==================== design 1
`config.mk`:
```
export PLATFORM = sky130hd
export DESIGN_NAME = uart_rx_cfg
export DESIGN_NICKNAME = d
export VERILOG_FILES = /design/src/rtl/uart_pkg.sv /design/src/rtl/uart_rx_sync.sv /design/src/rtl/uart_rx_cfg.sv
export SDC_FILE = /design/constraint.sdc
export NUM_CORES = 1
export LEC_CHECK = 0
export ABC_AREA = 1
export CAP_MARGIN = 20
export CORE_MARGIN = 2
export CORE_UTILIZATION = 45
export DETAILED_ROUTE_END_ITERATION = 8
export PLACE_DENSITY = 0.69
export SKIP_LAST_GASP = 1
export SYNTH_ARGS = -nofsm -noshare
export SYNTH_HDL_FRONTEND = slang
export SYNTH_SLANG_ARGS = --single-unit
export TNS_END_PERCENT = 100
```
`constraint.sdc`:
```
create_clock -name i_clk -period 1.94 [get_ports i_clk]
set_input_delay 0.582 -clock i_clk [delete_from_list [all_inputs] [get_ports i_clk]]
set_output_delay 0.582 -clock i_clk [all_outputs]
set_load 0.005 [all_outputs]
```
`src/rtl/uart_pkg.sv`:
```
// UART receiver shared types.
//   parity_e   : parity mode selection for the receiver
//   rx_state_e : receive FSM state encoding
package uart_pkg;

    typedef enum logic [1:0] {
        PAR_NONE,
        PAR_EVEN,
        PAR_ODD
    } parity_e;

    typedef enum logic [2:0] {
        ST_IDLE,
        ST_START,
        ST_DATA,
        ST_PARITY,
        ST_STOP,
        ST_WAIT_IDLE
    } rx_state_e;

endpackage

```
`src/rtl/uart_rx_sync.sv`:
```
// Line synchronizer: three-flop chain on the asynchronous UART input
// followed by a 2-of-3 majority vote across the chain, which also
// rejects single-cycle spikes on the line.
//   i_clk       : system clock
//   i_rst_n     : asynchronous reset, active low (flops preset to idle-high)
//   i_rx_serial : raw UART line
//   o_rx        : synchronized, voted line level
module uart_rx_sync (
    input  logic i_clk,
    input  logic i_rst_n,
    input  logic i_rx_serial,
    output logic o_rx
);

    logic [2:0] sync_q;

    always_ff @(posedge i_clk or negedge i_rst_n) begin
        if (!i_rst_n) begin
            sync_q <= 3'b111;
        end else begin
            sync_q <= {sync_q[1:0], i_rx_serial};
        end
    end

    assign o_rx = (sync_q[0] & sync_q[1]) | (sync_q[0] & sync_q[2]) | (sync_q[1] & sync_q[2]);

endmodule

```
`src/rtl/uart_rx_cfg.sv`:
```
// Configurable UART receiver with a single-word holding register.
//   i_clk        : system clock
//   i_rst_n      : asynchronous reset, active low
//   i_rx_serial  : UART line, idle high
//   i_rx_ready   : consumer ready; word accepted when o_rx_valid & i_rx_ready
//   i_clr_err    : pulse clearing o_overrun
//   o_rx_valid   : holding register contains an unaccepted word
//   o_rx_data    : received word, bit 0 received first
//   o_parity_err : parity mismatch for o_rx_data (qualified by o_rx_valid)
//   o_frame_err  : a stop bit sampled low (qualified by o_rx_valid)
//   o_break      : one-cycle pulse on break detection
//   o_overrun    : sticky, a completed frame was dropped
//
// state        | meaning
// -------------+-----------------------------------------------------
// ST_IDLE      | line idle, waiting for a falling edge
// ST_START     | inside start bit, mid-sample rejects false starts
// ST_DATA      | shifting data bits LSB first
// ST_PARITY    | sampling the parity bit
// ST_STOP      | sampling stop bit(s); frame completes at last mid-sample
// ST_WAIT_IDLE | line held low (break or bad stop), wait for it to rise
module uart_rx_cfg
    import uart_pkg::*;
#(
    parameter int      CLKS_PER_BIT = 434,
    parameter int      DATA_BITS    = 8,
    parameter parity_e PARITY       = PAR_NONE,
    parameter int      STOP_BITS    = 1
) (
    input  logic                 i_clk,
    input  logic                 i_rst_n,
    input  logic                 i_rx_serial,
    input  logic                 i_rx_ready,
    input  logic                 i_clr_err,
    output logic                 o_rx_valid,
    output logic [DATA_BITS-1:0] o_rx_data,
    output logic                 o_parity_err,
    output logic                 o_frame_err,
    output logic                 o_break,
    output logic                 o_overrun
);

    localparam int CW   = $clog2(CLKS_PER_BIT);
    localparam int BW   = $clog2(DATA_BITS + 1);
    localparam int HALF = CLKS_PER_BIT / 2;

    logic                 rx;
    rx_state_e            state_q, state_d;
    logic [CW-1:0]        clk_cnt;
    logic [BW-1:0]        bit_idx;
    logic [DATA_BITS-1:0] shift_q;
    logic                 par_q;
    logic                 fe_q;

    logic mid, bit_end, frame_done, brk_evt, is_break, par_err, frame_err;

    uart_rx_sync u_sync (
        .i_clk       (i_clk),
        .i_rst_n     (i_rst_n),
        .i_rx_serial (i_rx_serial),
        .o_rx        (rx)
    );

    assign mid     = (clk_cnt == CW'(HALF));
    assign bit_end = (clk_cnt == CW'(CLKS_PER_BIT - 1));

    // Break only counts when every bit up to and including the first stop is low.
    assign is_break = (shift_q == '0) && ((PARITY == PAR_NONE) || !par_q) && !rx;

    always_comb begin
        par_err = 1'b0;
        if (PARITY == PAR_EVEN) par_err = ^{shift_q, par_q};
        if (PARITY == PAR_ODD)  par_err = ~(^{shift_q, par_q});
    end

    assign frame_err = fe_q | ~rx;

    always_ff @(posedge i_clk or negedge i_rst_n) begin
        if (!i_rst_n) begin
            state_q <= ST_IDLE;
        end else begin
            state_q <= state_d;
        end
    end

    always_comb begin
        state_d    = state_q;
        frame_done = 1'b0;
        brk_evt    = 1'b0;
        case (state_q)
            ST_IDLE: begin
                if (!rx) state_d = ST_START;
            end
            ST_START: begin
                if (mid && rx)    state_d = ST_IDLE;
                else if (bit_end) state_d = ST_DATA;
            end
            ST_DATA: begin
                if (bit_end && (bit_idx == BW'(DATA_BITS)))
                    state_d = (PARITY != PAR_NONE) ? ST_PARITY : ST_STOP;
            end
            ST_PARITY: begin
                if (bit_end) state_d = ST_STOP;
            end
            ST_STOP: begin
                if (mid) begin
                    if ((bit_idx == '0) && is_break) begin
                        brk_evt = 1'b1;
                        state_d = ST_WAIT_IDLE;
                    end else if (bit_idx == BW'(STOP_BITS - 1)) begin
                        frame_done = 1'b1;
                        state_d    = rx ? ST_IDLE : ST_WAIT_IDLE;
                    end
                end
            end
            ST_WAIT_IDLE: begin
                if (rx) state_d = ST_IDLE;
            end
            default: state_d = ST_IDLE;
        endcase
    end

    // Bit timing and frame datapath. Counters rest at zero while idle so
    // they start from zero on entry to ST_START.
    always_ff @(posedge i_clk or negedge i_rst_n) begin
        if (!i_rst_n) begin
            clk_cnt <= '0;
            bit_idx <= '0;
            shift_q <= '0;
            par_q   <= 1'b0;
            fe_q    <= 1'b0;
        end else if ((state_q == ST_IDLE) || (state_q == ST_WAIT_IDLE)) begin
            clk_cnt <= '0;
            bit_idx <= '0;
            fe_q    <= 1'b0;
        end else begin
            clk_cnt <= bit_end ? '0 : clk_cnt + CW'(1);
            if ((state_q == ST_DATA) && mid) begin
                shift_q <= {rx, shift_q[DATA_BITS-1:1]};
                bit_idx <= bit_idx + BW'(1);
            end
            if ((state_q == ST_DATA) && bit_end && (bit_idx == BW'(DATA_BITS)))
                bit_idx <= '0;
            if ((state_q == ST_PARITY) && mid)
                par_q <= rx;
            if ((state_q == ST_STOP) && mid) begin
                fe_q    <= fe_q | ~rx;
                bit_idx <= bit_idx + BW'(1);
            end
        end
    end

    // Holding register: a completion may load only when the slot is free or
    // being emptied this same cycle; otherwise the new frame is dropped.
    always_ff @(posedge i_clk or negedge i_rst_n) begin
        if (!i_rst_n) begin
            o_rx_valid   <= 1'b0;
            o_rx_data    <= '0;
            o_parity_err <= 1'b0;
            o_frame_err  <= 1'b0;
            o_break      <= 1'b0;
            o_overrun    <= 1'b0;
        end else begin
            o_break <= brk_evt;
            if (frame_done && (!o_rx_valid || i_rx_ready)) begin
                o_rx_valid   <= 1'b1;
                o_rx_data    <= shift_q;
                o_parity_err <= par_err;
                o_frame_err  <= frame_err;
                if (i_clr_err) o_overrun <= 1'b0;
            end else if (frame_done) begin
                o_overrun <= 1'b1;
            end else begin
                if (o_rx_valid && i_rx_ready) o_rx_valid <= 1'b0;
                if (i_clr_err) o_overrun <= 1'b0;
            end
        end
    end

endmodule

```
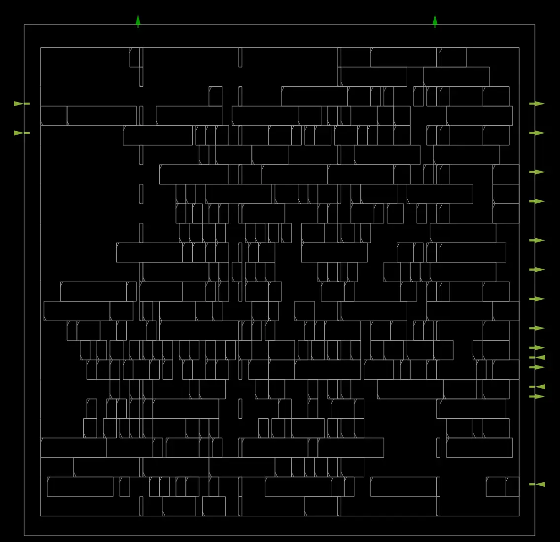
**Above:** design 1 (placed standard cells).
FP Rows: 24
Well Taps: 52
core area: 4354 um2
Util after Layout: 54.20%

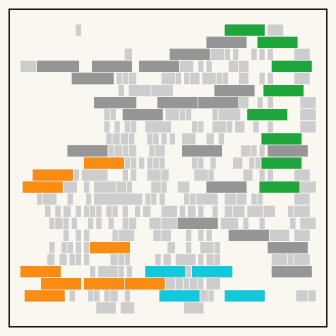
**Above:** design 1 (register map, names as in the netlist).
Other sequential cells in the stronger grey, the rest of the logic in the fainter grey.
Cyan shows `bit_idx`, placed flops 4, where bottom centre. Orange shows `clk_cnt`, placed flops 9, where lower left. Green shows `o_rx_data`, placed flops 8.
Another 19 sequential cells are not coloured.
Seq. pwr: 0.841 mW
Register Area: 1005 um2
flop share of the area: 42.58%

==> qor.yml <==
report.final.slew_viol_count: 0
synth-async-reset-ratio_pct: 100.0
setup_viol: 0
p_seq_share_pct: 54.3
inv_count: 31
drt_iter0_markers: 45
clk_latency_ps: 290
gr-usage-met3_pct: 4.701
comb_share_pct: 37.01
nNonClkBuffers: 21
fmax_mhz: 578.2
worstSetupPathType: "flip-flop to output pin"
route.detailed.drc: 0
layout_top_cells: "nand2_1 (77), dfrtp_1 (37), inv_1 (27)"
path_depth: 1
diodes: 0
status: "complete, no violations"

==================== design 2
**Design 2: M1 wires**

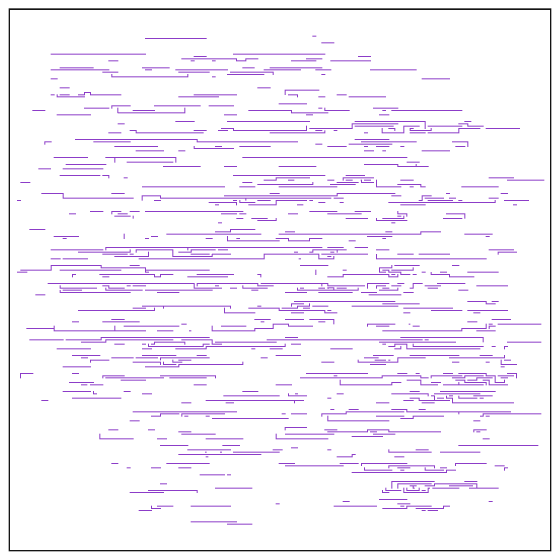
**Design 2: placed standard cells**

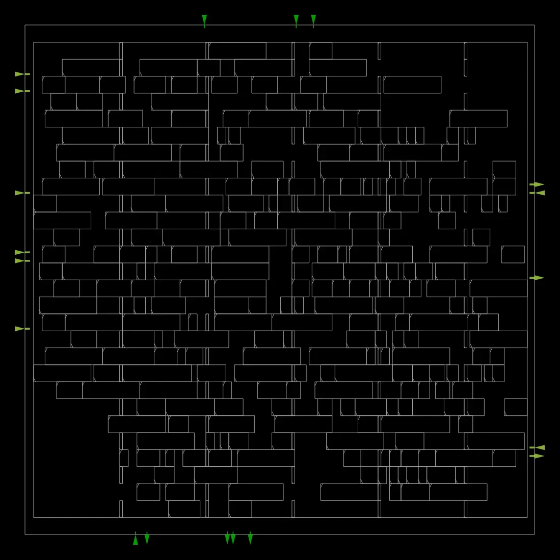
**Design 2: register map, names as in the netlist**

Other sequential cells in the stronger grey, the rest of the logic in the fainter grey.
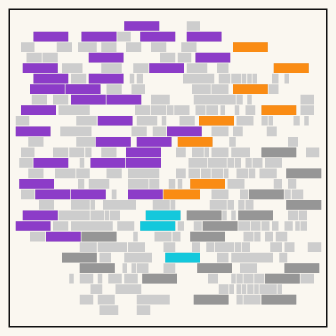
### src/rtl/audio_pkg.sv
// audio_pkg: shared sample width, sample type and PWM frame constants
// for the audio output path.
package audio_pkg;

  localparam int SAMPLE_W_DEF = 8;

  typedef logic [SAMPLE_W_DEF-1:0] sample_t;

  localparam sample_t MIDSCALE =
    sample_t'(1 << (SAMPLE_W_DEF - 1));

  localparam int PWM_FRAME_CLKS = 1 << SAMPLE_W_DEF;

endpackage

### src/rtl/audio_sample_fifo.sv
// audio_sample_fifo: synchronous sample FIFO, first-word fall-through,
// pointers carry an extra wrap bit so full and empty are distinct.
module audio_sample_fifo
  import audio_pkg::*;
#(
  parameter  int W     = SAMPLE_W_DEF,
  parameter  int DEPTH = 4,
  localparam int AW    = $clog2(DEPTH)
) (
  input  logic         clk,
  input  logic         rst,
  input  logic         push,
  input  logic         pop,
  input  logic [W-1:0] din,
  output logic [W-1:0] dout,
  output logic [AW:0]  level,
  output logic         full,
  output logic         empty
);

  logic [W-1:0] mem_q [DEPTH];
  logic [W-1:0] mem_d [DEPTH];
  logic [AW:0]  wr_q, wr_d;
  logic [AW:0]  rd_q, rd_d;
  logic         wr_en, rd_en;

  assign level = wr_q - rd_q;
  assign full  = (level == (AW+1)'(DEPTH));
  assign empty = (wr_q == rd_q);
  assign dout  = mem_q[rd_q[AW-1:0]];

  always_comb begin
    wr_en = push && !full;
    rd_en = pop && !empty;
    wr_d  = wr_q + (AW+1)'(wr_en);
    rd_d  = rd_q + (AW+1)'(rd_en);
    mem_d = mem_q;
    if (wr_en) mem_d[wr_q[AW-1:0]] = din;
  end

  always_ff @(posedge clk or posedge rst) begin
    if (rst) begin
      wr_q  <= '0;
      rd_q  <= '0;
      mem_q <= '{default: '0};
    end else begin
      wr_q  <= wr_d;
      rd_q  <= rd_d;
      mem_q <= mem_d;
    end
  end

endmodule

### src/rtl/audio_pwm_dac.sv
// audio_pwm_dac: buffered PCM samples played as a PWM carrier.
// Define AUD_IDLE_SD_EN to shut the amplifier down after long underruns.
module audio_pwm_dac
  import audio_pkg::*;
#(
  parameter  int SAMPLE_W     = SAMPLE_W_DEF,
  parameter  int REPEAT       = 8,
  parameter  int FIFO_DEPTH   = 4,
  parameter  int IDLE_TIMEOUT = 4096,
  localparam int LW           = $clog2(FIFO_DEPTH) + 1
) (
  input  logic                clk_100m,
  input  logic                rst,
  input  logic                enable,
  input  logic [SAMPLE_W-1:0] s_data,
  input  logic                s_valid,
  output logic                s_ready,
  output logic [LW-1:0]       fifo_level,
  output logic                underrun,
  output logic                AUD_PWM,
  output logic                AUD_SD
);

  localparam int FW = (REPEAT > 1) ? $clog2(REPEAT) : 1;
  localparam logic [SAMPLE_W-1:0] MID =
    {1'b1, {(SAMPLE_W-1){1'b0}}};
  localparam logic [FW-1:0] LAST_FRAME = FW'(REPEAT - 1);

  logic [SAMPLE_W-1:0] pwm_cnt_q, pwm_cnt_d;
  logic [SAMPLE_W-1:0] cur_q, cur_d;
  logic [SAMPLE_W-1:0] duty, head;
  logic [FW-1:0]       frame_q, frame_d;
  logic                run_q;
  logic                pwm_q, pwm_d;
  logic                sd_q, sd_d;
  logic                push, pop, full, empty, slot;

  audio_sample_fifo #(
    .W     (SAMPLE_W),
    .DEPTH (FIFO_DEPTH)
  ) u_fifo (
    .clk   (clk_100m),
    .rst   (rst),
    .push  (push),
    .pop   (pop),
    .din   (s_data),
    .dout  (head),
    .level (fifo_level),
    .full  (full),
    .empty (empty)
  );

  // run_q keeps s_ready low while rst is held, high from the first edge after
  assign s_ready  = run_q && !full;
  assign push     = s_valid && s_ready;
  assign slot     = enable && (pwm_cnt_q == '0) && (frame_q == '0);
  assign pop      = slot && !empty;
  assign underrun = slot && empty && !rst;
  assign AUD_PWM  = pwm_q;
  assign AUD_SD   = sd_q;

  always_comb begin
    pwm_cnt_d = '0;
    frame_d   = '0;
    if (enable) begin
      pwm_cnt_d = pwm_cnt_q + SAMPLE_W'(1);
      frame_d   = frame_q;
      if (&pwm_cnt_q)
        frame_d = (frame_q == LAST_FRAME) ? '0 : frame_q + FW'(1);
    end
    duty = cur_q;
    if (slot) duty = empty ? MID : head;
    cur_d = duty;
    pwm_d = enable && (pwm_cnt_q < duty);
  end

`ifdef AUD_IDLE_SD_EN
  localparam int IW = $clog2(IDLE_TIMEOUT + 1);
  localparam logic [IW-1:0] IDLE_MAX = IW'(IDLE_TIMEOUT);

  logic [IW-1:0] idle_q, idle_d;

  always_comb begin
    idle_d = idle_q;
    if (!enable || pop)
      idle_d = '0;
    else if (underrun && idle_q != IDLE_MAX)
      idle_d = idle_q + IW'(1);
    sd_d = enable && (idle_d != IDLE_MAX);
  end

  always_ff @(posedge clk_100m or posedge rst) begin
    if (rst) idle_q <= '0;
    else     idle_q <= idle_d;
  end
`else
  logic unused_idle;
  assign unused_idle = (IDLE_TIMEOUT > 0);

  always_comb sd_d = enable;
`endif

  always_ff @(posedge clk_100m or posedge rst) begin
    if (rst) begin
      pwm_cnt_q <= '0;
      frame_q   <= '0;
      cur_q     <= MID;
      run_q     <= 1'b0;
      pwm_q     <= 1'b0;
      sd_q      <= 1'b0;
    end else begin
      pwm_cnt_q <= pwm_cnt_d;
      frame_q   <= frame_d;
      cur_q     <= cur_d;
      run_q     <= 1'b1;
      pwm_q     <= pwm_d;
      sd_q      <= sd_d;
    end
  end

endmodule

### config.mk
export PLATFORM = sky130hd
export DESIGN_NAME = audio_pwm_dac
export DESIGN_NICKNAME = d
export VERILOG_FILES = /design/src/rtl/audio_pkg.sv /design/src/rtl/audio_sample_fifo.sv /design/src/rtl/audio_pwm_dac.sv
export SDC_FILE = /design/constraint.sdc
export NUM_CORES = 1
export LEC_CHECK = 0
export CORE_MARGIN = 1
export CORE_UTILIZATION = 48
export CTS_CLUSTER_DIAMETER = 200
export DETAILED_ROUTE_END_ITERATION = 12
export GPL_ROUTABILITY_DRIVEN = 0
export PLACE_DENSITY = 0.67
export SETUP_SLACK_MARGIN = 0.15
export SLEW_MARGIN = 0
export SYNTH_ARGS = -nofsm -noshare
export SYNTH_HDL_FRONTEND = slang
export SYNTH_SLANG_ARGS = --single-unit
### constraint.sdc
create_clock -name clk_100m -period 6.24 [get_ports clk_100m]
set_input_delay 1.872 -clock clk_100m [delete_from_list [all_inputs] [get_ports clk_100m]]
set_output_delay 1.872 -clock clk_100m [all_outputs]
set_load 0.01 [all_outputs]
==> qor.yml <==
p_int_mw: 1.220
avgSynthCellArea_um2: 12.80
power-top-group: "combinational logic"
nonClkBufAreaFrac_pct: 5.698
top_cells_by_count: "dfrtp_1 (59), mux2_2 (27), ha_1 (18)"
power_density_nw_per_um2: 507.3
xor_area_share_pct: 2.794
grt_use_met2_pct: 31.50
drv_cap: 0
n_clock_buffer: 10
synth-edff-count: 0
status: "complete, no violations"
ys_seq_share_pct: 49.34
fin_crit_ps: 5500
cts_resized: 0
p_sw_share_pct: 32.40
r2r-end: "u_fifo.mem_q[26]"
Notes on 'M1 wires' of design 2 above:
The longest straight run is 32.7 um. The layer holds 47% of the routed length. The wires run mostly horizontal.
via count: 1923
M1 GR Usage: 26.08%
Routed WL: 5645 um

Notes on 'placed standard cells' of design 2 above:
fill count: 496
FP Rows: 28
Layout Cells excl Fill: 343
Util after Layout: 59.03%

Notes on 'register map, names as in the netlist' of design 2 above:
Cyan shows `u_fifo.rd_q`, placed flops 3. Purple shows `u_fifo.mem_q`, placed flops 32. Orange shows `cur_q`, placed flops 8.
Another 17 sequential cells are not coloured.
Register Area: 1503 um2
Seq. pwr: 0.666 mW
flop share of the area: 42.24%


==================== design 3
==> src/rtl/usadd_uni_param.sv <==
// -----------------------------------------------------------------------------
// usadd_uni_param -- parametrised unipolar stochastic adder
//
// Each enabled cycle the NUM_IN input bitstream bits are popcounted and added
// to an accumulator. One output bitstream is produced:
//   iMode = 0 : scaled add. out carries the mean density of the inputs.
//               One output 1 is emitted per NUM_IN accumulated input 1s.
//   iMode = 1 : saturating unscaled add. Every accumulated input 1 becomes an
//               output 1. Excess 1s are banked in acc and drained one per
//               cycle. The bank clamps at 2^ACC_W-1.
//
// Parameters
//   NUM_IN  number of input bitstreams (>= 2)
//   ACC_W   accumulator width; 2^ACC_W must exceed 2*NUM_IN
//   CNT_W   width of the optional ones counter
//
// Ports
//   iClk     rising-edge clock
//   iRstN    asynchronous active-low reset
//   iEn      advance enable; when low the state holds and out emits 0
//   iClr     synchronous clear of acc/out (and ones counter); beats iEn
//   iMode    0 = scaled add, 1 = saturating add
//   in       NUM_IN input bitstream bits
//   out      registered output bit; reflects in/iMode from the previous edge
//   oOneCnt  count of 1s loaded into out (only with USADD_ONECNT_EN)
//
// Optional feature macro: USADD_ONECNT_EN adds the saturating ones counter
// and the oOneCnt port. out behaves identically in both builds.
// -----------------------------------------------------------------------------
module usadd_uni_param #(
  parameter int NUM_IN = 16,
  parameter int ACC_W  = 8,
  parameter int CNT_W  = 16
) (
  input  logic              iClk,
  input  logic              iRstN,
  input  logic              iEn,
  input  logic              iClr,
  input  logic              iMode,
  input  logic [NUM_IN-1:0] in,
`ifdef USADD_ONECNT_EN
  output logic              out,
  output logic [CNT_W-1:0]  oOneCnt
`else
  output logic              out
`endif
);

  localparam int PC_W = $clog2(NUM_IN + 1);
  localparam logic [ACC_W:0] NUM_IN_W = (ACC_W + 1)'(NUM_IN);
  localparam logic [ACC_W:0] ACC_MAX  = {1'b0, {ACC_W{1'b1}}};
  localparam logic [ACC_W:0] ONE_W    = (ACC_W + 1)'(1);

  // The accumulator has to hold acc + popcount without ambiguity in both
  // modes, so the width must clear 2*NUM_IN.
  if (NUM_IN < 2) begin : g_bad_num_in
    $error("usadd_uni_param: NUM_IN must be at least 2");
  end
  if (ACC_W < 31 && (64'(1) << ACC_W) <= 64'(2 * NUM_IN)) begin : g_bad_acc_w
    $error("usadd_uni_param: ACC_W too small, need 2^ACC_W > 2*NUM_IN");
  end

  logic [ACC_W-1:0] acc;
  logic             mode_q;

  logic [PC_W-1:0]  pc;
  logic [ACC_W-1:0] acc_eff;
  logic [ACC_W:0]   sum;
  logic [ACC_W:0]   sum_m1;
  logic [ACC_W-1:0] acc_nxt;
  logic             out_nxt;

  // Popcount of the input channels.
  always_comb begin
    pc = '0;
    for (int i = 0; i < NUM_IN; i++) begin
      pc = pc + PC_W'(in[i]);
    end
  end

  // Next-state datapath. A mode change discards the residue left by the
  // previous mode, so the old acc is replaced by 0 for this cycle's sum.
  always_comb begin
    acc_eff = (iMode != mode_q) ? '0 : acc;
    sum     = {1'b0, acc_eff} + (ACC_W + 1)'(pc);
    sum_m1  = sum - ONE_W;
    acc_nxt = acc;
    out_nxt = 1'b0;
    if (!iMode) begin
      if (sum >= NUM_IN_W) begin
        out_nxt = 1'b1;
        acc_nxt = ACC_W'(sum - NUM_IN_W);
      end else begin
        acc_nxt = sum[ACC_W-1:0];
      end
    end else begin
      if (sum != '0) begin
        out_nxt = 1'b1;
        // Bank clamps at full scale instead of wrapping.
        acc_nxt = (sum_m1 > ACC_MAX) ? '1 : sum_m1[ACC_W-1:0];
      end else begin
        acc_nxt = '0;
      end
    end
  end

  // Control priority: reset, then clear, then enable. A stalled stream
  // emits 0s while acc and mode_q hold.
  always_ff @(posedge iClk or negedge iRstN) begin
    if (!iRstN) begin
      acc    <= '0;
      out    <= 1'b0;
      mode_q <= 1'b0;
    end else if (iClr) begin
      acc    <= '0;
      out    <= 1'b0;
      mode_q <= iMode;
    end else if (iEn) begin
      acc    <= acc_nxt;
      out    <= out_nxt;
      mode_q <= iMode;
    end else begin
      out    <= 1'b0;
    end
  end

`ifdef USADD_ONECNT_EN
  // Counts every edge on which out is loaded with 1; saturates at all-ones.
  always_ff @(posedge iClk or negedge iRstN) begin
    if (!iRstN) begin
      oOneCnt <= '0;
    end else if (iClr) begin
      oOneCnt <= '0;
    end else if (iEn && out_nxt && (oOneCnt != '1)) begin
      oOneCnt <= oOneCnt + CNT_W'(1);
    end
  end
`endif

endmodule
==> config.mk <==
export PLATFORM = sky130hd
export DESIGN_NAME = usadd_uni_param
export DESIGN_NICKNAME = d
export VERILOG_FILES = /design/src/rtl/usadd_uni_param.sv
export SDC_FILE = /design/constraint.sdc
export NUM_CORES = 1
export LEC_CHECK = 0
export CAP_MARGIN = 20
export CORE_AREA = 2 2 74 94
export CTS_BUF_LIST = sky130_fd_sc_hd__clkbuf_16
export CTS_CLUSTER_SIZE = 14
export DETAILED_ROUTE_END_ITERATION = 8
export DIE_AREA = 0 0 76 96
export HOLD_SLACK_MARGIN = 0.02
export PLACE_DENSITY = 0.54
export SKIP_CTS_REPAIR_TIMING = 1
export SLEW_MARGIN = 10
export SYNTH_ARGS = -nofsm -noshare
export SYNTH_HDL_FRONTEND = slang
export SYNTH_SLANG_ARGS = --single-unit
==> constraint.sdc <==
create_clock -name iClk -period 6.31 [get_ports iClk]
set_input_delay 1.262 -clock iClk [delete_from_list [all_inputs] [get_ports iClk]]
set_output_delay 1.262 -clock iClk [all_outputs]
set_load 0.02 [all_outputs]
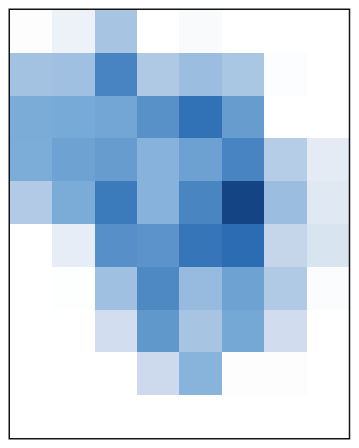
**Above:** design 3 (placement density heat map).
8 x 10 tiles, from white (low) to dark blue (high), 0 to 100% covered.
The densest ninth of the die: centre. 2.5% of the tiles are over 75% full. The fullest tile reaches 92%. The mean over all tiles is 28%. 38% of the tiles are nearly empty. The emptiest ninth of the die: lower left.
core area: 6400 um2
Util after Layout: 33.31%

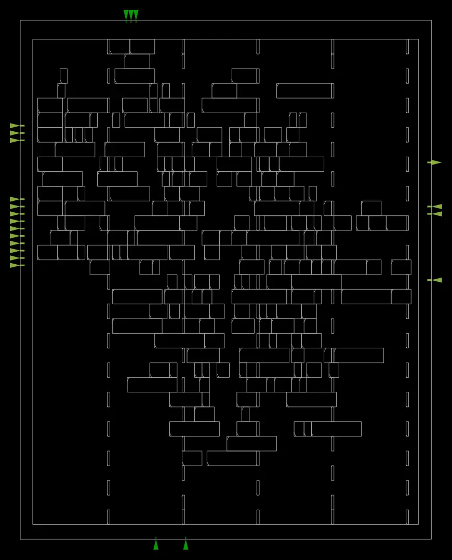
**Above:** design 3 (placed standard cells).
FP Rows: 33
flop share of the area: 11.74%
fill count: 662

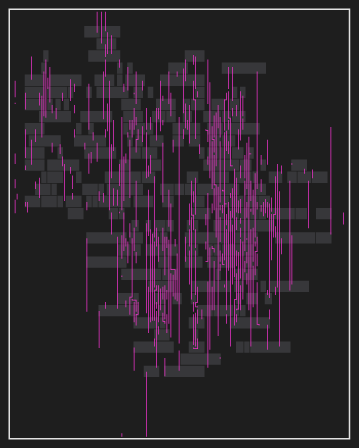
**Above:** design 3 (the metal 2 layer).
Cells faint in the background.
The longest straight run is 50.7 um. The layer carries 2020 um of wire.
Routed WL: 3854 um
met2 usage: 20.39%

==> qor.yml <==
status: "complete, no violations"
tightest_slew_ps: 488.0
ir_drop_mv: 0.2034
nNetsFinal: 254
clockBufferDepth: 2
yosys_area_um2: 1554
gr-usage-met3_pct: 2.064
cp-end-kind: "flip-flop"
hold-worst-slack_ps: 506.6
wl_met2_um: 2019
vias: 1349
viasPerCell: 4.588
drt_iter0_markers: 117
tool_warnings: 28
max_slew_margin_pct: 67.36
r2r-end: "acc[2]"
grt_max_degree: 14
area_delta_synth_final_pct: 37.20
grt_pass1_vias: 1384
ant_nets: 0
clk_latency_ps: 240
synth-async-reset-ratio_pct: 100.0

==================== design 4
===== src/rtl/sample_player_pkg.sv =====
// Shared constants for the sample player: FSM encodings and default widths/rates.
// No logic; imported by the player top.
package sample_player_pkg;

    localparam logic [1:0] ST_IDLE  = 2'd0;
    localparam logic [1:0] ST_RUN   = 2'd1;
    localparam logic [1:0] ST_DRAIN = 2'd2;

    localparam int ADDR_W_DEF  = 26;
    localparam int DATA_W_DEF  = 16;
    localparam int LEN_W_DEF   = 24;
    localparam int CLK_DIV_48K = 2083;   // 100 MHz / 48 kHz

endpackage


===== src/rtl/sync_fifo.sv =====
// Generic synchronous FIFO, first-word fall-through head; 1-cycle push-to-visible latency.
// Push while full is dropped unless a pop happens in the same cycle; flush empties it at once.
module sync_fifo #(
    parameter int WIDTH = 16,
    parameter int DEPTH = 8
) (
    input  logic                       clk_i,
    input  logic                       rst_ni,
    input  logic                       flush_i,
    input  logic                       push_i,
    input  logic [WIDTH-1:0]           din_i,
    input  logic                       pop_i,
    output logic [WIDTH-1:0]           dout_o,
    output logic [$clog2(DEPTH):0]     count_o,
    output logic                       empty_o,
    output logic                       full_o
);
    localparam int AW = $clog2(DEPTH);
    localparam int CW = AW + 1;

    logic [WIDTH-1:0] mem_q [DEPTH];
    logic [AW-1:0]    wr_ptr_q, rd_ptr_q;
    logic [CW-1:0]    count_q;
    logic             do_push, do_pop;

    assign empty_o = (count_q == '0);
    assign full_o  = (count_q == CW'(DEPTH));
    assign count_o = count_q;
    assign dout_o  = mem_q[rd_ptr_q];

    assign do_pop  = pop_i && !empty_o;
    assign do_push = push_i && (!full_o || do_pop);

    always_ff @(posedge clk_i) begin
        if (do_push && !flush_i) begin
            mem_q[wr_ptr_q] <= din_i;
        end
    end

    always_ff @(posedge clk_i or negedge rst_ni) begin
        if (!rst_ni) begin
            wr_ptr_q <= '0;
            rd_ptr_q <= '0;
            count_q  <= '0;
        end else if (flush_i) begin
            wr_ptr_q <= '0;
            rd_ptr_q <= '0;
            count_q  <= '0;
        end else begin
            if (do_push) wr_ptr_q <= wr_ptr_q + AW'(1);
            if (do_pop)  rd_ptr_q <= rd_ptr_q + AW'(1);
            case ({do_push, do_pop})
                2'b10:   count_q <= count_q + CW'(1);
                2'b01:   count_q <= count_q - CW'(1);
                default: count_q <= count_q;
            endcase
        end
    end

endmodule


===== src/rtl/sample_player.sv =====
// Streams RAM words out as audio samples, one per CLK_DIV tick; first strobe CLK_DIV cycles after start.
// Holds rd_req/rd_addr until the controller accepts; at most one read in flight, fetch gated by FIFO room.
module sample_player
    import sample_player_pkg::*;
#(
    parameter int CLK_DIV    = CLK_DIV_48K,
    parameter int FIFO_DEPTH = 8,
    parameter int ADDR_W     = ADDR_W_DEF,
    parameter int DATA_W     = DATA_W_DEF,
    parameter int LEN_W      = LEN_W_DEF
) (
    input  logic              clk_i,
    input  logic              rst_ni,
    input  logic              start_i,
    input  logic              stop_i,
    input  logic              loop_en_i,
    input  logic [ADDR_W-1:0] base_addr_i,
    input  logic [LEN_W-1:0]  length_i,
    output logic              rd_req_o,
    output logic [ADDR_W-1:0] rd_addr_o,
    input  logic              rd_ready_i,
    input  logic              rd_valid_i,
    input  logic [DATA_W-1:0] rd_data_i,
    output logic [DATA_W-1:0] sample_out_o,
    output logic              sample_strobe_o,
    output logic              busy_o,
    output logic              done_o,
    output logic              underrun_o
);
    localparam int TW = (CLK_DIV > 1) ? $clog2(CLK_DIV) : 1;
    localparam int CW = $clog2(FIFO_DEPTH) + 1;
    localparam logic [TW-1:0] TICK_LAST = TW'(CLK_DIV - 1);
    localparam logic [CW-1:0] DEPTH_CNT = CW'(FIFO_DEPTH);

    logic [1:0]        state_q, state_d;
    logic [ADDR_W-1:0] addr_q, addr_d, base_q, base_d;
    logic [LEN_W-1:0]  len_q, len_d, issued_q, issued_d, played_q, played_d;
    logic              loop_q, loop_d, outst_q, outst_d;
    logic [TW-1:0]     tick_q, tick_d;
    logic [DATA_W-1:0] sample_q, sample_d;
    logic              strobe_q, strobe_d, done_q, done_d, underrun_q, underrun_d;

    logic              fifo_push, fifo_pop, fifo_flush, fifo_empty, fifo_full;
    logic [DATA_W-1:0] fifo_dout;
    logic [CW-1:0]     fifo_count;
    logic              accept, tick;

    sync_fifo #(
        .WIDTH (DATA_W),
        .DEPTH (FIFO_DEPTH)
    ) u_fifo (
        .clk_i   (clk_i),
        .rst_ni  (rst_ni),
        .flush_i (fifo_flush),
        .push_i  (fifo_push),
        .din_i   (rd_data_i),
        .pop_i   (fifo_pop),
        .dout_o  (fifo_dout),
        .count_o (fifo_count),
        .empty_o (fifo_empty),
        .full_o  (fifo_full)
    );

    // Only counts words already buffered plus the one in flight, so a granted read always has a slot.
    assign rd_req_o  = (state_q == ST_RUN) && !outst_q && (issued_q < len_q) && !fifo_full
                       && ((fifo_count + CW'(outst_q)) < DEPTH_CNT);
    assign rd_addr_o = addr_q;
    assign accept    = rd_req_o && rd_ready_i;
    assign tick      = (state_q == ST_RUN) && (tick_q == TICK_LAST);

    assign sample_out_o    = sample_q;
    assign sample_strobe_o = strobe_q;
    assign busy_o          = (state_q != ST_IDLE);
    assign done_o          = done_q;
    assign underrun_o      = underrun_q;

    always_comb begin
        state_d    = state_q;
        addr_d     = addr_q;
        base_d     = base_q;
        len_d      = len_q;
        issued_d   = issued_q;
        played_d   = played_q;
        loop_d     = loop_q;
        outst_d    = outst_q;
        tick_d     = '0;
        sample_d   = sample_q;
        strobe_d   = 1'b0;
        done_d     = 1'b0;
        underrun_d = underrun_q;
        fifo_push  = 1'b0;
        fifo_pop   = 1'b0;
        fifo_flush = 1'b0;

        case (state_q)
            ST_IDLE: begin
                if (start_i && !stop_i && (length_i != '0)) begin
                    state_d    = ST_RUN;
                    base_d     = base_addr_i;
                    addr_d     = base_addr_i;
                    len_d      = length_i;
                    loop_d     = loop_en_i;
                    issued_d   = '0;
                    played_d   = '0;
                    underrun_d = 1'b0;
                end
            end
            ST_RUN: begin
                tick_d = (tick_q == TICK_LAST) ? '0 : tick_q + TW'(1);
                if (rd_valid_i) begin
                    fifo_push = 1'b1;
                    outst_d   = 1'b0;
                end
                if (accept) begin
                    outst_d = 1'b1;
                    if (loop_q && (issued_q + LEN_W'(1) == len_q)) begin
                        addr_d   = base_q;
                        issued_d = '0;
                    end else begin
                        addr_d   = addr_q + ADDR_W'(1);
                        issued_d = issued_q + LEN_W'(1);
                    end
                end
                if (tick) begin
                    if (!fifo_empty) begin
                        fifo_pop = 1'b1;
                        sample_d = fifo_dout;
                        strobe_d = 1'b1;
                        if (played_q + LEN_W'(1) == len_q) begin
                            played_d = '0;
                            if (!loop_q) begin
                                done_d  = 1'b1;
                                state_d = ST_DRAIN;
                            end
                        end else begin
                            played_d = played_q + LEN_W'(1);
                        end
                    end else begin
                        underrun_d = 1'b1;
                    end
                end
                if (stop_i) begin
                    state_d = ST_DRAIN;
                end
                fifo_flush = (state_d == ST_DRAIN);
            end
            ST_DRAIN: begin
                // Returning data for the in-flight read is swallowed here.
                if (rd_valid_i) outst_d = 1'b0;
                if (!outst_q)   state_d = ST_IDLE;
            end
            default: begin
                state_d = ST_IDLE;
                outst_d = 1'b0;
            end
        endcase
    end

    always_ff @(posedge clk_i or negedge rst_ni) begin
        if (!rst_ni) begin
            state_q    <= ST_IDLE;
            addr_q     <= '0;
            base_q     <= '0;
            len_q      <= '0;
            issued_q   <= '0;
            played_q   <= '0;
            loop_q     <= 1'b0;
            outst_q    <= 1'b0;
            tick_q     <= '0;
            sample_q   <= '0;
            strobe_q   <= 1'b0;
            done_q     <= 1'b0;
            underrun_q <= 1'b0;
        end else begin
            state_q    <= state_d;
            addr_q     <= addr_d;
            base_q     <= base_d;
            len_q      <= len_d;
            issued_q   <= issued_d;
            played_q   <= played_d;
            loop_q     <= loop_d;
            outst_q    <= outst_d;
            tick_q     <= tick_d;
            sample_q   <= sample_d;
            strobe_q   <= strobe_d;
            done_q     <= done_d;
            underrun_q <= underrun_d;
        end
    end

endmodule


===== config.mk =====
export PLATFORM = sky130hd
export DESIGN_NAME = sample_player
export DESIGN_NICKNAME = d
export VERILOG_FILES = /design/src/rtl/sample_player_pkg.sv /design/src/rtl/sync_fifo.sv /design/src/rtl/sample_player.sv
export SDC_FILE = /design/constraint.sdc
export NUM_CORES = 1
export LEC_CHECK = 0
export CORE_UTILIZATION = 44
export DETAILED_ROUTE_END_ITERATION = 16
export DONT_BUFFER_PORTS = 1
export SETUP_SLACK_MARGIN = 0.4
export SYNTH_ARGS = -nofsm -noshare
export SYNTH_HDL_FRONTEND = slang
export SYNTH_SLANG_ARGS = --single-unit

===== constraint.sdc =====
create_clock -name clk_i -period 4.7 [get_ports clk_i]
set_clock_uncertainty 0.05 [all_clocks]
set_input_delay 0.47 -clock clk_i [delete_from_list [all_inputs] [get_ports clk_i]]
set_output_delay 0.47 -clock clk_i [all_outputs]
set_load 0.1 [all_outputs]

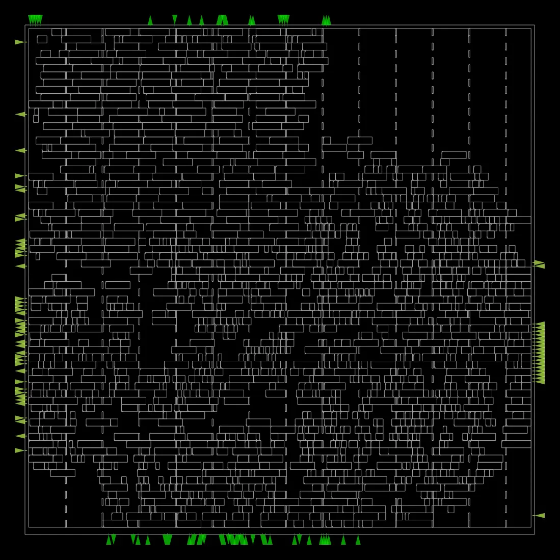
**Above:** design 4 (placed standard cells).
core area: 35480 um2
flop share of the area: 44.48%

==> qor.yml <==
dp_cells: 1809
layout_top_cells: "dfrtp_1 (168), nand2_1 (156), edfxtp_1 (128)"
syn-cell-area_um2: 15840
top_cells_by_count: "dfrtp_1 (169), nand2_1 (157), edfxtp_1 (128)"
hold-worst-slack_ps: -431.7
critPathArrivalTime_ps: 4320
yosys.cell_count.top_type: "dfrtp_1"
status: "complete, but fails checks"
clk_latency_ps: 550
routed_wl_um: 39640
nNetsFinal: 1549
mux_share_pct: 11.16
setup_viol: 0
power-top-group: "registers"
tightest_slew_ps: 1163
violations: "negative hold slack"
die-width_um: 191.7
nonClkBufAreaFrac_pct: 4.908
placed_cell_area_um2: 16440
finalHoldViolCount: 169

==================== design 5
**Design 5: the metal 2 layer**

Cells faint in the background.
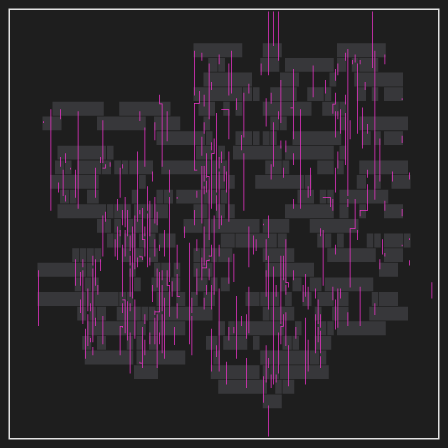
**Design 5: M1 wires**

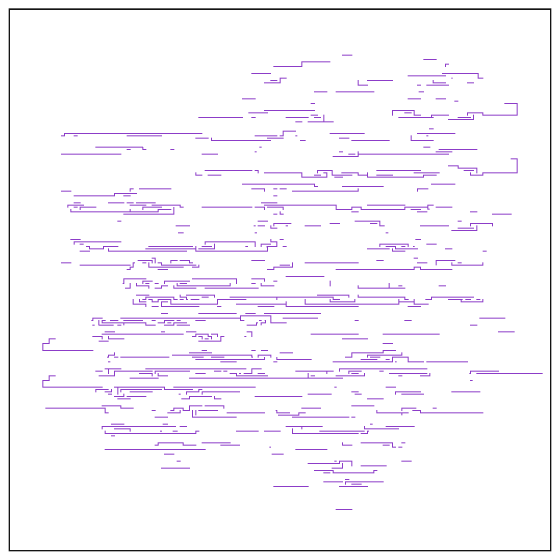
**config.mk**
```make
export PLATFORM = sky130hd
export DESIGN_NAME = uart_rx_oversampled
export DESIGN_NICKNAME = d
export VERILOG_FILES = /design/src/rtl/uart_rx_oversampled.sv
export SDC_FILE = /design/constraint.sdc
export NUM_CORES = 1
export LEC_CHECK = 0
export ABC_AREA = 1
export CORE_MARGIN = 5
export CORE_UTILIZATION = 40
export CTS_BUF_LIST = sky130_fd_sc_hd__clkbuf_8 sky130_fd_sc_hd__clkbuf_16
export DETAILED_ROUTE_END_ITERATION = 16
export GPL_ROUTABILITY_DRIVEN = 0
export PLACE_DENSITY = 0.59
export SYNTH_ARGS = -nofsm -noshare
export SYNTH_HDL_FRONTEND = slang
export SYNTH_SLANG_ARGS = --single-unit
```
**constraint.sdc**
```tcl
create_clock -name clk -period 1.9 [get_ports clk]
set_input_delay 0.285 -clock clk [delete_from_list [all_inputs] [get_ports clk]]
set_output_delay 0.285 -clock clk [all_outputs]
set_load 0.01 [all_outputs]
```
**src/rtl/uart_rx_oversampled.sv**
```systemverilog
// rtl/uart_rx_oversampled.sv - oversampled, majority-voting UART receiver with ready/valid byte output
//
// Optional feature macro: UART_RX_PARITY_EN (one even-parity bit between data and stop).
//
// Ports:
//   clk        system clock
//   rst        asynchronous reset, active high
//   uart_rx    asynchronous serial line, idle high
//   data       received byte, stable while valid
//   valid      byte available
//   ready      consumer accepts when valid && ready
//   frame_err  1-cycle pulse: a stop bit voted 0, frame dropped
//   overrun    1-cycle pulse: frame completed while valid && !ready, new byte dropped
//   parity_err 1-cycle pulse: parity mismatch, frame dropped (tied 0 without the macro)
module uart_rx_oversampled #(
  parameter int CLK_FREQ   = 125000000,
  parameter int BAUD_RATE  = 115200,
  parameter int OVERSAMPLE = 16,
  parameter int DATA_WIDTH = 8,
  parameter int STOP_BITS  = 1
) (
  input  logic                  clk,
  input  logic                  rst,
  input  logic                  uart_rx,
  output logic [DATA_WIDTH-1:0] data,
  output logic                  valid,
  input  logic                  ready,
  output logic                  frame_err,
  output logic                  overrun,
  output logic                  parity_err
);

  localparam int DIV   = CLK_FREQ / (BAUD_RATE * OVERSAMPLE);
  localparam int DIV_W = (DIV > 1) ? $clog2(DIV) : 1;
  localparam int OS_W  = $clog2(OVERSAMPLE);
  localparam int BIT_W = (DATA_WIDTH > 1) ? $clog2(DATA_WIDTH) : 1;
  localparam int M     = OVERSAMPLE / 2;

  localparam logic [DIV_W-1:0] DIV_LAST  = DIV_W'(DIV - 1);
  localparam logic [OS_W-1:0]  OS_LAST   = OS_W'(OVERSAMPLE - 1);
  localparam logic [OS_W-1:0]  OS_V0     = OS_W'(M - 1);
  localparam logic [OS_W-1:0]  OS_V1     = OS_W'(M);
  localparam logic [OS_W-1:0]  OS_V2     = OS_W'(M + 1);
  localparam logic [BIT_W-1:0] BIT_LAST  = BIT_W'(DATA_WIDTH - 1);
  localparam logic             STOP_LAST = 1'(STOP_BITS - 1);

  typedef enum logic [2:0] {
    S_IDLE,
    S_START,
    S_DATA,
`ifdef UART_RX_PARITY_EN
    S_PARITY,
`endif
    S_STOP
  } state_t;

  logic                  rx_meta, rx_sync;
  logic [DIV_W-1:0]      div_cnt;
  logic                  tick;

  state_t                state_q, state_d;
  logic [OS_W-1:0]       os_q, os_d;
  logic [BIT_W-1:0]      bit_q, bit_d;
  logic                  stop_q, stop_d;
  logic [DATA_WIDTH-1:0] shift_q, shift_d;
  logic [1:0]            samp_q, samp_d;
  logic                  vote, at_vote, os_end;
  logic                  deliver, ferr_set;
`ifdef UART_RX_PARITY_EN
  logic                  parity_q, parity_d;
  logic                  perr_set;
`endif

  // Two-flop synchronizer; resets to the idle level so reset never looks like a start bit.
  always_ff @(posedge clk or posedge rst) begin
    if (rst) begin
      rx_meta <= 1'b1;
      rx_sync <= 1'b1;
    end else begin
      rx_meta <= uart_rx;
      rx_sync <= rx_meta;
    end
  end

  always_ff @(posedge clk or posedge rst) begin
    if (rst) begin
      div_cnt <= '0;
    end else if (div_cnt == DIV_LAST) begin
      div_cnt <= '0;
    end else begin
      div_cnt <= div_cnt + 1'b1;
    end
  end

  assign tick = (div_cnt == DIV_LAST);

  // Two earlier samples are held in samp_q; the third is the live synced line at M+1.
  assign vote    = (samp_q[0] & samp_q[1]) | (samp_q[0] & rx_sync) | (samp_q[1] & rx_sync);
  assign at_vote = (os_q == OS_V2);
  assign os_end  = (os_q == OS_LAST);

  always_ff @(posedge clk or posedge rst) begin
    if (rst) begin
      state_q  <= S_IDLE;
      os_q     <= '0;
      bit_q    <= '0;
      stop_q   <= 1'b0;
      shift_q  <= '0;
      samp_q   <= '0;
`ifdef UART_RX_PARITY_EN
      parity_q <= 1'b0;
`endif
    end else begin
      state_q  <= state_d;
      os_q     <= os_d;
      bit_q    <= bit_d;
      stop_q   <= stop_d;
      shift_q  <= shift_d;
      samp_q   <= samp_d;
`ifdef UART_RX_PARITY_EN
      parity_q <= parity_d;
`endif
    end
  end

  always_comb begin
    state_d  = state_q;
    os_d     = os_q;
    bit_d    = bit_q;
    stop_d   = stop_q;
    shift_d  = shift_q;
    samp_d   = samp_q;
    deliver  = 1'b0;
    ferr_set = 1'b0;
`ifdef UART_RX_PARITY_EN
    parity_d = parity_q;
    perr_set = 1'b0;
`endif
    if (tick) begin
      if (os_q == OS_V0) samp_d[0] = rx_sync;
      if (os_q == OS_V1) samp_d[1] = rx_sync;
      os_d = os_q + 1'b1;
      case (state_q)
        S_IDLE: begin
          os_d = '0;
          if (!rx_sync) state_d = S_START;
        end
        S_START: begin
          if (at_vote && vote) begin
            // Start bit did not hold low through mid-bit: treat as noise.
            state_d = S_IDLE;
            os_d    = '0;
          end else if (os_end) begin
            state_d = S_DATA;
            os_d    = '0;
            bit_d   = '0;
          end
        end
        S_DATA: begin
          if (at_vote) shift_d = {vote, shift_q[DATA_WIDTH-1:1]};
          if (os_end) begin
            os_d = '0;
            if (bit_q == BIT_LAST) begin
              stop_d  = 1'b0;
`ifdef UART_RX_PARITY_EN
              state_d = S_PARITY;
`else
              state_d = S_STOP;
`endif
            end else begin
              bit_d = bit_q + 1'b1;
            end
          end
        end
`ifdef UART_RX_PARITY_EN
        S_PARITY: begin
          if (at_vote) parity_d = vote;
          if (os_end) begin
            os_d    = '0;
            stop_d  = 1'b0;
            state_d = S_STOP;
          end
        end
`endif
        S_STOP: begin
          if (at_vote && !vote) begin
            ferr_set = 1'b1;
            state_d  = S_IDLE;
            os_d     = '0;
          end else if (at_vote && (stop_q == STOP_LAST)) begin
            // Re-arm at the last stop vote so a back-to-back start edge is not missed.
            state_d = S_IDLE;
            os_d    = '0;
`ifdef UART_RX_PARITY_EN
            if ((^shift_q) ^ parity_q) perr_set = 1'b1;
            else                      deliver  = 1'b1;
`else
            deliver = 1'b1;
`endif
          end else if (os_end) begin
            os_d   = '0;
            stop_d = stop_q + 1'b1;
          end
        end
        default: begin
          state_d = S_IDLE;
          os_d    = '0;
        end
      endcase
    end
  end

  always_ff @(posedge clk or posedge rst) begin
    if (rst) begin
      data      <= '0;
      valid     <= 1'b0;
      frame_err <= 1'b0;
      overrun   <= 1'b0;
    end else begin
      frame_err <= ferr_set;
      overrun   <= 1'b0;
      if (deliver) begin
        if (!valid || ready) begin
          data  <= shift_q;
          valid <= 1'b1;
        end else begin
          overrun <= 1'b1;
        end
      end else if (valid && ready) begin
        valid <= 1'b0;
      end
    end
  end

`ifdef UART_RX_PARITY_EN
  always_ff @(posedge clk or posedge rst) begin
    if (rst) parity_err <= 1'b0;
    else     parity_err <= perr_set;
  end
`else
  assign parity_err = 1'b0;
`endif

endmodule

```
==> qor.yml <==
worst_slack_ps: 241.2
r2r-end: "stop_q"
route.detailed.drc: 0
inv_count: 38
flops: 40
avgRoutedWirePerCell_um: 10.22
p_clk_mw: 0.541
worstPathRequired_ps: 2070
design_area_um2: 2265
dieArea_um2: 6331
status: "complete, no violations"
firstDrtPassIters: 4
comb_share_pct: 33.20
syn-cell-area_um2: 1936
cp-end-kind: "flip-flop"
p_clk_share_pct: 37.9
wl_met2_um: 1384
Notes on 'the metal 2 layer' of design 5 above:
The longest straight run is 27.5 um. The layer carries 1380 um of wire.
via count: 1403
met2 usage: 18.03%
Routed WL: 3190 um

Notes on 'M1 wires' of design 5 above:
The layer carries 1600 um of wire. The wires run mostly horizontal.
M1 GR Usage: 14.84%


==================== design 6
### config.mk
export PLATFORM = sky130hd
export DESIGN_NAME = fifo_param
export DESIGN_NICKNAME = d
export VERILOG_FILES = /design/src/rtl/fifo_pkg.sv /design/src/rtl/fifo_mem.sv /design/src/rtl/fifo_param.sv
export SDC_FILE = /design/constraint.sdc
export NUM_CORES = 1
export LEC_CHECK = 0
export CAP_MARGIN = 0
export CORE_MARGIN = 3
export CORE_UTILIZATION = 50
export CTS_BUF_LIST = sky130_fd_sc_hd__clkbuf_8 sky130_fd_sc_hd__clkbuf_16
export CTS_CLUSTER_DIAMETER = 120
export DETAILED_ROUTE_END_ITERATION = 10
export PLACE_DENSITY = 0.67
export SLEW_MARGIN = 20
export SYNTH_ARGS = -nofsm -noshare
export SYNTH_HDL_FRONTEND = slang
export SYNTH_SLANG_ARGS = --single-unit
### constraint.sdc
create_clock -name clk_10khz -period 4.1 [get_ports clk_10khz]
set_input_delay 0.82 -clock clk_10khz [delete_from_list [all_inputs] [get_ports clk_10khz]]
set_output_delay 0.82 -clock clk_10khz [all_outputs]
set_load 0.01 [all_outputs]
### src/rtl/fifo_pkg.sv
// Shared helpers for the parametrised FIFO: pointer width and parameter sanity check.
package fifo_pkg;

   localparam int DEFAULT_WIDTH = 8;
   localparam int DEFAULT_DEPTH = 8;

   // Pointer width for a DEPTH-entry buffer; a 1-entry buffer still needs one bit.
   function automatic int ptr_width(input int depth);
      return (depth > 1) ? $clog2(depth) : 1;
   endfunction

   // Legal parameter sets: power-of-two depth and strictly ordered thresholds.
   function automatic bit params_ok(input int width, input int depth,
                                    input int ae_level, input int af_level);
      return (width >= 1) && (depth >= 2) && ((depth & (depth - 1)) == 0) &&
             (ae_level < af_level) && (af_level <= depth);
   endfunction

endpackage

### src/rtl/fifo_mem.sv
// DEPTH x WIDTH storage array: synchronous write port, asynchronous read port.
module fifo_mem
   import fifo_pkg::*;
#(
   parameter int WIDTH = DEFAULT_WIDTH,
   parameter int DEPTH = DEFAULT_DEPTH,
   localparam int AW   = ptr_width(DEPTH)
) (
   input  logic             clk_10khz,
   input  logic             wr_en,
   input  logic [AW-1:0]    wr_addr,
   input  logic [WIDTH-1:0] wr_data,
   input  logic [AW-1:0]    rd_addr,
   output logic [WIDTH-1:0] rd_data
);

   logic [WIDTH-1:0] mem [DEPTH];

   // Storage is deliberately not reset; contents are only meaningful below len.
   always_ff @(posedge clk_10khz) begin
      if (wr_en) mem[wr_addr] <= wr_data;
   end

   assign rd_data = mem[rd_addr];

endmodule

### src/rtl/fifo_param.sv
// Circular-buffer FIFO in the 10 kHz domain with flush, threshold flags,
// sticky overflow/underflow and a one-cycle read-valid strobe.
module fifo_param
   import fifo_pkg::*;
#(
   parameter int WIDTH    = DEFAULT_WIDTH,
   parameter int DEPTH    = DEFAULT_DEPTH,
   parameter int AF_LEVEL = DEPTH - 1,
   parameter int AE_LEVEL = 1
) (
   input  logic                   clk_10khz,
   input  logic                   reset,
   input  logic                   flush,
   input  logic                   clear_err,
   input  logic [WIDTH-1:0]       data_in,
   input  logic                   enqueue_in,
   input  logic                   dequeue_in,
   output logic [WIDTH-1:0]       data_out,
   output logic                   data_valid,
   output logic [$clog2(DEPTH):0] len_out,
   output logic                   full,
   output logic                   empty,
   output logic                   almost_full,
   output logic                   almost_empty,
   output logic                   overflow,
   output logic                   underflow
);

   localparam int PW = ptr_width(DEPTH);
   localparam int LW = $clog2(DEPTH) + 1;

   if (!params_ok(WIDTH, DEPTH, AE_LEVEL, AF_LEVEL)) begin : g_bad_params
      $error("fifo_param: DEPTH must be a power of two >= 2 and AE_LEVEL < AF_LEVEL <= DEPTH");
   end

   logic [PW-1:0]    wr_ptr;
   logic [PW-1:0]    rd_ptr;
   logic [WIDTH-1:0] rd_data;
   logic             deq_acc;
   logic             enq_acc;

   // A dequeue frees a slot in the same edge, so a full FIFO can still accept a write.
   assign deq_acc = dequeue_in && !empty;
   assign enq_acc = enqueue_in && (!full || deq_acc);

   // Status flags decode the registered occupancy only.
   assign full         = (len_out == LW'(DEPTH));
   assign empty        = (len_out == '0);
   assign almost_full  = (len_out >= LW'(AF_LEVEL));
   assign almost_empty = (len_out <= LW'(AE_LEVEL));

   fifo_mem #(
      .WIDTH (WIDTH),
      .DEPTH (DEPTH)
   ) u_mem (
      .clk_10khz (clk_10khz),
      .wr_en     (enq_acc && !flush),
      .wr_addr   (wr_ptr),
      .wr_data   (data_in),
      .rd_addr   (rd_ptr),
      .rd_data   (rd_data)
   );

   // Pointers, occupancy and the output register; flush overrides any request.
   always_ff @(posedge clk_10khz or posedge reset) begin
      if (reset) begin
         wr_ptr     <= '0;
         rd_ptr     <= '0;
         len_out    <= '0;
         data_out   <= '0;
         data_valid <= 1'b0;
      end else if (flush) begin
         wr_ptr     <= '0;
         rd_ptr     <= '0;
         len_out    <= '0;
         data_out   <= '0;
         data_valid <= 1'b0;
      end else begin
         data_valid <= deq_acc;
         if (deq_acc) begin
            data_out <= rd_data;
            rd_ptr   <= rd_ptr + 1'b1;
         end
         if (enq_acc) wr_ptr <= wr_ptr + 1'b1;
         case ({enq_acc, deq_acc})
            2'b10:   len_out <= len_out + 1'b1;
            2'b01:   len_out <= len_out - 1'b1;
            default: len_out <= len_out;
         endcase
      end
   end

   // Sticky error flags; a new error beats clear_err, flush neither raises nor clears.
   always_ff @(posedge clk_10khz or posedge reset) begin
      if (reset) begin
         overflow  <= 1'b0;
         underflow <= 1'b0;
      end else begin
         if (!flush && enqueue_in && !enq_acc) overflow <= 1'b1;
         else if (clear_err)                   overflow <= 1'b0;
         if (!flush && dequeue_in && empty)    underflow <= 1'b1;
         else if (clear_err)                   underflow <= 1'b0;
      end
   end

endmodule

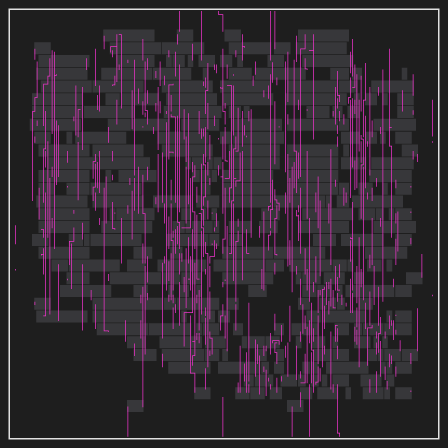
**Above:** design 6 (the metal 2 layer).
Cells faint in the background.
245 nets have wire on it. The layer holds 43% of the routed length. The longest straight run is 49.3 um.
Routed WL: 7279 um
via count: 2093

==> qor.yml <==
top_layer_used: "met4"
die-width_um: 91.09
nonClkBufAreaFrac_pct: 8.138
area_delta_synth_final_pct: 16.38
r2r-start: "len_out[0]"
clk_latency_ps: 360
start_kind: "flip-flop"
hp-start: "data_out[3]"
place_ws_ps: 1002
xor_area_share_pct: 1.452
status: "complete, no violations"
post-dp-hpwl_um: 5026
cp-end-kind: "output pin"
syn-num-nets: 267
mux_share_pct: 10.47
yosys.cell_count.top_type: "edfxtp_1"
wl_met1_um: 3454
sh_seq_area_pct: 58.12
power-top-group: "registers"
clockBufferDepth: 2
fmax_mhz: 317.5
crit_path_end: "empty"
ant_nets: 0
synth-async-reset-ratio_pct: 24.71
seq_cell_power_mw: 1.10
clk_share_pct: 4.752
tool_warnings: 28
route.detailed.drc: 0

==================== design 7
**Design 7: M1 wires**

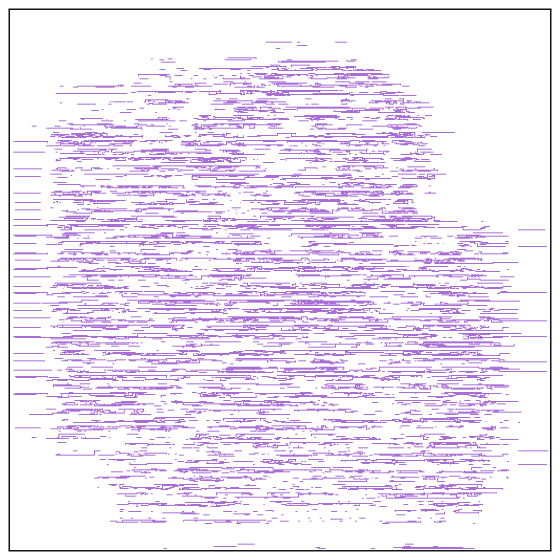
===== src/rtl/intra_pred_8x8_if.sv =====
// Request/response bundle between the reference buffers, the 8x8 intra
// predictor and the residual stage. master = producer side, slave = predictor.
interface intra_pred_8x8_if #(parameter int PIX_W = 8);
  logic                 START;
  logic [1:0]           MODE;
  logic                 LEFT_AVAIL;
  logic                 TOP_AVAIL;
  logic [8*PIX_W-1:0]   REF_LEFT;
  logic [8*PIX_W-1:0]   REF_TOP;
  logic [8*PIX_W-1:0]   PRED_ROW;
  logic [2:0]           ROW_IDX;
  logic                 PRED_VALID;
  logic                 PRED_READY;
  logic                 BUSY;
  logic                 DONE;
  logic                 ERR;

  modport master (
    output START, MODE, LEFT_AVAIL, TOP_AVAIL, REF_LEFT, REF_TOP, PRED_READY,
    input  PRED_ROW, ROW_IDX, PRED_VALID, BUSY, DONE, ERR
  );
  modport slave (
    input  START, MODE, LEFT_AVAIL, TOP_AVAIL, REF_LEFT, REF_TOP, PRED_READY,
    output PRED_ROW, ROW_IDX, PRED_VALID, BUSY, DONE, ERR
  );
endinterface


===== src/rtl/intra_pred_8x8.sv =====
// 8x8 intra predictor (vertical / horizontal / DC): snapshots references on
// START, accumulates neighbour sums over 8 cycles, then streams one row per handshake.
module intra_pred_8x8 #(
  parameter int PIX_W      = 8,
  parameter int DC_DEFAULT = 128
) (
  input logic             CLK,
  input logic             RST,
  intra_pred_8x8_if.slave io
);
  localparam int NUM_LANES = 8;
  localparam int SUM_W     = PIX_W + 3;
  localparam logic [1:0] M_VER = 2'd0, M_HOR = 2'd1, M_DC = 2'd2;

  typedef enum logic [1:0] {IDLE, CALC, EMIT, FIN} state_e;
  typedef logic [NUM_LANES-1:0][PIX_W-1:0] row_t;

  state_e            state_q, state_d;
  row_t              left_q, left_d, top_q, top_d, row_q, row_d;
  logic [1:0]        mode_q, mode_d;
  logic              lavail_q, lavail_d, tavail_q, tavail_d;
  logic [2:0]        cnt_q, cnt_d, row_idx_q, row_idx_d;
  logic [SUM_W-1:0]  sum_l_q, sum_l_d, sum_t_q, sum_t_d;
  logic [PIX_W-1:0]  dc_q, dc_d;
  logic              valid_q, valid_d, done_q, done_d, err_q, err_d;

  logic [SUM_W-1:0]  sum_l_nx, sum_t_nx, sum_l_rnd, sum_t_rnd;
  logic [SUM_W:0]    sum_both;
  logic [1:0]        eff_mode;
  logic              eff_err;
  logic [PIX_W-1:0]  dc_calc;

  function automatic row_t build_row(input logic [1:0] m, input logic [2:0] r,
                                     input logic [PIX_W-1:0] dc, input row_t l, input row_t t);
    row_t row;
    for (int i = 0; i < NUM_LANES; i++) begin
      case (m)
        M_VER:   row[i] = t[i];
        M_HOR:   row[i] = l[r];
        default: row[i] = dc;
      endcase
    end
    return row;
  endfunction

  // Sums including this cycle's lane, so the last CALC cycle sees final totals.
  always_comb begin
    sum_l_nx  = sum_l_q + SUM_W'(left_q[cnt_q]);
    sum_t_nx  = sum_t_q + SUM_W'(top_q[cnt_q]);
    sum_both  = {1'b0, sum_l_nx} + {1'b0, sum_t_nx} + (SUM_W+1)'(8);
    sum_l_rnd = sum_l_nx + SUM_W'(4);
    sum_t_rnd = sum_t_nx + SUM_W'(4);
    case ({lavail_q, tavail_q})
      2'b11:   dc_calc = PIX_W'(sum_both >> 4);
      2'b10:   dc_calc = PIX_W'(sum_l_rnd >> 3);
      2'b01:   dc_calc = PIX_W'(sum_t_rnd >> 3);
      default: dc_calc = PIX_W'(DC_DEFAULT);
    endcase
    eff_mode = mode_q;
    eff_err  = 1'b0;
    if ((mode_q == 2'd3) || (mode_q == M_VER && !tavail_q) || (mode_q == M_HOR && !lavail_q)) begin
      eff_mode = M_DC;
      eff_err  = 1'b1;
    end
  end

  always_comb begin
    state_d   = state_q;
    left_d    = left_q;
    top_d     = top_q;
    mode_d    = mode_q;
    lavail_d  = lavail_q;
    tavail_d  = tavail_q;
    cnt_d     = cnt_q;
    sum_l_d   = sum_l_q;
    sum_t_d   = sum_t_q;
    dc_d      = dc_q;
    row_d     = row_q;
    row_idx_d = row_idx_q;
    valid_d   = valid_q;
    done_d    = 1'b0;
    err_d     = err_q;
    case (state_q)
      IDLE: if (io.START) begin
        left_d   = io.REF_LEFT;
        top_d    = io.REF_TOP;
        mode_d   = io.MODE;
        lavail_d = io.LEFT_AVAIL;
        tavail_d = io.TOP_AVAIL;
        err_d    = 1'b0;
        cnt_d    = '0;
        sum_l_d  = '0;
        sum_t_d  = '0;
        state_d  = CALC;
      end
      CALC: begin
        sum_l_d = sum_l_nx;
        sum_t_d = sum_t_nx;
        cnt_d   = cnt_q + 3'd1;
        if (cnt_q == 3'd7) begin
          mode_d    = eff_mode;
          err_d     = eff_err;
          dc_d      = dc_calc;
          row_d     = build_row(eff_mode, 3'd0, dc_calc, left_q, top_q);
          row_idx_d = '0;
          valid_d   = 1'b1;
          state_d   = EMIT;
        end
      end
      EMIT: if (io.PRED_READY) begin
        if (row_idx_q == 3'd7) begin
          valid_d = 1'b0;
          done_d  = 1'b1;
          state_d = FIN;
        end else begin
          row_idx_d = row_idx_q + 3'd1;
          row_d     = build_row(mode_q, row_idx_q + 3'd1, dc_q, left_q, top_q);
        end
      end
      default: state_d = IDLE;
    endcase
  end

  always_ff @(posedge CLK) begin
    if (RST) begin
      state_q   <= IDLE;
      left_q    <= '0;
      top_q     <= '0;
      mode_q    <= '0;
      lavail_q  <= 1'b0;
      tavail_q  <= 1'b0;
      cnt_q     <= '0;
      sum_l_q   <= '0;
      sum_t_q   <= '0;
      dc_q      <= '0;
      row_q     <= '0;
      row_idx_q <= '0;
      valid_q   <= 1'b0;
      done_q    <= 1'b0;
      err_q     <= 1'b0;
    end else begin
      state_q   <= state_d;
      left_q    <= left_d;
      top_q     <= top_d;
      mode_q    <= mode_d;
      lavail_q  <= lavail_d;
      tavail_q  <= tavail_d;
      cnt_q     <= cnt_d;
      sum_l_q   <= sum_l_d;
      sum_t_q   <= sum_t_d;
      dc_q      <= dc_d;
      row_q     <= row_d;
      row_idx_q <= row_idx_d;
      valid_q   <= valid_d;
      done_q    <= done_d;
      err_q     <= err_d;
    end
  end

  assign io.PRED_ROW   = row_q;
  assign io.ROW_IDX    = row_idx_q;
  assign io.PRED_VALID = valid_q;
  assign io.BUSY       = (state_q != IDLE);
  assign io.DONE       = done_q;
  assign io.ERR        = err_q;
endmodule


===== src/flat_wrapper.sv =====
// flat-port wrapper written by rule: the top's interface ports become plain ports
module intra_pred_8x8_flat 
#(
  parameter int PIX_W      = 8,
  parameter int DC_DEFAULT = 128
)
  (CLK, RST, io_START, io_MODE, io_LEFT_AVAIL, io_TOP_AVAIL, io_REF_LEFT, io_REF_TOP, io_PRED_READY, io_PRED_ROW, io_ROW_IDX, io_PRED_VALID, io_BUSY, io_DONE, io_ERR);
  intra_pred_8x8_if #(.PIX_W(PIX_W)) io_i ();
  input logic CLK;
  input logic RST;
  input wire logic [$bits(io_i.START)-1:0] io_START;
  input wire logic [$bits(io_i.MODE)-1:0] io_MODE;
  input wire logic [$bits(io_i.LEFT_AVAIL)-1:0] io_LEFT_AVAIL;
  input wire logic [$bits(io_i.TOP_AVAIL)-1:0] io_TOP_AVAIL;
  input wire logic [$bits(io_i.REF_LEFT)-1:0] io_REF_LEFT;
  input wire logic [$bits(io_i.REF_TOP)-1:0] io_REF_TOP;
  input wire logic [$bits(io_i.PRED_READY)-1:0] io_PRED_READY;
  output wire logic [$bits(io_i.PRED_ROW)-1:0] io_PRED_ROW;
  output wire logic [$bits(io_i.ROW_IDX)-1:0] io_ROW_IDX;
  output wire logic [$bits(io_i.PRED_VALID)-1:0] io_PRED_VALID;
  output wire logic [$bits(io_i.BUSY)-1:0] io_BUSY;
  output wire logic [$bits(io_i.DONE)-1:0] io_DONE;
  output wire logic [$bits(io_i.ERR)-1:0] io_ERR;
  assign io_i.START = io_START;
  assign io_i.MODE = io_MODE;
  assign io_i.LEFT_AVAIL = io_LEFT_AVAIL;
  assign io_i.TOP_AVAIL = io_TOP_AVAIL;
  assign io_i.REF_LEFT = io_REF_LEFT;
  assign io_i.REF_TOP = io_REF_TOP;
  assign io_i.PRED_READY = io_PRED_READY;
  assign io_PRED_ROW = io_i.PRED_ROW;
  assign io_ROW_IDX = io_i.ROW_IDX;
  assign io_PRED_VALID = io_i.PRED_VALID;
  assign io_BUSY = io_i.BUSY;
  assign io_DONE = io_i.DONE;
  assign io_ERR = io_i.ERR;
  intra_pred_8x8 #(.PIX_W(PIX_W), .DC_DEFAULT(DC_DEFAULT)) u_core (.CLK(CLK), .RST(RST), .io(io_i));
endmodule

===== config.mk =====
export PLATFORM = sky130hd
export DESIGN_NAME = intra_pred_8x8_flat
export DESIGN_NICKNAME = d
export VERILOG_FILES = /design/src/rtl/intra_pred_8x8_if.sv /design/src/rtl/intra_pred_8x8.sv /design/src/flat_wrapper.sv
export SDC_FILE = /design/constraint.sdc
export NUM_CORES = 1
export LEC_CHECK = 0
export ABC_CLOCK_PERIOD_IN_PS = 5240
export CORE_MARGIN = 8
export CORE_UTILIZATION = 49
export DETAILED_ROUTE_END_ITERATION = 10
export PLACE_DENSITY = 0.77
export SYNTH_ARGS = -nofsm -noshare
export SYNTH_HDL_FRONTEND = slang
export SYNTH_SLANG_ARGS = --single-unit
export TNS_END_PERCENT = 5

===== constraint.sdc =====
create_clock -name CLK -period 5.24 [get_ports CLK]
set_input_delay 0.524 -clock CLK [delete_from_list [all_inputs] [get_ports CLK]]
set_output_delay 0.524 -clock CLK [all_outputs]
set_load 0.05 [all_outputs]

==> qor.yml <==
hold_path_end: "u_core.io.PRED_ROW[26]"
top_area_share_pct: 38.22
cp.buffers_inverters: 3
cp-end-kind: "flip-flop"
synth-edff-count: 0
p_seq_share_pct: 32.2
fin_cells: 2009
std_cell_rows: 58
fp_util_pct: 49.58
r2r-start: "u_core.cnt_q[0]"
syn-num-nets: 1620
place_ws_ps: -42.63
sh_seq_area_pct: 29.40
status: "complete, no violations"
wl_met3_um: 3352
yosys-stat-cells: 1437
p_int_mw: 4.428
finalCritPeriodShare_pct: 97.34
place.gp.congestion: 0.9341
track_usage_pct: 24.99
## Picture notes: 'M1 wires' of design 7
The wires run mostly horizontal. The layer holds 39% of the routed length.
via count: 11712
M1 GR Usage: 30.34%
Routed WL: 40350 um


==================== design 8
**src/rtl/wb_lsu_master.sv**
```systemverilog
// Wishbone initiator for single byte/half/word/tag loads and stores from the memory stage.
// Bus fields stay frozen for POST_ACK_HOLD cycles after ack so the slave can finish its post-ack phases.
module wb_lsu_master #(
    parameter int WB_DATA_WIDTH     = 32,
    parameter int WB_ADDR_WIDTH     = 32,
    parameter int WB_SEL_WIDTH      = WB_DATA_WIDTH / 8,
    parameter int GRANULE_TAG_WIDTH = 4,
    parameter int TIMEOUT_CYCLES    = 255,
    parameter int POST_ACK_HOLD     = 2
) (
    input  logic                     wb_clk_i,
    input  logic                     wb_rst_i,
    input  logic                     req_valid_i,
    output logic                     req_ready_o,
    input  logic                     req_we_i,
    input  logic [1:0]               req_size_i,
    input  logic                     req_signed_i,
    input  logic [WB_ADDR_WIDTH-1:0] req_addr_i,
    input  logic [WB_DATA_WIDTH-1:0] req_wdata_i,
    output logic                     rsp_valid_o,
    output logic [WB_DATA_WIDTH-1:0] rsp_rdata_o,
    output logic [1:0]               rsp_err_o,
    output logic [WB_ADDR_WIDTH-1:0] wb_addr_o,
    output logic [WB_DATA_WIDTH-1:0] wb_data_o,
    output logic [WB_SEL_WIDTH-1:0]  wb_sel_o,
    output logic                     wb_we_o,
    output logic                     wb_cyc_o,
    output logic                     wb_stb_o,
    input  logic                     wb_ack_i,
    input  logic [WB_DATA_WIDTH-1:0] wb_data_i
);

    localparam int CNT_MAX = (TIMEOUT_CYCLES > POST_ACK_HOLD) ? TIMEOUT_CYCLES : POST_ACK_HOLD;
    localparam int CNT_W   = $clog2(CNT_MAX + 1);

    localparam logic [1:0] ERR_OK    = 2'b00;
    localparam logic [1:0] ERR_ALIGN = 2'b01;
    localparam logic [1:0] ERR_TMO   = 2'b10;

    typedef enum logic [1:0] {IDLE, REQ, HOLD, RESP_ERR} state_t;

    state_t           state;
    logic [CNT_W-1:0] cnt;
    logic [1:0]       size_q;
    logic             signed_q;

    function automatic logic [WB_SEL_WIDTH-1:0] sel_of(input logic [1:0] size);
        case (size)
            2'b00:   sel_of = WB_SEL_WIDTH'(4'b0001);
            2'b01:   sel_of = WB_SEL_WIDTH'(4'b0011);
            2'b10:   sel_of = WB_SEL_WIDTH'(4'b1111);
            default: sel_of = WB_SEL_WIDTH'(4'b0101);
        endcase
    endfunction

    function automatic logic [WB_DATA_WIDTH-1:0] wdata_of(input logic [1:0] size,
                                                          input logic [WB_DATA_WIDTH-1:0] d);
        case (size)
            2'b00:   wdata_of = {24'b0, d[7:0]};
            2'b01:   wdata_of = {16'b0, d[15:0]};
            2'b10:   wdata_of = d;
            default: wdata_of = WB_DATA_WIDTH'(d[GRANULE_TAG_WIDTH-1:0]);
        endcase
    endfunction

    function automatic logic [WB_DATA_WIDTH-1:0] load_of(input logic [1:0] size, input logic sg,
                                                         input logic [WB_DATA_WIDTH-1:0] d);
        case (size)
            2'b00:   load_of = {{24{sg & d[7]}}, d[7:0]};
            2'b01:   load_of = {{16{sg & d[15]}}, d[15:0]};
            2'b10:   load_of = d;
            default: load_of = WB_DATA_WIDTH'(d[GRANULE_TAG_WIDTH-1:0]);
        endcase
    endfunction

    function automatic logic misaligned(input logic [1:0] size, input logic [1:0] a);
        misaligned = ((size == 2'b01) && a[0]) || ((size == 2'b10) && (a != 2'b00));
    endfunction

    always_ff @(posedge wb_clk_i or posedge wb_rst_i) begin
        if (wb_rst_i) begin
            state       <= IDLE;
            cnt         <= '0;
            size_q      <= 2'b00;
            signed_q    <= 1'b0;
            req_ready_o <= 1'b1;
            rsp_valid_o <= 1'b0;
            rsp_rdata_o <= '0;
            rsp_err_o   <= ERR_OK;
            wb_addr_o   <= '0;
            wb_data_o   <= '0;
            wb_sel_o    <= '0;
            wb_we_o     <= 1'b0;
            wb_cyc_o    <= 1'b0;
            wb_stb_o    <= 1'b0;
        end else begin
            rsp_valid_o <= 1'b0;
            case (state)
                IDLE: begin
                    if (req_valid_i) begin
                        req_ready_o <= 1'b0;
                        size_q      <= req_size_i;
                        signed_q    <= req_signed_i;
                        if (misaligned(req_size_i, req_addr_i[1:0])) begin
                            // Error answer is launched here so it lands one cycle after accept.
                            rsp_valid_o <= 1'b1;
                            rsp_err_o   <= ERR_ALIGN;
                            rsp_rdata_o <= '0;
                            state       <= RESP_ERR;
                        end else begin
                            wb_addr_o <= req_addr_i;
                            wb_data_o <= wdata_of(req_size_i, req_wdata_i);
                            wb_sel_o  <= sel_of(req_size_i);
                            wb_we_o   <= req_we_i;
                            wb_cyc_o  <= 1'b1;
                            wb_stb_o  <= 1'b1;
                            cnt       <= '0;
                            state     <= REQ;
                        end
                    end
                end
                REQ: begin
                    if (wb_ack_i) begin
                        wb_cyc_o    <= 1'b0;
                        wb_stb_o    <= 1'b0;
                        rsp_valid_o <= 1'b1;
                        rsp_err_o   <= ERR_OK;
                        rsp_rdata_o <= wb_we_o ? '0 : load_of(size_q, signed_q, wb_data_i);
                        cnt         <= CNT_W'(POST_ACK_HOLD);
                        state       <= HOLD;
                    end else if (cnt == CNT_W'(TIMEOUT_CYCLES - 1)) begin
                        wb_cyc_o    <= 1'b0;
                        wb_stb_o    <= 1'b0;
                        rsp_valid_o <= 1'b1;
                        rsp_err_o   <= ERR_TMO;
                        rsp_rdata_o <= '0;
                        cnt         <= CNT_W'(POST_ACK_HOLD);
                        state       <= HOLD;
                    end else begin
                        cnt <= cnt + CNT_W'(1);
                    end
                end
                HOLD: begin
                    cnt <= cnt - CNT_W'(1);
                    if (cnt == CNT_W'(1)) begin
                        req_ready_o <= 1'b1;
                        state       <= IDLE;
                    end
                end
                RESP_ERR: begin
                    req_ready_o <= 1'b1;
                    state       <= IDLE;
                end
                default: begin
                    req_ready_o <= 1'b1;
                    state       <= IDLE;
                end
            endcase
        end
    end

endmodule

```
**config.mk**
```make
export PLATFORM = sky130hd
export DESIGN_NAME = wb_lsu_master
export DESIGN_NICKNAME = d
export VERILOG_FILES = /design/src/rtl/wb_lsu_master.sv
export SDC_FILE = /design/constraint.sdc
export NUM_CORES = 1
export LEC_CHECK = 0
export CAP_MARGIN = 5
export CORE_MARGIN = 3
export CORE_UTILIZATION = 30
export CTS_CLUSTER_SIZE = 40
export DETAILED_ROUTE_END_ITERATION = 10
export PLACE_DENSITY_LB_ADDON = 0.2
export RECOVER_POWER = 25
export SYNTH_ARGS = -nofsm -noshare
export SYNTH_HDL_FRONTEND = slang
export SYNTH_SLANG_ARGS = --single-unit
```
**constraint.sdc**
```tcl
create_clock -name wb_clk_i -period 10.05 [get_ports wb_clk_i]
set_input_delay 1.005 -clock wb_clk_i [delete_from_list [all_inputs] [get_ports wb_clk_i]]
set_output_delay 1.005 -clock wb_clk_i [all_outputs]
set_load 0.1 [all_outputs]
```
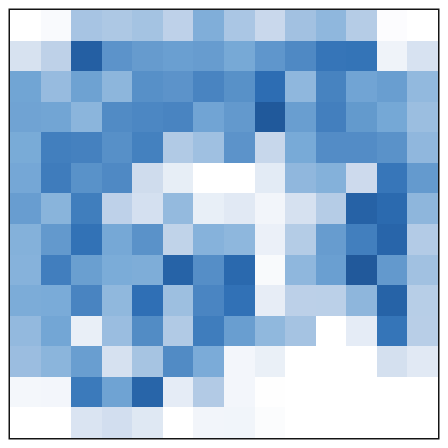
**Above:** design 8 (placement density heat map).
14 x 14 tiles, from white (low) to dark blue (high), 0 to 100% covered.
12% of the tiles are nearly empty. The fullest tile reaches 84%. The emptiest ninth of the die: lower right. 5.6% of the tiles are over 75% full. The mean over all tiles is 40%.
FP Util: 30.98%
Util after Layout: 46.28%
core area: 18210 um2

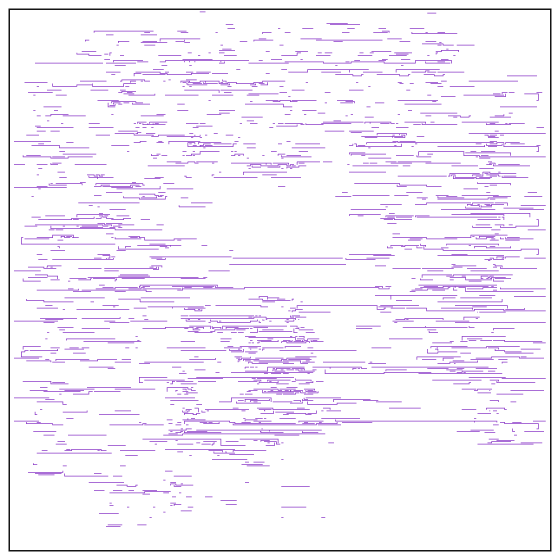
**Above:** design 8 (M1 wires).
The wires run mostly horizontal. The layer holds 44% of the routed length. 712 nets have wire on it. The longest straight run is 42.8 um. The layer carries 6580 um of wire.
Routed WL: 15070 um
via count: 4461

==> qor.yml <==
violations: "max-capacitance violations, max-slew violations"
gr-usage-met3_pct: 5.961
synthTopCellsByArea: "dfrtp_1 (52%), mux2_2 (7.8%), nand2_1 (6.6%)"
cts_resized: 0
finalHoldViolCount: 0
start_kind: "input pin"
cp_top_family: "buffers and inverters"
drv_cap: 1
cp.buffers_inverters: 3
synth-edff-count: 0
n_clock_buffer: 23
synth_compound_gate_area_share_pct: 10.29
fmax_mhz: 272.7
final-comb-area_um2: 2386
drt_iter0_markers: 186
report.final.slew_viol_count: 43
inv_count: 24
status: "complete, but fails checks"
multi_input_comb_cells: 342
grt-ovfl-total: 0
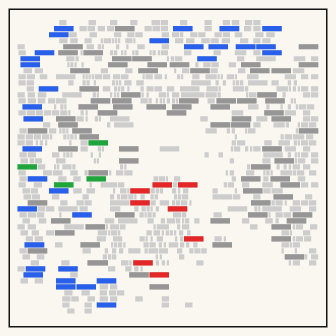
**Above:** design 8 (register map, names as in the netlist).
Other sequential cells in the stronger grey, the rest of the logic in the fainter grey.
Blue shows `wb_addr_o`, placed flops 32, where all over the die. Red shows `cnt`, placed flops 8. Green shows `wb_sel_o`, placed flops 4, where middle left.
Register Area: 2979 um2
flop share of the area: 35.35%


==================== design 9
===== src/rtl/imem_ctrl_pkg.sv =====
// Shared types and default sizes for the instruction-memory fetch controller.
package imem_ctrl_pkg;

    localparam int ADDR_W     = 4;
    localparam int DATA_W     = 12;
    localparam int DEPTH      = 16;
    localparam int PROG_LEN_W = ADDR_W + 1;

    typedef enum logic [2:0] {
        S_LOAD,
        S_LOADED,
        S_ISSUE,
        S_WAIT,
        S_VALID,
        S_DONE
    } state_t;

endpackage


===== src/rtl/imem_fetch_ctrl.sv =====
// Owns the single instruction-memory port: sequential program load first,
// then PC-driven fetch with branches, presenting one instruction at a time.
module imem_fetch_ctrl #(
    parameter int ADDR_W = imem_ctrl_pkg::ADDR_W,
    parameter int DATA_W = imem_ctrl_pkg::DATA_W,
    parameter int DEPTH  = imem_ctrl_pkg::DEPTH
) (
    input  logic              clk,
    input  logic              reset,
    input  logic              load_valid,
    input  logic [DATA_W-1:0] load_data,
    input  logic              load_last,
    output logic              load_ready,
    input  logic              start,
    input  logic              fetch_req,
    input  logic              branch_valid,
    input  logic [ADDR_W-1:0] branch_addr,
    output logic              instr_valid,
    output logic [DATA_W-1:0] instr_out,
    output logic [ADDR_W-1:0] pc_out,
    output logic [ADDR_W:0]   prog_len,
    output logic              done,
    output logic              mem_wr_en,
    output logic [ADDR_W-1:0] mem_addr,
    output logic [DATA_W-1:0] mem_write_data,
    input  logic [DATA_W-1:0] mem_instruction
);

    import imem_ctrl_pkg::*;

    localparam int LEN_W = ADDR_W + 1;
    localparam logic [LEN_W-1:0] LAST_SLOT = LEN_W'(DEPTH - 1);

    state_t            state, state_n;
    logic [ADDR_W-1:0] wr_ptr, wr_ptr_n;
    logic [ADDR_W-1:0] pc, pc_n;
    logic [LEN_W-1:0]  prog_len_n;
    logic [DATA_W-1:0] instr_out_n;
    logic [ADDR_W-1:0] pc_out_n;
    logic              instr_valid_n;
    logic              done_n;
    logic              beat;

    assign load_ready     = (state == S_LOAD);
    assign beat           = load_valid & load_ready;
    assign mem_wr_en      = beat;
    assign mem_write_data = load_data;
    assign mem_addr       = (state == S_LOAD) ? wr_ptr : pc;

    always_ff @(posedge clk) begin
        if (!reset) begin
            state       <= S_LOAD;
            wr_ptr      <= '0;
            pc          <= '0;
            prog_len    <= '0;
            instr_out   <= '0;
            pc_out      <= '0;
            instr_valid <= 1'b0;
            done        <= 1'b0;
        end else begin
            state       <= state_n;
            wr_ptr      <= wr_ptr_n;
            pc          <= pc_n;
            prog_len    <= prog_len_n;
            instr_out   <= instr_out_n;
            pc_out      <= pc_out_n;
            instr_valid <= instr_valid_n;
            done        <= done_n;
        end
    end

    always_comb begin
        state_n       = state;
        wr_ptr_n      = wr_ptr;
        pc_n          = pc;
        prog_len_n    = prog_len;
        instr_out_n   = instr_out;
        pc_out_n      = pc_out;
        instr_valid_n = instr_valid;
        done_n        = done;

        case (state)
            S_LOAD: begin
                // An accepted beat always wins over start in the same cycle.
                if (beat) begin
                    wr_ptr_n   = wr_ptr + 1'b1;
                    prog_len_n = prog_len + 1'b1;
                    if (load_last || prog_len == LAST_SLOT) begin
                        state_n = S_LOADED;
                    end
                end else if (start) begin
                    state_n = S_LOADED;
                end
            end
            S_LOADED: begin
                if (start) begin
                    pc_n = '0;
                    if (prog_len == '0) begin
                        done_n  = 1'b1;
                        state_n = S_DONE;
                    end else begin
                        state_n = S_ISSUE;
                    end
                end
            end
            S_ISSUE: begin
                state_n = S_WAIT;
            end
            S_WAIT: begin
                instr_out_n   = mem_instruction;
                pc_out_n      = pc;
                instr_valid_n = 1'b1;
                state_n       = S_VALID;
            end
            S_VALID: begin
                // Termination is only checked on a sequential advance, so a
                // branch target beyond the program is still fetched.
                if (fetch_req) begin
                    instr_valid_n = 1'b0;
                    if (branch_valid) begin
                        pc_n    = branch_addr;
                        state_n = S_ISSUE;
                    end else if ({1'b0, pc} == prog_len - LEN_W'(1)) begin
                        done_n  = 1'b1;
                        state_n = S_DONE;
                    end else begin
                        pc_n    = pc + 1'b1;
                        state_n = S_ISSUE;
                    end
                end
            end
            S_DONE: begin
                if (start) begin
                    done_n  = 1'b0;
                    pc_n    = '0;
                    state_n = S_ISSUE;
                end
            end
            default: begin
                state_n = S_LOAD;
            end
        endcase
    end

endmodule

===== config.mk =====
export PLATFORM = sky130hd
export DESIGN_NAME = imem_fetch_ctrl
export DESIGN_NICKNAME = d
export VERILOG_FILES = /design/src/rtl/imem_ctrl_pkg.sv /design/src/rtl/imem_fetch_ctrl.sv
export SDC_FILE = /design/constraint.sdc
export NUM_CORES = 1
export LEC_CHECK = 0
export ABC_AREA = 1
export CORE_MARGIN = 1.5
export CORE_UTILIZATION = 46
export DETAILED_ROUTE_END_ITERATION = 6
export GPL_TIMING_DRIVEN = 1
export PLACE_DENSITY = 0.85
export SETUP_SLACK_MARGIN = 0.5
export SYNTH_ARGS = -nofsm -noshare
export SYNTH_HDL_FRONTEND = slang
export SYNTH_SLANG_ARGS = --single-unit

===== constraint.sdc =====
create_clock -name clk -period 2.55 [get_ports clk]
set_input_delay 0.255 -clock clk [delete_from_list [all_inputs] [get_ports clk]]
set_output_delay 0.255 -clock clk [all_outputs]
set_load 0.05 [all_outputs]

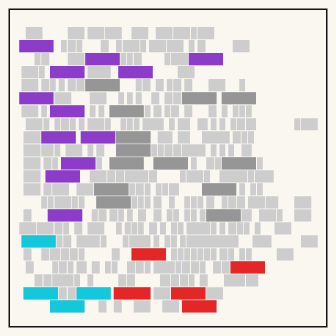
**Above:** design 9 (register map, names as in the netlist).
Other sequential cells in the stronger grey, the rest of the logic in the fainter grey.
Purple shows `instr_out`, placed flops 12. Cyan shows `wr_ptr`, placed flops 4, where lower left. Red shows `prog_len`, placed flops 5, where bottom centre.
Another 13 sequential cells are not coloured.
flop share of the area: 28.62%
Register Area: 681.9 um2
Util after Layout: 63.64%
Seq. pwr: 0.760 mW

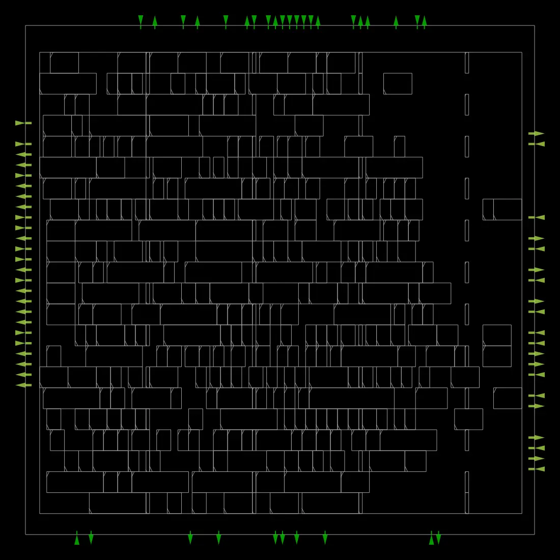
**Above:** design 9 (placed standard cells).
Layout Cells excl Fill: 359
FP Rows: 22

==> qor.yml <==
synth_top_cell_by_area: "dfxtp_1"
nNonClkBuffers: 54
ys_seq_elements: 34
worstPathRequired_ps: 2300
final-comb-area_um2: 903.4
status: "complete, no violations"
nonClkBufAreaFrac_pct: 21.32
grt_use_met2_pct: 34.09
avgRoutedWirePerCell_um: 11.99
largest_class: "multi-input combinational cells"
comb_cell_power_mw: 1.36
clockBufferDepth: 2
dieArea_um2: 4361
power_density_nw_per_um2: 1097
gr-usage-met3_pct: 6.644
cp_top_family: "simple AND/OR/NAND/NOR gates"
tightest_slew_ps: 526.1
finalPower_mw: 2.614
flops: 34
wl_met1_um: 1960
fin_crit_ps: 1902
yosys_area_um2: 1828
xor_area_share_pct: 0.4791
layout_top_cell: "nor2_1"
synth-edff-count: 0
inv_count: 32
yosys_most_used_dff: "dfxtp_1"
finalHoldViolCount: 0
hp-class: "flip-flop to flip-flop"
crit_path_end: "mem_addr[2]"
io_pins: 76
met1_usage_pct: 27.70
h-tree-depth: 2
switchingPower_mw: 1.259
critPathArrivalTime_ps: 1650
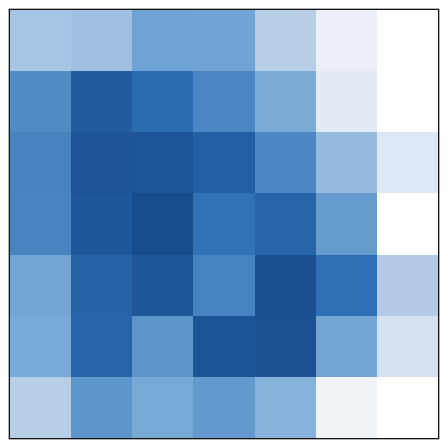
**Above:** design 9 (placement density heat map).
7 x 7 tiles, from white (low) to dark blue (high), 0 to 100% covered.
The fullest tile reaches 89%. The emptiest ninth of the die: upper right. The mean over all tiles is 53%.
FP Util: 48.83%
core area: 3744 um2


==================== design 10
**Design 10: the metal 2 layer**

Cells faint in the background.
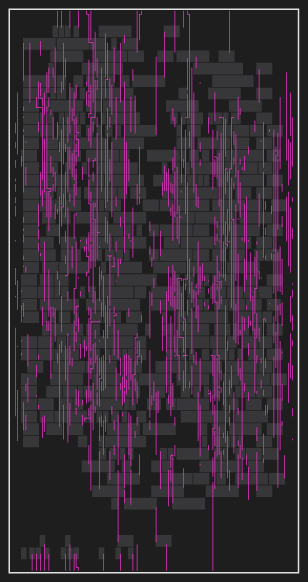
**Design 10: register map, names as in the netlist**

Other sequential cells in the stronger grey, the rest of the logic in the fainter grey.
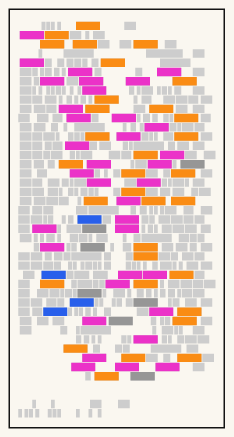
**Design 10: M1 wires**

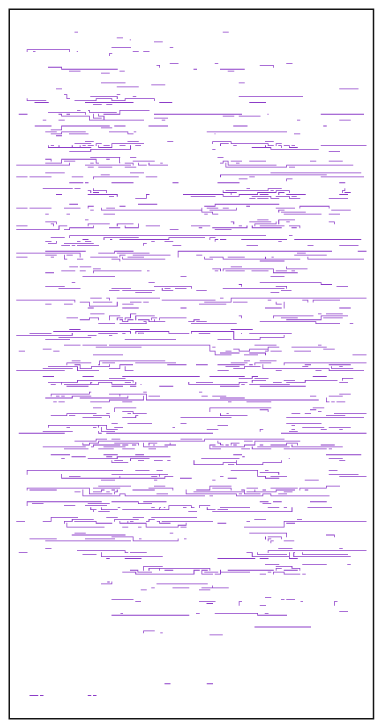
--- src/rtl/sodor_inductive_pkg.sv ---
// Shared types for the inductive state sink: exported core state layout,
// field bit positions, mismatch-mask layout and the sink FSM encoding.
package sodor_inductive_pkg;

  localparam int STATE_W      = 35;
  localparam int BIT_MEM_EN   = 0;
  localparam int BIT_DMISS    = 1;
  localparam int BIT_INST_LSB = 2;
  localparam int BIT_INST_MSB = 33;
  localparam int BIT_IRQ      = 34;

  localparam int MASK_W      = 4;
  localparam int MASK_MEM_EN = 0;
  localparam int MASK_DMISS  = 1;
  localparam int MASK_INST   = 2;
  localparam int MASK_IRQ    = 3;

  // Packed so that bit 0 is mem_en and bit 34 is interrupt_edge.
  typedef struct packed {
    logic        interrupt_edge;
    logic [31:0] if_inst_buffer;
    logic        dmiss;
    logic        mem_en;
  } core_state_t;

  typedef enum logic [1:0] {
    IDLE     = 2'd0,
    ARMED    = 2'd1,
    CHECKING = 2'd2,
    FAIL     = 2'd3
  } sink_state_e;

  function automatic core_state_t pack_state(input logic        mem_en,
                                             input logic        dmiss,
                                             input logic        interrupt_edge,
                                             input logic [31:0] if_inst_buffer);
    core_state_t s;
    s.mem_en         = mem_en;
    s.dmiss          = dmiss;
    s.interrupt_edge = interrupt_edge;
    s.if_inst_buffer = if_inst_buffer;
    return s;
  endfunction

endpackage

--- src/rtl/sodor_inductive_state_cmp.sv ---
// Combinational left/right compare of the 35-bit exported core state,
// reduced to one mismatch bit per field.
module sodor_inductive_state_cmp
  import sodor_inductive_pkg::*;
(
  input  core_state_t              l_state,
  input  core_state_t              r_state,
  output logic [MASK_W-1:0]        mismatch
);

  always_comb begin
    mismatch              = '0;
    mismatch[MASK_MEM_EN] = (l_state.mem_en != r_state.mem_en);
    mismatch[MASK_DMISS]  = (l_state.dmiss != r_state.dmiss);
    mismatch[MASK_INST]   = (l_state.if_inst_buffer != r_state.if_inst_buffer);
    mismatch[MASK_IRQ]    = (l_state.interrupt_edge != r_state.interrupt_edge);
  end

endmodule

--- src/rtl/sodor_tile_1stage_inductive_state_sink.sv ---
// Snapshot/compare/replay sink for two copies of the 1-stage tile state.
// Define INDUCTIVE_SINK_CYCLE_CNT_EN to build the saturating checked-cycle counter.
//
// state    | meaning
// IDLE     | no snapshot yet; waiting for snap_req
// ARMED    | snapshot held; compares and restores accepted
// CHECKING | at least one compare done; comparing on every check_en
// FAIL     | mismatch seen; everything frozen until reset
module sodor_tile_1stage_inductive_state_sink
  import sodor_inductive_pkg::*;
#(
  parameter int CNT_W = 16
) (
  input  logic             clock,
  input  logic             reset,
  input  logic             l_reg_mem_en,
  input  logic             l_reg_dmiss,
  input  logic             l_reg_interrupt_edge,
  input  logic [31:0]      l_if_inst_buffer,
  input  logic             r_reg_mem_en,
  input  logic             r_reg_dmiss,
  input  logic             r_reg_interrupt_edge,
  input  logic [31:0]      r_if_inst_buffer,
  input  logic             snap_req,
  input  logic             check_en,
  input  logic             restore_req,
  output logic             snap_valid,
  output logic             restore_valid,
  output logic             restore_reg_mem_en,
  output logic             restore_reg_dmiss,
  output logic             restore_reg_interrupt_edge,
  output logic [31:0]      restore_if_inst_buffer,
  output logic             violation,
  output logic [3:0]       violation_mask,
  output logic [CNT_W-1:0] checked_cycles
);

  sink_state_e       state_q, state_d;
  core_state_t       l_state, r_state;
  core_state_t       snap_q;
  core_state_t       restore_q;
  logic              restore_valid_q;
  logic              violation_q;
  logic [MASK_W-1:0] mask_q;
  logic [MASK_W-1:0] mismatch;
  logic              capture, compare_act, restore_act;

  assign l_state = pack_state(l_reg_mem_en, l_reg_dmiss, l_reg_interrupt_edge, l_if_inst_buffer);
  assign r_state = pack_state(r_reg_mem_en, r_reg_dmiss, r_reg_interrupt_edge, r_if_inst_buffer);

  sodor_inductive_state_cmp u_cmp (
    .l_state  (l_state),
    .r_state  (r_state),
    .mismatch (mismatch)
  );

  always_comb begin
    state_d     = state_q;
    capture     = 1'b0;
    compare_act = 1'b0;
    restore_act = 1'b0;
    case (state_q)
      IDLE: begin
        if (snap_req) begin
          capture = 1'b1;
          state_d = ARMED;
        end
      end
      ARMED, CHECKING: begin
        capture     = snap_req;
        restore_act = restore_req;
        if (check_en) begin
          compare_act = 1'b1;
          state_d     = (|mismatch) ? FAIL : CHECKING;
        end
      end
      FAIL:    state_d = FAIL;
      default: state_d = IDLE;
    endcase
  end

  always_ff @(posedge clock) begin
    if (reset) begin
      state_q         <= IDLE;
      snap_q          <= '0;
      restore_q       <= '0;
      restore_valid_q <= 1'b0;
      violation_q     <= 1'b0;
      mask_q          <= '0;
    end else begin
      state_q         <= state_d;
      restore_valid_q <= restore_act;
      // Restore reads the snapshot before any same-cycle capture lands.
      restore_q       <= restore_act ? snap_q : '0;
      if (capture) snap_q <= l_state;
      if (compare_act && (|mismatch)) begin
        violation_q <= 1'b1;
        mask_q      <= mask_q | mismatch;
      end
    end
  end

`ifdef INDUCTIVE_SINK_CYCLE_CNT_EN
  logic [CNT_W-1:0] cnt_q;

  always_ff @(posedge clock) begin
    if (reset) begin
      cnt_q <= '0;
    end else if (compare_act && (cnt_q != {CNT_W{1'b1}})) begin
      cnt_q <= cnt_q + 1'b1;
    end
  end

  assign checked_cycles = cnt_q;
`else
  assign checked_cycles = {CNT_W{1'b0}};
`endif

  assign snap_valid                 = (state_q != IDLE);
  assign restore_valid              = restore_valid_q;
  assign restore_reg_mem_en         = restore_q.mem_en;
  assign restore_reg_dmiss          = restore_q.dmiss;
  assign restore_reg_interrupt_edge = restore_q.interrupt_edge;
  assign restore_if_inst_buffer     = restore_q.if_inst_buffer;
  assign violation                  = violation_q;
  assign violation_mask             = mask_q;

endmodule

--- config.mk ---
export PLATFORM = sky130hd
export DESIGN_NAME = sodor_tile_1stage_inductive_state_sink
export DESIGN_NICKNAME = d
export VERILOG_FILES = /design/src/rtl/sodor_inductive_pkg.sv /design/src/rtl/sodor_inductive_state_cmp.sv /design/src/rtl/sodor_tile_1stage_inductive_state_sink.sv
export SDC_FILE = /design/constraint.sdc
export NUM_CORES = 1
export LEC_CHECK = 0
export CAP_MARGIN = 15
export CORE_AREA = 2 2 61 121
export DETAILED_ROUTE_END_ITERATION = 10
export DIE_AREA = 0 0 63 123
export GPL_ROUTABILITY_DRIVEN = 0
export PLACE_DENSITY = 0.88
export RECOVER_POWER = 100
export SYNTH_ARGS = -nofsm -noshare
export SYNTH_HDL_FRONTEND = slang
export SYNTH_SLANG_ARGS = --single-unit
--- constraint.sdc ---
create_clock -name clock -period 2.6 [get_ports clock]
set_input_delay 0.26 -clock clock [delete_from_list [all_inputs] [get_ports clock]]
set_output_delay 0.26 -clock clock [all_outputs]
set_load 0.02 [all_outputs]
==> qor.yml <==
status: "complete, no violations"
crit_path_end: "restore_if_inst_buffer[9]"
grt-ovfl-total: 0
largest_class: "registers"
fin_crit_ps: 1981
cts_resized: 0
clockBufferDepth: 2
route.detailed.drc: 0
p_sw_share_pct: 27.54
r2r-start: "state_q[0]"
hp-class: "flip-flop to flip-flop"
r2r-end: "restore_if_inst_buffer[9]"
grt_pass1_vias: 2587
area_delta_synth_final_pct: 48.62
synthCells: 331
mux_share_pct: 0
p_clk_mw: 1.18
Notes on 'the metal 2 layer' of design 10 above:
The layer holds 48% of the routed length. The layer carries 3550 um of wire. The wires run mostly vertical. 443 nets have wire on it. The longest straight run is 39.8 um.
Routed WL: 7385 um
met2 usage: 33.05%
via count: 2562

Notes on 'register map, names as in the netlist' of design 10 above:
Blue shows `violation_mask`, placed flops 4. Orange shows `restore_if_inst_buffer`, placed flops 32. Magenta shows `snap_q`, placed flops 35.
Another 7 sequential cells are not coloured.
Register Area: 1562 um2
flop share of the area: 35.22%
Seq. pwr: 1.36 mW
Util after Layout: 64.88%

Notes on 'M1 wires' of design 10 above:
The longest straight run is 34.0 um. The layer carries 3020 um of wire. 446 nets have wire on it. The layer holds 41% of the routed length.
M1 GR Usage: 23.18%


==================== design 11
**Design 11: register map, names as in the netlist**

Other cells in grey.
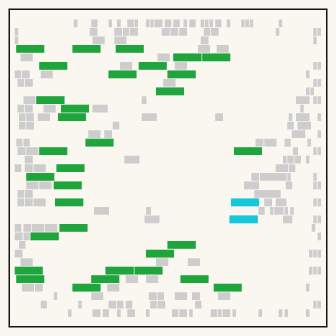
**Design 11: placement density heat map**

10 x 10 tiles, from white (low) to dark blue (high), 0 to 100% covered.
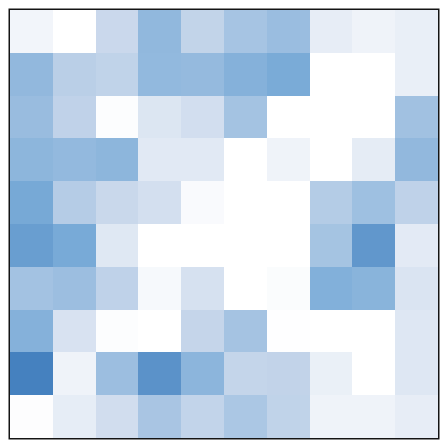
[config.mk]
export PLATFORM = sky130hd
export DESIGN_NAME = ctrl_pipe_hold
export DESIGN_NICKNAME = d
export VERILOG_FILES = /design/src/rtl/ctrl_pipe_hold.sv
export SDC_FILE = /design/constraint.sdc
export NUM_CORES = 1
export LEC_CHECK = 0
export ABC_CLOCK_PERIOD_IN_PS = 4019
export CAP_MARGIN = 15
export CELL_PAD_IN_SITES_DETAIL_PLACEMENT = 0
export CELL_PAD_IN_SITES_GLOBAL_PLACEMENT = 1
export CORE_UTILIZATION = 25
export DETAILED_ROUTE_END_ITERATION = 8
export DONT_BUFFER_PORTS = 1
export MAX_ROUTING_LAYER = met4
export PLACE_DENSITY = 0.53
export SLEW_MARGIN = 20
export SYNTH_ARGS = -nofsm -noshare
export SYNTH_HDL_FRONTEND = slang
export SYNTH_SLANG_ARGS = --single-unit
export TNS_END_PERCENT = 100
[constraint.sdc]
create_clock -name clk -period 4.02 [get_ports clk]
set_clock_uncertainty 0.1 [all_clocks]
set_input_delay 1.005 -clock clk [delete_from_list [all_inputs] [get_ports clk]]
set_output_delay 1.005 -clock clk [all_outputs]
set_load 0.01 [all_outputs]
[src/rtl/ctrl_pipe_hold.sv]
// Pipeline hold/flush controller: fixed-priority stall/flush decode plus interrupt-entry and
// JTAG halt sequencing. Optional performance counters are enabled with `define CTRL_PERF_CNT_EN.
module ctrl_pipe_hold #(
    parameter int unsigned STAGES   = 4,
    parameter int unsigned EX_STAGE = 2,
    parameter int unsigned ADDR_W   = 32,
    parameter int unsigned CNT_W    = 32
) (
    input  logic                  clk,
    input  logic                  rst_n,
    input  logic                  mem_wb_wr_wait_req_i,
    input  logic                  ex_multi_clock_wait_req_i,
    input  logic                  ex_jump_flush_req_i,
    input  logic [ADDR_W-1:0]     ex_jump_flush_addr_i,
    input  logic                  clint_irq_flush_req_i,
    input  logic [ADDR_W-1:0]     clint_irq_addr_i,
    output logic                  clint_irq_ack_o,
    input  logic                  jtag_halt_wait_req_i,
    output logic                  jtag_halted_o,
    output logic [2*STAGES-1:0]   hold_ctrl_o,
    output logic                  jump_flag_o,
    output logic [ADDR_W-1:0]     jump_addr_o,
    input  logic                  perf_clr_i,
    output logic [CNT_W-1:0]      perf_stall_cnt_o,
    output logic [CNT_W-1:0]      perf_flush_cnt_o
);

    localparam logic [1:0] HoldNone  = 2'b00;
    localparam logic [1:0] HoldWait  = 2'b01;
    localparam logic [1:0] HoldFlush = 2'b10;

    typedef enum logic [1:0] {StRun, StIrqPend, StIrqEntry, StHalted} state_e;
    typedef enum logic [1:0] {PatNone, PatAllWait, PatMulti, PatRedirect} pat_e;

    state_e            state_q;
    logic [ADDR_W-1:0] irq_addr_q;
    pat_e              pat;
    logic              pipe_busy;
    logic              stall_hit;
    logic              flush_hit;

    assign pipe_busy = mem_wb_wr_wait_req_i | ex_multi_clock_wait_req_i | ex_jump_flush_req_i;

    always_comb begin
        pat         = PatNone;
        jump_flag_o = 1'b0;
        jump_addr_o = '0;
        if (rst_n) begin
            unique case (state_q)
                StHalted: pat = PatAllWait;
                StIrqEntry: begin
                    pat         = PatRedirect;
                    jump_flag_o = 1'b1;
                    jump_addr_o = irq_addr_q;
                end
                default: begin
                    if (mem_wb_wr_wait_req_i) begin
                        pat = PatAllWait;
                    end else if (ex_multi_clock_wait_req_i) begin
                        pat = PatMulti;
                    end else if (ex_jump_flush_req_i) begin
                        pat         = PatRedirect;
                        jump_flag_o = 1'b1;
                        jump_addr_o = ex_jump_flush_addr_i;
                    end
                end
            endcase
        end
    end

    // Expand the selected pattern into per-stage codes relative to EX_STAGE.
    always_comb begin
        hold_ctrl_o = '0;
        flush_hit   = 1'b0;
        for (int unsigned i = 0; i < STAGES; i++) begin
            unique case (pat)
                PatAllWait:  hold_ctrl_o[2*i +: 2] = HoldWait;
                PatMulti:    hold_ctrl_o[2*i +: 2] = (i <= EX_STAGE) ? HoldWait : HoldFlush;
                PatRedirect: hold_ctrl_o[2*i +: 2] = (i == 0) ? HoldWait :
                                                     (i <= EX_STAGE) ? HoldFlush : HoldNone;
                default:     hold_ctrl_o[2*i +: 2] = HoldNone;
            endcase
            flush_hit = flush_hit | (hold_ctrl_o[2*i +: 2] == HoldFlush);
        end
        stall_hit = (hold_ctrl_o[1:0] == HoldWait);
    end

    always_ff @(posedge clk or negedge rst_n) begin
        if (!rst_n) begin
            state_q    <= StRun;
            irq_addr_q <= '0;
        end else begin
            unique case (state_q)
                StRun: begin
                    if (clint_irq_flush_req_i && !jtag_halt_wait_req_i) begin
                        state_q    <= StIrqPend;
                        irq_addr_q <= clint_irq_addr_i;
                    end else if (jtag_halt_wait_req_i && !pipe_busy && !clint_irq_flush_req_i) begin
                        state_q <= StHalted;
                    end
                end
                StIrqPend:  if (!pipe_busy) state_q <= StIrqEntry;
                StIrqEntry: state_q <= StRun;
                StHalted:   if (!jtag_halt_wait_req_i) state_q <= StRun;
                default:    state_q <= StRun;
            endcase
        end
    end

    assign clint_irq_ack_o = (state_q == StIrqEntry);
    assign jtag_halted_o   = (state_q == StHalted);

`ifdef CTRL_PERF_CNT_EN
    logic [CNT_W-1:0] stall_cnt_q;
    logic [CNT_W-1:0] flush_cnt_q;

    always_ff @(posedge clk or negedge rst_n) begin
        if (!rst_n) begin
            stall_cnt_q <= '0;
            flush_cnt_q <= '0;
        end else if (perf_clr_i) begin
            stall_cnt_q <= '0;
            flush_cnt_q <= '0;
        end else begin
            if (stall_hit && (stall_cnt_q != '1)) stall_cnt_q <= stall_cnt_q + CNT_W'(1);
            if (flush_hit && (flush_cnt_q != '1)) flush_cnt_q <= flush_cnt_q + CNT_W'(1);
        end
    end

    assign perf_stall_cnt_o = stall_cnt_q;
    assign perf_flush_cnt_o = flush_cnt_q;
`else
    logic unused_perf;
    assign unused_perf      = perf_clr_i ^ stall_hit ^ flush_hit;
    assign perf_stall_cnt_o = '0;
    assign perf_flush_cnt_o = '0;
`endif

endmodule
==> qor.yml <==
status: "complete, no violations"
nNonClkBuffers: 3
met1_usage_pct: 11.31
ant_nets: 0
synth_compound_gate_area_share_pct: 11.38
comb_share_pct: 52.91
hp-class: "input pin to async pin"
r2r-end: "irq_addr_q[5]"
finalPower_mw: 1.162
cts_root_buffer: "clkbuf_8"
r2r_cells: 3
fin_crit_ps: 3193
switchingPower_mw: 0.3798
p_seq_share_pct: 53.0
dieArea_um2: 10160
p_leak_nw: 0.9975
p_int_mw: 0.7818
top_cells_by_count: "buf_4 (67), dfrtp_1 (34), nor2b_1 (34)"
cp.buffers_inverters: 1
About 'register map, names as in the netlist' of design 11:
Green shows `irq_addr_q`, placed flops 32. Cyan shows `state_q`, placed flops 2.
Seq. pwr: 0.615 mW
flop share of the area: 35.62%
Register Area: 850.8 um2
Util after Layout: 25.61%

About 'placement density heat map' of design 11:
The densest ninth of the die: middle left. The fullest tile reaches 67%. The mean over all tiles is 22%. 23% of the tiles are nearly empty. The emptiest ninth of the die: centre.
core area: 9328 um2
FP Util: 26.16%


==================== design 12
[src/rtl/dtw_query_scheduler_if.sv]
// Handshake bundle between the query scheduler, the shared source/sink FIFOs and the dtw_core array.
// master = scheduler side, slave = FIFO/core side.
interface dtw_query_scheduler_if #(
    parameter int NUM_CORES = 4
);
    logic                   enable;
    logic                   src_fifo_empty;
    logic                   src_fifo_rden;
    logic [NUM_CORES-1:0]   core_load_done;
    logic [NUM_CORES-1:0]   core_busy;
    logic [NUM_CORES-1:0]   core_rs;
    logic [NUM_CORES-1:0]   core_src_rden;
    logic [NUM_CORES-1:0]   core_src_empty;
    logic [NUM_CORES-1:0]   core_res_req;
    logic [NUM_CORES-1:0]   core_sink_wren;
    logic [32*NUM_CORES-1:0] core_sink_data;
    logic [NUM_CORES-1:0]   core_sink_last;
    logic [NUM_CORES-1:0]   core_sink_full;
    logic                   sink_fifo_full;
    logic                   sink_fifo_wren;
    logic [31:0]            sink_fifo_data;
    logic                   sink_fifo_last;
    logic                   sched_busy;

    modport master (
        input  enable, src_fifo_empty, core_load_done, core_busy, core_src_rden,
               core_res_req, core_sink_wren, core_sink_data, core_sink_last, sink_fifo_full,
        output src_fifo_rden, core_rs, core_src_empty, core_sink_full,
               sink_fifo_wren, sink_fifo_data, sink_fifo_last, sched_busy
    );

    modport slave (
        output enable, src_fifo_empty, core_load_done, core_busy, core_src_rden,
               core_res_req, core_sink_wren, core_sink_data, core_sink_last, sink_fifo_full,
        input  src_fifo_rden, core_rs, core_src_empty, core_sink_full,
               sink_fifo_wren, sink_fifo_data, sink_fifo_last, sched_busy
    );
endinterface

[src/rtl/dtw_query_scheduler.sv]
// Round-robin query dispatch to idle dtw_cores (rs 1 cycle after data+idle core) and fixed-priority result merge
// (first word 2 cycles after res_req); sink full stalls only the granted core. SCHED_PERF_CNT_EN adds perf counters.
module dtw_query_scheduler #(
    parameter int NUM_CORES = 4,
    parameter int SQG_SIZE  = 250,
    parameter int CID_WIDTH = 4
) (
    input  logic                  clk,
    input  logic                  rst,
    dtw_query_scheduler_if.master io
`ifdef SCHED_PERF_CNT_EN
    ,
    output logic [31:0]           perf_dispatched,
    output logic [31:0]           perf_completed
`endif
);
    localparam int RCNT_W = $clog2(SQG_SIZE + 2);

    typedef enum logic [1:0] {D_IDLE, D_START, D_WAIT, D_STREAM} dstate_t;
    typedef enum logic {R_IDLE, R_GRANT} rstate_t;

    dstate_t              dstate;
    rstate_t              rstate;
    logic [CID_WIDTH-1:0] dgrant, rr_ptr, rgrant, pick, rlow;
    logic [RCNT_W-1:0]    rcnt;
    logic [NUM_CORES-1:0] idle, pick_oh;
    logic                 found, g_busy, g_rden, r_wren, r_last, r_req;
    logic [31:0]          r_data;
    logic                 stream_done;

    assign idle = io.core_load_done & ~io.core_busy;

    // First idle core at or after rr_ptr, wrapping around the core array.
    always_comb begin
        found   = 1'b0;
        pick    = '0;
        pick_oh = '0;
        for (int k = 0; k < NUM_CORES; k++) begin
            int c;
            c = int'(rr_ptr) + k;
            if (c >= NUM_CORES) c = c - NUM_CORES;
            if (!found && idle[c]) begin
                found   = 1'b1;
                pick    = CID_WIDTH'(c);
                pick_oh = NUM_CORES'(1) << c;
            end
        end
    end

    always_comb begin
        rlow = '0;
        for (int i = NUM_CORES - 1; i >= 0; i--) begin
            if (io.core_res_req[i]) rlow = CID_WIDTH'(i);
        end
    end

    always_comb begin
        g_busy = 1'b0;
        g_rden = 1'b0;
        r_wren = 1'b0;
        r_last = 1'b0;
        r_req  = 1'b0;
        r_data = '0;
        for (int i = 0; i < NUM_CORES; i++) begin
            if (dgrant == CID_WIDTH'(i)) begin
                g_busy = io.core_busy[i];
                g_rden = io.core_src_rden[i];
            end
            if (rgrant == CID_WIDTH'(i)) begin
                r_wren = io.core_sink_wren[i];
                r_last = io.core_sink_last[i];
                r_req  = io.core_res_req[i];
                r_data = io.core_sink_data[32*i +: 32];
            end
        end
    end

    // The qid word plus SQG_SIZE samples: leave on the read that brings the count to SQG_SIZE+1.
    assign stream_done = (dstate == D_STREAM) && g_rden && !io.src_fifo_empty &&
                         (rcnt == RCNT_W'(SQG_SIZE));

    always_ff @(posedge clk) begin
        if (rst) begin
            dstate     <= D_IDLE;
            dgrant     <= '0;
            rr_ptr     <= '0;
            rcnt       <= '0;
            io.core_rs <= '0;
        end else begin
            io.core_rs <= '0;
            case (dstate)
                D_IDLE: begin
                    if (io.enable && !io.src_fifo_empty && found) begin
                        dgrant     <= pick;
                        io.core_rs <= pick_oh;
                        dstate     <= D_START;
                    end
                end
                D_START: dstate <= D_WAIT;
                D_WAIT: begin
                    if (g_busy) dstate <= D_STREAM;
                end
                D_STREAM: begin
                    if (stream_done) begin
                        rcnt   <= '0;
                        rr_ptr <= (dgrant == CID_WIDTH'(NUM_CORES - 1)) ? '0 : dgrant + CID_WIDTH'(1);
                        dstate <= D_IDLE;
                    end else if (g_rden && !io.src_fifo_empty) begin
                        rcnt <= rcnt + RCNT_W'(1);
                    end
                end
                default: dstate <= D_IDLE;
            endcase
        end
    end

    always_ff @(posedge clk) begin
        if (rst) begin
            rstate <= R_IDLE;
            rgrant <= '0;
        end else begin
            case (rstate)
                R_IDLE: begin
                    if (|io.core_res_req) begin
                        rgrant <= rlow;
                        rstate <= R_GRANT;
                    end
                end
                R_GRANT: begin
                    if (r_last || !r_req) rstate <= R_IDLE;
                end
                default: rstate <= R_IDLE;
            endcase
        end
    end

    always_comb begin
        io.src_fifo_rden  = (dstate == D_STREAM) && g_rden;
        io.core_src_empty = '1;
        io.core_sink_full = '1;
        for (int i = 0; i < NUM_CORES; i++) begin
            if (dstate == D_STREAM && dgrant == CID_WIDTH'(i)) io.core_src_empty[i] = io.src_fifo_empty;
            if (rstate == R_GRANT && rgrant == CID_WIDTH'(i)) io.core_sink_full[i] = io.sink_fifo_full;
        end
        io.sink_fifo_wren = (rstate == R_GRANT) && r_wren;
        io.sink_fifo_last = (rstate == R_GRANT) && r_last;
        io.sink_fifo_data = (rstate == R_GRANT) ? r_data : 32'd0;
    end

    assign io.sched_busy = (dstate != D_IDLE) || (|io.core_busy);

`ifdef SCHED_PERF_CNT_EN
    always_ff @(posedge clk) begin
        if (rst) begin
            perf_dispatched <= '0;
            perf_completed  <= '0;
        end else begin
            if (stream_done) perf_dispatched <= perf_dispatched + 32'd1;
            if (rstate == R_GRANT && r_last) perf_completed <= perf_completed + 32'd1;
        end
    end
`endif
endmodule

[src/flat_wrapper.sv]
// flat-port wrapper written by rule: the top's interface ports become plain ports
module dtw_query_scheduler_flat 
#(
    parameter int NUM_CORES = 4,
    parameter int SQG_SIZE  = 250,
    parameter int CID_WIDTH = 4
)
  (clk, rst, io_enable, io_src_fifo_empty, io_core_load_done, io_core_busy, io_core_src_rden, io_core_res_req, io_core_sink_wren, io_core_sink_data, io_core_sink_last, io_sink_fifo_full, io_src_fifo_rden, io_core_rs, io_core_src_empty, io_core_sink_full, io_sink_fifo_wren, io_sink_fifo_data, io_sink_fifo_last, io_sched_busy);
  dtw_query_scheduler_if #(.NUM_CORES(NUM_CORES)) io_i ();
  input  logic clk;
  input  logic rst;
  input wire logic [$bits(io_i.enable)-1:0] io_enable;
  input wire logic [$bits(io_i.src_fifo_empty)-1:0] io_src_fifo_empty;
  input wire logic [$bits(io_i.core_load_done)-1:0] io_core_load_done;
  input wire logic [$bits(io_i.core_busy)-1:0] io_core_busy;
  input wire logic [$bits(io_i.core_src_rden)-1:0] io_core_src_rden;
  input wire logic [$bits(io_i.core_res_req)-1:0] io_core_res_req;
  input wire logic [$bits(io_i.core_sink_wren)-1:0] io_core_sink_wren;
  input wire logic [$bits(io_i.core_sink_data)-1:0] io_core_sink_data;
  input wire logic [$bits(io_i.core_sink_last)-1:0] io_core_sink_last;
  input wire logic [$bits(io_i.sink_fifo_full)-1:0] io_sink_fifo_full;
  output wire logic [$bits(io_i.src_fifo_rden)-1:0] io_src_fifo_rden;
  output wire logic [$bits(io_i.core_rs)-1:0] io_core_rs;
  output wire logic [$bits(io_i.core_src_empty)-1:0] io_core_src_empty;
  output wire logic [$bits(io_i.core_sink_full)-1:0] io_core_sink_full;
  output wire logic [$bits(io_i.sink_fifo_wren)-1:0] io_sink_fifo_wren;
  output wire logic [$bits(io_i.sink_fifo_data)-1:0] io_sink_fifo_data;
  output wire logic [$bits(io_i.sink_fifo_last)-1:0] io_sink_fifo_last;
  output wire logic [$bits(io_i.sched_busy)-1:0] io_sched_busy;
  assign io_i.enable = io_enable;
  assign io_i.src_fifo_empty = io_src_fifo_empty;
  assign io_i.core_load_done = io_core_load_done;
  assign io_i.core_busy = io_core_busy;
  assign io_i.core_src_rden = io_core_src_rden;
  assign io_i.core_res_req = io_core_res_req;
  assign io_i.core_sink_wren = io_core_sink_wren;
  assign io_i.core_sink_data = io_core_sink_data;
  assign io_i.core_sink_last = io_core_sink_last;
  assign io_i.sink_fifo_full = io_sink_fifo_full;
  assign io_src_fifo_rden = io_i.src_fifo_rden;
  assign io_core_rs = io_i.core_rs;
  assign io_core_src_empty = io_i.core_src_empty;
  assign io_core_sink_full = io_i.core_sink_full;
  assign io_sink_fifo_wren = io_i.sink_fifo_wren;
  assign io_sink_fifo_data = io_i.sink_fifo_data;
  assign io_sink_fifo_last = io_i.sink_fifo_last;
  assign io_sched_busy = io_i.sched_busy;
  dtw_query_scheduler #(.NUM_CORES(NUM_CORES), .SQG_SIZE(SQG_SIZE), .CID_WIDTH(CID_WIDTH)) u_core (.clk(clk), .rst(rst), .io(io_i));
endmodule
[config.mk]
export PLATFORM = sky130hd
export DESIGN_NAME = dtw_query_scheduler_flat
export DESIGN_NICKNAME = d
export VERILOG_FILES = /design/src/rtl/dtw_query_scheduler_if.sv /design/src/rtl/dtw_query_scheduler.sv /design/src/flat_wrapper.sv
export SDC_FILE = /design/constraint.sdc
export NUM_CORES = 1
export LEC_CHECK = 0
export ABC_AREA = 1
export ABC_CLOCK_PERIOD_IN_PS = 6380
export CORE_UTILIZATION = 43
export CTS_CLUSTER_DIAMETER = 200
export DETAILED_ROUTE_END_ITERATION = 10
export PLACE_DENSITY = 0.92
export SYNTH_ARGS = -nofsm -noshare
export SYNTH_HDL_FRONTEND = slang
export SYNTH_SLANG_ARGS = --single-unit
[constraint.sdc]
create_clock -name clk -period 6.38 [get_ports clk]
set_input_delay 0.957 -clock clk [delete_from_list [all_inputs] [get_ports clk]]
set_output_delay 0.957 -clock clk [all_outputs]
set_load 0.02 [all_outputs]
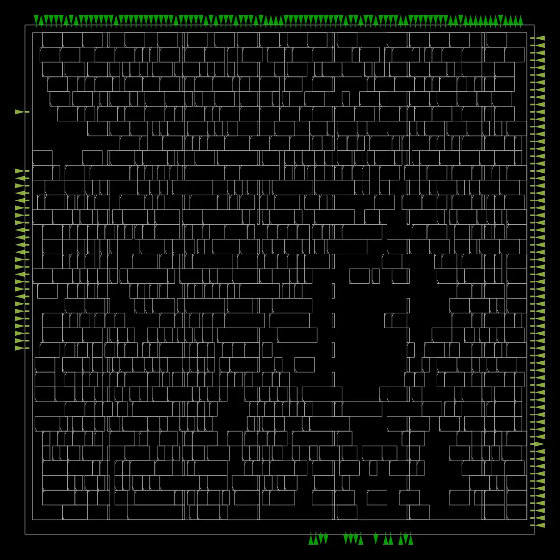
**Above:** design 12 (placed standard cells).
Flops: 25
flop share of the area: 8.709%
Well Taps: 105
Layout Cells excl Fill: 905

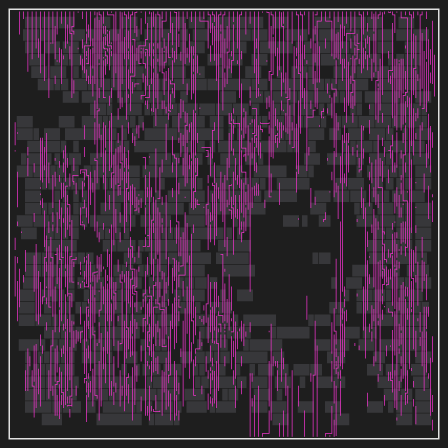
**Above:** design 12 (the metal 2 layer).
Cells faint in the background.
The longest straight run is 59.5 um. 806 nets have wire on it. The wires run mostly vertical. The layer carries 6330 um of wire.
met2 usage: 50.06%
Routed WL: 13870 um

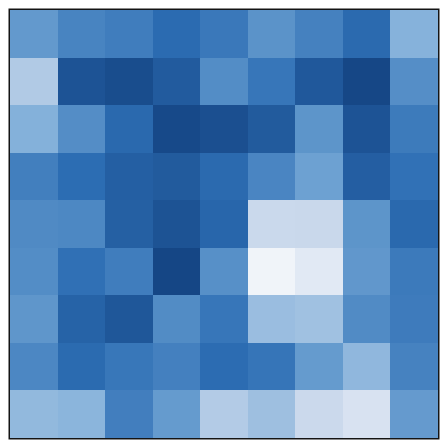
**Above:** design 12 (placement density heat map).
9 x 9 tiles, from white (low) to dark blue (high), 0 to 100% covered.
32% of the tiles are over 75% full. The fullest tile reaches 91%. The mean over all tiles is 64%. The emptiest ninth of the die: lower right.
Util after Layout: 70.29%
core area: 8175 um2
FP Util: 44.40%

==> qor.yml <==
io_pins: 205
area_delta_synth_final_pct: 58.32
r2r-start: "u_core.rr_ptr[0]"
p_sw_share_pct: 41.20
top_layer_used: "met4"
hold_path_end: "u_core.rcnt[7]"
finalSetupTns_ps: 0
status: "complete, no violations"
inv_count: 89
p_clk_mw: 0.101
numPortBuffers: 204
mux_share_pct: 0
drv_cap: 0
die-width_um: 93.88
vias: 4798
grt_max_degree: 33
dieHeight_um: 93.88

==================== design 13
## src/rtl/sat_cnt_multi.sv

```systemverilog
// sat_cnt_multi: NCH independent up/down counters, each saturating at 0 and MAXV.
// Each channel reports its count, a "count <= THRESH" flag and saturation flags.
// Optional feature macro: SAT_CNT_OVF_EN enables the sticky per-channel
// overflow/underflow flag on ovf_o. Without it, ovf_o is tied to 0.
module sat_cnt_multi #(
    parameter int unsigned NCH    = 4,
    parameter int unsigned WIDTH  = 4,
    parameter int unsigned MAXV   = 15,
    parameter int unsigned THRESH = 2
) (
    input  logic                 clk,
    input  logic                 rst,
    input  logic                 en,
    input  logic [NCH-1:0]       clr,
    input  logic [NCH-1:0]       inc,
    input  logic [NCH-1:0]       dec,
    output logic [NCH*WIDTH-1:0] cnt_o,
    output logic [NCH-1:0]       le_thr,
    output logic [NCH-1:0]       sat_hi,
    output logic [NCH-1:0]       sat_lo,
    output logic [NCH-1:0]       ovf_o
);

    // One extra bit so compares against MAXV = 2^WIDTH-1 never lose a carry
    localparam int unsigned   CW     = WIDTH + 1;
    localparam logic [CW-1:0] MAXV_W = CW'(MAXV);
    localparam logic [CW-1:0] THR_W  = CW'(THRESH);

    // Reject illegal configurations at elaboration instead of truncating
    if (NCH < 1) begin : g_bad_nch
        $error("sat_cnt_multi: NCH must be >= 1");
    end
    if (WIDTH < 1) begin : g_bad_width
        $error("sat_cnt_multi: WIDTH must be >= 1");
    end
    if (MAXV < 1) begin : g_bad_maxv_lo
        $error("sat_cnt_multi: MAXV must be >= 1");
    end
    if ((MAXV >> WIDTH) != 0) begin : g_bad_maxv_hi
        $error("sat_cnt_multi: MAXV must fit in WIDTH bits");
    end
    if (THRESH > MAXV) begin : g_bad_thresh
        $error("sat_cnt_multi: THRESH must be <= MAXV");
    end

    for (genvar g = 0; g < NCH; g++) begin : g_ch
        logic [WIDTH-1:0] cnt_q;
        logic [WIDTH-1:0] cnt_d;
        logic [CW-1:0]    cnt_ext;
        logic             up;
        logic             dn;

        assign cnt_ext = {1'b0, cnt_q};
        // inc and dec together cancel; en gates both but never clr
        assign up      = en & inc[g] & ~dec[g];
        assign dn      = en & dec[g] & ~inc[g];

        // Next count: clear first, then saturating step
        always_comb begin
            cnt_d = cnt_q;
            if (clr[g]) begin
                cnt_d = '0;
            end else if (up && (cnt_ext < MAXV_W)) begin
                cnt_d = cnt_q + WIDTH'(1);
            end else if (dn && (cnt_q != '0)) begin
                cnt_d = cnt_q - WIDTH'(1);
            end
        end

        // Count register
        always_ff @(posedge clk or posedge rst) begin
            if (rst) begin
                cnt_q <= '0;
            end else begin
                cnt_q <= cnt_d;
            end
        end

        assign cnt_o[g*WIDTH +: WIDTH] = cnt_q;
        assign le_thr[g]               = (cnt_ext <= THR_W);
        assign sat_hi[g]               = (cnt_ext == MAXV_W);
        assign sat_lo[g]               = (cnt_q == '0);

`ifdef SAT_CNT_OVF_EN
        logic ovf_q;
        logic ovf_d;

        // Sticky flag: set by a step pushing past a bound, cleared by clr
        always_comb begin
            ovf_d = ovf_q;
            if (clr[g]) begin
                ovf_d = 1'b0;
            end else if ((up && sat_hi[g]) || (dn && sat_lo[g])) begin
                ovf_d = 1'b1;
            end
        end

        // Overflow register
        always_ff @(posedge clk or posedge rst) begin
            if (rst) begin
                ovf_q <= 1'b0;
            end else begin
                ovf_q <= ovf_d;
            end
        end

        assign ovf_o[g] = ovf_q;
`else
        assign ovf_o[g] = 1'b0;
`endif
    end

endmodule

```

## config.mk

```make
export PLATFORM = sky130hd
export DESIGN_NAME = sat_cnt_multi
export DESIGN_NICKNAME = d
export VERILOG_FILES = /design/src/rtl/sat_cnt_multi.sv
export SDC_FILE = /design/constraint.sdc
export NUM_CORES = 1
export LEC_CHECK = 0
export ABC_AREA = 0
export CAP_MARGIN = 20
export CORE_MARGIN = 3
export CORE_UTILIZATION = 30
export CTS_CLUSTER_SIZE = 20
export DETAILED_ROUTE_END_ITERATION = 16
export PLACE_DENSITY = 0.62
export SYNTH_ARGS = -nofsm -noshare
export SYNTH_HDL_FRONTEND = slang
export SYNTH_SLANG_ARGS = --single-unit
```

## constraint.sdc

```tcl
create_clock -name clk -period 4.7 [get_ports clk]
set_input_delay 0.47 -clock clk [delete_from_list [all_inputs] [get_ports clk]]
set_output_delay 0.47 -clock clk [all_outputs]
set_load 0.03 [all_outputs]
```

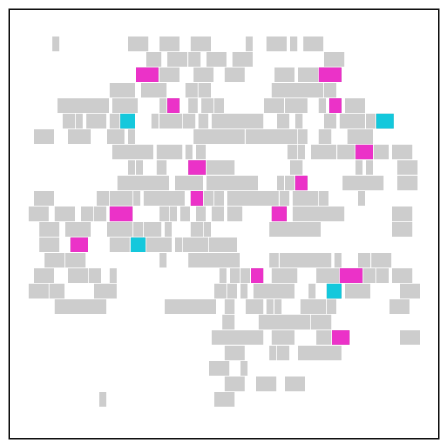
**Above:** design 13 (gate-type map).
Magenta shows and/or cells, cells 14. Cyan shows non-inverting ao/oa cells, cells 4.
Comb area share: 49.45%
Layout Cells excl Fill: 251
Commonest Layout Cell: clkdlybuf4s50_1

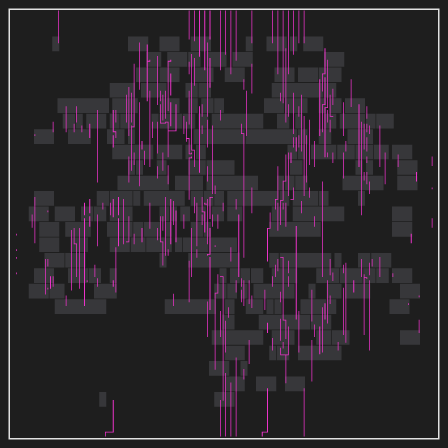
**Above:** design 13 (the metal 2 layer).
Cells faint in the background.
The layer carries 1370 um of wire. The wires run mostly vertical.
via count: 1234
Routed WL: 3075 um

==> qor.yml <==
max_slew_margin_pct: 58.16
top_cells_by_count: "dfrtp_1 (16), nand2b_1 (15), inv_1 (13)"
cts_tree: "yes"
comb_power_share_pct: 45.8
gr-usage-met3_pct: 2.111
placed_cell_area_um2: 1904
p_clk_mw: 0.101
grt_use_met2_pct: 18.31
multi_input_comb_cells: 124
status: "complete, no violations"
r2r-start: "g_ch[0].cnt_q[0]"
firstDrtPassIters: 2
ys_seq_share_pct: 27.78
die-width_um: 75.32
post-dp-hpwl_um: 2485
ir_drop_mv: 0.1046
worstPathRequired_ps: 4830
rrSetupSlack_ps: 2240
wl_met2_um: 1367
ys_seq_elements: 16
wl_met1_um: 1578
utilization_pct: 43.19
max_stage_delay_ps: 720
syn-cell-area_um2: 1441
top_usage_layer: "met2"
synthCells: 156
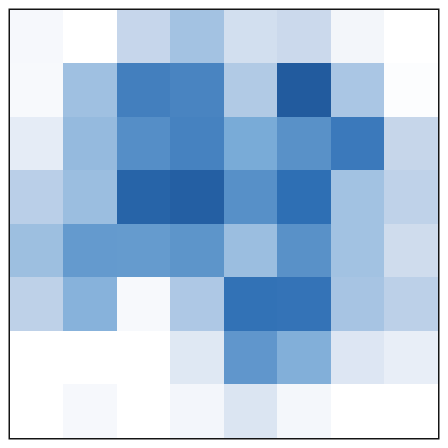
**Above:** design 13 (placement density heat map).
8 x 8 tiles, from white (low) to dark blue (high), 0 to 100% covered.
16% of the tiles are nearly empty. The emptiest ninth of the die: lower left. 4.7% of the tiles are over 75% full. The densest ninth of the die: centre. The mean over all tiles is 33%. The fullest tile reaches 83%.
core area: 4504 um2
FP Util: 32.00%


==================== design 14
**Design 14: the metal 2 layer**

Cells faint in the background.
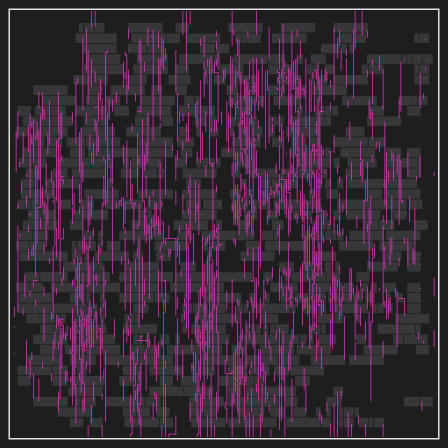
**Design 14: register map, names as in the netlist**

Other sequential cells in the stronger grey, the rest of the logic in the fainter grey.
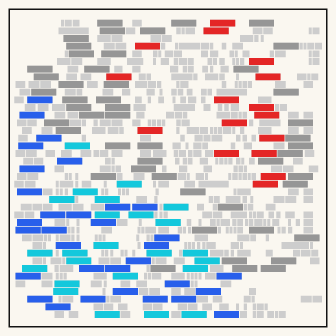
### config.mk
export PLATFORM = sky130hd
export DESIGN_NAME = carregador_de_instrucoes
export DESIGN_NICKNAME = d
export VERILOG_FILES = /design/src/rtl/carregador_de_instrucoes.sv
export SDC_FILE = /design/constraint.sdc
export NUM_CORES = 1
export LEC_CHECK = 0
export CAP_MARGIN = 20
export CORE_UTILIZATION = 46
export CTS_BUF_LIST = sky130_fd_sc_hd__clkbuf_8
export DETAILED_ROUTE_END_ITERATION = 16
export GPL_ROUTABILITY_DRIVEN = 1
export GPL_TIMING_DRIVEN = 0
export PLACE_DENSITY = 0.65
export SYNTH_ARGS = -nofsm -noshare
export SYNTH_HDL_FRONTEND = slang
export SYNTH_SLANG_ARGS = --single-unit
### constraint.sdc
create_clock -name clk -period 2.6 [get_ports clk]
set_clock_uncertainty 0.15 [all_clocks]
set_input_delay 0.52 -clock clk [delete_from_list [all_inputs] [get_ports clk]]
set_output_delay 0.52 -clock clk [all_outputs]
set_load 0.01 [all_outputs]
### src/rtl/carregador_de_instrucoes.sv
// rtl/carregador_de_instrucoes.sv - boot-time loader: length-prefixed byte image to instruction memory words
// Optional feature macro: CARREGADOR_CHECKSUM_EN (trailing XOR checksum byte)
module carregador_de_instrucoes #(
  parameter int RAM_SIZE = 500
) (
  input  logic        clk,
  input  logic        rst_n,
  input  logic        start,
  input  logic        byte_valid,
  input  logic [7:0]  byte_data,
  output logic        byte_ready,
  output logic        we,
  output logic [31:0] addr,
  output logic [31:0] datain,
  output logic        busy,
  output logic        done,
  output logic        error,
  output logic        cpu_hold
);

  typedef enum logic [2:0] {
    S_IDLE, S_LEN_HI, S_LEN_LO, S_BYTES, S_WRITE, S_CHECK, S_FINISH, S_ERROR
  } state_t;

  localparam logic [15:0] MAX_WORDS = 16'(RAM_SIZE);

  // Where the image goes once the last data word (or an empty length) is seen
`ifdef CARREGADOR_CHECKSUM_EN
  localparam state_t LAST_STATE = S_CHECK;
`else
  localparam state_t LAST_STATE = S_FINISH;
`endif

  state_t      state;
  logic [7:0]  len_hi;
  logic [15:0] n_words;
  logic [15:0] k;
  logic [1:0]  bcnt;
  logic [23:0] shreg;
`ifdef CARREGADOR_CHECKSUM_EN
  logic [7:0]  csum;
`endif

  logic        hs;
  logic [15:0] n_next;

  // Byte acceptance is decoded straight from the state so a stalled source sees it immediately
  always_comb begin
    byte_ready = (state == S_LEN_HI) || (state == S_LEN_LO) ||
                 (state == S_BYTES)  || (state == S_CHECK);
  end

  assign hs       = byte_valid && byte_ready;
  assign n_next   = {len_hi, byte_data};
  assign cpu_hold = busy;

  // Loader FSM with registered memory port and status outputs
  always_ff @(posedge clk or negedge rst_n) begin
    if (!rst_n) begin
      state   <= S_IDLE;
      len_hi  <= '0;
      n_words <= '0;
      k       <= '0;
      bcnt    <= '0;
      shreg   <= '0;
      we      <= 1'b0;
      addr    <= '0;
      datain  <= '0;
      busy    <= 1'b0;
      done    <= 1'b0;
      error   <= 1'b0;
`ifdef CARREGADOR_CHECKSUM_EN
      csum    <= '0;
`endif
    end else begin
      case (state)
        S_IDLE: begin
          if (start) begin
            state <= S_LEN_HI;
            busy  <= 1'b1;
            done  <= 1'b0;
            error <= 1'b0;
            k     <= '0;
            bcnt  <= '0;
`ifdef CARREGADOR_CHECKSUM_EN
            csum  <= '0;
`endif
          end
        end
        S_LEN_HI: begin
          if (hs) begin
            len_hi <= byte_data;
`ifdef CARREGADOR_CHECKSUM_EN
            csum   <= csum ^ byte_data;
`endif
            state  <= S_LEN_LO;
          end
        end
        S_LEN_LO: begin
          if (hs) begin
            n_words <= n_next;
`ifdef CARREGADOR_CHECKSUM_EN
            csum    <= csum ^ byte_data;
`endif
            if (n_next > MAX_WORDS) begin
              state <= S_ERROR;
            end else if (n_next == 16'd0) begin
              state <= LAST_STATE;
            end else begin
              state <= S_BYTES;
            end
          end
        end
        S_BYTES: begin
          if (hs) begin
            shreg <= {shreg[15:0], byte_data};
            bcnt  <= bcnt + 2'd1;
`ifdef CARREGADOR_CHECKSUM_EN
            csum  <= csum ^ byte_data;
`endif
            // Fourth byte completes the big-endian word; present it to memory next cycle
            if (bcnt == 2'd3) begin
              we     <= 1'b1;
              addr   <= {16'd0, k};
              datain <= {shreg, byte_data};
              state  <= S_WRITE;
            end
          end
        end
        S_WRITE: begin
          we <= 1'b0;
          k  <= k + 16'd1;
          if (k + 16'd1 == n_words) begin
            state <= LAST_STATE;
          end else begin
            state <= S_BYTES;
          end
        end
        S_CHECK: begin
`ifdef CARREGADOR_CHECKSUM_EN
          if (hs) begin
            state <= (byte_data == csum) ? S_FINISH : S_ERROR;
          end
`else
          state <= S_IDLE;
`endif
        end
        S_FINISH: begin
          done  <= 1'b1;
          busy  <= 1'b0;
          state <= S_IDLE;
        end
        S_ERROR: begin
          error <= 1'b1;
          busy  <= 1'b0;
          state <= S_IDLE;
        end
        default: state <= S_IDLE;
      endcase
    end
  end

endmodule

==> qor.yml <==
status: "complete, but fails checks"
violations: "design-rule violations"
p_seq_share_pct: 41.1
tool_warnings: 26
diodes: 0
route.detailed.drc: 5
top_area_share_pct: 54.30
cts_resized: 2
cp.buffers_inverters: 2
p_leak_nw: 3.256
cts_setup_buffers: 0
gr-usage-met3_pct: 5.724
synth-async-reset-ratio_pct: 100.0
p_int_mw: 5.351
wl_met2_um: 5720
wl_met1_um: 5779
p_clk_share_pct: 22.1
About 'the metal 2 layer' of design 14:
The longest straight run is 35.0 um. 531 nets have wire on it. The wires run mostly vertical. The layer carries 5720 um of wire. The layer holds 46% of the routed length.
met2 usage: 33.13%
Routed WL: 12410 um
via count: 4035

About 'register map, names as in the netlist' of design 14:
Red shows `k`, placed flops 16. Cyan shows `shreg`, placed flops 24. Blue shows `datain`, placed flops 32.
Util after Layout: 59.69%
Register Area: 3028 um2


==================== design 15
File: src/rtl/shift_issue_stage.sv
// shift_issue_stage
// Decode/issue stage that sits directly in front of the 32-bit barrel shifter.
// Takes R-type instruction words plus register operands over a valid/ready
// handshake, decodes the six MIPS shift instructions and presents registered
// a/b/aluc operands and a destination tag to the shifter. The output register
// and one skid register form a 2-entry queue, so in_ready is a flop and has no
// combinational path from out_ready or in_valid.
//
// Ports:
//   clk, rst_n            rising-edge clock, asynchronous active-low reset
//   in_valid / in_ready   upstream handshake (in_ready is registered)
//   in_instr              32-bit instruction word
//   in_rs, in_rt          register operands
//   out_valid / out_ready downstream handshake
//   out_a                 value to shift (rt)
//   out_b                 shift amount (shamt or rs[4:0])
//   out_aluc              00 = SRA, 01 = SRL, 10 = SLL
//   out_tag               destination register (rd field)
//   illegal               one-cycle pulse after a non-shift word is accepted
//
// Optional feature (macro SHIFT_ISSUE_STATS_EN):
//   issued_cnt            saturating count of output transfers
//   illegal_cnt           saturating count of accepted illegal words
module shift_issue_stage #(
    parameter int DATA_W = 32,
    parameter int TAG_W  = 5,
    parameter int CNT_W  = 16
) (
    input  logic              clk,
    input  logic              rst_n,
    input  logic              in_valid,
    output logic              in_ready,
    input  logic [31:0]       in_instr,
    input  logic [DATA_W-1:0] in_rs,
    input  logic [DATA_W-1:0] in_rt,
    output logic              out_valid,
    input  logic              out_ready,
    output logic [DATA_W-1:0] out_a,
    output logic [4:0]        out_b,
    output logic [1:0]        out_aluc,
    output logic [TAG_W-1:0]  out_tag,
    output logic              illegal
`ifdef SHIFT_ISSUE_STATS_EN
    ,
    output logic [CNT_W-1:0]  issued_cnt,
    output logic [CNT_W-1:0]  illegal_cnt
`endif
);

    typedef enum logic [1:0] {
        EMPTY = 2'd0,
        ONE   = 2'd1,
        FULL  = 2'd2
    } state_t;

    typedef struct packed {
        logic [DATA_W-1:0] a;
        logic [4:0]        b;
        logic [1:0]        aluc;
        logic [TAG_W-1:0]  tag;
    } entry_t;

    localparam logic [1:0] ALUC_SRA = 2'b00;
    localparam logic [1:0] ALUC_SRL = 2'b01;
    localparam logic [1:0] ALUC_SLL = 2'b10;

    state_t state;
    state_t next_state;

    entry_t dec_entry;
    entry_t out_q;
    entry_t skid_q;

    logic dec_legal;
    logic accept;
    logic push;
    logic pop;
    logic load_out;
    logic load_skid;
    logic skid_to_out;

    // Register-number fields of rs/rt and the upper rs bits are not needed;
    // CNT_W is only consumed when the statistics counters are built.
    logic unused_bits;
    assign unused_bits = ^{in_rs[DATA_W-1:5], in_instr[25:16], (CNT_W > 0)};

    // Shift decode. Anything with a non-zero opcode or a funct outside the
    // six shift encodings is illegal; NOP (all zeros) decodes as SLL.
    always_comb begin
        dec_legal     = 1'b0;
        dec_entry.a   = in_rt;
        dec_entry.b   = in_instr[10:6];
        dec_entry.aluc = ALUC_SRA;
        dec_entry.tag = TAG_W'(in_instr[15:11]);
        if (in_instr[31:26] == 6'b000000) begin
            case (in_instr[5:0])
                6'b000000: begin dec_legal = 1'b1; dec_entry.aluc = ALUC_SLL; end
                6'b000010: begin dec_legal = 1'b1; dec_entry.aluc = ALUC_SRL; end
                6'b000011: begin dec_legal = 1'b1; dec_entry.aluc = ALUC_SRA; end
                6'b000100: begin
                    dec_legal      = 1'b1;
                    dec_entry.aluc = ALUC_SLL;
                    dec_entry.b    = in_rs[4:0];
                end
                6'b000110: begin
                    dec_legal      = 1'b1;
                    dec_entry.aluc = ALUC_SRL;
                    dec_entry.b    = in_rs[4:0];
                end
                6'b000111: begin
                    dec_legal      = 1'b1;
                    dec_entry.aluc = ALUC_SRA;
                    dec_entry.b    = in_rs[4:0];
                end
                default: dec_legal = 1'b0;
            endcase
        end
    end

    assign accept    = in_valid && in_ready;
    assign push      = accept && dec_legal;
    assign out_valid = (state != EMPTY);
    assign pop       = out_valid && out_ready;

    always_ff @(posedge clk or negedge rst_n) begin
        if (!rst_n) begin
            state <= EMPTY;
        end else begin
            state <= next_state;
        end
    end

    // In ONE with a simultaneous push and pop the new word goes straight into
    // the output register. A push into FULL cannot happen because in_ready is
    // low there.
    always_comb begin
        next_state  = state;
        load_out    = 1'b0;
        load_skid   = 1'b0;
        skid_to_out = 1'b0;
        case (state)
            EMPTY: begin
                if (push) begin
                    next_state = ONE;
                    load_out   = 1'b1;
                end
            end
            ONE: begin
                if (push && pop) begin
                    load_out = 1'b1;
                end else if (push) begin
                    next_state = FULL;
                    load_skid  = 1'b1;
                end else if (pop) begin
                    next_state = EMPTY;
                end
            end
            FULL: begin
                if (pop) begin
                    next_state  = ONE;
                    skid_to_out = 1'b1;
                end
            end
            default: next_state = EMPTY;
        endcase
    end

    // in_ready is computed from the next state so it is a plain flop output.
    always_ff @(posedge clk or negedge rst_n) begin
        if (!rst_n) begin
            in_ready <= 1'b1;
            illegal  <= 1'b0;
        end else begin
            in_ready <= (next_state != FULL);
            illegal  <= accept && !dec_legal;
        end
    end

    always_ff @(posedge clk or negedge rst_n) begin
        if (!rst_n) begin
            out_q  <= '0;
            skid_q <= '0;
        end else begin
            if (load_out) begin
                out_q <= dec_entry;
            end else if (skid_to_out) begin
                out_q <= skid_q;
            end
            if (load_skid) begin
                skid_q <= dec_entry;
            end
        end
    end

    assign out_a    = out_q.a;
    assign out_b    = out_q.b;
    assign out_aluc = out_q.aluc;
    assign out_tag  = out_q.tag;

`ifdef SHIFT_ISSUE_STATS_EN
    always_ff @(posedge clk or negedge rst_n) begin
        if (!rst_n) begin
            issued_cnt  <= '0;
            illegal_cnt <= '0;
        end else begin
            if (pop && (issued_cnt != '1)) begin
                issued_cnt <= issued_cnt + CNT_W'(1);
            end
            if (accept && !dec_legal && (illegal_cnt != '1)) begin
                illegal_cnt <= illegal_cnt + CNT_W'(1);
            end
        end
    end
`else
    // Statistics counters are not built in this configuration.
`endif

endmodule

File: config.mk
export PLATFORM = sky130hd
export DESIGN_NAME = shift_issue_stage
export DESIGN_NICKNAME = d
export VERILOG_FILES = /design/src/rtl/shift_issue_stage.sv
export SDC_FILE = /design/constraint.sdc
export NUM_CORES = 1
export LEC_CHECK = 0
export CAP_MARGIN = 40
export CORE_MARGIN = 4
export CORE_UTILIZATION = 43
export CTS_BUF_LIST = sky130_fd_sc_hd__clkbuf_2
export CTS_CLUSTER_DIAMETER = 30
export CTS_CLUSTER_SIZE = 20
export DETAILED_ROUTE_END_ITERATION = 16
export GPL_TIMING_DRIVEN = 0
export MAX_ROUTING_LAYER = met4
export PLACE_DENSITY = 0.73
export SLEW_MARGIN = 20
export SYNTH_ARGS = -nofsm -noshare
export SYNTH_HDL_FRONTEND = slang
export SYNTH_SLANG_ARGS = --single-unit
File: constraint.sdc
create_clock -name clk -period 2.5 [get_ports clk]
set_clock_uncertainty 0.15 [all_clocks]
set_input_delay 0.25 -clock clk [delete_from_list [all_inputs] [get_ports clk]]
set_output_delay 0.25 -clock clk [all_outputs]
set_load 0.01 [all_outputs]
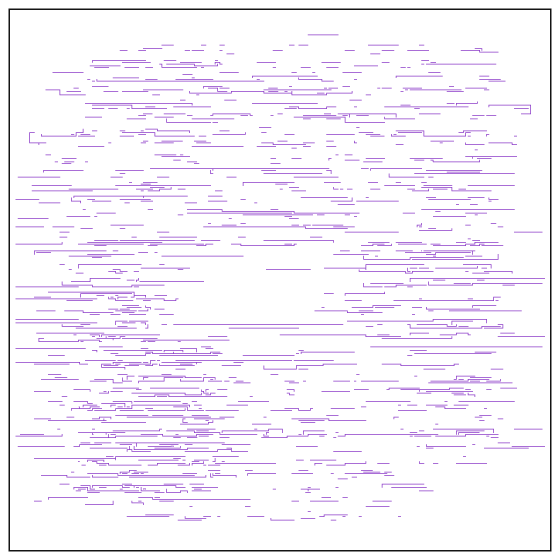
**Above:** design 15 (M1 wires).
The layer holds 46% of the routed length. The wires run mostly horizontal.
Routed WL: 9212 um
M1 GR Usage: 22.96%
via count: 2842

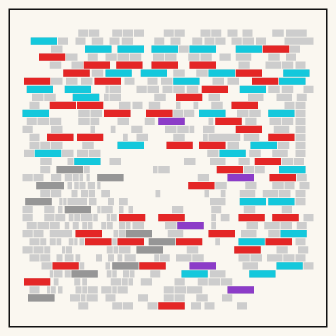
**Above:** design 15 (register map, names as in the netlist).
Other sequential cells in the stronger grey, the rest of the logic in the fainter grey.
Purple shows `out_tag`, placed flops 5. Red shows `skid_q`, placed flops 44. Cyan shows `out_a`, placed flops 32, where all over the die.
Another 11 sequential cells are not coloured.
flop share of the area: 40.48%
Register Area: 2303 um2
Seq. pwr: 1.52 mW
Util after Layout: 60.44%

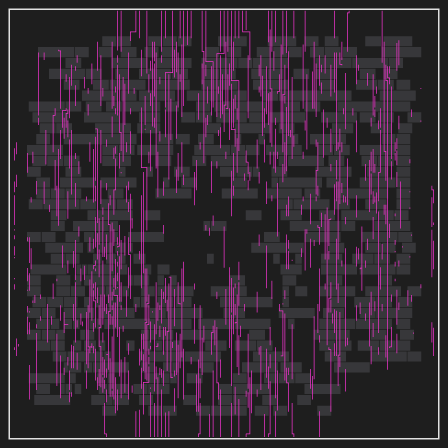
**Above:** design 15 (the metal 2 layer).
Cells faint in the background.
The wires run mostly vertical. The layer holds 48% of the routed length. The longest straight run is 72.2 um. The layer carries 4460 um of wire.
met2 usage: 26.59%

==> qor.yml <==
wl_met2_um: 4458
wl_met3_um: 393
worstPathRequired_ps: 2770
path_depth: 5
syn-cell-area_um2: 4224
critical_path.slowest_cell: "dfrtp_1"
layout_top_cell: "clkdlybuf4s50_1"
cts_buffers: 9
p_int_mw: 1.904
comb_share_pct: 32.34
wl_met1_um: 4258
die-width_um: 107.1
synthSimpleGateAreaFrac_pct: 5.806
cp-startpoint: "state[1]"
worst_slack_ps: 151.7
comb_power_share_pct: 9.9
max_stage_delay_ps: 530
hold-worst-slack_ps: 132.6
p_leak_nw: 2.772
io_pins: 147
status: "complete, no violations"
worstSetupPathType: "flip-flop to flip-flop"
max_slew_margin_pct: 62.07
firstDrtPassIters: 4
avgRoutedWirePerCell_um: 16.51
crit_chain: "nand3b_1 -> clkbuf_1 -> clkbuf_2 -> mux2_2 -> mux2_4"
ys.warnings.count: 0
rrSetupSlack_ps: 150
synthTopLogicFamily: "multiplexers"
yosys-stat-cells: 298
top_area_share_pct: 53.91
grt_pass1_wl_um: 15040
synthTopCellsByArea: "dfrtp_1 (54%), mux2_2 (26%), mux2_4 (6.8%)"
std_cell_rows: 35
avgSynthCellArea_um2: 14.17
p_clk_mw: 0.765

==================== design 16
## config.mk

```make
export PLATFORM = sky130hd
export DESIGN_NAME = keypad_scanner
export DESIGN_NICKNAME = d
export VERILOG_FILES = /design/src/rtl/keypad_scanner_pkg.sv /design/src/rtl/key_debounce.sv /design/src/rtl/keypad_scanner.sv
export SDC_FILE = /design/constraint.sdc
export NUM_CORES = 1
export LEC_CHECK = 0
export ABC_CLOCK_PERIOD_IN_PS = 5200
export CAP_MARGIN = 30
export CORE_MARGIN = 3
export CORE_UTILIZATION = 60
export DETAILED_ROUTE_END_ITERATION = 12
export GPL_TIMING_DRIVEN = 0
export PLACE_DENSITY = 0.91
export SKIP_CTS_REPAIR_TIMING = 1
export SLEW_MARGIN = 20
export SYNTH_ARGS = -nofsm -noshare
export SYNTH_HDL_FRONTEND = slang
export SYNTH_SLANG_ARGS = --single-unit
```

## constraint.sdc

```tcl
create_clock -name clk -period 5.2 [get_ports clk]
set_clock_uncertainty 0.05 [all_clocks]
set_input_delay 1.04 -clock clk [delete_from_list [all_inputs] [get_ports clk]]
set_output_delay 1.04 -clock clk [all_outputs]
set_load 0.03 [all_outputs]
```

## src/rtl/keypad_scanner_pkg.sv

```systemverilog
// Shared constants, FSM encoding and bit-vector helpers for the 4x4 keypad scanner.
package keypad_scanner_pkg;

  localparam int NUM_COLS  = 4;
  localparam int NUM_ROWS  = 4;
  localparam int NUM_KEYS  = NUM_COLS * NUM_ROWS;
  localparam int CODE_W    = 4;
  localparam int COL_IDX_W = 2;

  localparam logic [1:0] ST_RELEASED = 2'd0;
  localparam logic [1:0] ST_ONE      = 2'd1;
  localparam logic [1:0] ST_MULTI    = 2'd2;

  localparam logic [NUM_COLS-1:0] COL_RESET = 4'b1110;

  function automatic logic [4:0] popcount16(input logic [NUM_KEYS-1:0] v);
    logic [4:0] n;
    n = '0;
    for (int i = 0; i < NUM_KEYS; i++) begin
      n = n + {4'b0000, v[i]};
    end
    return n;
  endfunction

  // Only meaningful when exactly one bit is set; the highest set bit wins otherwise.
  function automatic logic [CODE_W-1:0] onehot_index(input logic [NUM_KEYS-1:0] v);
    logic [CODE_W-1:0] idx;
    idx = '0;
    for (int i = 0; i < NUM_KEYS; i++) begin
      if (v[i]) idx = CODE_W'(i);
    end
    return idx;
  endfunction

endpackage

```

## src/rtl/key_debounce.sv

```systemverilog
// Whole-snapshot debouncer: commits a snapshot once it has repeated DEBOUNCE_SCANS times.
// commit is a one-cycle strobe registered alongside the new debounced value.
module key_debounce #(
  parameter int WIDTH          = 16,
  parameter int DEBOUNCE_SCANS = 3
) (
  input  logic             clk,
  input  logic             rst_n,
  input  logic             sample,
  input  logic [WIDTH-1:0] snap,
  output logic [WIDTH-1:0] debounced,
  output logic             commit
);

  localparam int CNT_W = $clog2(DEBOUNCE_SCANS + 1);
  localparam logic [CNT_W-1:0] CNT_MAX = CNT_W'(DEBOUNCE_SCANS);

  logic [WIDTH-1:0] candidate;
  logic [CNT_W-1:0] stable_cnt;
  logic [CNT_W-1:0] cnt_nxt;
  logic             differ;
  logic             first_hit;

  always_comb begin
    differ = (snap != candidate);
    if (differ)
      cnt_nxt = CNT_W'(1);
    else if (stable_cnt == CNT_MAX)
      cnt_nxt = stable_cnt;
    else
      cnt_nxt = stable_cnt + CNT_W'(1);
    // A saturated count only re-commits if the snapshot actually changed.
    first_hit = (cnt_nxt == CNT_MAX) && (differ || (stable_cnt != CNT_MAX));
  end

  always_ff @(posedge clk) begin
    if (!rst_n) begin
      candidate  <= '0;
      stable_cnt <= '0;
      debounced  <= '0;
      commit     <= 1'b0;
    end else begin
      commit <= 1'b0;
      if (sample) begin
        candidate  <= snap;
        stable_cnt <= cnt_nxt;
        if (first_hit) begin
          debounced <= snap;
          commit    <= 1'b1;
        end
      end
    end
  end

endmodule

```

## src/rtl/keypad_scanner.sv

```systemverilog
// 4x4 keypad scanner: column strobing, row sync, debounce, single-key FSM and valid/ack event port.
module keypad_scanner
  import keypad_scanner_pkg::*;
#(
  parameter int SCAN_DIV       = 8,
  parameter int DEBOUNCE_SCANS = 3
) (
  input  logic                clk,
  input  logic                rst_n,
  input  logic [NUM_ROWS-1:0] key_row,
  output logic [NUM_COLS-1:0] key_col,
  output logic [CODE_W-1:0]   key_code,
  output logic                key_valid,
  input  logic                key_ack,
  output logic                key_pressed,
  output logic                overrun
);

  localparam int DWELL_W = $clog2(SCAN_DIV);
  localparam logic [DWELL_W-1:0] DWELL_LAST = DWELL_W'(SCAN_DIV - 1);

  logic [NUM_ROWS-1:0]  row_meta;
  logic [NUM_ROWS-1:0]  row_sync;
  logic [DWELL_W-1:0]   dwell;
  logic [COL_IDX_W-1:0] col_idx;
  logic [NUM_KEYS-1:0]  snapshot;
  logic [NUM_KEYS-1:0]  snap_next;
  logic [NUM_KEYS-1:0]  debounced;
  logic                 commit;
  logic                 dwell_end;
  logic                 scan_done;
  logic [1:0]           state;
  logic [1:0]           state_nxt;
  logic                 emit;
  logic [4:0]           pc;

  assign dwell_end = (dwell == DWELL_LAST);
  assign scan_done = dwell_end && (col_idx == COL_IDX_W'(NUM_COLS - 1));

  always_comb begin
    snap_next = snapshot;
    snap_next[{col_idx, 2'b00} +: NUM_ROWS] = ~row_sync;
  end

  always_ff @(posedge clk) begin
    if (!rst_n) begin
      row_meta <= '1;
      row_sync <= '1;
      dwell    <= '0;
      col_idx  <= '0;
      key_col  <= COL_RESET;
      snapshot <= '0;
    end else begin
      row_meta <= key_row;
      row_sync <= row_meta;
      if (dwell_end) begin
        dwell    <= '0;
        col_idx  <= col_idx + COL_IDX_W'(1);
        key_col  <= {key_col[NUM_COLS-2:0], key_col[NUM_COLS-1]};
        snapshot <= snap_next;
      end else begin
        dwell <= dwell + DWELL_W'(1);
      end
    end
  end

  // Debounce sees the snapshot including the column being sampled on this edge.
  key_debounce #(
    .WIDTH          (NUM_KEYS),
    .DEBOUNCE_SCANS (DEBOUNCE_SCANS)
  ) u_debounce (
    .clk       (clk),
    .rst_n     (rst_n),
    .sample    (scan_done),
    .snap      (snap_next),
    .debounced (debounced),
    .commit    (commit)
  );

  assign pc = popcount16(debounced);

  always_comb begin
    state_nxt = state;
    emit      = 1'b0;
    if (commit) begin
      case (state)
        ST_RELEASED: begin
          if (pc == 5'd1) begin
            state_nxt = ST_ONE;
            emit      = 1'b1;
          end else if (pc >= 5'd2) begin
            state_nxt = ST_MULTI;
          end
        end
        ST_ONE:  state_nxt = (pc == 5'd0) ? ST_RELEASED : ST_MULTI;
        default: if (pc == 5'd0) state_nxt = ST_RELEASED;
      endcase
    end
  end

  always_ff @(posedge clk) begin
    if (!rst_n) begin
      state     <= ST_RELEASED;
      key_code  <= '0;
      key_valid <= 1'b0;
      overrun   <= 1'b0;
    end else begin
      state <= state_nxt;
      if (emit) begin
        if (!key_valid || key_ack) begin
          key_code  <= onehot_index(debounced);
          key_valid <= 1'b1;
          if (key_ack) overrun <= 1'b0;
        end else begin
          overrun <= 1'b1;
        end
      end else if (key_ack && key_valid) begin
        key_valid <= 1'b0;
        overrun   <= 1'b0;
      end
    end
  end

  assign key_pressed = (state == ST_ONE);

endmodule

```

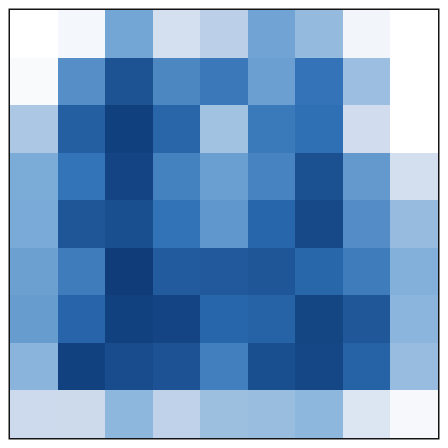
**Above:** design 16 (placement density heat map).
9 x 9 tiles, from white (low) to dark blue (high), 0 to 100% covered.
35% of the tiles are over 75% full. The mean over all tiles is 57%. The emptiest ninth of the die: upper right. The fullest tile reaches 95%. 4.9% of the tiles are nearly empty.
FP Util: 63.00%
Util after Layout: 70.63%
core area: 6459 um2

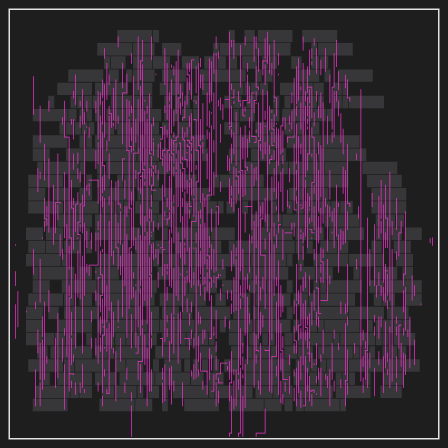
**Above:** design 16 (the metal 2 layer).
Cells faint in the background.
The longest straight run is 60.2 um. The layer carries 4820 um of wire. The layer holds 47% of the routed length.
met2 usage: 45.62%
Routed WL: 10300 um

==> qor.yml <==
mux_share_pct: 4.920
r2r_cells: 17
rrSetupSlack_ps: 290
switchingPower_mw: 0.2824
post-dp-hpwl_um: 7549
synthTopCellsByArea: "dfxtp_1 (37%), nor2_1 (5.5%), fa_1 (4.9%)"
status: "complete, no violations"
flops: 76
drv_cap: 0
worstPathRequired_ps: 5420
seq_cell_power_mw: 0.591
cts_sinks: 76
synth_top_cell_by_area: "dfxtp_1"
std_cell_rows: 29
critical_path.slowest_cell: "fa_1"
synthSimpleGateAreaFrac_pct: 21.28
cts_root_buffer: "clkbuf_8"
gr-usage-met3_pct: 7.356
yosys.cell_count.top_type: "dfxtp_1"
p_seq_share_pct: 52.6
comb_share_pct: 50.44
wl_met3_um: 741
finalSetupTns_ps: 0
largest_class: "multi-input combinational cells"
p_clk_share_pct: 42.9
clkTransAtPathRegs_ps: 90
tightest_slew_ps: 738.7
crit_path_end: "key_code[3]"

==================== design 17
**Design 17: placed standard cells**

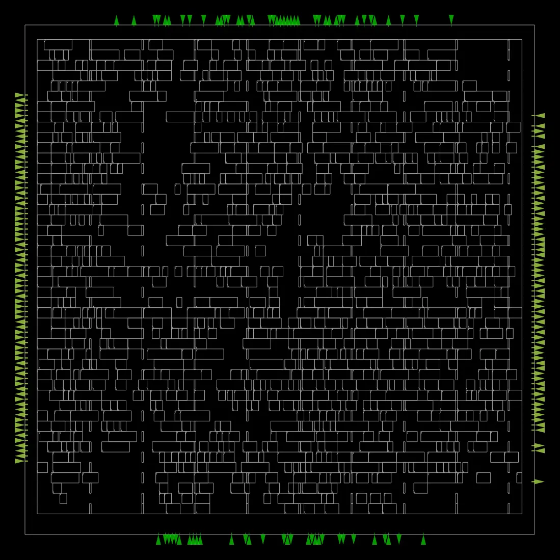
**Design 17: placement density heat map**

13 x 13 tiles, from white (low) to dark blue (high), 0 to 100% covered.
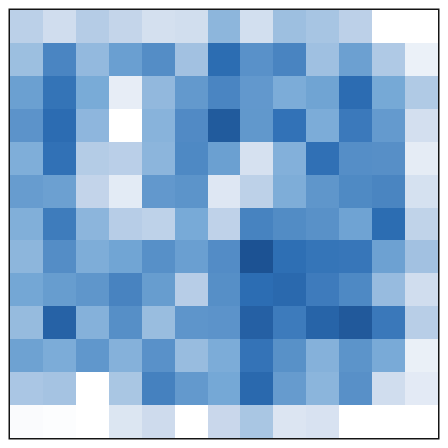
**config.mk**
```make
export PLATFORM = sky130hd
export DESIGN_NAME = lsu_mem_master
export DESIGN_NICKNAME = d
export VERILOG_FILES = /design/src/rtl/lsu_mem_master.sv
export SDC_FILE = /design/constraint.sdc
export NUM_CORES = 1
export LEC_CHECK = 0
export ABC_AREA = 0
export CAP_MARGIN = 20
export CORE_MARGIN = 3
export CORE_UTILIZATION = 35
export CTS_BUF_LIST = sky130_fd_sc_hd__clkbuf_4
export DETAILED_ROUTE_END_ITERATION = 10
export PLACE_DENSITY_LB_ADDON = 0.12
export REMOVE_ABC_BUFFERS = 1
export SLEW_MARGIN = 20
export SYNTH_ARGS = -nofsm -noshare
export SYNTH_HDL_FRONTEND = slang
export SYNTH_SLANG_ARGS = --single-unit
export TNS_END_PERCENT = 10
```
**constraint.sdc**
```tcl
create_clock -name clk -period 2.1 [get_ports clk]
set_input_delay 0.42 -clock clk [delete_from_list [all_inputs] [get_ports clk]]
set_output_delay 0.42 -clock clk [all_outputs]
set_load 0.02 [all_outputs]
```
**src/rtl/lsu_mem_master.sv**
```systemverilog
// Load/store initiator between the execute stage and a word-addressed data memory.
// Sub-word stores are performed as read-modify-write. Load data is extended before it is returned.
module lsu_mem_master #(
   parameter bit ERR_ON_MISALIGN = 1'b1
) (
   input  logic        clk,
   input  logic        reset,
   input  logic        req_valid,
   output logic        req_ready,
   input  logic        req_we,
   input  logic [2:0]  req_funct3,
   input  logic [31:0] req_addr,
   input  logic [31:0] req_wdata,
   output logic        resp_valid,
   output logic [31:0] resp_rdata,
   output logic        resp_err,
   output logic        mem_write,
   output logic        mem_read,
   output logic [31:0] address,
   output logic [31:0] write_data,
   input  logic [31:0] read_data,
   output logic [1:0]  dbg_state
);

   localparam logic [1:0] S_IDLE = 2'd0;
   localparam logic [1:0] S_RD   = 2'd1;
   localparam logic [1:0] S_WR   = 2'd2;
   localparam logic [1:0] S_RESP = 2'd3;

   logic [1:0]  r_state;
   logic        r_we;
   logic [2:0]  r_funct3;
   logic [31:0] r_addr;
   logic [31:0] r_wdata;
   logic [31:0] r_rdq;
   logic        r_err;

   logic        w_accept;
   logic        w_illegal;
   logic        w_misal;
   logic        w_err;
   logic [31:0] w_align_addr;
   logic [31:0] w_wmerge;
   logic [7:0]  w_byte;
   logic [15:0] w_half;
   logic [31:0] w_load;

   // Handshake: a request transfers on a rising edge where req_valid && req_ready; req_ready is high only in IDLE.
   assign w_accept  = req_valid && (r_state == S_IDLE);
   assign w_illegal = (req_funct3 == 3'b011) || (req_funct3 == 3'b110) || (req_funct3 == 3'b111) ||
                      (req_we && req_funct3[2]);
   assign w_misal   = ((req_funct3[1:0] == 2'b01) && req_addr[0]) ||
                      ((req_funct3[1:0] == 2'b10) && (req_addr[1:0] != 2'b00));
   assign w_err     = w_illegal || (ERR_ON_MISALIGN && w_misal);

   // Aligning at latch time makes later lane selection use the aligned bits.
   always_comb begin
      w_align_addr = req_addr;
      if (req_funct3[1:0] == 2'b01)
         w_align_addr = {req_addr[31:1], 1'b0};
      else if (req_funct3[1:0] == 2'b10)
         w_align_addr = {req_addr[31:2], 2'b00};
   end

   always_ff @(posedge clk) begin
      if (reset) begin
         r_state  <= S_IDLE;
         r_we     <= 1'b0;
         r_funct3 <= 3'b000;
         r_addr   <= 32'h0;
         r_wdata  <= 32'h0;
         r_rdq    <= 32'h0;
         r_err    <= 1'b0;
      end else begin
         case (r_state)
            S_IDLE: begin
               if (w_accept) begin
                  r_we     <= req_we;
                  r_funct3 <= req_funct3;
                  r_addr   <= w_align_addr;
                  r_wdata  <= req_wdata;
                  r_err    <= w_err;
                  if (w_err)
                     r_state <= S_RESP;
                  else if (req_we && (req_funct3[1:0] == 2'b10))
                     r_state <= S_WR;
                  else
                     r_state <= S_RD;
               end
            end
            S_RD: begin
               r_rdq   <= read_data;
               r_state <= r_we ? S_WR : S_RESP;
            end
            S_WR:    r_state <= S_RESP;
            default: r_state <= S_IDLE;
         endcase
      end
   end

   always_comb begin
      w_wmerge = r_rdq;
      case (r_funct3[1:0])
         2'b00: begin
            case (r_addr[1:0])
               2'b00:   w_wmerge[7:0]   = r_wdata[7:0];
               2'b01:   w_wmerge[15:8]  = r_wdata[7:0];
               2'b10:   w_wmerge[23:16] = r_wdata[7:0];
               default: w_wmerge[31:24] = r_wdata[7:0];
            endcase
         end
         2'b01: begin
            if (r_addr[1])
               w_wmerge[31:16] = r_wdata[15:0];
            else
               w_wmerge[15:0]  = r_wdata[15:0];
         end
         default: w_wmerge = r_wdata;
      endcase
   end

   always_comb begin
      case (r_addr[1:0])
         2'b00:   w_byte = r_rdq[7:0];
         2'b01:   w_byte = r_rdq[15:8];
         2'b10:   w_byte = r_rdq[23:16];
         default: w_byte = r_rdq[31:24];
      endcase
      w_half = r_addr[1] ? r_rdq[31:16] : r_rdq[15:0];
      case (r_funct3)
         3'b000:  w_load = {{24{w_byte[7]}}, w_byte};
         3'b001:  w_load = {{16{w_half[15]}}, w_half};
         3'b010:  w_load = r_rdq;
         3'b100:  w_load = {24'h0, w_byte};
         3'b101:  w_load = {16'h0, w_half};
         default: w_load = 32'h0;
      endcase
   end

   assign req_ready  = (r_state == S_IDLE);
   assign resp_valid = (r_state == S_RESP);
   assign resp_err   = resp_valid && r_err;
   assign resp_rdata = (resp_valid && !r_err && !r_we) ? w_load : 32'h0;
   assign mem_read   = (r_state == S_RD);
   assign mem_write  = (r_state == S_WR);
   assign address    = (mem_read || mem_write) ? {r_addr[31:2], 2'b00} : 32'h0;
   assign write_data = mem_write ? w_wmerge : 32'h0;
   assign dbg_state  = r_state;

endmodule

```
==> qor.yml <==
status: "complete, but fails checks"
violations: "negative setup slack"
comb_cell_power_mw: 4.45
hold_path_end: "r_err"
met1_usage_pct: 30.12
post-dp-hpwl_um: 15010
top_usage_layer: "met2"
mux_share_pct: 15.85
worstPathRequired_ps: 1680
dp_cells: 1153
clk_latency_ps: 470
r2r-start: "dbg_state[1]"
ys_seq_share_pct: 35.73
top_area_share_pct: 35.73
hold_path_depth: 2
finalPower_mw: 8.090
tool_warnings: 30
placed_cell_area_um2: 8376
die-width_um: 134.4
max_stage_delay_ps: 400
n_clock_buffer: 10
critPathArrivalTime_ps: 2150
xor_area_share_pct: 0
path_depth: 7
grt_max_degree: 46
clk_share_pct: 1.165
ys.warnings.count: 0
switchingPower_mw: 3.426
fin_crit_ps: 2575
worst_slack_ps: -474.9
yosysUniqueCellTypes: 45
regArea_um2: 2077
r2r_cells: 8
numPortBuffers: 203
cts_root_buffer: "clkbuf_4"
finalSetupTns_ps: -22120
p_sw_share_pct: 42.35
hp-start: "reset"
diodes: 0
setup_viol: 94
adder_share_pct: 0.8671
p_clk_mw: 0.914
route.detailed.drc: 0
About 'placed standard cells' of design 17:
fill count: 1592
FP Rows: 46
Well Taps: 216

About 'placement density heat map' of design 17:
7.7% of the tiles are over 75% full. The fullest tile reaches 86%. 5.9% of the tiles are nearly empty. The mean over all tiles is 46%.
Util after Layout: 53.68%
core area: 16000 um2
FP Util: 36.07%


==================== design 18
**Design 18: M1 wires**

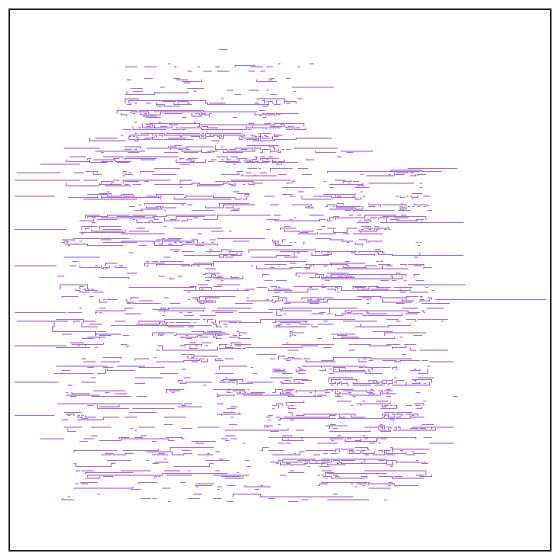
<file path="src/rtl/eeprom_defs.sv">
// Shared definitions for the EEPROM burst sequencer, the byte controller and benches.
package eeprom_defs;
  localparam int ADDR_W = 11;
  localparam int DATA_W = 8;

  localparam logic OP_WR = 1'b0;
  localparam logic OP_RD = 1'b1;

  typedef enum logic [2:0] {
    S_IDLE,
    S_FETCH,
    S_ISSUE,
    S_WAIT_ACK,
    S_GAP,
    S_DONE
  } seq_state_e;

  // Byte addresses wrap from the top of the array back to zero.
  function automatic logic [ADDR_W-1:0] next_addr(input logic [ADDR_W-1:0] a);
    return a + ADDR_W'(1);
  endfunction
endpackage

</file>
<file path="src/rtl/eeprom_wait_cnt.sv">
// Loadable down-counter that parks at zero; zero_o flags the terminal count.
module eeprom_wait_cnt #(
  parameter int W = 8
) (
  input  logic         clk,
  input  logic         reset,
  input  logic         load_i,
  input  logic [W-1:0] load_val_i,
  input  logic         en_i,
  output logic         zero_o
);
  logic [W-1:0] cnt_q;

  always_ff @(posedge clk or posedge reset) begin
    if (reset) begin
      cnt_q <= '0;
    end else if (load_i) begin
      cnt_q <= load_val_i;
    end else if (en_i && (cnt_q != '0)) begin
      cnt_q <= cnt_q - W'(1);
    end
  end

  assign zero_o = (cnt_q == '0);
endmodule

</file>
<file path="src/rtl/eeprom_burst_seq.sv">
// Splits host bursts of 1-16 bytes into single-byte wr/rd requests toward the
// EEPROM byte controller, with an inter-byte gap and an ack timeout.
module eeprom_burst_seq
  import eeprom_defs::*;
#(
  parameter int GAP_CYCLES     = 16,
  parameter int TIMEOUT_CYCLES = 4096
) (
  input  logic              clk,
  input  logic              reset,
  input  logic              cmd_valid,
  output logic              cmd_ready,
  input  logic              cmd_op,
  input  logic [ADDR_W-1:0] cmd_addr,
  input  logic [3:0]        cmd_len,
  input  logic              wdata_valid,
  output logic              wdata_ready,
  input  logic [DATA_W-1:0] wdata,
  output logic              rdata_valid,
  output logic [DATA_W-1:0] rdata,
  output logic              done,
  output logic              err,
  output logic              busy,
  output logic              wr,
  output logic              rd,
  output logic [ADDR_W-1:0] addr,
  output logic [DATA_W-1:0] data_out,
  output logic              data_oe,
  input  logic [DATA_W-1:0] data_in,
  input  logic              ack
);
  localparam int CNT_MAX = (GAP_CYCLES > TIMEOUT_CYCLES) ? GAP_CYCLES : TIMEOUT_CYCLES;
  localparam int CNT_W   = $clog2(CNT_MAX + 1);
  // GAP state lasts exactly GAP_CYCLES cycles; WAIT_ACK gives up once TIMEOUT_CYCLES have elapsed.
  localparam logic [CNT_W-1:0] GAP_LOAD = CNT_W'(GAP_CYCLES - 1);
  localparam logic [CNT_W-1:0] TO_LOAD  = CNT_W'(TIMEOUT_CYCLES);

  seq_state_e        state_q, state_d;
  logic              op_q;
  logic [3:0]        remain_q;
  logic [ADDR_W-1:0] addr_q;
  logic [DATA_W-1:0] wbyte_q, data_out_q, rdata_q;
  logic              cmd_ready_q, wdata_ready_q, rdata_valid_q, done_q, err_q, busy_q;
  logic              wr_q, rd_q, data_oe_q;
  logic              gap_load, gap_en, gap_zero;
  logic              to_load, to_en, to_zero;

  assign gap_load = (state_q == S_WAIT_ACK) && ack;
  assign gap_en   = (state_q == S_GAP);
  assign to_load  = (state_q == S_ISSUE);
  assign to_en    = (state_q == S_WAIT_ACK);

  eeprom_wait_cnt #(.W(CNT_W)) u_gap_cnt (
    .clk        (clk),
    .reset      (reset),
    .load_i     (gap_load),
    .load_val_i (GAP_LOAD),
    .en_i       (gap_en),
    .zero_o     (gap_zero)
  );

  eeprom_wait_cnt #(.W(CNT_W)) u_to_cnt (
    .clk        (clk),
    .reset      (reset),
    .load_i     (to_load),
    .load_val_i (TO_LOAD),
    .en_i       (to_en),
    .zero_o     (to_zero)
  );

  always_comb begin
    state_d = state_q;
    case (state_q)
      S_IDLE:     if (cmd_valid && cmd_ready_q) state_d = (cmd_op == OP_RD) ? S_ISSUE : S_FETCH;
      S_FETCH:    if (wdata_valid && wdata_ready_q) state_d = S_ISSUE;
      S_ISSUE:    state_d = S_WAIT_ACK;
      S_WAIT_ACK: begin
        if (ack)          state_d = S_GAP;
        else if (to_zero) state_d = S_DONE;
      end
      S_GAP: begin
        if (gap_zero) begin
          if (remain_q == 4'd0) state_d = S_DONE;
          else                  state_d = (op_q == OP_RD) ? S_ISSUE : S_FETCH;
        end
      end
      S_DONE:     state_d = S_IDLE;
      default:    state_d = S_IDLE;
    endcase
  end

  always_ff @(posedge clk or posedge reset) begin
    if (reset) begin
      state_q       <= S_IDLE;
      op_q          <= OP_WR;
      remain_q      <= '0;
      addr_q        <= '0;
      wbyte_q       <= '0;
      data_out_q    <= '0;
      rdata_q       <= '0;
      cmd_ready_q   <= 1'b0;
      wdata_ready_q <= 1'b0;
      rdata_valid_q <= 1'b0;
      done_q        <= 1'b0;
      err_q         <= 1'b0;
      busy_q        <= 1'b0;
      wr_q          <= 1'b0;
      rd_q          <= 1'b0;
      data_oe_q     <= 1'b0;
    end else begin
      state_q       <= state_d;
      cmd_ready_q   <= (state_d == S_IDLE);
      busy_q        <= (state_d != S_IDLE);
      wdata_ready_q <= (state_d == S_FETCH);
      rdata_valid_q <= 1'b0;
      done_q        <= 1'b0;
      err_q         <= 1'b0;
      case (state_q)
        S_IDLE: begin
          if (state_d != S_IDLE) begin
            op_q     <= cmd_op;
            addr_q   <= cmd_addr;
            remain_q <= cmd_len;
          end
        end
        S_FETCH: begin
          if (state_d == S_ISSUE) wbyte_q <= wdata;
        end
        S_ISSUE: begin
          wr_q      <= (op_q == OP_WR);
          rd_q      <= (op_q == OP_RD);
          data_oe_q <= (op_q == OP_WR);
          if (op_q == OP_WR) data_out_q <= wbyte_q;
        end
        S_WAIT_ACK: begin
          if (state_d != S_WAIT_ACK) begin
            wr_q      <= 1'b0;
            rd_q      <= 1'b0;
            data_oe_q <= 1'b0;
            if (ack) begin
              if (op_q == OP_RD) begin
                rdata_q       <= data_in;
                rdata_valid_q <= 1'b1;
              end
            end else begin
              // Timed out: the rest of the burst is dropped.
              done_q <= 1'b1;
              err_q  <= 1'b1;
            end
          end
        end
        S_GAP: begin
          if (gap_zero) begin
            if (remain_q == 4'd0) begin
              done_q <= 1'b1;
            end else begin
              remain_q <= remain_q - 4'd1;
              addr_q   <= next_addr(addr_q);
            end
          end
        end
        default: ;
      endcase
    end
  end

  assign cmd_ready   = cmd_ready_q;
  assign wdata_ready = wdata_ready_q;
  assign rdata_valid = rdata_valid_q;
  assign rdata       = rdata_q;
  assign done        = done_q;
  assign err         = err_q;
  assign busy        = busy_q;
  assign wr          = wr_q;
  assign rd          = rd_q;
  assign addr        = addr_q;
  assign data_out    = data_out_q;
  assign data_oe     = data_oe_q;
endmodule

</file>
<file path="config.mk">
export PLATFORM = sky130hd
export DESIGN_NAME = eeprom_burst_seq
export DESIGN_NICKNAME = d
export VERILOG_FILES = /design/src/rtl/eeprom_defs.sv /design/src/rtl/eeprom_wait_cnt.sv /design/src/rtl/eeprom_burst_seq.sv
export SDC_FILE = /design/constraint.sdc
export NUM_CORES = 1
export LEC_CHECK = 0
export ABC_AREA = 1
export CAP_MARGIN = 30
export CORE_MARGIN = 10
export CORE_UTILIZATION = 40
export DETAILED_ROUTE_END_ITERATION = 12
export GPL_ROUTABILITY_DRIVEN = 0
export GPL_TIMING_DRIVEN = 0
export PLACE_DENSITY = 0.69
export SETUP_SLACK_MARGIN = 0.1
export SLEW_MARGIN = 10
export SYNTH_ARGS = -nofsm -noshare
export SYNTH_HDL_FRONTEND = slang
export SYNTH_HIERARCHICAL = 1
export SYNTH_SLANG_ARGS = --single-unit
export TNS_END_PERCENT = 50
</file>
<file path="constraint.sdc">
create_clock -name clk -period 2.8 [get_ports clk]
set_clock_uncertainty 0.1 [all_clocks]
set_input_delay 0.84 -clock clk [delete_from_list [all_inputs] [get_ports clk]]
set_output_delay 0.84 -clock clk [all_outputs]
set_load 0.005 [all_outputs]
</file>
==> qor.yml <==
synthTopLogicFamily: "simple AND/OR/NAND/NOR gates"
crit_path_end: "u_gap_cnt/cnt_q[2]"
status: "complete, no violations"
hold_path_depth: 2
antenna_found_initial: 0
fin_crit_ps: 2490
top_cells_by_count: "nand2_1 (177), nand3_1 (87), dfrtp_1 (77)"
ant_nets: 0
xor_area_share_pct: 2.710
nonClkBufAreaFrac_pct: 14.55
layout_top_cell: "nand2_1"
fmax_mhz: 401.7
max_slew_margin_pct: 58.68
synth_compound_gate_area_share_pct: 3.650
crit_fanout: 10
inv_count: 47
grt_pass1_wl_um: 19410
finalHoldViolCount: 0
r2r-start: "u_gap_cnt/cnt_q[5]"
p_clk_mw: 1.13
finalPower_mw: 6.598
p_leak_nw: 2.827
comb_cell_power_mw: 3.35
power-top-group: "combinational logic"
r2r_cells: 11
yosys-stat-cells: 578
power_density_nw_per_um2: 1128
fin_cells: 832
top_area_share_pct: 42.59
synthCells: 578
tightest_slew_ps: 619.0
Notes on 'M1 wires' of design 18 above:
The layer carries 4950 um of wire. The layer holds 44% of the routed length. 666 nets have wire on it.
M1 GR Usage: 17.20%
Routed WL: 11140 um
via count: 4072


==================== design 19
**Design 19: placed standard cells**

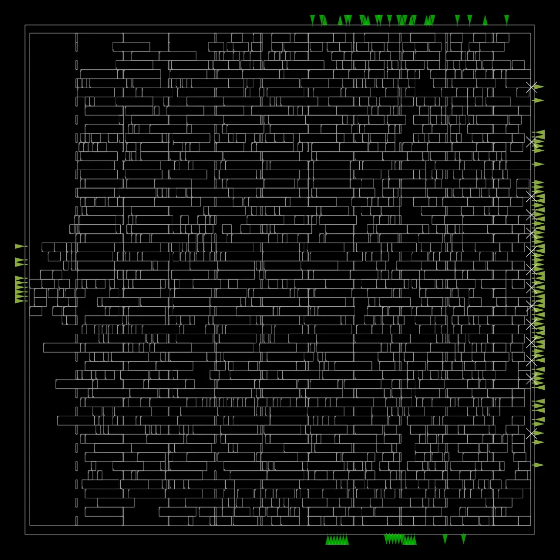
**Design 19: placement density heat map**

15 x 15 tiles, from white (low) to dark blue (high), 0 to 100% covered.
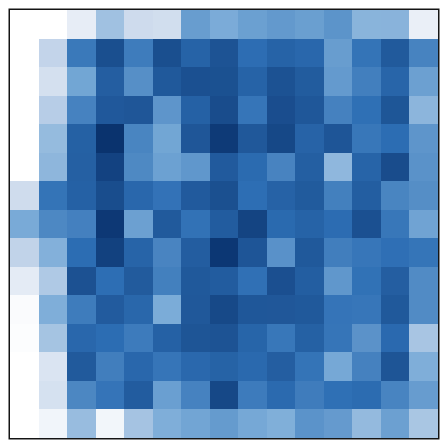
<file path="src/rtl/glitc_disperse_inject.sv">
// rtl/glitc_disperse_inject.sv - injects a stored 64-sample dispersed pulse offset onto a 16-sample/clk stream
module glitc_disperse_inject #(
    parameter int TRIG_DELAY = 0
) (
    input  logic        clk_i,
    input  logic        rst_i,
    input  logic [47:0] raw_i,
    output logic [47:0] disp_o,
    input  logic        trig_i,
    input  logic        wr_en_i,
    input  logic [5:0]  wr_addr_i,
    input  logic [2:0]  wr_data_i,
    output logic        busy_o,
    output logic        done_o,
    output logic        trig_drop_o,
    output logic        wr_err_o
);

    typedef enum logic [1:0] {IDLE, ARM, PLAY, DONE} state_t;

    state_t      state;
    logic [1:0]  frame;
    logic [3:0]  dcnt;
    logic [2:0]  tbl [64];
    logic [47:0] play_data;

    // Signed 5-bit sum spans -4..10; bit 4 flags negative, bit 3 flags >7.
    for (genvar g = 0; g < 16; g++) begin : g_sample
        logic [2:0] ofs;
        logic [4:0] sum;
        assign ofs = tbl[{frame, 4'(g)}];
        assign sum = {2'b00, raw_i[3*g +: 3]} + {{2{ofs[2]}}, ofs};
        assign play_data[3*g +: 3] = sum[4] ? 3'd0 :
                                     sum[3] ? 3'd7 : sum[2:0];
    end

    assign busy_o = (state != IDLE);
    assign done_o = (state == DONE);

    always_ff @(posedge clk_i) begin
        if (rst_i) begin
            state       <= IDLE;
            frame       <= 2'd0;
            dcnt        <= 4'd0;
            disp_o      <= 48'd0;
            trig_drop_o <= 1'b0;
            wr_err_o    <= 1'b0;
            for (int n = 0; n < 64; n++) tbl[n] <= 3'd0;
        end else begin
            disp_o      <= (state == PLAY) ? play_data : raw_i;
            trig_drop_o <= trig_i  && (state != IDLE);
            wr_err_o    <= wr_en_i && (state != IDLE);
            case (state)
                IDLE: begin
                    // Write lands at this edge, so a same-cycle trigger plays the new value.
                    if (wr_en_i) tbl[wr_addr_i] <= wr_data_i;
                    if (trig_i) begin
                        frame <= 2'd0;
                        dcnt  <= 4'd0;
                        state <= (TRIG_DELAY > 0) ? ARM : PLAY;
                    end
                end
                ARM: begin
                    if (dcnt == 4'(TRIG_DELAY - 1)) begin
                        dcnt  <= 4'd0;
                        state <= PLAY;
                    end else begin
                        dcnt <= dcnt + 4'd1;
                    end
                end
                PLAY: begin
                    if (frame == 2'd3) begin
                        frame <= 2'd0;
                        state <= DONE;
                    end else begin
                        frame <= frame + 2'd1;
                    end
                end
                default: state <= IDLE;
            endcase
        end
    end

endmodule
</file>
<file path="config.mk">
export PLATFORM = sky130hd
export DESIGN_NAME = glitc_disperse_inject
export DESIGN_NICKNAME = d
export VERILOG_FILES = /design/src/rtl/glitc_disperse_inject.sv
export SDC_FILE = /design/constraint.sdc
export NUM_CORES = 1
export LEC_CHECK = 0
export CORE_UTILIZATION = 60
export CTS_CLUSTER_DIAMETER = 80
export CTS_CLUSTER_SIZE = 28
export DETAILED_ROUTE_END_ITERATION = 6
export PLACE_DENSITY = 0.8
export SLEW_MARGIN = 15
export SYNTH_ARGS = -nofsm -noshare
export SYNTH_HDL_FRONTEND = slang
export SYNTH_SLANG_ARGS = --single-unit
</file>
<file path="constraint.sdc">
create_clock -name clk_i -period 8.77 [get_ports clk_i]
set_input_delay 1.3155 -clock clk_i [delete_from_list [all_inputs] [get_ports clk_i]]
set_output_delay 1.3155 -clock clk_i [all_outputs]
set_load 0.005 [all_outputs]
</file>
==> qor.yml <==
cts_setup_buffers: 0
cp_top_family: "simple AND/OR/NAND/NOR gates"
xor_area_share_pct: 3.112
crit_fanout: 8
wl_met2_um: 14030
route.detailed.drc: 28
hp-start: "dcnt[3]"
synth-edff-count: 192
violations: "design-rule violations"
status: "complete, but fails checks"
antenna_found_initial: 0
layout_top_cells: "nor2_1 (205), edfxtp_1 (192), clkdlybuf4s50_1 (111)"
start_kind: "input pin"
hp-class: "flip-flop to flip-flop"
p_int_mw: 1.869
clockBufferDepth: 3
dieHeight_um: 152.0
wl_met1_um: 13210
crit_path_end: "tbl[0][1]"
largest_register_ffs: 192
About 'placed standard cells' of design 19:
Well Taps: 280
fill count: 1573
core area: 21960 um2
flop share of the area: 46.05%
Util after Layout: 68.95%

About 'placement density heat map' of design 19:
The fullest tile reaches 99%. 43% of the tiles are over 75% full. 4.9% of the tiles are nearly empty. The mean over all tiles is 64%.
FP Util: 61.52%


==================== design 20
### src/rtl/mandelbrot_pkg.sv
// mandelbrot_pkg
// Shared constants and types for the Mandelbrot escape-time engine.
// Fixed-point format is Q4.12 for z and c; squared terms are Q8.24.
package mandelbrot_pkg;

    localparam int WIDTH  = 16;
    localparam int FRAC   = 12;
    localparam int ITER_W = 8;

    // 4.0 expressed in Q8.24, held in the 33-bit width of the escape sum
    localparam logic signed [2*WIDTH:0] ESCAPE_LIMIT = 33'sd67108864;

    localparam logic [2:0] ADDR_CR_LO    = 3'd0;
    localparam logic [2:0] ADDR_CR_HI    = 3'd1;
    localparam logic [2:0] ADDR_CI_LO    = 3'd2;
    localparam logic [2:0] ADDR_CI_HI    = 3'd3;
    localparam logic [2:0] ADDR_MAX_ITER = 3'd4;

    typedef enum logic [1:0] {
        IDLE = 2'd0,
        BUSY = 2'd1,
        DONE = 2'd2
    } state_t;

endpackage

### src/rtl/mandelbrot_step.sv
// mandelbrot_step
// One combinational Mandelbrot iteration: z' = z^2 + c, plus the escape test
// |z|^2 > 4.0 evaluated on the current z.
// Ports:
//   zr, zi   current z (Q4.12 signed)
//   cr, ci   constant c (Q4.12 signed)
//   zr_next  real part of z^2 + c, wrapped to WIDTH bits
//   zi_next  imaginary part of z^2 + c, wrapped to WIDTH bits
//   escape   1 when zr^2 + zi^2 is strictly greater than 4.0
import mandelbrot_pkg::*;

module mandelbrot_step (
    input  logic signed [WIDTH-1:0] zr,
    input  logic signed [WIDTH-1:0] zi,
    input  logic signed [WIDTH-1:0] cr,
    input  logic signed [WIDTH-1:0] ci,
    output logic signed [WIDTH-1:0] zr_next,
    output logic signed [WIDTH-1:0] zi_next,
    output logic                    escape
);

    logic signed [2*WIDTH-1:0] zr_w;
    logic signed [2*WIDTH-1:0] zi_w;
    logic signed [2*WIDTH-1:0] zr_sq;
    logic signed [2*WIDTH-1:0] zi_sq;
    logic signed [2*WIDTH-1:0] zr_zi;
    logic signed [2*WIDTH:0]   mag;
    logic signed [2*WIDTH:0]   diff;
    logic                      unused_bits;

    assign zr_w  = 32'(zr);
    assign zi_w  = 32'(zi);
    assign zr_sq = zr_w * zr_w;
    assign zi_sq = zi_w * zi_w;
    assign zr_zi = zr_w * zi_w;

    // One extra bit so neither the sum nor the difference of squares overflows
    assign mag  = 33'(zr_sq) + 33'(zi_sq);
    assign diff = 33'(zr_sq) - 33'(zi_sq);

    assign escape = (mag > ESCAPE_LIMIT);

    // Back to Q4.12 by dropping FRAC bits; the doubling of zr*zi folds into
    // taking the slice one bit lower, which also avoids a 2^31 overflow
    assign zr_next = diff[FRAC+WIDTH-1:FRAC] + cr;
    assign zi_next = zr_zi[FRAC+WIDTH-2:FRAC-1] + ci;

    assign unused_bits = ^{diff[2*WIDTH:FRAC+WIDTH], diff[FRAC-1:0],
                           zr_zi[2*WIDTH-1:FRAC+WIDTH-1], zr_zi[FRAC-2:0]};

endmodule

### src/rtl/tt_um_mandelbrot_accel.sv
// tt_um_mandelbrot_accel
// TinyTapeout wrapper around a single-point Mandelbrot escape-time engine.
// The host writes c and max_iter byte-wise, pulses start, then reads back the
// iteration count or the status flags on uo_out.
// Ports:
//   clk      clock, all state changes on the rising edge
//   rst_n    synchronous reset, active HIGH despite the harness name
//   ena      design selected; commands are ignored while low
//   ui_in    [2:0] address, [3] write strobe, [4] start, [5] output select
//   uio_in   write data byte
//   uo_out   sel=0: iteration count, sel=1: {busy, done, escaped, 5'b0}
//   uio_out  constant 0
//   uio_oe   constant 0, all uio pins are inputs
import mandelbrot_pkg::*;

module tt_um_mandelbrot_accel (
    input  logic [7:0] ui_in,
    output logic [7:0] uo_out,
    input  logic [7:0] uio_in,
    output logic [7:0] uio_out,
    output logic [7:0] uio_oe,
    input  logic       ena,
    input  logic       clk,
    input  logic       rst_n
);

    state_t                   state;
    state_t                   state_next;
    logic signed [WIDTH-1:0]  cr;
    logic signed [WIDTH-1:0]  ci;
    logic signed [WIDTH-1:0]  zr;
    logic signed [WIDTH-1:0]  zi;
    logic signed [WIDTH-1:0]  zr_next;
    logic signed [WIDTH-1:0]  zi_next;
    logic [ITER_W-1:0]        max_iter;
    logic [ITER_W-1:0]        iter;
    logic                     escaped;
    logic                     escape;
    logic                     wr_prev;
    logic                     start_prev;
    logic                     wr_edge;
    logic                     start_edge;
    logic                     do_write;
    logic                     do_start;
    logic                     do_step;
    logic                     set_escaped;
    logic                     unused_inputs;

    mandelbrot_step u_step (
        .zr      (zr),
        .zi      (zi),
        .cr      (cr),
        .ci      (ci),
        .zr_next (zr_next),
        .zi_next (zi_next),
        .escape  (escape)
    );

    assign wr_edge    = ui_in[3] & ~wr_prev;
    assign start_edge = ui_in[4] & ~start_prev;

    // Next-state logic: commands are only honoured outside BUSY, and each
    // BUSY cycle picks escape, limit reached, or one more iteration
    always_comb begin
        state_next  = state;
        do_write    = 1'b0;
        do_start    = 1'b0;
        do_step     = 1'b0;
        set_escaped = 1'b0;
        case (state)
            IDLE, DONE: begin
                do_write = ena & wr_edge;
                do_start = ena & start_edge;
                if (do_start) begin
                    state_next = BUSY;
                end
            end
            BUSY: begin
                if (escape) begin
                    state_next  = DONE;
                    set_escaped = 1'b1;
                end else if (iter == max_iter) begin
                    state_next = DONE;
                end else begin
                    do_step = 1'b1;
                end
            end
            default: state_next = IDLE;
        endcase
    end

    // State register, config registers, iteration datapath and edge history
    always_ff @(posedge clk) begin
        if (rst_n) begin
            state      <= IDLE;
            cr         <= '0;
            ci         <= '0;
            max_iter   <= '1;
            zr         <= '0;
            zi         <= '0;
            iter       <= '0;
            escaped    <= 1'b0;
            wr_prev    <= 1'b0;
            start_prev <= 1'b0;
        end else begin
            state      <= state_next;
            wr_prev    <= ui_in[3];
            start_prev <= ui_in[4];
            if (do_write) begin
                case (ui_in[2:0])
                    ADDR_CR_LO:    cr[7:0]   <= uio_in;
                    ADDR_CR_HI:    cr[15:8]  <= uio_in;
                    ADDR_CI_LO:    ci[7:0]   <= uio_in;
                    ADDR_CI_HI:    ci[15:8]  <= uio_in;
                    ADDR_MAX_ITER: max_iter  <= uio_in;
                    default:       ;
                endcase
            end
            if (do_start) begin
                zr      <= '0;
                zi      <= '0;
                iter    <= '0;
                escaped <= 1'b0;
            end else if (do_step) begin
                zr   <= zr_next;
                zi   <= zi_next;
                iter <= iter + 1'b1;
            end
            if (set_escaped) begin
                escaped <= 1'b1;
            end
        end
    end

    assign uo_out  = ui_in[5] ? {(state == BUSY), (state == DONE), escaped, 5'b0}
                              : iter;
    assign uio_out = 8'h00;
    assign uio_oe  = 8'h00;

    assign unused_inputs = ^ui_in[7:6];

endmodule

### config.mk
export PLATFORM = sky130hd
export DESIGN_NAME = tt_um_mandelbrot_accel
export DESIGN_NICKNAME = d
export VERILOG_FILES = /design/src/rtl/mandelbrot_pkg.sv /design/src/rtl/mandelbrot_step.sv /design/src/rtl/tt_um_mandelbrot_accel.sv
export SDC_FILE = /design/constraint.sdc
export NUM_CORES = 2
export LEC_CHECK = 0
export ABC_AREA = 1
export CAP_MARGIN = 10
export CORE_ASPECT_RATIO = 1.1
export CORE_MARGIN = 5
export CORE_UTILIZATION = 45
export CTS_CLUSTER_DIAMETER = 30
export CTS_CLUSTER_SIZE = 25
export DETAILED_ROUTE_END_ITERATION = 8
export HOLD_SLACK_MARGIN = 0.03
export PLACE_DENSITY = 0.58
export SLEW_MARGIN = 25
export SYNTH_ARGS = -nofsm -noshare
export SYNTH_HDL_FRONTEND = slang
export SYNTH_SLANG_ARGS = --single-unit
### constraint.sdc
create_clock -name clk -period 14.9 [get_ports clk]
set_input_delay 1.49 -clock clk [delete_from_list [all_inputs] [get_ports clk]]
set_output_delay 1.49 -clock clk [all_outputs]
set_load 0.05 [all_outputs]
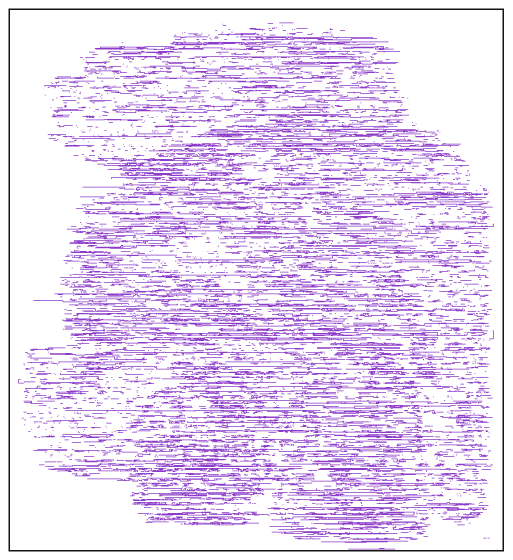
**Above:** design 20 (M1 wires).
The layer holds 41% of the routed length. 5330 nets have wire on it. The wires run mostly horizontal. The longest straight run is 104 um. The layer carries 38.5 mm of wire.
M1 GR Usage: 27.93%
Routed WL: 92720 um
via count: 27540

==> qor.yml <==
top_area_share_pct: 39.64
wl_met1_um: 38450
switchingPower_mw: 4.602
worstPathRequired_ps: 15140
yosysUniqueCellTypes: 46
place.gp.congestion: 0.9181
clk_share_pct: 0.8761
wl_met3_um: 2300
yosys_most_used_dff: "dfxtp_1"
final-comb-area_um2: 27690
tightest_slew_ps: 904.3
hp-class: "flip-flop to flip-flop"
drv_cap: 0
crit_path_end: "zr[15]"
track_usage_pct: 22.36
power_density_nw_per_um2: 192.9
clk_latency_ps: 340
fin_cells: 5633
top_layer_used: "met4"
antenna_found_initial: 0
setup_viol: 0
synth_compound_gate_area_share_pct: 5.112
yosys.cell_count.top_type: "inv_1"
synth-async-reset-ratio_pct: 0
flops: 85
critical_path.slowest_cell: "dfxtp_1"
hold_buffers: 0
finalSetupTns_ps: 0
place_ws_ps: 4768
power-top-group: "combinational logic"
synth-edff-count: 0
route.detailed.drc: 0
r2r-end: "zr[15]"
die-width_um: 276.3
syn-cell-area_um2: 35100
grt_use_met2_pct: 42.02
ant_nets: 0
xor_area_share_pct: 4.517
status: "complete, no violations"
nonClkBufAreaFrac_pct: 1.595
tap_cells: 1035
critPathArrivalTime_ps: 10360
p_int_mw: 2.479
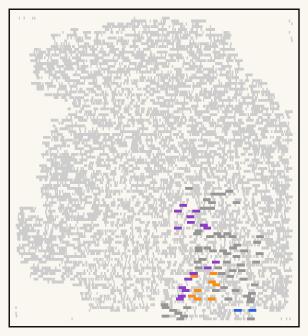
**Above:** design 20 (register map, names as in the netlist).
Other sequential cells in the stronger grey, the rest of the logic in the fainter grey.
Purple shows `zr`, placed flops 16. Blue shows `state`, placed flops 2. Orange shows `iter`, placed flops 8.
Another 59 sequential cells are not coloured.
Seq. pwr: 0.362 mW
Util after Layout: 47.43%


==================== design 21
==> config.mk <==
export PLATFORM = sky130hd
export DESIGN_NAME = spread_seq_ctrl
export DESIGN_NICKNAME = d
export VERILOG_FILES = /design/src/rtl/spread_seq_ctrl.sv
export SDC_FILE = /design/constraint.sdc
export NUM_CORES = 1
export LEC_CHECK = 0
export CORE_UTILIZATION = 49
export DETAILED_ROUTE_END_ITERATION = 7
export PLACE_DENSITY = 0.83
export REMOVE_ABC_BUFFERS = 1
export SETUP_SLACK_MARGIN = 0.02
export SYNTH_ARGS = -nofsm -noshare
export SYNTH_HDL_FRONTEND = slang
export SYNTH_SLANG_ARGS = --single-unit
==> constraint.sdc <==
create_clock -name clk_s -period 3.8 [get_ports clk_s]
set_input_delay 0.95 -clock clk_s [delete_from_list [all_inputs] [get_ports clk_s]]
set_output_delay 0.95 -clock clk_s [all_outputs]
set_load 0.05 [all_outputs]
==> src/rtl/spread_seq_ctrl.sv <==
// spread_seq_ctrl
//
// Spreads each accepted data bit into CHIPS_PER_BIT chips. For each chip it
// reads an external synchronous chip ROM (one clock of read latency) and
// emits the ROM word as-is for a 0 bit or bitwise-inverted for a 1 bit.
// Exactly one bit is in flight at a time. The next bit is accepted only
// after the last chip of the current bit has been handed off.
//
// Parameters
//   CHIPS_PER_BIT : ROM entries read per data bit, legal range 1..8.
//
// Ports
//   clk_s      in   single rising-edge clock
//   rst        in   asynchronous active-high reset
//   bit_in     in   data bit to spread
//   bit_valid  in   bit_in is valid
//   bit_ready  out  block can accept a bit (high only in IDLE)
//   rom_addr   out  registered chip ROM address
//   rom_data   in   ROM word, valid one clock after rom_addr is sampled
//   chip_out   out  registered spread chip
//   chip_valid out  chip_out is valid
//   chip_ready in   downstream accepts the chip
//   chip_last  out  chip_out is the final chip of the current bit
//   bit_cnt    out  (only with SPREAD_SEQ_CNT_EN) count of completed bits
//
// Handshakes: a transfer happens on a rising edge where valid and ready are
// both high. The producer holds its data stable while valid is high and
// ready is low. valid never depends combinationally on ready.
//
// Optional feature: define SPREAD_SEQ_CNT_EN to add the 16-bit bit_cnt
// output. It counts last-chip handshakes and wraps from 0xFFFF to 0x0000.
module spread_seq_ctrl #(
    parameter int CHIPS_PER_BIT = 8
) (
    input  logic       clk_s,
    input  logic       rst,
    input  logic       bit_in,
    input  logic       bit_valid,
    output logic       bit_ready,
    output logic [2:0] rom_addr,
    input  logic [7:0] rom_data,
    output logic [7:0] chip_out,
    output logic       chip_valid,
    input  logic       chip_ready,
    output logic       chip_last
`ifdef SPREAD_SEQ_CNT_EN
    ,
    output logic [15:0] bit_cnt
`endif
);

    // IDLE: waiting for a bit. READ: ROM samples rom_addr.
    // CAPT: ROM word is available and is loaded into chip_out on the exit edge.
    // HOLD: chip presented until the downstream handshake.
    typedef enum logic [1:0] {
        IDLE = 2'd0,
        READ = 2'd1,
        CAPT = 2'd2,
        HOLD = 2'd3
    } state_t;

    localparam logic [2:0] LAST_ADDR = 3'(CHIPS_PER_BIT - 1);

    state_t state;
    logic   bit_lat;

    always_ff @(posedge clk_s or posedge rst) begin
        if (rst) begin
            state      <= IDLE;
            bit_ready  <= 1'b1;
            rom_addr   <= 3'd0;
            chip_out   <= 8'h00;
            chip_valid <= 1'b0;
            chip_last  <= 1'b0;
            bit_lat    <= 1'b0;
`ifdef SPREAD_SEQ_CNT_EN
            bit_cnt    <= 16'h0000;
`endif
        end else begin
            case (state)
                IDLE: begin
                    if (bit_valid) begin
                        bit_lat   <= bit_in;
                        rom_addr  <= 3'd0;
                        bit_ready <= 1'b0;
                        state     <= READ;
                    end
                end
                READ: begin
                    state <= CAPT;
                end
                CAPT: begin
                    chip_out   <= bit_lat ? ~rom_data : rom_data;
                    chip_valid <= 1'b1;
                    chip_last  <= (rom_addr == LAST_ADDR);
                    state      <= HOLD;
                end
                HOLD: begin
                    if (chip_ready) begin
                        chip_valid <= 1'b0;
                        chip_last  <= 1'b0;
                        // chip_last is registered from rom_addr, so it marks
                        // the final chip without a second compare here.
                        if (chip_last) begin
                            rom_addr  <= 3'd0;
                            bit_ready <= 1'b1;
                            state     <= IDLE;
`ifdef SPREAD_SEQ_CNT_EN
                            bit_cnt   <= bit_cnt + 16'd1;
`endif
                        end else begin
                            rom_addr <= rom_addr + 3'd1;
                            state    <= READ;
                        end
                    end
                end
                default: begin
                    state <= IDLE;
                end
            endcase
        end
    end

endmodule

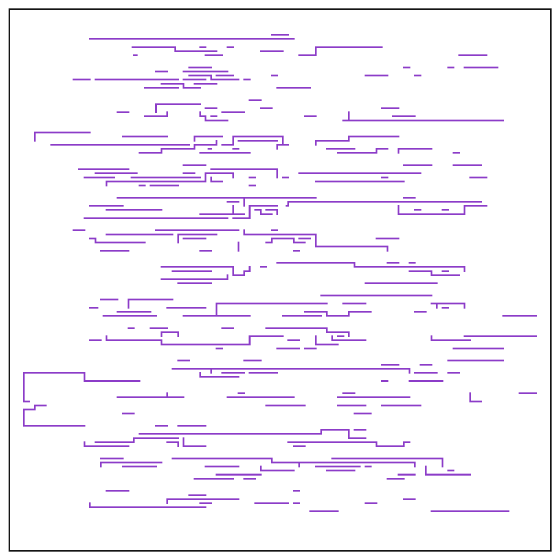
**Above:** design 21 (M1 wires).
The layer holds 46% of the routed length. 116 nets have wire on it. The longest straight run is 19.8 um. The layer carries 786 um of wire. The wires run mostly horizontal.
Routed WL: 1719 um
M1 GR Usage: 24.74%
via count: 670

==> qor.yml <==
power-top-group: "combinational logic"
p_sw_share_pct: 49.02
setup_viol: 0
dieHeight_um: 45.09
cts_setup_buffers: 0
cts_tree: "yes"
place.gp.congestion: 0.7871
p_clk_mw: 0.100
ys.warnings.count: 0
clk_share_pct: 2.492
hp-start: "chip_valid"
mux_share_pct: 8.803
n_clock_buffer: 3
worstPathRequired_ps: 2850
cp.buffers_inverters: 1
h-tree-depth: 1
ant_nets: 0
synthCells: 85
fin_crit_ps: 2587
fmax_mhz: 386.5
hold_buffers: 0
tool_warnings: 29
wl_met2_um: 844
comb_share_pct: 36.66
finalSetupTns_ps: 0
avgSynthCellArea_um2: 10.70
crit_path_end: "bit_ready"
status: "complete, no violations"
synth_compound_gate_area_share_pct: 8.528

==================== design 22
[src/rtl/gf163_reduce.sv]
// gf163_reduce
// Reduces a 325-bit unreduced GF(2) polynomial product modulo
// f(x) = x^163 + x^7 + x^6 + x^3 + 1 using repeated folding of the high half.
//
// Ports:
//   clk        rising-edge clock
//   rst        asynchronous, active-high reset (clears state and accumulator)
//   in_valid   unreduced product present on c
//   in_ready   block can accept a product (IDLE and not in reset)
//   c[324:0]   unreduced product, bit i = coefficient of x^i
//   out_valid  reduced result present on d (HOLD state)
//   out_ready  downstream accepts d
//   d[162:0]   c mod f(x), taken directly from the low accumulator bits
//
// Compile-time option:
//   GF163_REDUCE_ONECYCLE_EN  perform both folds in a single cycle (no F2 state),
//                             giving one-edge latency; results are identical.
module gf163_reduce (
    input  logic         clk,
    input  logic         rst,
    input  logic         in_valid,
    output logic         in_ready,
    input  logic [324:0] c,
    output logic         out_valid,
    input  logic         out_ready,
    output logic [162:0] d
);

    localparam int unsigned M  = 163;        // field degree
    localparam int unsigned W  = 325;        // unreduced product width
    localparam int unsigned HW = W - M;      // high-part width (162)

    // x^163 == x^7 + x^6 + x^3 + 1, so the high part folds back as
    // hi * (1 + x^3 + x^6 + x^7) onto the low part.
    function automatic logic [W-1:0] fold(input logic [W-1:0] x);
        logic [W-1:0] hi;
        logic [W-1:0] lo;
        hi   = {{M{1'b0}}, x[W-1:M]};
        lo   = {{HW{1'b0}}, x[M-1:0]};
        fold = lo ^ hi ^ (hi << 3) ^ (hi << 6) ^ (hi << 7);
    endfunction

`ifdef GF163_REDUCE_ONECYCLE_EN
    typedef enum logic [1:0] {
        IDLE = 2'd0,
        F1   = 2'd1,
        HOLD = 2'd3
    } state_t;
`else
    typedef enum logic [1:0] {
        IDLE = 2'd0,
        F1   = 2'd1,
        F2   = 2'd2,
        HOLD = 2'd3
    } state_t;
`endif

    state_t       state;
    state_t       state_next;
    logic [W-1:0] acc;
    logic [W-1:0] acc_next;

    // State and accumulator registers; reset clears both without a clock.
    always_ff @(posedge clk or posedge rst) begin
        if (rst) begin
            state <= IDLE;
            acc   <= '0;
        end else begin
            state <= state_next;
            acc   <= acc_next;
        end
    end

    // Next-state and accumulator update.
    always_comb begin
        state_next = state;
        acc_next   = acc;
        case (state)
            IDLE: begin
                if (in_valid) begin
                    acc_next   = c;
                    state_next = F1;
                end
            end
`ifdef GF163_REDUCE_ONECYCLE_EN
            F1: begin
                acc_next   = fold(fold(acc));
                state_next = HOLD;
            end
`else
            F1: begin
                acc_next   = fold(acc);
                state_next = F2;
            end
            // After the second fold the high part is guaranteed zero.
            F2: begin
                acc_next   = fold(acc);
                state_next = HOLD;
            end
`endif
            HOLD: begin
                if (out_ready) begin
                    state_next = IDLE;
                end
            end
            default: begin
                state_next = IDLE;
            end
        endcase
    end

    // Outputs derive directly from registered state; in_ready is masked
    // during reset so nothing can be accepted while it is held.
    assign in_ready  = (state == IDLE) && !rst;
    assign out_valid = (state == HOLD);
    assign d         = acc[M-1:0];

endmodule

[config.mk]
export PLATFORM = sky130hd
export DESIGN_NAME = gf163_reduce
export DESIGN_NICKNAME = d
export VERILOG_FILES = /design/src/rtl/gf163_reduce.sv
export SDC_FILE = /design/constraint.sdc
export NUM_CORES = 1
export LEC_CHECK = 0
export CORE_ASPECT_RATIO = 0.5
export CORE_UTILIZATION = 47
export DETAILED_ROUTE_END_ITERATION = 7
export GPL_TIMING_DRIVEN = 0
export PLACE_DENSITY_LB_ADDON = 0.05
export SLEW_MARGIN = 25
export SYNTH_ARGS = -nofsm -noshare
export SYNTH_HDL_FRONTEND = slang
export SYNTH_SLANG_ARGS = --single-unit
[constraint.sdc]
create_clock -name clk -period 10.2 [get_ports clk]
set_input_delay 1.53 -clock clk [delete_from_list [all_inputs] [get_ports clk]]
set_output_delay 1.53 -clock clk [all_outputs]
set_load 0.05 [all_outputs]
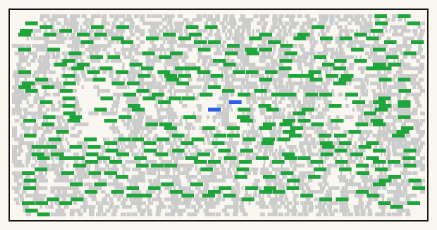
**Above:** design 22 (register map, names as in the netlist).
Other cells in grey.
Blue shows `state`, placed flops 2. Green shows `acc`, placed flops 325, where all over the die.
Util after Layout: 64.36%
Register Area: 8183 um2

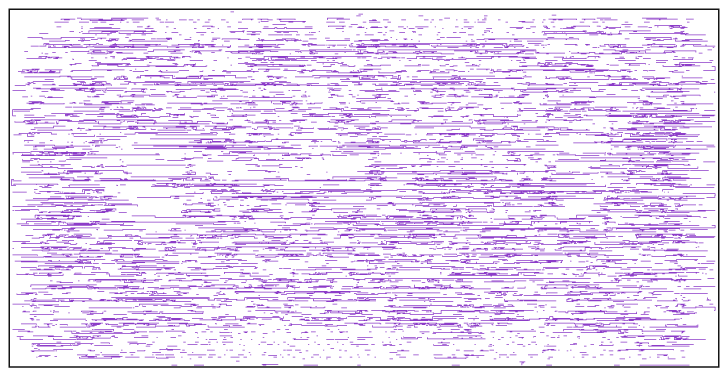
**Above:** design 22 (M1 wires).
The layer holds 42% of the routed length. The wires run mostly horizontal. 2670 nets have wire on it.
M1 GR Usage: 34.01%
via count: 16244
Routed WL: 62340 um

==> qor.yml <==
status: "complete, no violations"
hold-worst-slack_ps: 542.9
fmax_mhz: 224.6
multi_input_comb_cells: 1447
cpMostUsedCell: "clkdlybuf4s50_1"
final-comb-area_um2: 11240
drv_cap: 0
grt-ovfl-total: 0
flops: 327
grt_pass1_wl_um: 95550
gr-usage-met3_pct: 3.479
fin_crit_ps: 4452
die-width_um: 303.2
crit_fanout: 2
xor_area_share_pct: 25.22
clk_share_pct: 3.877
setup_viol: 0
dp_cells: 3169
largest_class: "multi-input combinational cells"
worstPathRequired_ps: 8670
clk_latency_ps: 520
ys_seq_elements: 327
yosys_area_um2: 21320
grt_use_met2_pct: 47.74
hold_path_end: "state[0]"
h-tree-depth: 2
wl_met1_um: 25890
synth_top_cell_by_area: "dfrtp_1"
rsz0062_at_grt: "no"

==================== design 23
## config.mk

```make
export PLATFORM = sky130hd
export DESIGN_NAME = ramb4_s1_rr_arbiter
export DESIGN_NICKNAME = d
export VERILOG_FILES = /design/src/rtl/ramb4_s1_rr_arbiter.sv
export SDC_FILE = /design/constraint.sdc
export NUM_CORES = 1
export LEC_CHECK = 0
export ABC_AREA = 1
export CAP_MARGIN = 25
export CELL_PAD_IN_SITES_DETAIL_PLACEMENT = 0
export CELL_PAD_IN_SITES_GLOBAL_PLACEMENT = 1
export CORE_MARGIN = 5
export CORE_UTILIZATION = 27
export CTS_CLUSTER_DIAMETER = 80
export DETAILED_ROUTE_END_ITERATION = 10
export GPL_ROUTABILITY_DRIVEN = 1
export PLACE_DENSITY = 0.86
export SYNTH_ARGS = -nofsm -noshare
export SYNTH_HDL_FRONTEND = slang
export SYNTH_SLANG_ARGS = --single-unit
```

## constraint.sdc

```tcl
create_clock -name clk -period 2.9 [get_ports clk]
set_input_delay 0.435 -clock clk [delete_from_list [all_inputs] [get_ports clk]]
set_output_delay 0.435 -clock clk [all_outputs]
set_load 0.005 [all_outputs]
```

## src/rtl/ramb4_s1_rr_arbiter.sv

```systemverilog
// Round-robin arbiter sharing one RAMB4_S1 block RAM between requesters A and B.
// Define RAMB4_ARB_DOREG_EN to register RAM_DO (read latency 3 instead of 2).
module ramb4_s1_rr_arbiter #(
  parameter int ADDR_WIDTH = 12,
  parameter int DATA_WIDTH = 1,
  parameter bit RESET_PRIO = 1'b0
) (
  input  logic                  clk,
  input  logic                  rst,
  input  logic                  req_a,
  input  logic                  req_b,
  input  logic                  we_a,
  input  logic                  we_b,
  input  logic [ADDR_WIDTH-1:0] addr_a,
  input  logic [ADDR_WIDTH-1:0] addr_b,
  input  logic [DATA_WIDTH-1:0] di_a,
  input  logic [DATA_WIDTH-1:0] di_b,
  output logic                  gnt_a,
  output logic                  gnt_b,
  output logic                  dv_a,
  output logic                  dv_b,
  output logic [DATA_WIDTH-1:0] do_a,
  output logic [DATA_WIDTH-1:0] do_b,
  output logic                  ram_en,
  output logic                  ram_we,
  output logic [ADDR_WIDTH-1:0] ram_addr,
  output logic [DATA_WIDTH-1:0] ram_di,
  input  logic [DATA_WIDTH-1:0] ram_do
);

  typedef enum logic [1:0] {
    IDLE,
    ISSUE_A,
    ISSUE_B
  } state_t;

  state_t state, state_nx;
  logic   pri, pri_nx;
  logic   elig_a, elig_b;
  logic   pick_a, pick_b;
  logic   rd_v1, rd_id1;

  assign gnt_a  = (state == ISSUE_A);
  assign gnt_b  = (state == ISSUE_B);

  // A port granted this cycle is holding the request it just had accepted.
  assign elig_a = req_a & ~gnt_a;
  assign elig_b = req_b & ~gnt_b;
  assign pick_a = elig_a & (~elig_b | ~pri);
  assign pick_b = elig_b & (~elig_a | pri);

  always_comb begin
    state_nx = IDLE;
    pri_nx   = pri;
    unique case (1'b1)
      pick_a: begin
        state_nx = ISSUE_A;
        pri_nx   = 1'b1;
      end
      pick_b: begin
        state_nx = ISSUE_B;
        pri_nx   = 1'b0;
      end
      default: ;
    endcase
  end

  always_ff @(posedge clk) begin
    if (rst) begin
      state    <= IDLE;
      pri      <= RESET_PRIO;
      ram_en   <= 1'b0;
      ram_we   <= 1'b0;
      ram_addr <= '0;
      ram_di   <= '0;
    end else begin
      state  <= state_nx;
      pri    <= pri_nx;
      ram_en <= pick_a | pick_b;
      ram_we <= pick_a ? we_a : (pick_b & we_b);
      if (pick_a) begin
        ram_addr <= addr_a;
        ram_di   <= di_a;
      end else if (pick_b) begin
        ram_addr <= addr_b;
        ram_di   <= di_b;
      end
    end
  end

  // Read tag follows the access into the RAM; DV is routed by it alone.
  always_ff @(posedge clk) begin
    if (rst) begin
      rd_v1  <= 1'b0;
      rd_id1 <= 1'b0;
    end else begin
      rd_v1  <= ram_en & ~ram_we;
      rd_id1 <= gnt_b;
    end
  end

`ifdef RAMB4_ARB_DOREG_EN
  logic                  rd_v2, rd_id2;
  logic [DATA_WIDTH-1:0] do_q;

  always_ff @(posedge clk) begin
    if (rst) begin
      rd_v2  <= 1'b0;
      rd_id2 <= 1'b0;
      do_q   <= '0;
    end else begin
      rd_v2  <= rd_v1;
      rd_id2 <= rd_id1;
      do_q   <= ram_do;
    end
  end

  assign dv_a = rd_v2 & ~rd_id2;
  assign dv_b = rd_v2 & rd_id2;
  assign do_a = dv_a ? do_q : '0;
  assign do_b = dv_b ? do_q : '0;
`else
  assign dv_a = rd_v1 & ~rd_id1;
  assign dv_b = rd_v1 & rd_id1;
  assign do_a = dv_a ? ram_do : '0;
  assign do_b = dv_b ? ram_do : '0;
`endif

endmodule
```

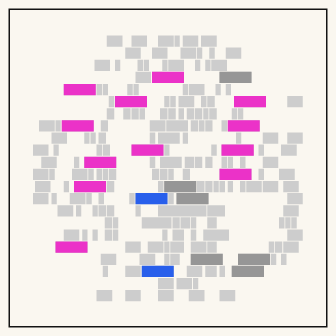
**Above:** design 23 (register map, names as in the netlist).
Other sequential cells in the stronger grey, the rest of the logic in the fainter grey.
Blue shows `state`, placed flops 2. Magenta shows `ram_addr`, placed flops 12.
Another 6 sequential cells are not coloured.
Util after Layout: 44.66%
flop share of the area: 24.67%
Register Area: 400.4 um2

==> qor.yml <==
status: "complete, no violations"
diodes: 0
cts_buffers: 3
r2r-end: "ram_we"
finalSetupTns_ps: 0
fmax_mhz: 492.5
p_clk_share_pct: 36.5
largest_class: "buffers"
power-top-group: "registers"
cp.buffers_inverters: 3
adder_share_pct: 0
cts_tree: "yes"
clockBufferDepth: 2
max_slew_margin_pct: 73.38
layout_top_cells: "clkdlybuf4s50_1 (53), nand2_1 (43), inv_1 (30)"
io_pins: 54
tool_warnings: 26
hp-class: "flip-flop to flip-flop"
ir_drop_mv: 0.1522
ys_seq_share_pct: 40.00
top_cells_by_count: "nand2_1 (43), inv_1 (30), nand3_1 (27)"
place.gp.congestion: 0.7660
skew_ps: 8.262
grt_use_met2_pct: 20.19
xor_area_share_pct: 0
cts_root_buffer: "clkbuf_8"
tap_cells: 48
syn-cell-area_um2: 1001
ys.warnings.count: 0
top_area_share_pct: 40.00
hold_path_depth: 2
p_sw_share_pct: 23.86
hold_path_end: "ram_addr[2]"
largest_register_ffs: 12
p_leak_nw: 0.7935
synth-async-reset-ratio_pct: 0
grt_pass1_wl_um: 4533
synthCells: 147
final-comb-area_um2: 440.4
synthTopLogicFamily: "simple AND/OR/NAND/NOR gates"
drive_gt1_share_pct: 8.040
p_int_mw: 0.5871
top_layer_used: "met4"
cpMostUsedCell: "clkdlybuf4s50_1"
multi_input_comb_cells: 90
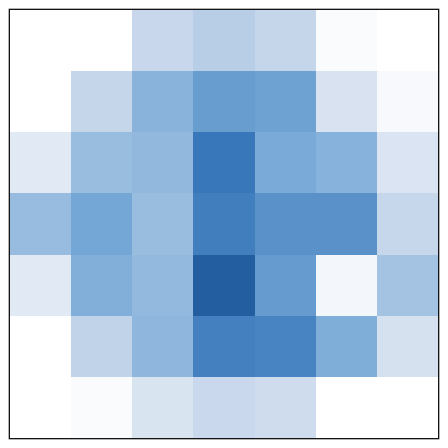
**Above:** design 23 (placement density heat map).
7 x 7 tiles, from white (low) to dark blue (high), 0 to 100% covered.
16% of the tiles are nearly empty. The mean over all tiles is 31%. The fullest tile reaches 82%. The densest ninth of the die: centre. 2.0% of the tiles are over 75% full.
FP Util: 27.55%
core area: 3633 um2


==================== design 24
==> src/rtl/mem_loader_pkg.sv <==
`timescale 1ns/1ps
// Shared command codes, FSM states and header layout for the host-driven memory loader.
// Optional checksum trailer on load/dump is enabled by defining MEM_LOADER_CHECKSUM_EN.
package noobs_loader_pkg;

  localparam int unsigned HDR_BYTES   = 4;
  localparam int unsigned HDR_IDX_W   = $clog2(HDR_BYTES);
  localparam int unsigned HDR_FIELD_W = 12;

  localparam logic [7:0] CMD_LOAD_I = 8'h01;
  localparam logic [7:0] CMD_LOAD_D = 8'h02;
  localparam logic [7:0] CMD_DUMP_D = 8'h03;
  localparam logic [7:0] CMD_RUN    = 8'h04;

  typedef enum logic [2:0] {
    ST_IDLE,
    ST_HDR,
    ST_LOAD,
    ST_DUMP_RD,
    ST_DUMP_TX,
    ST_COOLOFF,
    ST_RUN
  } state_e;

  typedef struct packed {
    logic [7:0]             cmd;
    logic [HDR_FIELD_W-1:0] addr;
    logic [HDR_FIELD_W-1:0] len;
  } ldr_hdr_t;

  // Commands that carry a 4-byte address/length header.
  function automatic logic is_xfer_cmd(input logic [7:0] b);
    return (b == CMD_LOAD_I) || (b == CMD_LOAD_D) || (b == CMD_DUMP_D);
  endfunction

endpackage

==> src/rtl/mem_loader_if.sv <==
`timescale 1ns/1ps
// Host byte link plus instruction/data memory ports driven by the loader.
interface mem_loader_if #(
  parameter int unsigned ADDR_W = 12
);
  logic [7:0]        rx_data;
  logic              rx_valid;
  logic              rx_ready;
  logic [7:0]        tx_data;
  logic              tx_valid;
  logic              tx_ready;
  logic [ADDR_W-1:0] i_addr;
  logic [7:0]        i_wr_data;
  logic              i_wr;
  logic [ADDR_W-1:0] d_addr;
  logic [7:0]        d_wr_data;
  logic              d_wr;
  logic              d_rd;
  logic [7:0]        d_rd_data;

  modport master (
    input  rx_data, rx_valid, tx_ready, d_rd_data,
    output rx_ready, tx_data, tx_valid, i_addr, i_wr_data, i_wr,
           d_addr, d_wr_data, d_wr, d_rd
  );

  modport slave (
    output rx_data, rx_valid, tx_ready, d_rd_data,
    input  rx_ready, tx_data, tx_valid, i_addr, i_wr_data, i_wr,
           d_addr, d_wr_data, d_wr, d_rd
  );
endinterface

==> src/rtl/mem_loader_cmd_parser.sv <==
`timescale 1ns/1ps
// Assembles the command byte and the 4-byte address/length header into one record.
module loader_cmd_parser
  import noobs_loader_pkg::*;
(
  input  logic       clk,
  input  logic       reset_,
  input  logic [7:0] rx_byte,
  input  logic       cmd_take,
  input  logic       hdr_take,
  output ldr_hdr_t   hdr_c,
  output logic       hdr_last_c
);

  logic [7:0]             cmd_q;
  logic [HDR_FIELD_W-1:0] addr_q;
  logic [3:0]             len_hi_q;
  logic [HDR_IDX_W-1:0]   idx_q;

  // Upper nibbles of the hi bytes are dropped.
  always_ff @(posedge clk or negedge reset_) begin
    if (!reset_) begin
      cmd_q    <= '0;
      addr_q   <= '0;
      len_hi_q <= '0;
      idx_q    <= '0;
    end else if (cmd_take) begin
      cmd_q <= rx_byte;
      idx_q <= '0;
    end else if (hdr_take) begin
      idx_q <= idx_q + HDR_IDX_W'(1);
      case (idx_q)
        HDR_IDX_W'(0): addr_q[11:8] <= rx_byte[3:0];
        HDR_IDX_W'(1): addr_q[7:0]  <= rx_byte;
        HDR_IDX_W'(2): len_hi_q     <= rx_byte[3:0];
        default: ;
      endcase
    end
  end

  // The final length byte is still on the link when the header completes.
  always_comb begin
    hdr_c      = '0;
    hdr_c.cmd  = cmd_q;
    hdr_c.addr = addr_q;
    hdr_c.len  = {len_hi_q, rx_byte};
    hdr_last_c = hdr_take && (idx_q == HDR_IDX_W'(HDR_BYTES - 1));
  end

endmodule

==> src/rtl/mem_loader.sv <==
`timescale 1ns/1ps
// Byte-stream memory loader: programs imem/dmem, dumps dmem, and sequences CPU reset release.
// Define MEM_LOADER_CHECKSUM_EN for a trailing two's-complement checksum byte on load and dump.
module mem_loader
  import noobs_loader_pkg::*;
#(
  parameter int unsigned ADDR_W    = 12,
  parameter int unsigned COOLOFF   = 32,
  parameter int unsigned DMEM_BASE = 8
) (
  input  logic         clk,
  input  logic         reset_,
  mem_loader_if.master bus,
  input  logic         cpu_halted,
  output logic         cpu_reset_,
  output logic         err
);

  localparam int unsigned COOL_W = 8;
  localparam int unsigned CNT_W  = HDR_FIELD_W;

  state_e            state, state_nx;
  logic [ADDR_W-1:0] addr_q, addr_nx;
  logic [CNT_W-1:0]  cnt_q, cnt_nx;
  logic [COOL_W-1:0] cool_q, cool_nx;
  logic              rx_ready_q, rx_ready_nx;
  logic [7:0]        tx_data_q, tx_data_nx;
  logic              tx_valid_q, tx_valid_nx;
  logic [ADDR_W-1:0] i_addr_q, i_addr_nx;
  logic [7:0]        i_wr_data_q, i_wr_data_nx;
  logic              i_wr_q, i_wr_nx;
  logic [ADDR_W-1:0] d_addr_q, d_addr_nx;
  logic [7:0]        d_wr_data_q, d_wr_data_nx;
  logic              d_wr_q, d_wr_nx;
  logic              d_rd_q, d_rd_nx;
  logic              cpu_reset_q, cpu_reset_nx;
  logic              err_q, err_nx;
`ifdef MEM_LOADER_CHECKSUM_EN
  logic              csum_q, csum_nx;
  logic [7:0]        sum_q, sum_nx;
`endif

  ldr_hdr_t hdr_c;
  logic     hdr_last_c;
  logic     rx_fire_c;
  logic     tx_fire_c;

  assign rx_fire_c = bus.rx_valid && rx_ready_q;
  assign tx_fire_c = tx_valid_q && bus.tx_ready;

  function automatic logic [ADDR_W-1:0] dmem_addr(input logic [ADDR_W-1:0] a);
    return a + ADDR_W'(DMEM_BASE);
  endfunction

  loader_cmd_parser u_parser (
    .clk        (clk),
    .reset_     (reset_),
    .rx_byte    (bus.rx_data),
    .cmd_take   (rx_fire_c && (state == ST_IDLE)),
    .hdr_take   (rx_fire_c && (state == ST_HDR)),
    .hdr_c      (hdr_c),
    .hdr_last_c (hdr_last_c)
  );

  always_ff @(posedge clk or negedge reset_) begin
    if (!reset_) begin
      state       <= ST_IDLE;
      addr_q      <= '0;
      cnt_q       <= '0;
      cool_q      <= '0;
      rx_ready_q  <= 1'b0;
      tx_data_q   <= '0;
      tx_valid_q  <= 1'b0;
      i_addr_q    <= '0;
      i_wr_data_q <= '0;
      i_wr_q      <= 1'b0;
      d_addr_q    <= '0;
      d_wr_data_q <= '0;
      d_wr_q      <= 1'b0;
      d_rd_q      <= 1'b0;
      cpu_reset_q <= 1'b0;
      err_q       <= 1'b0;
`ifdef MEM_LOADER_CHECKSUM_EN
      csum_q      <= 1'b0;
      sum_q       <= '0;
`endif
    end else begin
      state       <= state_nx;
      addr_q      <= addr_nx;
      cnt_q       <= cnt_nx;
      cool_q      <= cool_nx;
      rx_ready_q  <= rx_ready_nx;
      tx_data_q   <= tx_data_nx;
      tx_valid_q  <= tx_valid_nx;
      i_addr_q    <= i_addr_nx;
      i_wr_data_q <= i_wr_data_nx;
      i_wr_q      <= i_wr_nx;
      d_addr_q    <= d_addr_nx;
      d_wr_data_q <= d_wr_data_nx;
      d_wr_q      <= d_wr_nx;
      d_rd_q      <= d_rd_nx;
      cpu_reset_q <= cpu_reset_nx;
      err_q       <= err_nx;
`ifdef MEM_LOADER_CHECKSUM_EN
      csum_q      <= csum_nx;
      sum_q       <= sum_nx;
`endif
    end
  end

  // Next state and next registered outputs; strobes default low, everything else holds.
  always_comb begin
    state_nx     = state;
    addr_nx      = addr_q;
    cnt_nx       = cnt_q;
    cool_nx      = cool_q;
    tx_data_nx   = tx_data_q;
    tx_valid_nx  = tx_valid_q;
    i_addr_nx    = i_addr_q;
    i_wr_data_nx = i_wr_data_q;
    i_wr_nx      = 1'b0;
    d_addr_nx    = d_addr_q;
    d_wr_data_nx = d_wr_data_q;
    d_wr_nx      = 1'b0;
    d_rd_nx      = 1'b0;
    cpu_reset_nx = cpu_reset_q;
    err_nx       = err_q;
`ifdef MEM_LOADER_CHECKSUM_EN
    csum_nx      = csum_q;
    sum_nx       = sum_q;
`endif

    case (state)
      ST_IDLE: begin
        if (rx_fire_c) begin
          if (is_xfer_cmd(bus.rx_data)) begin
            state_nx     = ST_HDR;
            cpu_reset_nx = 1'b0;
          end else if (bus.rx_data == CMD_RUN) begin
            state_nx = ST_COOLOFF;
            cool_nx  = COOL_W'(COOLOFF - 1);
          end else begin
            err_nx = 1'b1;
          end
        end
      end

      ST_HDR: begin
        if (hdr_last_c) begin
          if (hdr_c.len == '0) begin
            state_nx = ST_IDLE;
          end else begin
            addr_nx = ADDR_W'(hdr_c.addr);
            cnt_nx  = hdr_c.len;
`ifdef MEM_LOADER_CHECKSUM_EN
            csum_nx = 1'b0;
            sum_nx  = '0;
`endif
            if (hdr_c.cmd == CMD_DUMP_D) begin
              state_nx  = ST_DUMP_RD;
              d_rd_nx   = 1'b1;
              d_addr_nx = dmem_addr(ADDR_W'(hdr_c.addr));
            end else begin
              state_nx = ST_LOAD;
            end
          end
        end
      end

      ST_LOAD: begin
        if (rx_fire_c) begin
`ifdef MEM_LOADER_CHECKSUM_EN
          if (csum_q) begin
            err_nx   = err_q | (bus.rx_data != 8'(8'd0 - sum_q));
            csum_nx  = 1'b0;
            state_nx = ST_IDLE;
          end else begin
            sum_nx = sum_q + bus.rx_data;
`endif
            if (hdr_c.cmd == CMD_LOAD_I) begin
              i_wr_nx      = 1'b1;
              i_addr_nx    = addr_q;
              i_wr_data_nx = bus.rx_data;
            end else begin
              d_wr_nx      = 1'b1;
              d_addr_nx    = dmem_addr(addr_q);
              d_wr_data_nx = bus.rx_data;
            end
            addr_nx = addr_q + ADDR_W'(1);
            cnt_nx  = cnt_q - CNT_W'(1);
            if (cnt_q == CNT_W'(1)) begin
`ifdef MEM_LOADER_CHECKSUM_EN
              csum_nx = 1'b1;
`else
              state_nx = ST_IDLE;
`endif
            end
`ifdef MEM_LOADER_CHECKSUM_EN
          end
`endif
        end
      end

      ST_DUMP_RD: state_nx = ST_DUMP_TX;

      // Read data lands during the first DUMP_TX cycle and is captured at its end.
      ST_DUMP_TX: begin
        if (!tx_valid_q) begin
          tx_data_nx  = bus.d_rd_data;
          tx_valid_nx = 1'b1;
        end else if (tx_fire_c) begin
          tx_valid_nx = 1'b0;
`ifdef MEM_LOADER_CHECKSUM_EN
          if (csum_q) begin
            csum_nx  = 1'b0;
            state_nx = ST_IDLE;
          end else begin
            sum_nx = sum_q + tx_data_q;
`endif
            addr_nx = addr_q + ADDR_W'(1);
            cnt_nx  = cnt_q - CNT_W'(1);
            if (cnt_q == CNT_W'(1)) begin
`ifdef MEM_LOADER_CHECKSUM_EN
              csum_nx     = 1'b1;
              tx_valid_nx = 1'b1;
              tx_data_nx  = 8'(8'd0 - sum_nx);
`else
              state_nx = ST_IDLE;
`endif
            end else begin
              state_nx  = ST_DUMP_RD;
              d_rd_nx   = 1'b1;
              d_addr_nx = dmem_addr(addr_q + ADDR_W'(1));
            end
`ifdef MEM_LOADER_CHECKSUM_EN
          end
`endif
        end
      end

      ST_COOLOFF: begin
        if (cool_q == '0) begin
          cpu_reset_nx = 1'b1;
          state_nx     = ST_RUN;
        end else begin
          cool_nx = cool_q - COOL_W'(1);
        end
      end

      ST_RUN: begin
        if (cpu_halted) state_nx = ST_IDLE;
      end

      default: state_nx = ST_IDLE;
    endcase

    rx_ready_nx = (state_nx == ST_IDLE) || (state_nx == ST_HDR) || (state_nx == ST_LOAD);
  end

  assign bus.rx_ready  = rx_ready_q;
  assign bus.tx_data   = tx_data_q;
  assign bus.tx_valid  = tx_valid_q;
  assign bus.i_addr    = i_addr_q;
  assign bus.i_wr_data = i_wr_data_q;
  assign bus.i_wr      = i_wr_q;
  assign bus.d_addr    = d_addr_q;
  assign bus.d_wr_data = d_wr_data_q;
  assign bus.d_wr      = d_wr_q;
  assign bus.d_rd      = d_rd_q;
  assign cpu_reset_    = cpu_reset_q;
  assign err           = err_q;

endmodule

==> src/flat_wrapper.sv <==
// flat-port wrapper written by rule: the top's interface ports become plain ports
module mem_loader_flat import noobs_loader_pkg::*;
#(
  parameter int unsigned ADDR_W    = 12,
  parameter int unsigned COOLOFF   = 32,
  parameter int unsigned DMEM_BASE = 8
)
  (clk, reset_, cpu_halted, cpu_reset_, err, bus_rx_data, bus_rx_valid, bus_tx_ready, bus_d_rd_data, bus_rx_ready, bus_tx_data, bus_tx_valid, bus_i_addr, bus_i_wr_data, bus_i_wr, bus_d_addr, bus_d_wr_data, bus_d_wr, bus_d_rd);
  mem_loader_if #(.ADDR_W(ADDR_W)) bus_i ();
  input  logic clk;
  input  logic reset_;
  input  logic cpu_halted;
  output logic cpu_reset_;
  output logic err;
  input wire logic [$bits(bus_i.rx_data)-1:0] bus_rx_data;
  input wire logic [$bits(bus_i.rx_valid)-1:0] bus_rx_valid;
  input wire logic [$bits(bus_i.tx_ready)-1:0] bus_tx_ready;
  input wire logic [$bits(bus_i.d_rd_data)-1:0] bus_d_rd_data;
  output wire logic [$bits(bus_i.rx_ready)-1:0] bus_rx_ready;
  output wire logic [$bits(bus_i.tx_data)-1:0] bus_tx_data;
  output wire logic [$bits(bus_i.tx_valid)-1:0] bus_tx_valid;
  output wire logic [$bits(bus_i.i_addr)-1:0] bus_i_addr;
  output wire logic [$bits(bus_i.i_wr_data)-1:0] bus_i_wr_data;
  output wire logic [$bits(bus_i.i_wr)-1:0] bus_i_wr;
  output wire logic [$bits(bus_i.d_addr)-1:0] bus_d_addr;
  output wire logic [$bits(bus_i.d_wr_data)-1:0] bus_d_wr_data;
  output wire logic [$bits(bus_i.d_wr)-1:0] bus_d_wr;
  output wire logic [$bits(bus_i.d_rd)-1:0] bus_d_rd;
  assign bus_i.rx_data = bus_rx_data;
  assign bus_i.rx_valid = bus_rx_valid;
  assign bus_i.tx_ready = bus_tx_ready;
  assign bus_i.d_rd_data = bus_d_rd_data;
  assign bus_rx_ready = bus_i.rx_ready;
  assign bus_tx_data = bus_i.tx_data;
  assign bus_tx_valid = bus_i.tx_valid;
  assign bus_i_addr = bus_i.i_addr;
  assign bus_i_wr_data = bus_i.i_wr_data;
  assign bus_i_wr = bus_i.i_wr;
  assign bus_d_addr = bus_i.d_addr;
  assign bus_d_wr_data = bus_i.d_wr_data;
  assign bus_d_wr = bus_i.d_wr;
  assign bus_d_rd = bus_i.d_rd;
  mem_loader #(.ADDR_W(ADDR_W), .COOLOFF(COOLOFF), .DMEM_BASE(DMEM_BASE)) u_core (.clk(clk), .reset_(reset_), .bus(bus_i), .cpu_halted(cpu_halted), .cpu_reset_(cpu_reset_), .err(err));
endmodule
==> config.mk <==
export PLATFORM = sky130hd
export DESIGN_NAME = mem_loader_flat
export DESIGN_NICKNAME = d
export VERILOG_FILES = /design/src/rtl/mem_loader_pkg.sv /design/src/rtl/mem_loader_if.sv /design/src/rtl/mem_loader_cmd_parser.sv /design/src/rtl/mem_loader.sv /design/src/flat_wrapper.sv
export SDC_FILE = /design/constraint.sdc
export NUM_CORES = 1
export LEC_CHECK = 0
export ABC_AREA = 0
export CELL_PAD_IN_SITES_DETAIL_PLACEMENT = 1
export CELL_PAD_IN_SITES_GLOBAL_PLACEMENT = 2
export CORE_UTILIZATION = 35
export DETAILED_ROUTE_END_ITERATION = 16
export GPL_ROUTABILITY_DRIVEN = 0
export PLACE_DENSITY_LB_ADDON = 0.1
export SLEW_MARGIN = 10
export SYNTH_ARGS = -nofsm -noshare
export SYNTH_HDL_FRONTEND = slang
export SYNTH_HIERARCHICAL = 1
export SYNTH_SLANG_ARGS = --single-unit
export TNS_END_PERCENT = 1
==> constraint.sdc <==
create_clock -name clk -period 3.1 [get_ports clk]
set_input_delay 0.62 -clock clk [delete_from_list [all_inputs] [get_ports clk]]
set_output_delay 0.62 -clock clk [all_outputs]
set_load 0.05 [all_outputs]
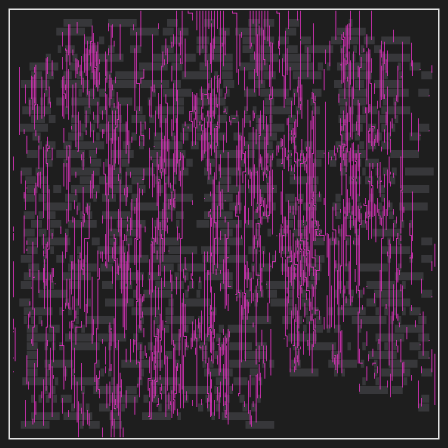
**Above:** design 24 (the metal 2 layer).
Cells faint in the background.
682 nets have wire on it. The wires run mostly vertical. The layer holds 49% of the routed length.
Routed WL: 18210 um
via count: 5188
met2 usage: 36.27%

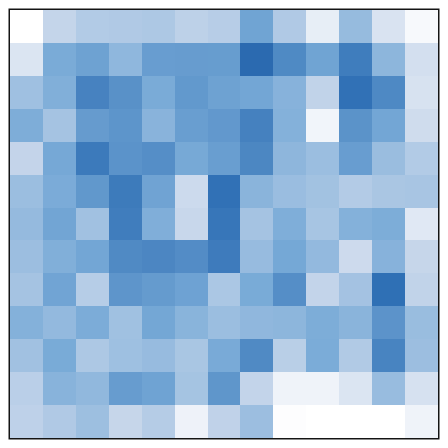
**Above:** design 24 (placement density heat map).
13 x 13 tiles, from white (low) to dark blue (high), 0 to 100% covered.
The mean over all tiles is 42%. The emptiest ninth of the die: lower right. 3.0% of the tiles are nearly empty. The fullest tile reaches 76%.
Util after Layout: 46.31%
FP Util: 36.08%

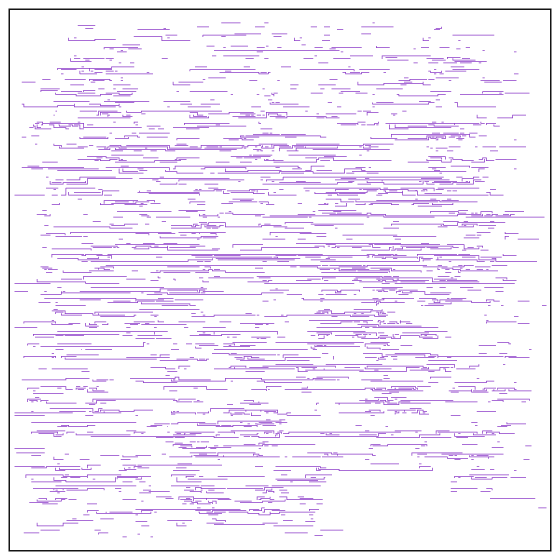
**Above:** design 24 (M1 wires).
The longest straight run is 52.9 um. The layer holds 45% of the routed length. 697 nets have wire on it. The wires run mostly horizontal.
M1 GR Usage: 29.21%

==> qor.yml <==
hold-worst-slack_ps: 113.8
h-tree-depth: 4
avgSynthCellArea_um2: 9.328
antenna_found_initial: 0
dieArea_um2: 17740
comb_share_pct: 37.03
worst_slack_ps: 288.3
wl_met3_um: 786
numPortBuffers: 75
start_kind: "flip-flop"
seq_cell_power_mw: 2.38
top_layer_used: "met4"
sh_seq_area_pct: 37.53
rsz0062_at_grt: "no"
finalPower_mw: 6.904
final-comb-area_um2: 2864
r2r-end: "u_core/bus.d_addr[11]"
place_ws_ps: 66.28
cp.buffers_inverters: 0
regArea_um2: 2903
grt-ovfl-total: 0
clockBufferDepth: 2
status: "complete, no violations"
cts_setup_buffers: 0
diodes: 0
hp-class: "input pin to async pin"
fmax_mhz: 355.7
largest_class: "registers"
cts_buffers: 17
comb_power_share_pct: 38.2
yosys-stat-cells: 646
firstDrtPassIters: 4
worstSetupPathType: "flip-flop to flip-flop"

==================== design 25
[config.mk]
export PLATFORM = sky130hd
export DESIGN_NAME = lagd_fifo_reader
export DESIGN_NICKNAME = d
export VERILOG_FILES = /design/src/rtl/lagd_fifo_reader.sv
export SDC_FILE = /design/constraint.sdc
export NUM_CORES = 1
export LEC_CHECK = 0
export ABC_AREA = 1
export CAP_MARGIN = 25
export CELL_PAD_IN_SITES_DETAIL_PLACEMENT = 0
export CELL_PAD_IN_SITES_GLOBAL_PLACEMENT = 1
export CORE_MARGIN = 3
export CORE_UTILIZATION = 42
export CTS_BUF_LIST = sky130_fd_sc_hd__clkbuf_4 sky130_fd_sc_hd__clkbuf_8 sky130_fd_sc_hd__clkbuf_16
export CTS_CLUSTER_SIZE = 25
export DETAILED_ROUTE_END_ITERATION = 7
export PLACE_DENSITY_LB_ADDON = 0.25
export SYNTH_ARGS = -nofsm -noshare
export SYNTH_HDL_FRONTEND = slang
export SYNTH_SLANG_ARGS = --single-unit
export TNS_END_PERCENT = 100
[constraint.sdc]
create_clock -name clk_i -period 3.2 [get_ports clk_i]
set_input_delay 0.64 -clock clk_i [delete_from_list [all_inputs] [get_ports clk_i]]
set_output_delay 0.64 -clock clk_i [all_outputs]
set_load 0.1 [all_outputs]
[src/rtl/lagd_fifo_reader.sv]
// Pop-side reader for the flip-manager FIFO: drains a burst (or everything until the FIFO is
// empty) into a 2-entry in-order buffer feeding a valid/ready stream.
module lagd_fifo_reader #(
  parameter int unsigned DATA_WIDTH = 32,
  parameter int unsigned CNT_WIDTH  = 16
) (
  input  logic                  clk_i,
  input  logic                  rst_ni,
  input  logic                  flush_i,
  input  logic                  start_i,
  input  logic [CNT_WIDTH-1:0]  burst_len_i,
  output logic                  busy_o,
  output logic                  done_o,
  output logic [CNT_WIDTH-1:0]  count_o,
  input  logic                  fifo_empty_i,
  input  logic [DATA_WIDTH-1:0] fifo_data_i,
  output logic                  fifo_pop_o,
  output logic [DATA_WIDTH-1:0] data_o,
  output logic                  valid_o,
  input  logic                  ready_i
);

  typedef enum logic [1:0] {ST_IDLE, ST_RUN, ST_DRAIN, ST_DONE} state_t;

  localparam logic [CNT_WIDTH-1:0] CNT_MAX = '1;

  state_t                state_q, state_d;
  logic [CNT_WIDTH-1:0]  len_q, len_d, count_q, count_d;
  logic [1:0]            occ_q, occ_d;
  logic [DATA_WIDTH-1:0] buf0_q, buf0_d, buf1_q, buf1_d;
  logic                  len_zero, limit, pop, accept;

  // Pop gating uses only registered occupancy, keeping ready_i off the pop path.
  assign len_zero   = (len_q == '0);
  assign limit      = ~len_zero & (count_q == len_q);
  assign pop        = (state_q == ST_RUN) & ~flush_i & ~fifo_empty_i & (occ_q != 2'd2) & ~limit;
  assign accept     = valid_o & ready_i;
  assign fifo_pop_o = pop;
  assign count_o    = count_q;
  assign data_o     = buf0_q;

  // Burst sequencing and popped-entry counter.
  always_comb begin
    state_d = state_q;
    len_d   = len_q;
    count_d = count_q;
    case (state_q)
      ST_IDLE: begin
        if (start_i) begin
          state_d = ST_RUN;
          len_d   = burst_len_i;
          count_d = '0;
        end
      end
      ST_RUN: begin
        if (pop && (count_q != CNT_MAX)) count_d = count_q + CNT_WIDTH'(1);
        if (limit || (len_zero && fifo_empty_i)) state_d = ST_DRAIN;
      end
      ST_DRAIN: begin
        if (occ_q == 2'd0) state_d = ST_DONE;
      end
      ST_DONE:  state_d = ST_IDLE;
      default:  state_d = ST_IDLE;
    endcase
    if (flush_i) begin
      state_d = ST_IDLE;
      count_d = '0;
    end
  end

  // In-order two-entry buffer; buf0 is always the head.
  always_comb begin
    occ_d  = occ_q;
    buf0_d = buf0_q;
    buf1_d = buf1_q;
    case (occ_q)
      2'd0: begin
        if (pop) begin
          buf0_d = fifo_data_i;
          occ_d  = 2'd1;
        end
      end
      2'd1: begin
        if (pop && accept) begin
          buf0_d = fifo_data_i;
        end else if (pop) begin
          buf1_d = fifo_data_i;
          occ_d  = 2'd2;
        end else if (accept) begin
          occ_d  = 2'd0;
        end
      end
      2'd2: begin
        if (accept) begin
          buf0_d = buf1_q;
          occ_d  = 2'd1;
        end
      end
      default: occ_d = 2'd0;
    endcase
    if (flush_i) occ_d = 2'd0;
  end

  always_ff @(posedge clk_i or negedge rst_ni) begin
    if (!rst_ni) begin
      state_q <= ST_IDLE;
      len_q   <= '0;
      count_q <= '0;
      occ_q   <= 2'd0;
      buf0_q  <= '0;
      buf1_q  <= '0;
      busy_o  <= 1'b0;
      done_o  <= 1'b0;
      valid_o <= 1'b0;
    end else begin
      state_q <= state_d;
      len_q   <= len_d;
      count_q <= count_d;
      occ_q   <= occ_d;
      buf0_q  <= buf0_d;
      buf1_q  <= buf1_d;
      busy_o  <= (state_d != ST_IDLE);
      done_o  <= (state_d == ST_DONE);
      valid_o <= (occ_d != 2'd0);
    end
  end

endmodule

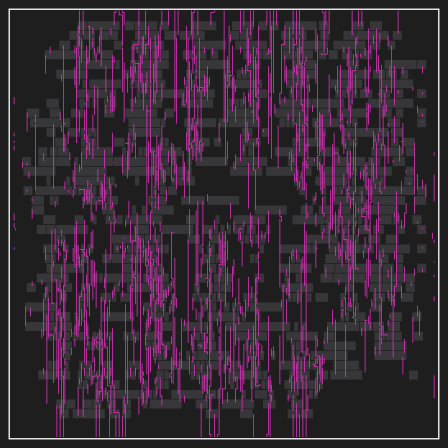
**Above:** design 25 (the metal 2 layer).
Cells faint in the background.
The layer holds 47% of the routed length. The longest straight run is 40.5 um.
met2 usage: 29.40%
Routed WL: 12910 um

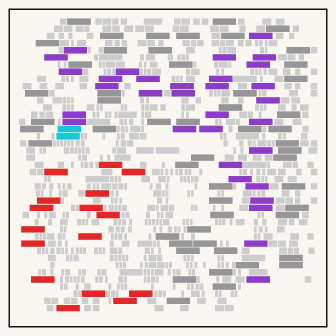
**Above:** design 25 (register map, names as in the netlist).
Other sequential cells in the stronger grey, the rest of the logic in the fainter grey.
Red shows `count_o`, placed flops 16. Purple shows `buf1_q`, placed flops 32. Cyan shows `state_q`, placed flops 2.
Register Area: 2577 um2
Seq. pwr: 1.64 mW
flop share of the area: 38.19%

==> qor.yml <==
clk_latency_ps: 350
status: "complete, no violations"
nonClkBufAreaFrac_pct: 14.76
wl_met2_um: 6040
route.detailed.drc: 0
antenna_found_initial: 0
final-comb-area_um2: 2497
clk_share_pct: 4.134
fp_util_pct: 43.08
cp_top_family: "simple AND/OR/NAND/NOR gates"
p_int_mw: 2.392
finalSetupTns_ps: 0
layout_top_cell: "nand2_1"
power_density_nw_per_um2: 608.2
viasPerCell: 4.857
met1_usage_pct: 26.83
wl_met1_um: 6114
critPathArrivalTime_ps: 2090
numPortBuffers: 105
top_layer_used: "met4"
ys_seq_elements: 103
cpMostUsedCell: "inv_1"
yosys_area_um2: 5459
top_area_share_pct: 47.22
firstDrtPassIters: 5
yosysUniqueCellTypes: 35
drt_iter0_markers: 337

==================== design 26
==> src/rtl/key_click_decoder_if.sv <==
// Key click decoder bus: the debounced press pulse going in, the
// click classification pulses, the held code and busy coming out.
interface key_click_decoder_if;
    logic       key_flag;
    logic       single_flag;
    logic       double_flag;
    logic       triple_flag;
    logic [1:0] last_click;
    logic       busy;

    // Upstream side: the debounce stage drives presses, mode logic reads results
    modport master (
        output key_flag,
        input  single_flag,
        input  double_flag,
        input  triple_flag,
        input  last_click,
        input  busy
    );

    // Decoder side
    modport slave (
        input  key_flag,
        output single_flag,
        output double_flag,
        output triple_flag,
        output last_click,
        output busy
    );
endinterface

==> src/rtl/key_click_decoder.sv <==
// Key click decoder: groups debounced presses into bursts separated by an
// inter-press window of WINDOW_MAX+1 cycles and classifies each burst as a
// single, double or triple click. A third press ends the burst at once;
// one or two presses are classified when the window after the last press
// runs out. A press landing on the final window cycle still counts as part
// of the burst.
module key_click_decoder #(
    parameter int               CNT_W      = 25,
    parameter logic [CNT_W-1:0] WINDOW_MAX = 25'd24_999_999
) (
    input  logic               sys_clk,
    input  logic               sys_rst_n,
    key_click_decoder_if.slave bus
);

    typedef enum logic [1:0] {
        IDLE  = 2'd0,
        WAIT1 = 2'd1,
        WAIT2 = 2'd2
    } state_t;

    state_t           state;
    logic [CNT_W-1:0] timer;
    logic             window_done;

    assign window_done = (timer == WINDOW_MAX);

    // Burst FSM, window timer and all registered outputs; busy mirrors next state
    always_ff @(posedge sys_clk or negedge sys_rst_n) begin
        if (!sys_rst_n) begin
            state           <= IDLE;
            timer           <= '0;
            bus.single_flag <= 1'b0;
            bus.double_flag <= 1'b0;
            bus.triple_flag <= 1'b0;
            bus.last_click  <= 2'd0;
            bus.busy        <= 1'b0;
        end else begin
            bus.single_flag <= 1'b0;
            bus.double_flag <= 1'b0;
            bus.triple_flag <= 1'b0;

            case (state)
                IDLE: begin
                    timer <= '0;
                    if (bus.key_flag) begin
                        state    <= WAIT1;
                        bus.busy <= 1'b1;
                    end else begin
                        bus.busy <= 1'b0;
                    end
                end

                WAIT1: begin
                    if (bus.key_flag) begin
                        state    <= WAIT2;
                        timer    <= '0;
                        bus.busy <= 1'b1;
                    end else if (window_done) begin
                        state           <= IDLE;
                        timer           <= '0;
                        bus.single_flag <= 1'b1;
                        bus.last_click  <= 2'd1;
                        bus.busy        <= 1'b0;
                    end else begin
                        timer    <= timer + 1'b1;
                        bus.busy <= 1'b1;
                    end
                end

                WAIT2: begin
                    if (bus.key_flag) begin
                        state           <= IDLE;
                        timer           <= '0;
                        bus.triple_flag <= 1'b1;
                        bus.last_click  <= 2'd3;
                        bus.busy        <= 1'b0;
                    end else if (window_done) begin
                        state           <= IDLE;
                        timer           <= '0;
                        bus.double_flag <= 1'b1;
                        bus.last_click  <= 2'd2;
                        bus.busy        <= 1'b0;
                    end else begin
                        timer    <= timer + 1'b1;
                        bus.busy <= 1'b1;
                    end
                end

                default: begin
                    state    <= IDLE;
                    timer    <= '0;
                    bus.busy <= 1'b0;
                end
            endcase
        end
    end

endmodule

==> src/flat_wrapper.sv <==
// flat-port wrapper written by rule: the top's interface ports become plain ports
module key_click_decoder_flat 
#(
    parameter int               CNT_W      = 25,
    parameter logic [CNT_W-1:0] WINDOW_MAX = 25'd24_999_999
)
  (sys_clk, sys_rst_n, bus_key_flag, bus_single_flag, bus_double_flag, bus_triple_flag, bus_last_click, bus_busy);
  key_click_decoder_if bus_i ();
  input  logic sys_clk;
  input  logic sys_rst_n;
  input wire logic [$bits(bus_i.key_flag)-1:0] bus_key_flag;
  output wire logic [$bits(bus_i.single_flag)-1:0] bus_single_flag;
  output wire logic [$bits(bus_i.double_flag)-1:0] bus_double_flag;
  output wire logic [$bits(bus_i.triple_flag)-1:0] bus_triple_flag;
  output wire logic [$bits(bus_i.last_click)-1:0] bus_last_click;
  output wire logic [$bits(bus_i.busy)-1:0] bus_busy;
  assign bus_i.key_flag = bus_key_flag;
  assign bus_single_flag = bus_i.single_flag;
  assign bus_double_flag = bus_i.double_flag;
  assign bus_triple_flag = bus_i.triple_flag;
  assign bus_last_click = bus_i.last_click;
  assign bus_busy = bus_i.busy;
  key_click_decoder #(.CNT_W(CNT_W), .WINDOW_MAX(WINDOW_MAX)) u_core (.sys_clk(sys_clk), .sys_rst_n(sys_rst_n), .bus(bus_i));
endmodule
==> config.mk <==
export PLATFORM = sky130hd
export DESIGN_NAME = key_click_decoder_flat
export DESIGN_NICKNAME = d
export VERILOG_FILES = /design/src/rtl/key_click_decoder_if.sv /design/src/rtl/key_click_decoder.sv /design/src/flat_wrapper.sv
export SDC_FILE = /design/constraint.sdc
export NUM_CORES = 1
export LEC_CHECK = 0
export ABC_AREA = 1
export CAP_MARGIN = 40
export CORE_MARGIN = 1.5
export CORE_UTILIZATION = 64
export CTS_BUF_LIST = sky130_fd_sc_hd__clkbuf_16
export CTS_CLUSTER_SIZE = 16
export DETAILED_ROUTE_END_ITERATION = 10
export HOLD_SLACK_MARGIN = 0.12
export PLACE_DENSITY_LB_ADDON = 0.15
export RECOVER_POWER = 100
export SYNTH_ARGS = -nofsm -noshare
export SYNTH_HDL_FRONTEND = slang
export SYNTH_SLANG_ARGS = --single-unit
==> constraint.sdc <==
create_clock -name sys_clk -period 4.5 [get_ports sys_clk]
set_input_delay 0.9 -clock sys_clk [delete_from_list [all_inputs] [get_ports sys_clk]]
set_output_delay 0.9 -clock sys_clk [all_outputs]
set_load 0.02 [all_outputs]
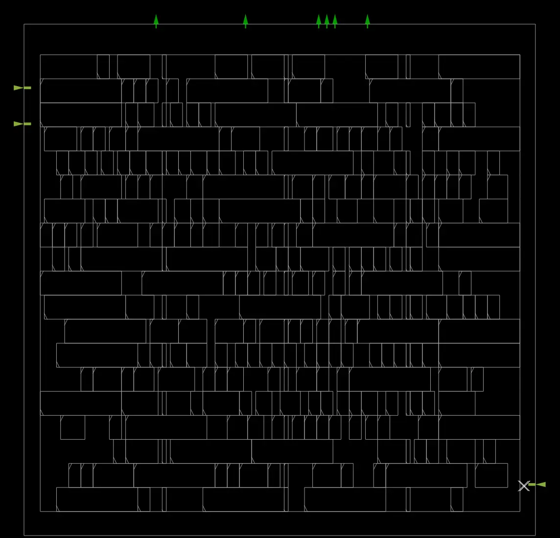
**Above:** design 26 (placed standard cells).
Util after Layout: 76.45%
core area: 2805 um2
fill count: 217

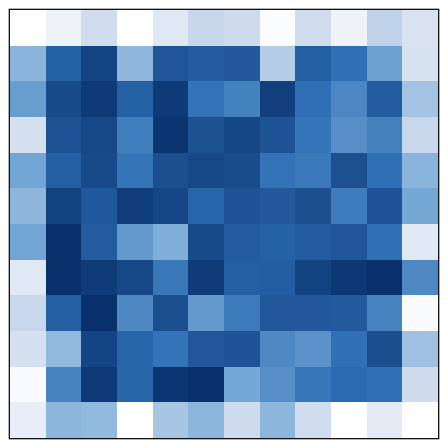
**Above:** design 26 (placement density heat map).
12 x 12 tiles, from white (low) to dark blue (high), 0 to 100% covered.
The fullest tile reaches 100%. 4.2% of the tiles are nearly empty. The mean over all tiles is 63%. 45% of the tiles are over 75% full. The densest ninth of the die: centre.
FP Util: 68.69%

==> qor.yml <==
diodes: 0
top_regs: "u_core.timer (25), u_core.bus.last_click (2), u_core.state (2)"
place_ws_ps: 2067
cp-end-kind: "async pin"
rrSetupSlack_ps: 2420
drv_cap: 1
largest_register: "u_core.timer"
top_cells_by_count: "nor2_1 (64), nand2_1 (61), dfrtp_1 (33)"
grt-ovfl-total: 0
route.detailed.drc: 3
report.final.slew_viol_count: 34
fin_crit_ps: 2642
finalHoldViolCount: 0
synthCells: 256
status: "complete, but fails checks"
violations: "design-rule violations, max-capacitance violations, max-slew violations"
layout_top_cell: "nor2_1"

==================== design 27
### src/rtl/booth_job_sequencer_pkg.sv
// Shared definitions for the Booth multiplier job sequencer and its datapath:
// state encoding and the default operand width / timeout.
package booth_job_sequencer_pkg;

  localparam int BOOTH_N       = 8;
  localparam int BOOTH_TIMEOUT = 64;

  typedef enum logic [2:0] {
    ST_IDLE    = 3'd0,
    ST_LAUNCH  = 3'd1,
    ST_WAIT    = 3'd2,
    ST_SETTLE  = 3'd3,
    ST_DELIVER = 3'd4,
    ST_RECOVER = 3'd5
  } seq_state_t;

endpackage

### src/rtl/booth_result_reg.sv
// Output holding register with valid/ready; a load is legal when empty or
// when the current contents are drained in the same cycle.
module booth_result_reg #(
  parameter int W = 17
) (
  input  logic         clk,
  input  logic         rst_n,
  input  logic         load,
  input  logic [W-1:0] load_data,
  input  logic         out_ready,
  output logic         can_load,
  output logic         out_valid,
  output logic [W-1:0] out_data
);

  logic         valid_reg;
  logic [W-1:0] data_reg;

  assign can_load  = !valid_reg || out_ready;
  assign out_valid = valid_reg;
  assign out_data  = data_reg;

  always_ff @(posedge clk or negedge rst_n) begin
    if (!rst_n) begin
      valid_reg <= 1'b0;
      data_reg  <= '0;
    end else if (load) begin
      valid_reg <= 1'b1;
      data_reg  <= load_data;
    end else if (valid_reg && out_ready) begin
      valid_reg <= 1'b0;
    end
  end

endmodule

### src/rtl/booth_job_sequencer.sv
// Job sequencer around the Booth multiplier: accepts operand pairs, launches
// the multiplier, captures its product (or a timeout) and returns it to idle.
module booth_job_sequencer
  import booth_job_sequencer_pkg::*;
#(
  parameter int N           = BOOTH_N,
  parameter int CAPTURE_LAT = 1,
  parameter int TIMEOUT     = BOOTH_TIMEOUT,
  parameter int TW          = 7
) (
  input  logic           clk,
  input  logic           rst_n,
  input  logic           in_valid,
  output logic           in_ready,
  input  logic [N-1:0]   in_m,
  input  logic [N-1:0]   in_q,
  output logic           mul_start,
  output logic [N-1:0]   mul_data_m,
  output logic [N-1:0]   mul_data_q,
  output logic           mul_restart,
  input  logic           mul_done,
  input  logic [2*N-1:0] mul_ans,
  output logic           out_valid,
  input  logic           out_ready,
  output logic [2*N-1:0] out_prod,
  output logic           out_err,
  output logic           busy
);

  localparam logic [TW-1:0] TIMEOUT_LAST = TW'(TIMEOUT - 1);
  localparam logic [TW-1:0] TCNT_MAX     = {TW{1'b1}};
  localparam logic [1:0]    SETTLE_LAST  = (CAPTURE_LAT > 0) ? 2'(CAPTURE_LAT - 1) : 2'd0;

  seq_state_t    state_reg;
  logic          in_ready_reg;
  logic          mul_start_reg;
  logic          mul_restart_reg;
  logic [N-1:0]  data_m_reg;
  logic [N-1:0]  data_q_reg;
  logic [TW-1:0] tcnt_reg;
  logic [1:0]    scnt_reg;
  logic          launch_cnt_reg;
  logic          err_reg;

  logic           res_can_load;
  logic           res_load;
  logic [2*N:0]   res_data;
  logic [2*N:0]   res_q;

  assign in_ready    = in_ready_reg;
  assign mul_start   = mul_start_reg;
  assign mul_restart = mul_restart_reg;
  assign mul_data_m  = data_m_reg;
  assign mul_data_q  = data_q_reg;
  assign busy        = (state_reg != ST_IDLE);

  // mul_ans is re-sampled on the actual load cycle; it is stable while done.
  assign res_load = (state_reg == ST_DELIVER) && res_can_load;
  assign res_data = {err_reg, err_reg ? {2*N{1'b0}} : mul_ans};
  assign out_err  = res_q[2*N];
  assign out_prod = res_q[2*N-1:0];

  booth_result_reg #(.W(2*N+1)) u_result (
    .clk       (clk),
    .rst_n     (rst_n),
    .load      (res_load),
    .load_data (res_data),
    .out_ready (out_ready),
    .can_load  (res_can_load),
    .out_valid (out_valid),
    .out_data  (res_q)
  );

  always_ff @(posedge clk or negedge rst_n) begin
    if (!rst_n) begin
      state_reg       <= ST_IDLE;
      in_ready_reg    <= 1'b1;
      mul_start_reg   <= 1'b0;
      mul_restart_reg <= 1'b0;
      data_m_reg      <= '0;
      data_q_reg      <= '0;
      tcnt_reg        <= '0;
      scnt_reg        <= '0;
      launch_cnt_reg  <= 1'b0;
      err_reg         <= 1'b0;
    end else begin
      case (state_reg)
        ST_IDLE: begin
          if (in_valid && in_ready_reg) begin
            data_m_reg     <= in_m;
            data_q_reg     <= in_q;
            in_ready_reg   <= 1'b0;
            mul_start_reg  <= 1'b1;
            launch_cnt_reg <= 1'b0;
            state_reg      <= ST_LAUNCH;
          end
        end
        ST_LAUNCH: begin
          // Start is held over the multiplier's idle and load states.
          if (launch_cnt_reg) begin
            mul_start_reg <= 1'b0;
            tcnt_reg      <= '0;
            state_reg     <= ST_WAIT;
          end else begin
            launch_cnt_reg <= 1'b1;
          end
        end
        ST_WAIT: begin
          if (tcnt_reg != TCNT_MAX) tcnt_reg <= tcnt_reg + 1'b1;
          if (mul_done) begin
            scnt_reg  <= '0;
            state_reg <= (CAPTURE_LAT == 0) ? ST_DELIVER : ST_SETTLE;
          end else if (tcnt_reg == TIMEOUT_LAST) begin
            err_reg   <= 1'b1;
            state_reg <= ST_DELIVER;
          end
        end
        ST_SETTLE: begin
          if (scnt_reg == SETTLE_LAST) state_reg <= ST_DELIVER;
          else                         scnt_reg  <= scnt_reg + 2'd1;
        end
        ST_DELIVER: begin
          if (res_can_load) begin
            err_reg         <= 1'b0;
            mul_restart_reg <= 1'b1;
            state_reg       <= ST_RECOVER;
          end
        end
        ST_RECOVER: begin
          mul_restart_reg <= 1'b0;
          in_ready_reg    <= 1'b1;
          state_reg       <= ST_IDLE;
        end
        default: begin
          mul_start_reg   <= 1'b0;
          mul_restart_reg <= 1'b0;
          in_ready_reg    <= 1'b1;
          state_reg       <= ST_IDLE;
        end
      endcase
    end
  end

endmodule

### config.mk
export PLATFORM = sky130hd
export DESIGN_NAME = booth_job_sequencer
export DESIGN_NICKNAME = d
export VERILOG_FILES = /design/src/rtl/booth_job_sequencer_pkg.sv /design/src/rtl/booth_result_reg.sv /design/src/rtl/booth_job_sequencer.sv
export SDC_FILE = /design/constraint.sdc
export NUM_CORES = 1
export LEC_CHECK = 0
export CAP_MARGIN = 10
export CORE_UTILIZATION = 43
export CTS_BUF_LIST = sky130_fd_sc_hd__clkbuf_16
export DETAILED_ROUTE_END_ITERATION = 7
export PLACE_DENSITY = 0.75
export SYNTH_ARGS = -nofsm -noshare
export SYNTH_HDL_FRONTEND = slang
export SYNTH_SLANG_ARGS = --single-unit
### constraint.sdc
create_clock -name clk -period 2.2 [get_ports clk]
set_input_delay 0.22 -clock clk [delete_from_list [all_inputs] [get_ports clk]]
set_output_delay 0.22 -clock clk [all_outputs]
set_load 0.01 [all_outputs]
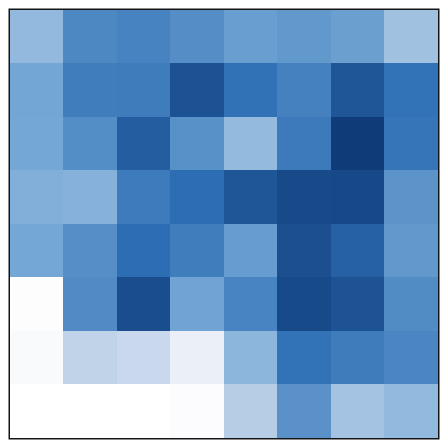
**Above:** design 27 (placement density heat map).
8 x 8 tiles, from white (low) to dark blue (high), 0 to 100% covered.
The emptiest ninth of the die: lower left. The mean over all tiles is 57%. The fullest tile reaches 95%. 7.8% of the tiles are nearly empty. The densest ninth of the die: middle right.
Util after Layout: 64.42%
core area: 5172 um2
FP Util: 44.97%

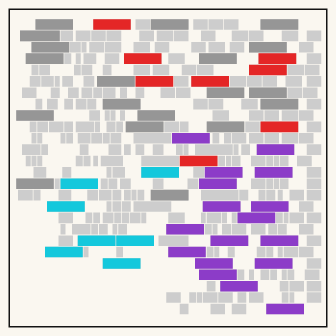
**Above:** design 27 (register map, names as in the netlist).
Other sequential cells in the stronger grey, the rest of the logic in the fainter grey.
Cyan shows `tcnt_reg`, placed flops 7, where lower left. Red shows `mul_data_q`, placed flops 8. Purple shows `u_result.out_data`, placed flops 17.
Another 19 sequential cells are not coloured.
Seq. pwr: 1.55 mW
Register Area: 1277 um2
flop share of the area: 38.34%

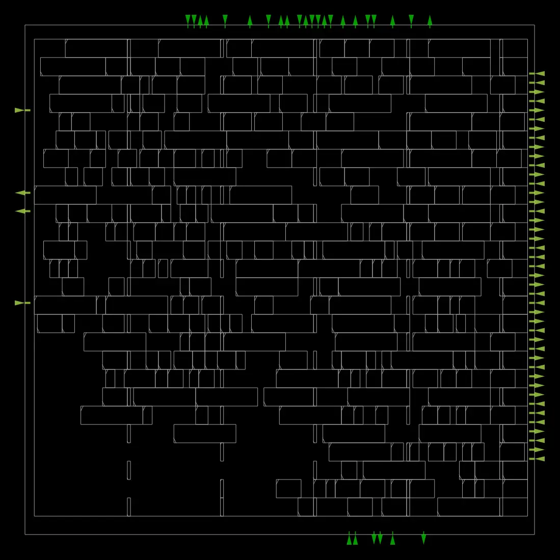
**Above:** design 27 (placed standard cells).
Layout Cells excl Fill: 369
Flops: 51

==> qor.yml <==
power-top-group: "combinational logic"
top_cells_by_count: "dfrtp_1 (50), nand2_1 (27), o21ai_0 (22)"
cts_sinks: 51
clockBufferDepth: 2
max_stage_delay_ps: 490
grt-ovfl-total: 0
cts_setup_buffers: 0
largest_register_ffs: 17
fin_crit_ps: 1987
largest_class: "registers"
yosys-stat-cells: 218
dieArea_um2: 5707
cp-startpoint: "state_reg[0]"
synthCells: 218
syn-num-nets: 257
vias: 1863
comb_cell_power_mw: 1.75
die-width_um: 75.55
finalPower_mw: 4.035
place_ws_ps: 472.3
mux_share_pct: 9.091
synth_compound_gate_area_share_pct: 14.63
ir_drop_mv: 0.6496
finalHoldViolCount: 0
p_int_mw: 2.718
status: "complete, no violations"
yosys.cell_count.top_type: "dfrtp_1"
n_clock_buffer: 5
viasPerCell: 5.049
synthTopCellsByArea: "dfrtp_1 (54%), mux2_2 (8.2%), nand2b_1 (5.4%)"
adder_share_pct: 1.076
placed_cell_area_um2: 3181
ys_seq_share_pct: 54.92
avgSynthCellArea_um2: 10.67
grt_pass1_vias: 1672
synth-async-reset-ratio_pct: 100.0
critical_path.slowest_cell: "clkdlybuf4s50_1"
nonClkBufAreaFrac_pct: 24.56
area_delta_synth_final_pct: 43.25
top_area_share_pct: 53.79
drt_iter0_markers: 108
p_clk_share_pct: 18.2
yosysUniqueCellTypes: 42


==> layout pictures side by side <==
Register map, names as in the netlist.
Other sequential cells in the stronger grey, the rest of the logic in the fainter grey.
panel A
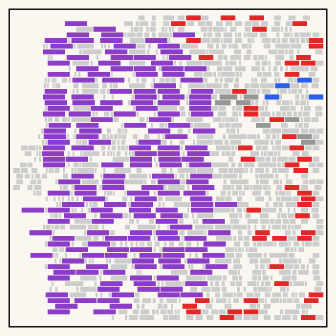
panel B
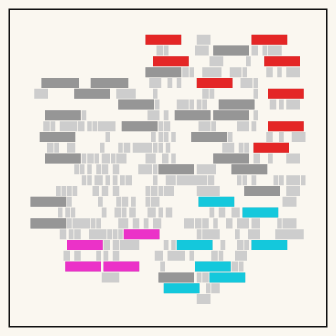
panel C
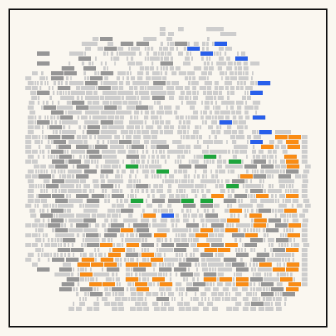
panel D
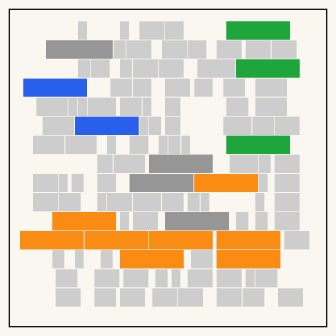
panel E
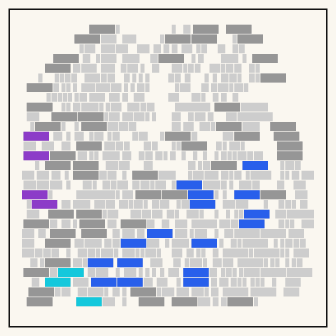
panel F
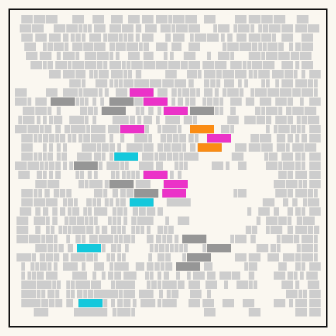
Panel B is design 5.
Panel C is design 7.
Panel A is design 19.
Panel F is design 12.
Panel D is design 21.
Panel E is design 16.
The one with the fewest cells is panel D.


==> gallery <==
Placed standard cells.
Plate I
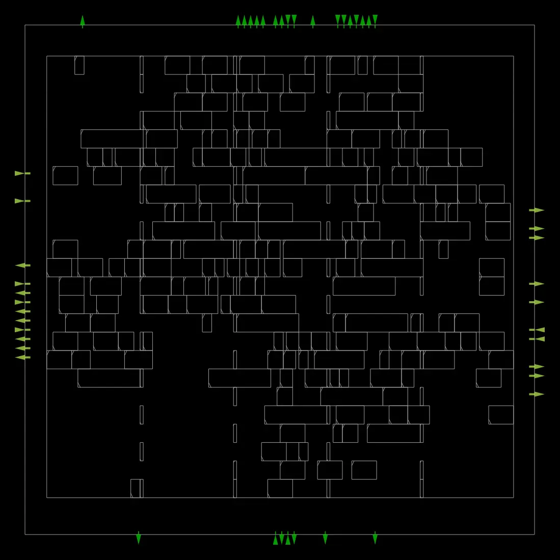
Plate II
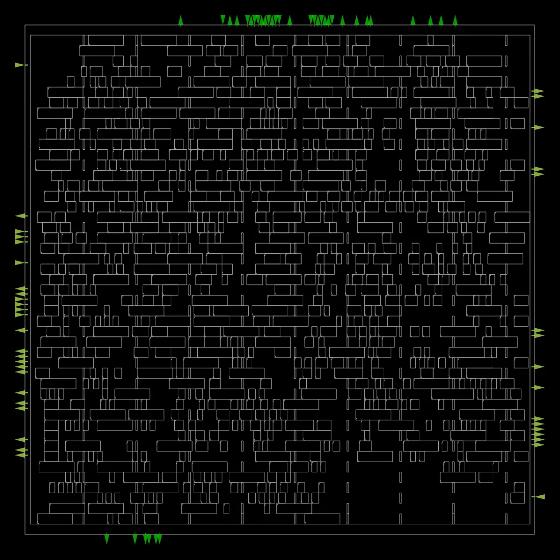
Plate III
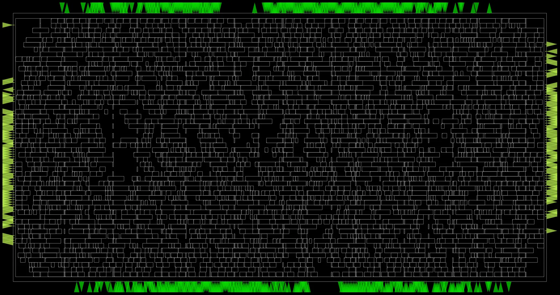
Plate IV
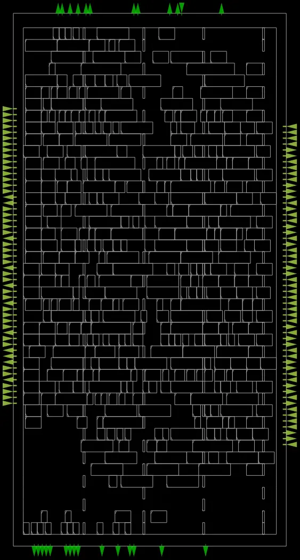
Plate V
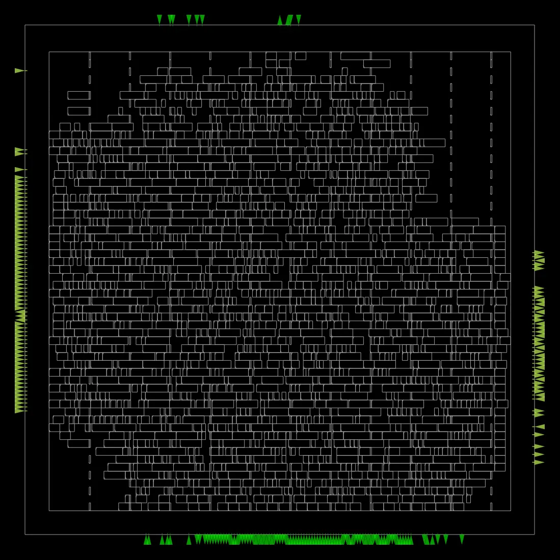
Plate VI
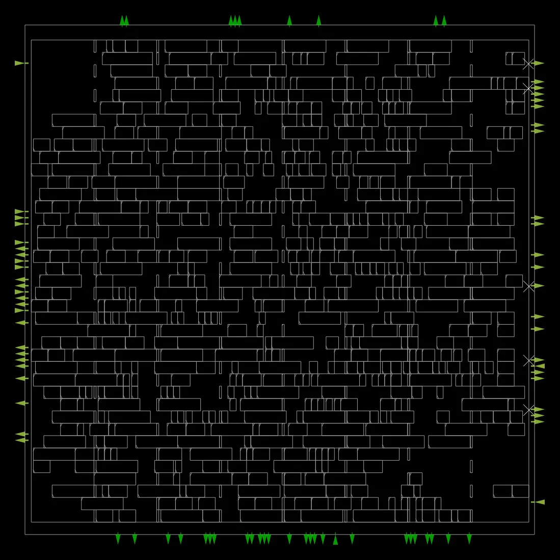
Design 10 is Plate IV.
Design 7 is Plate V.
Design 14 is Plate VI.
Design 13 is Plate I.
Design 22 is Plate III.
Design 24 is Plate II.
- fewest cells: Plate I

Power is estimated from default activity; no workload was simulated.
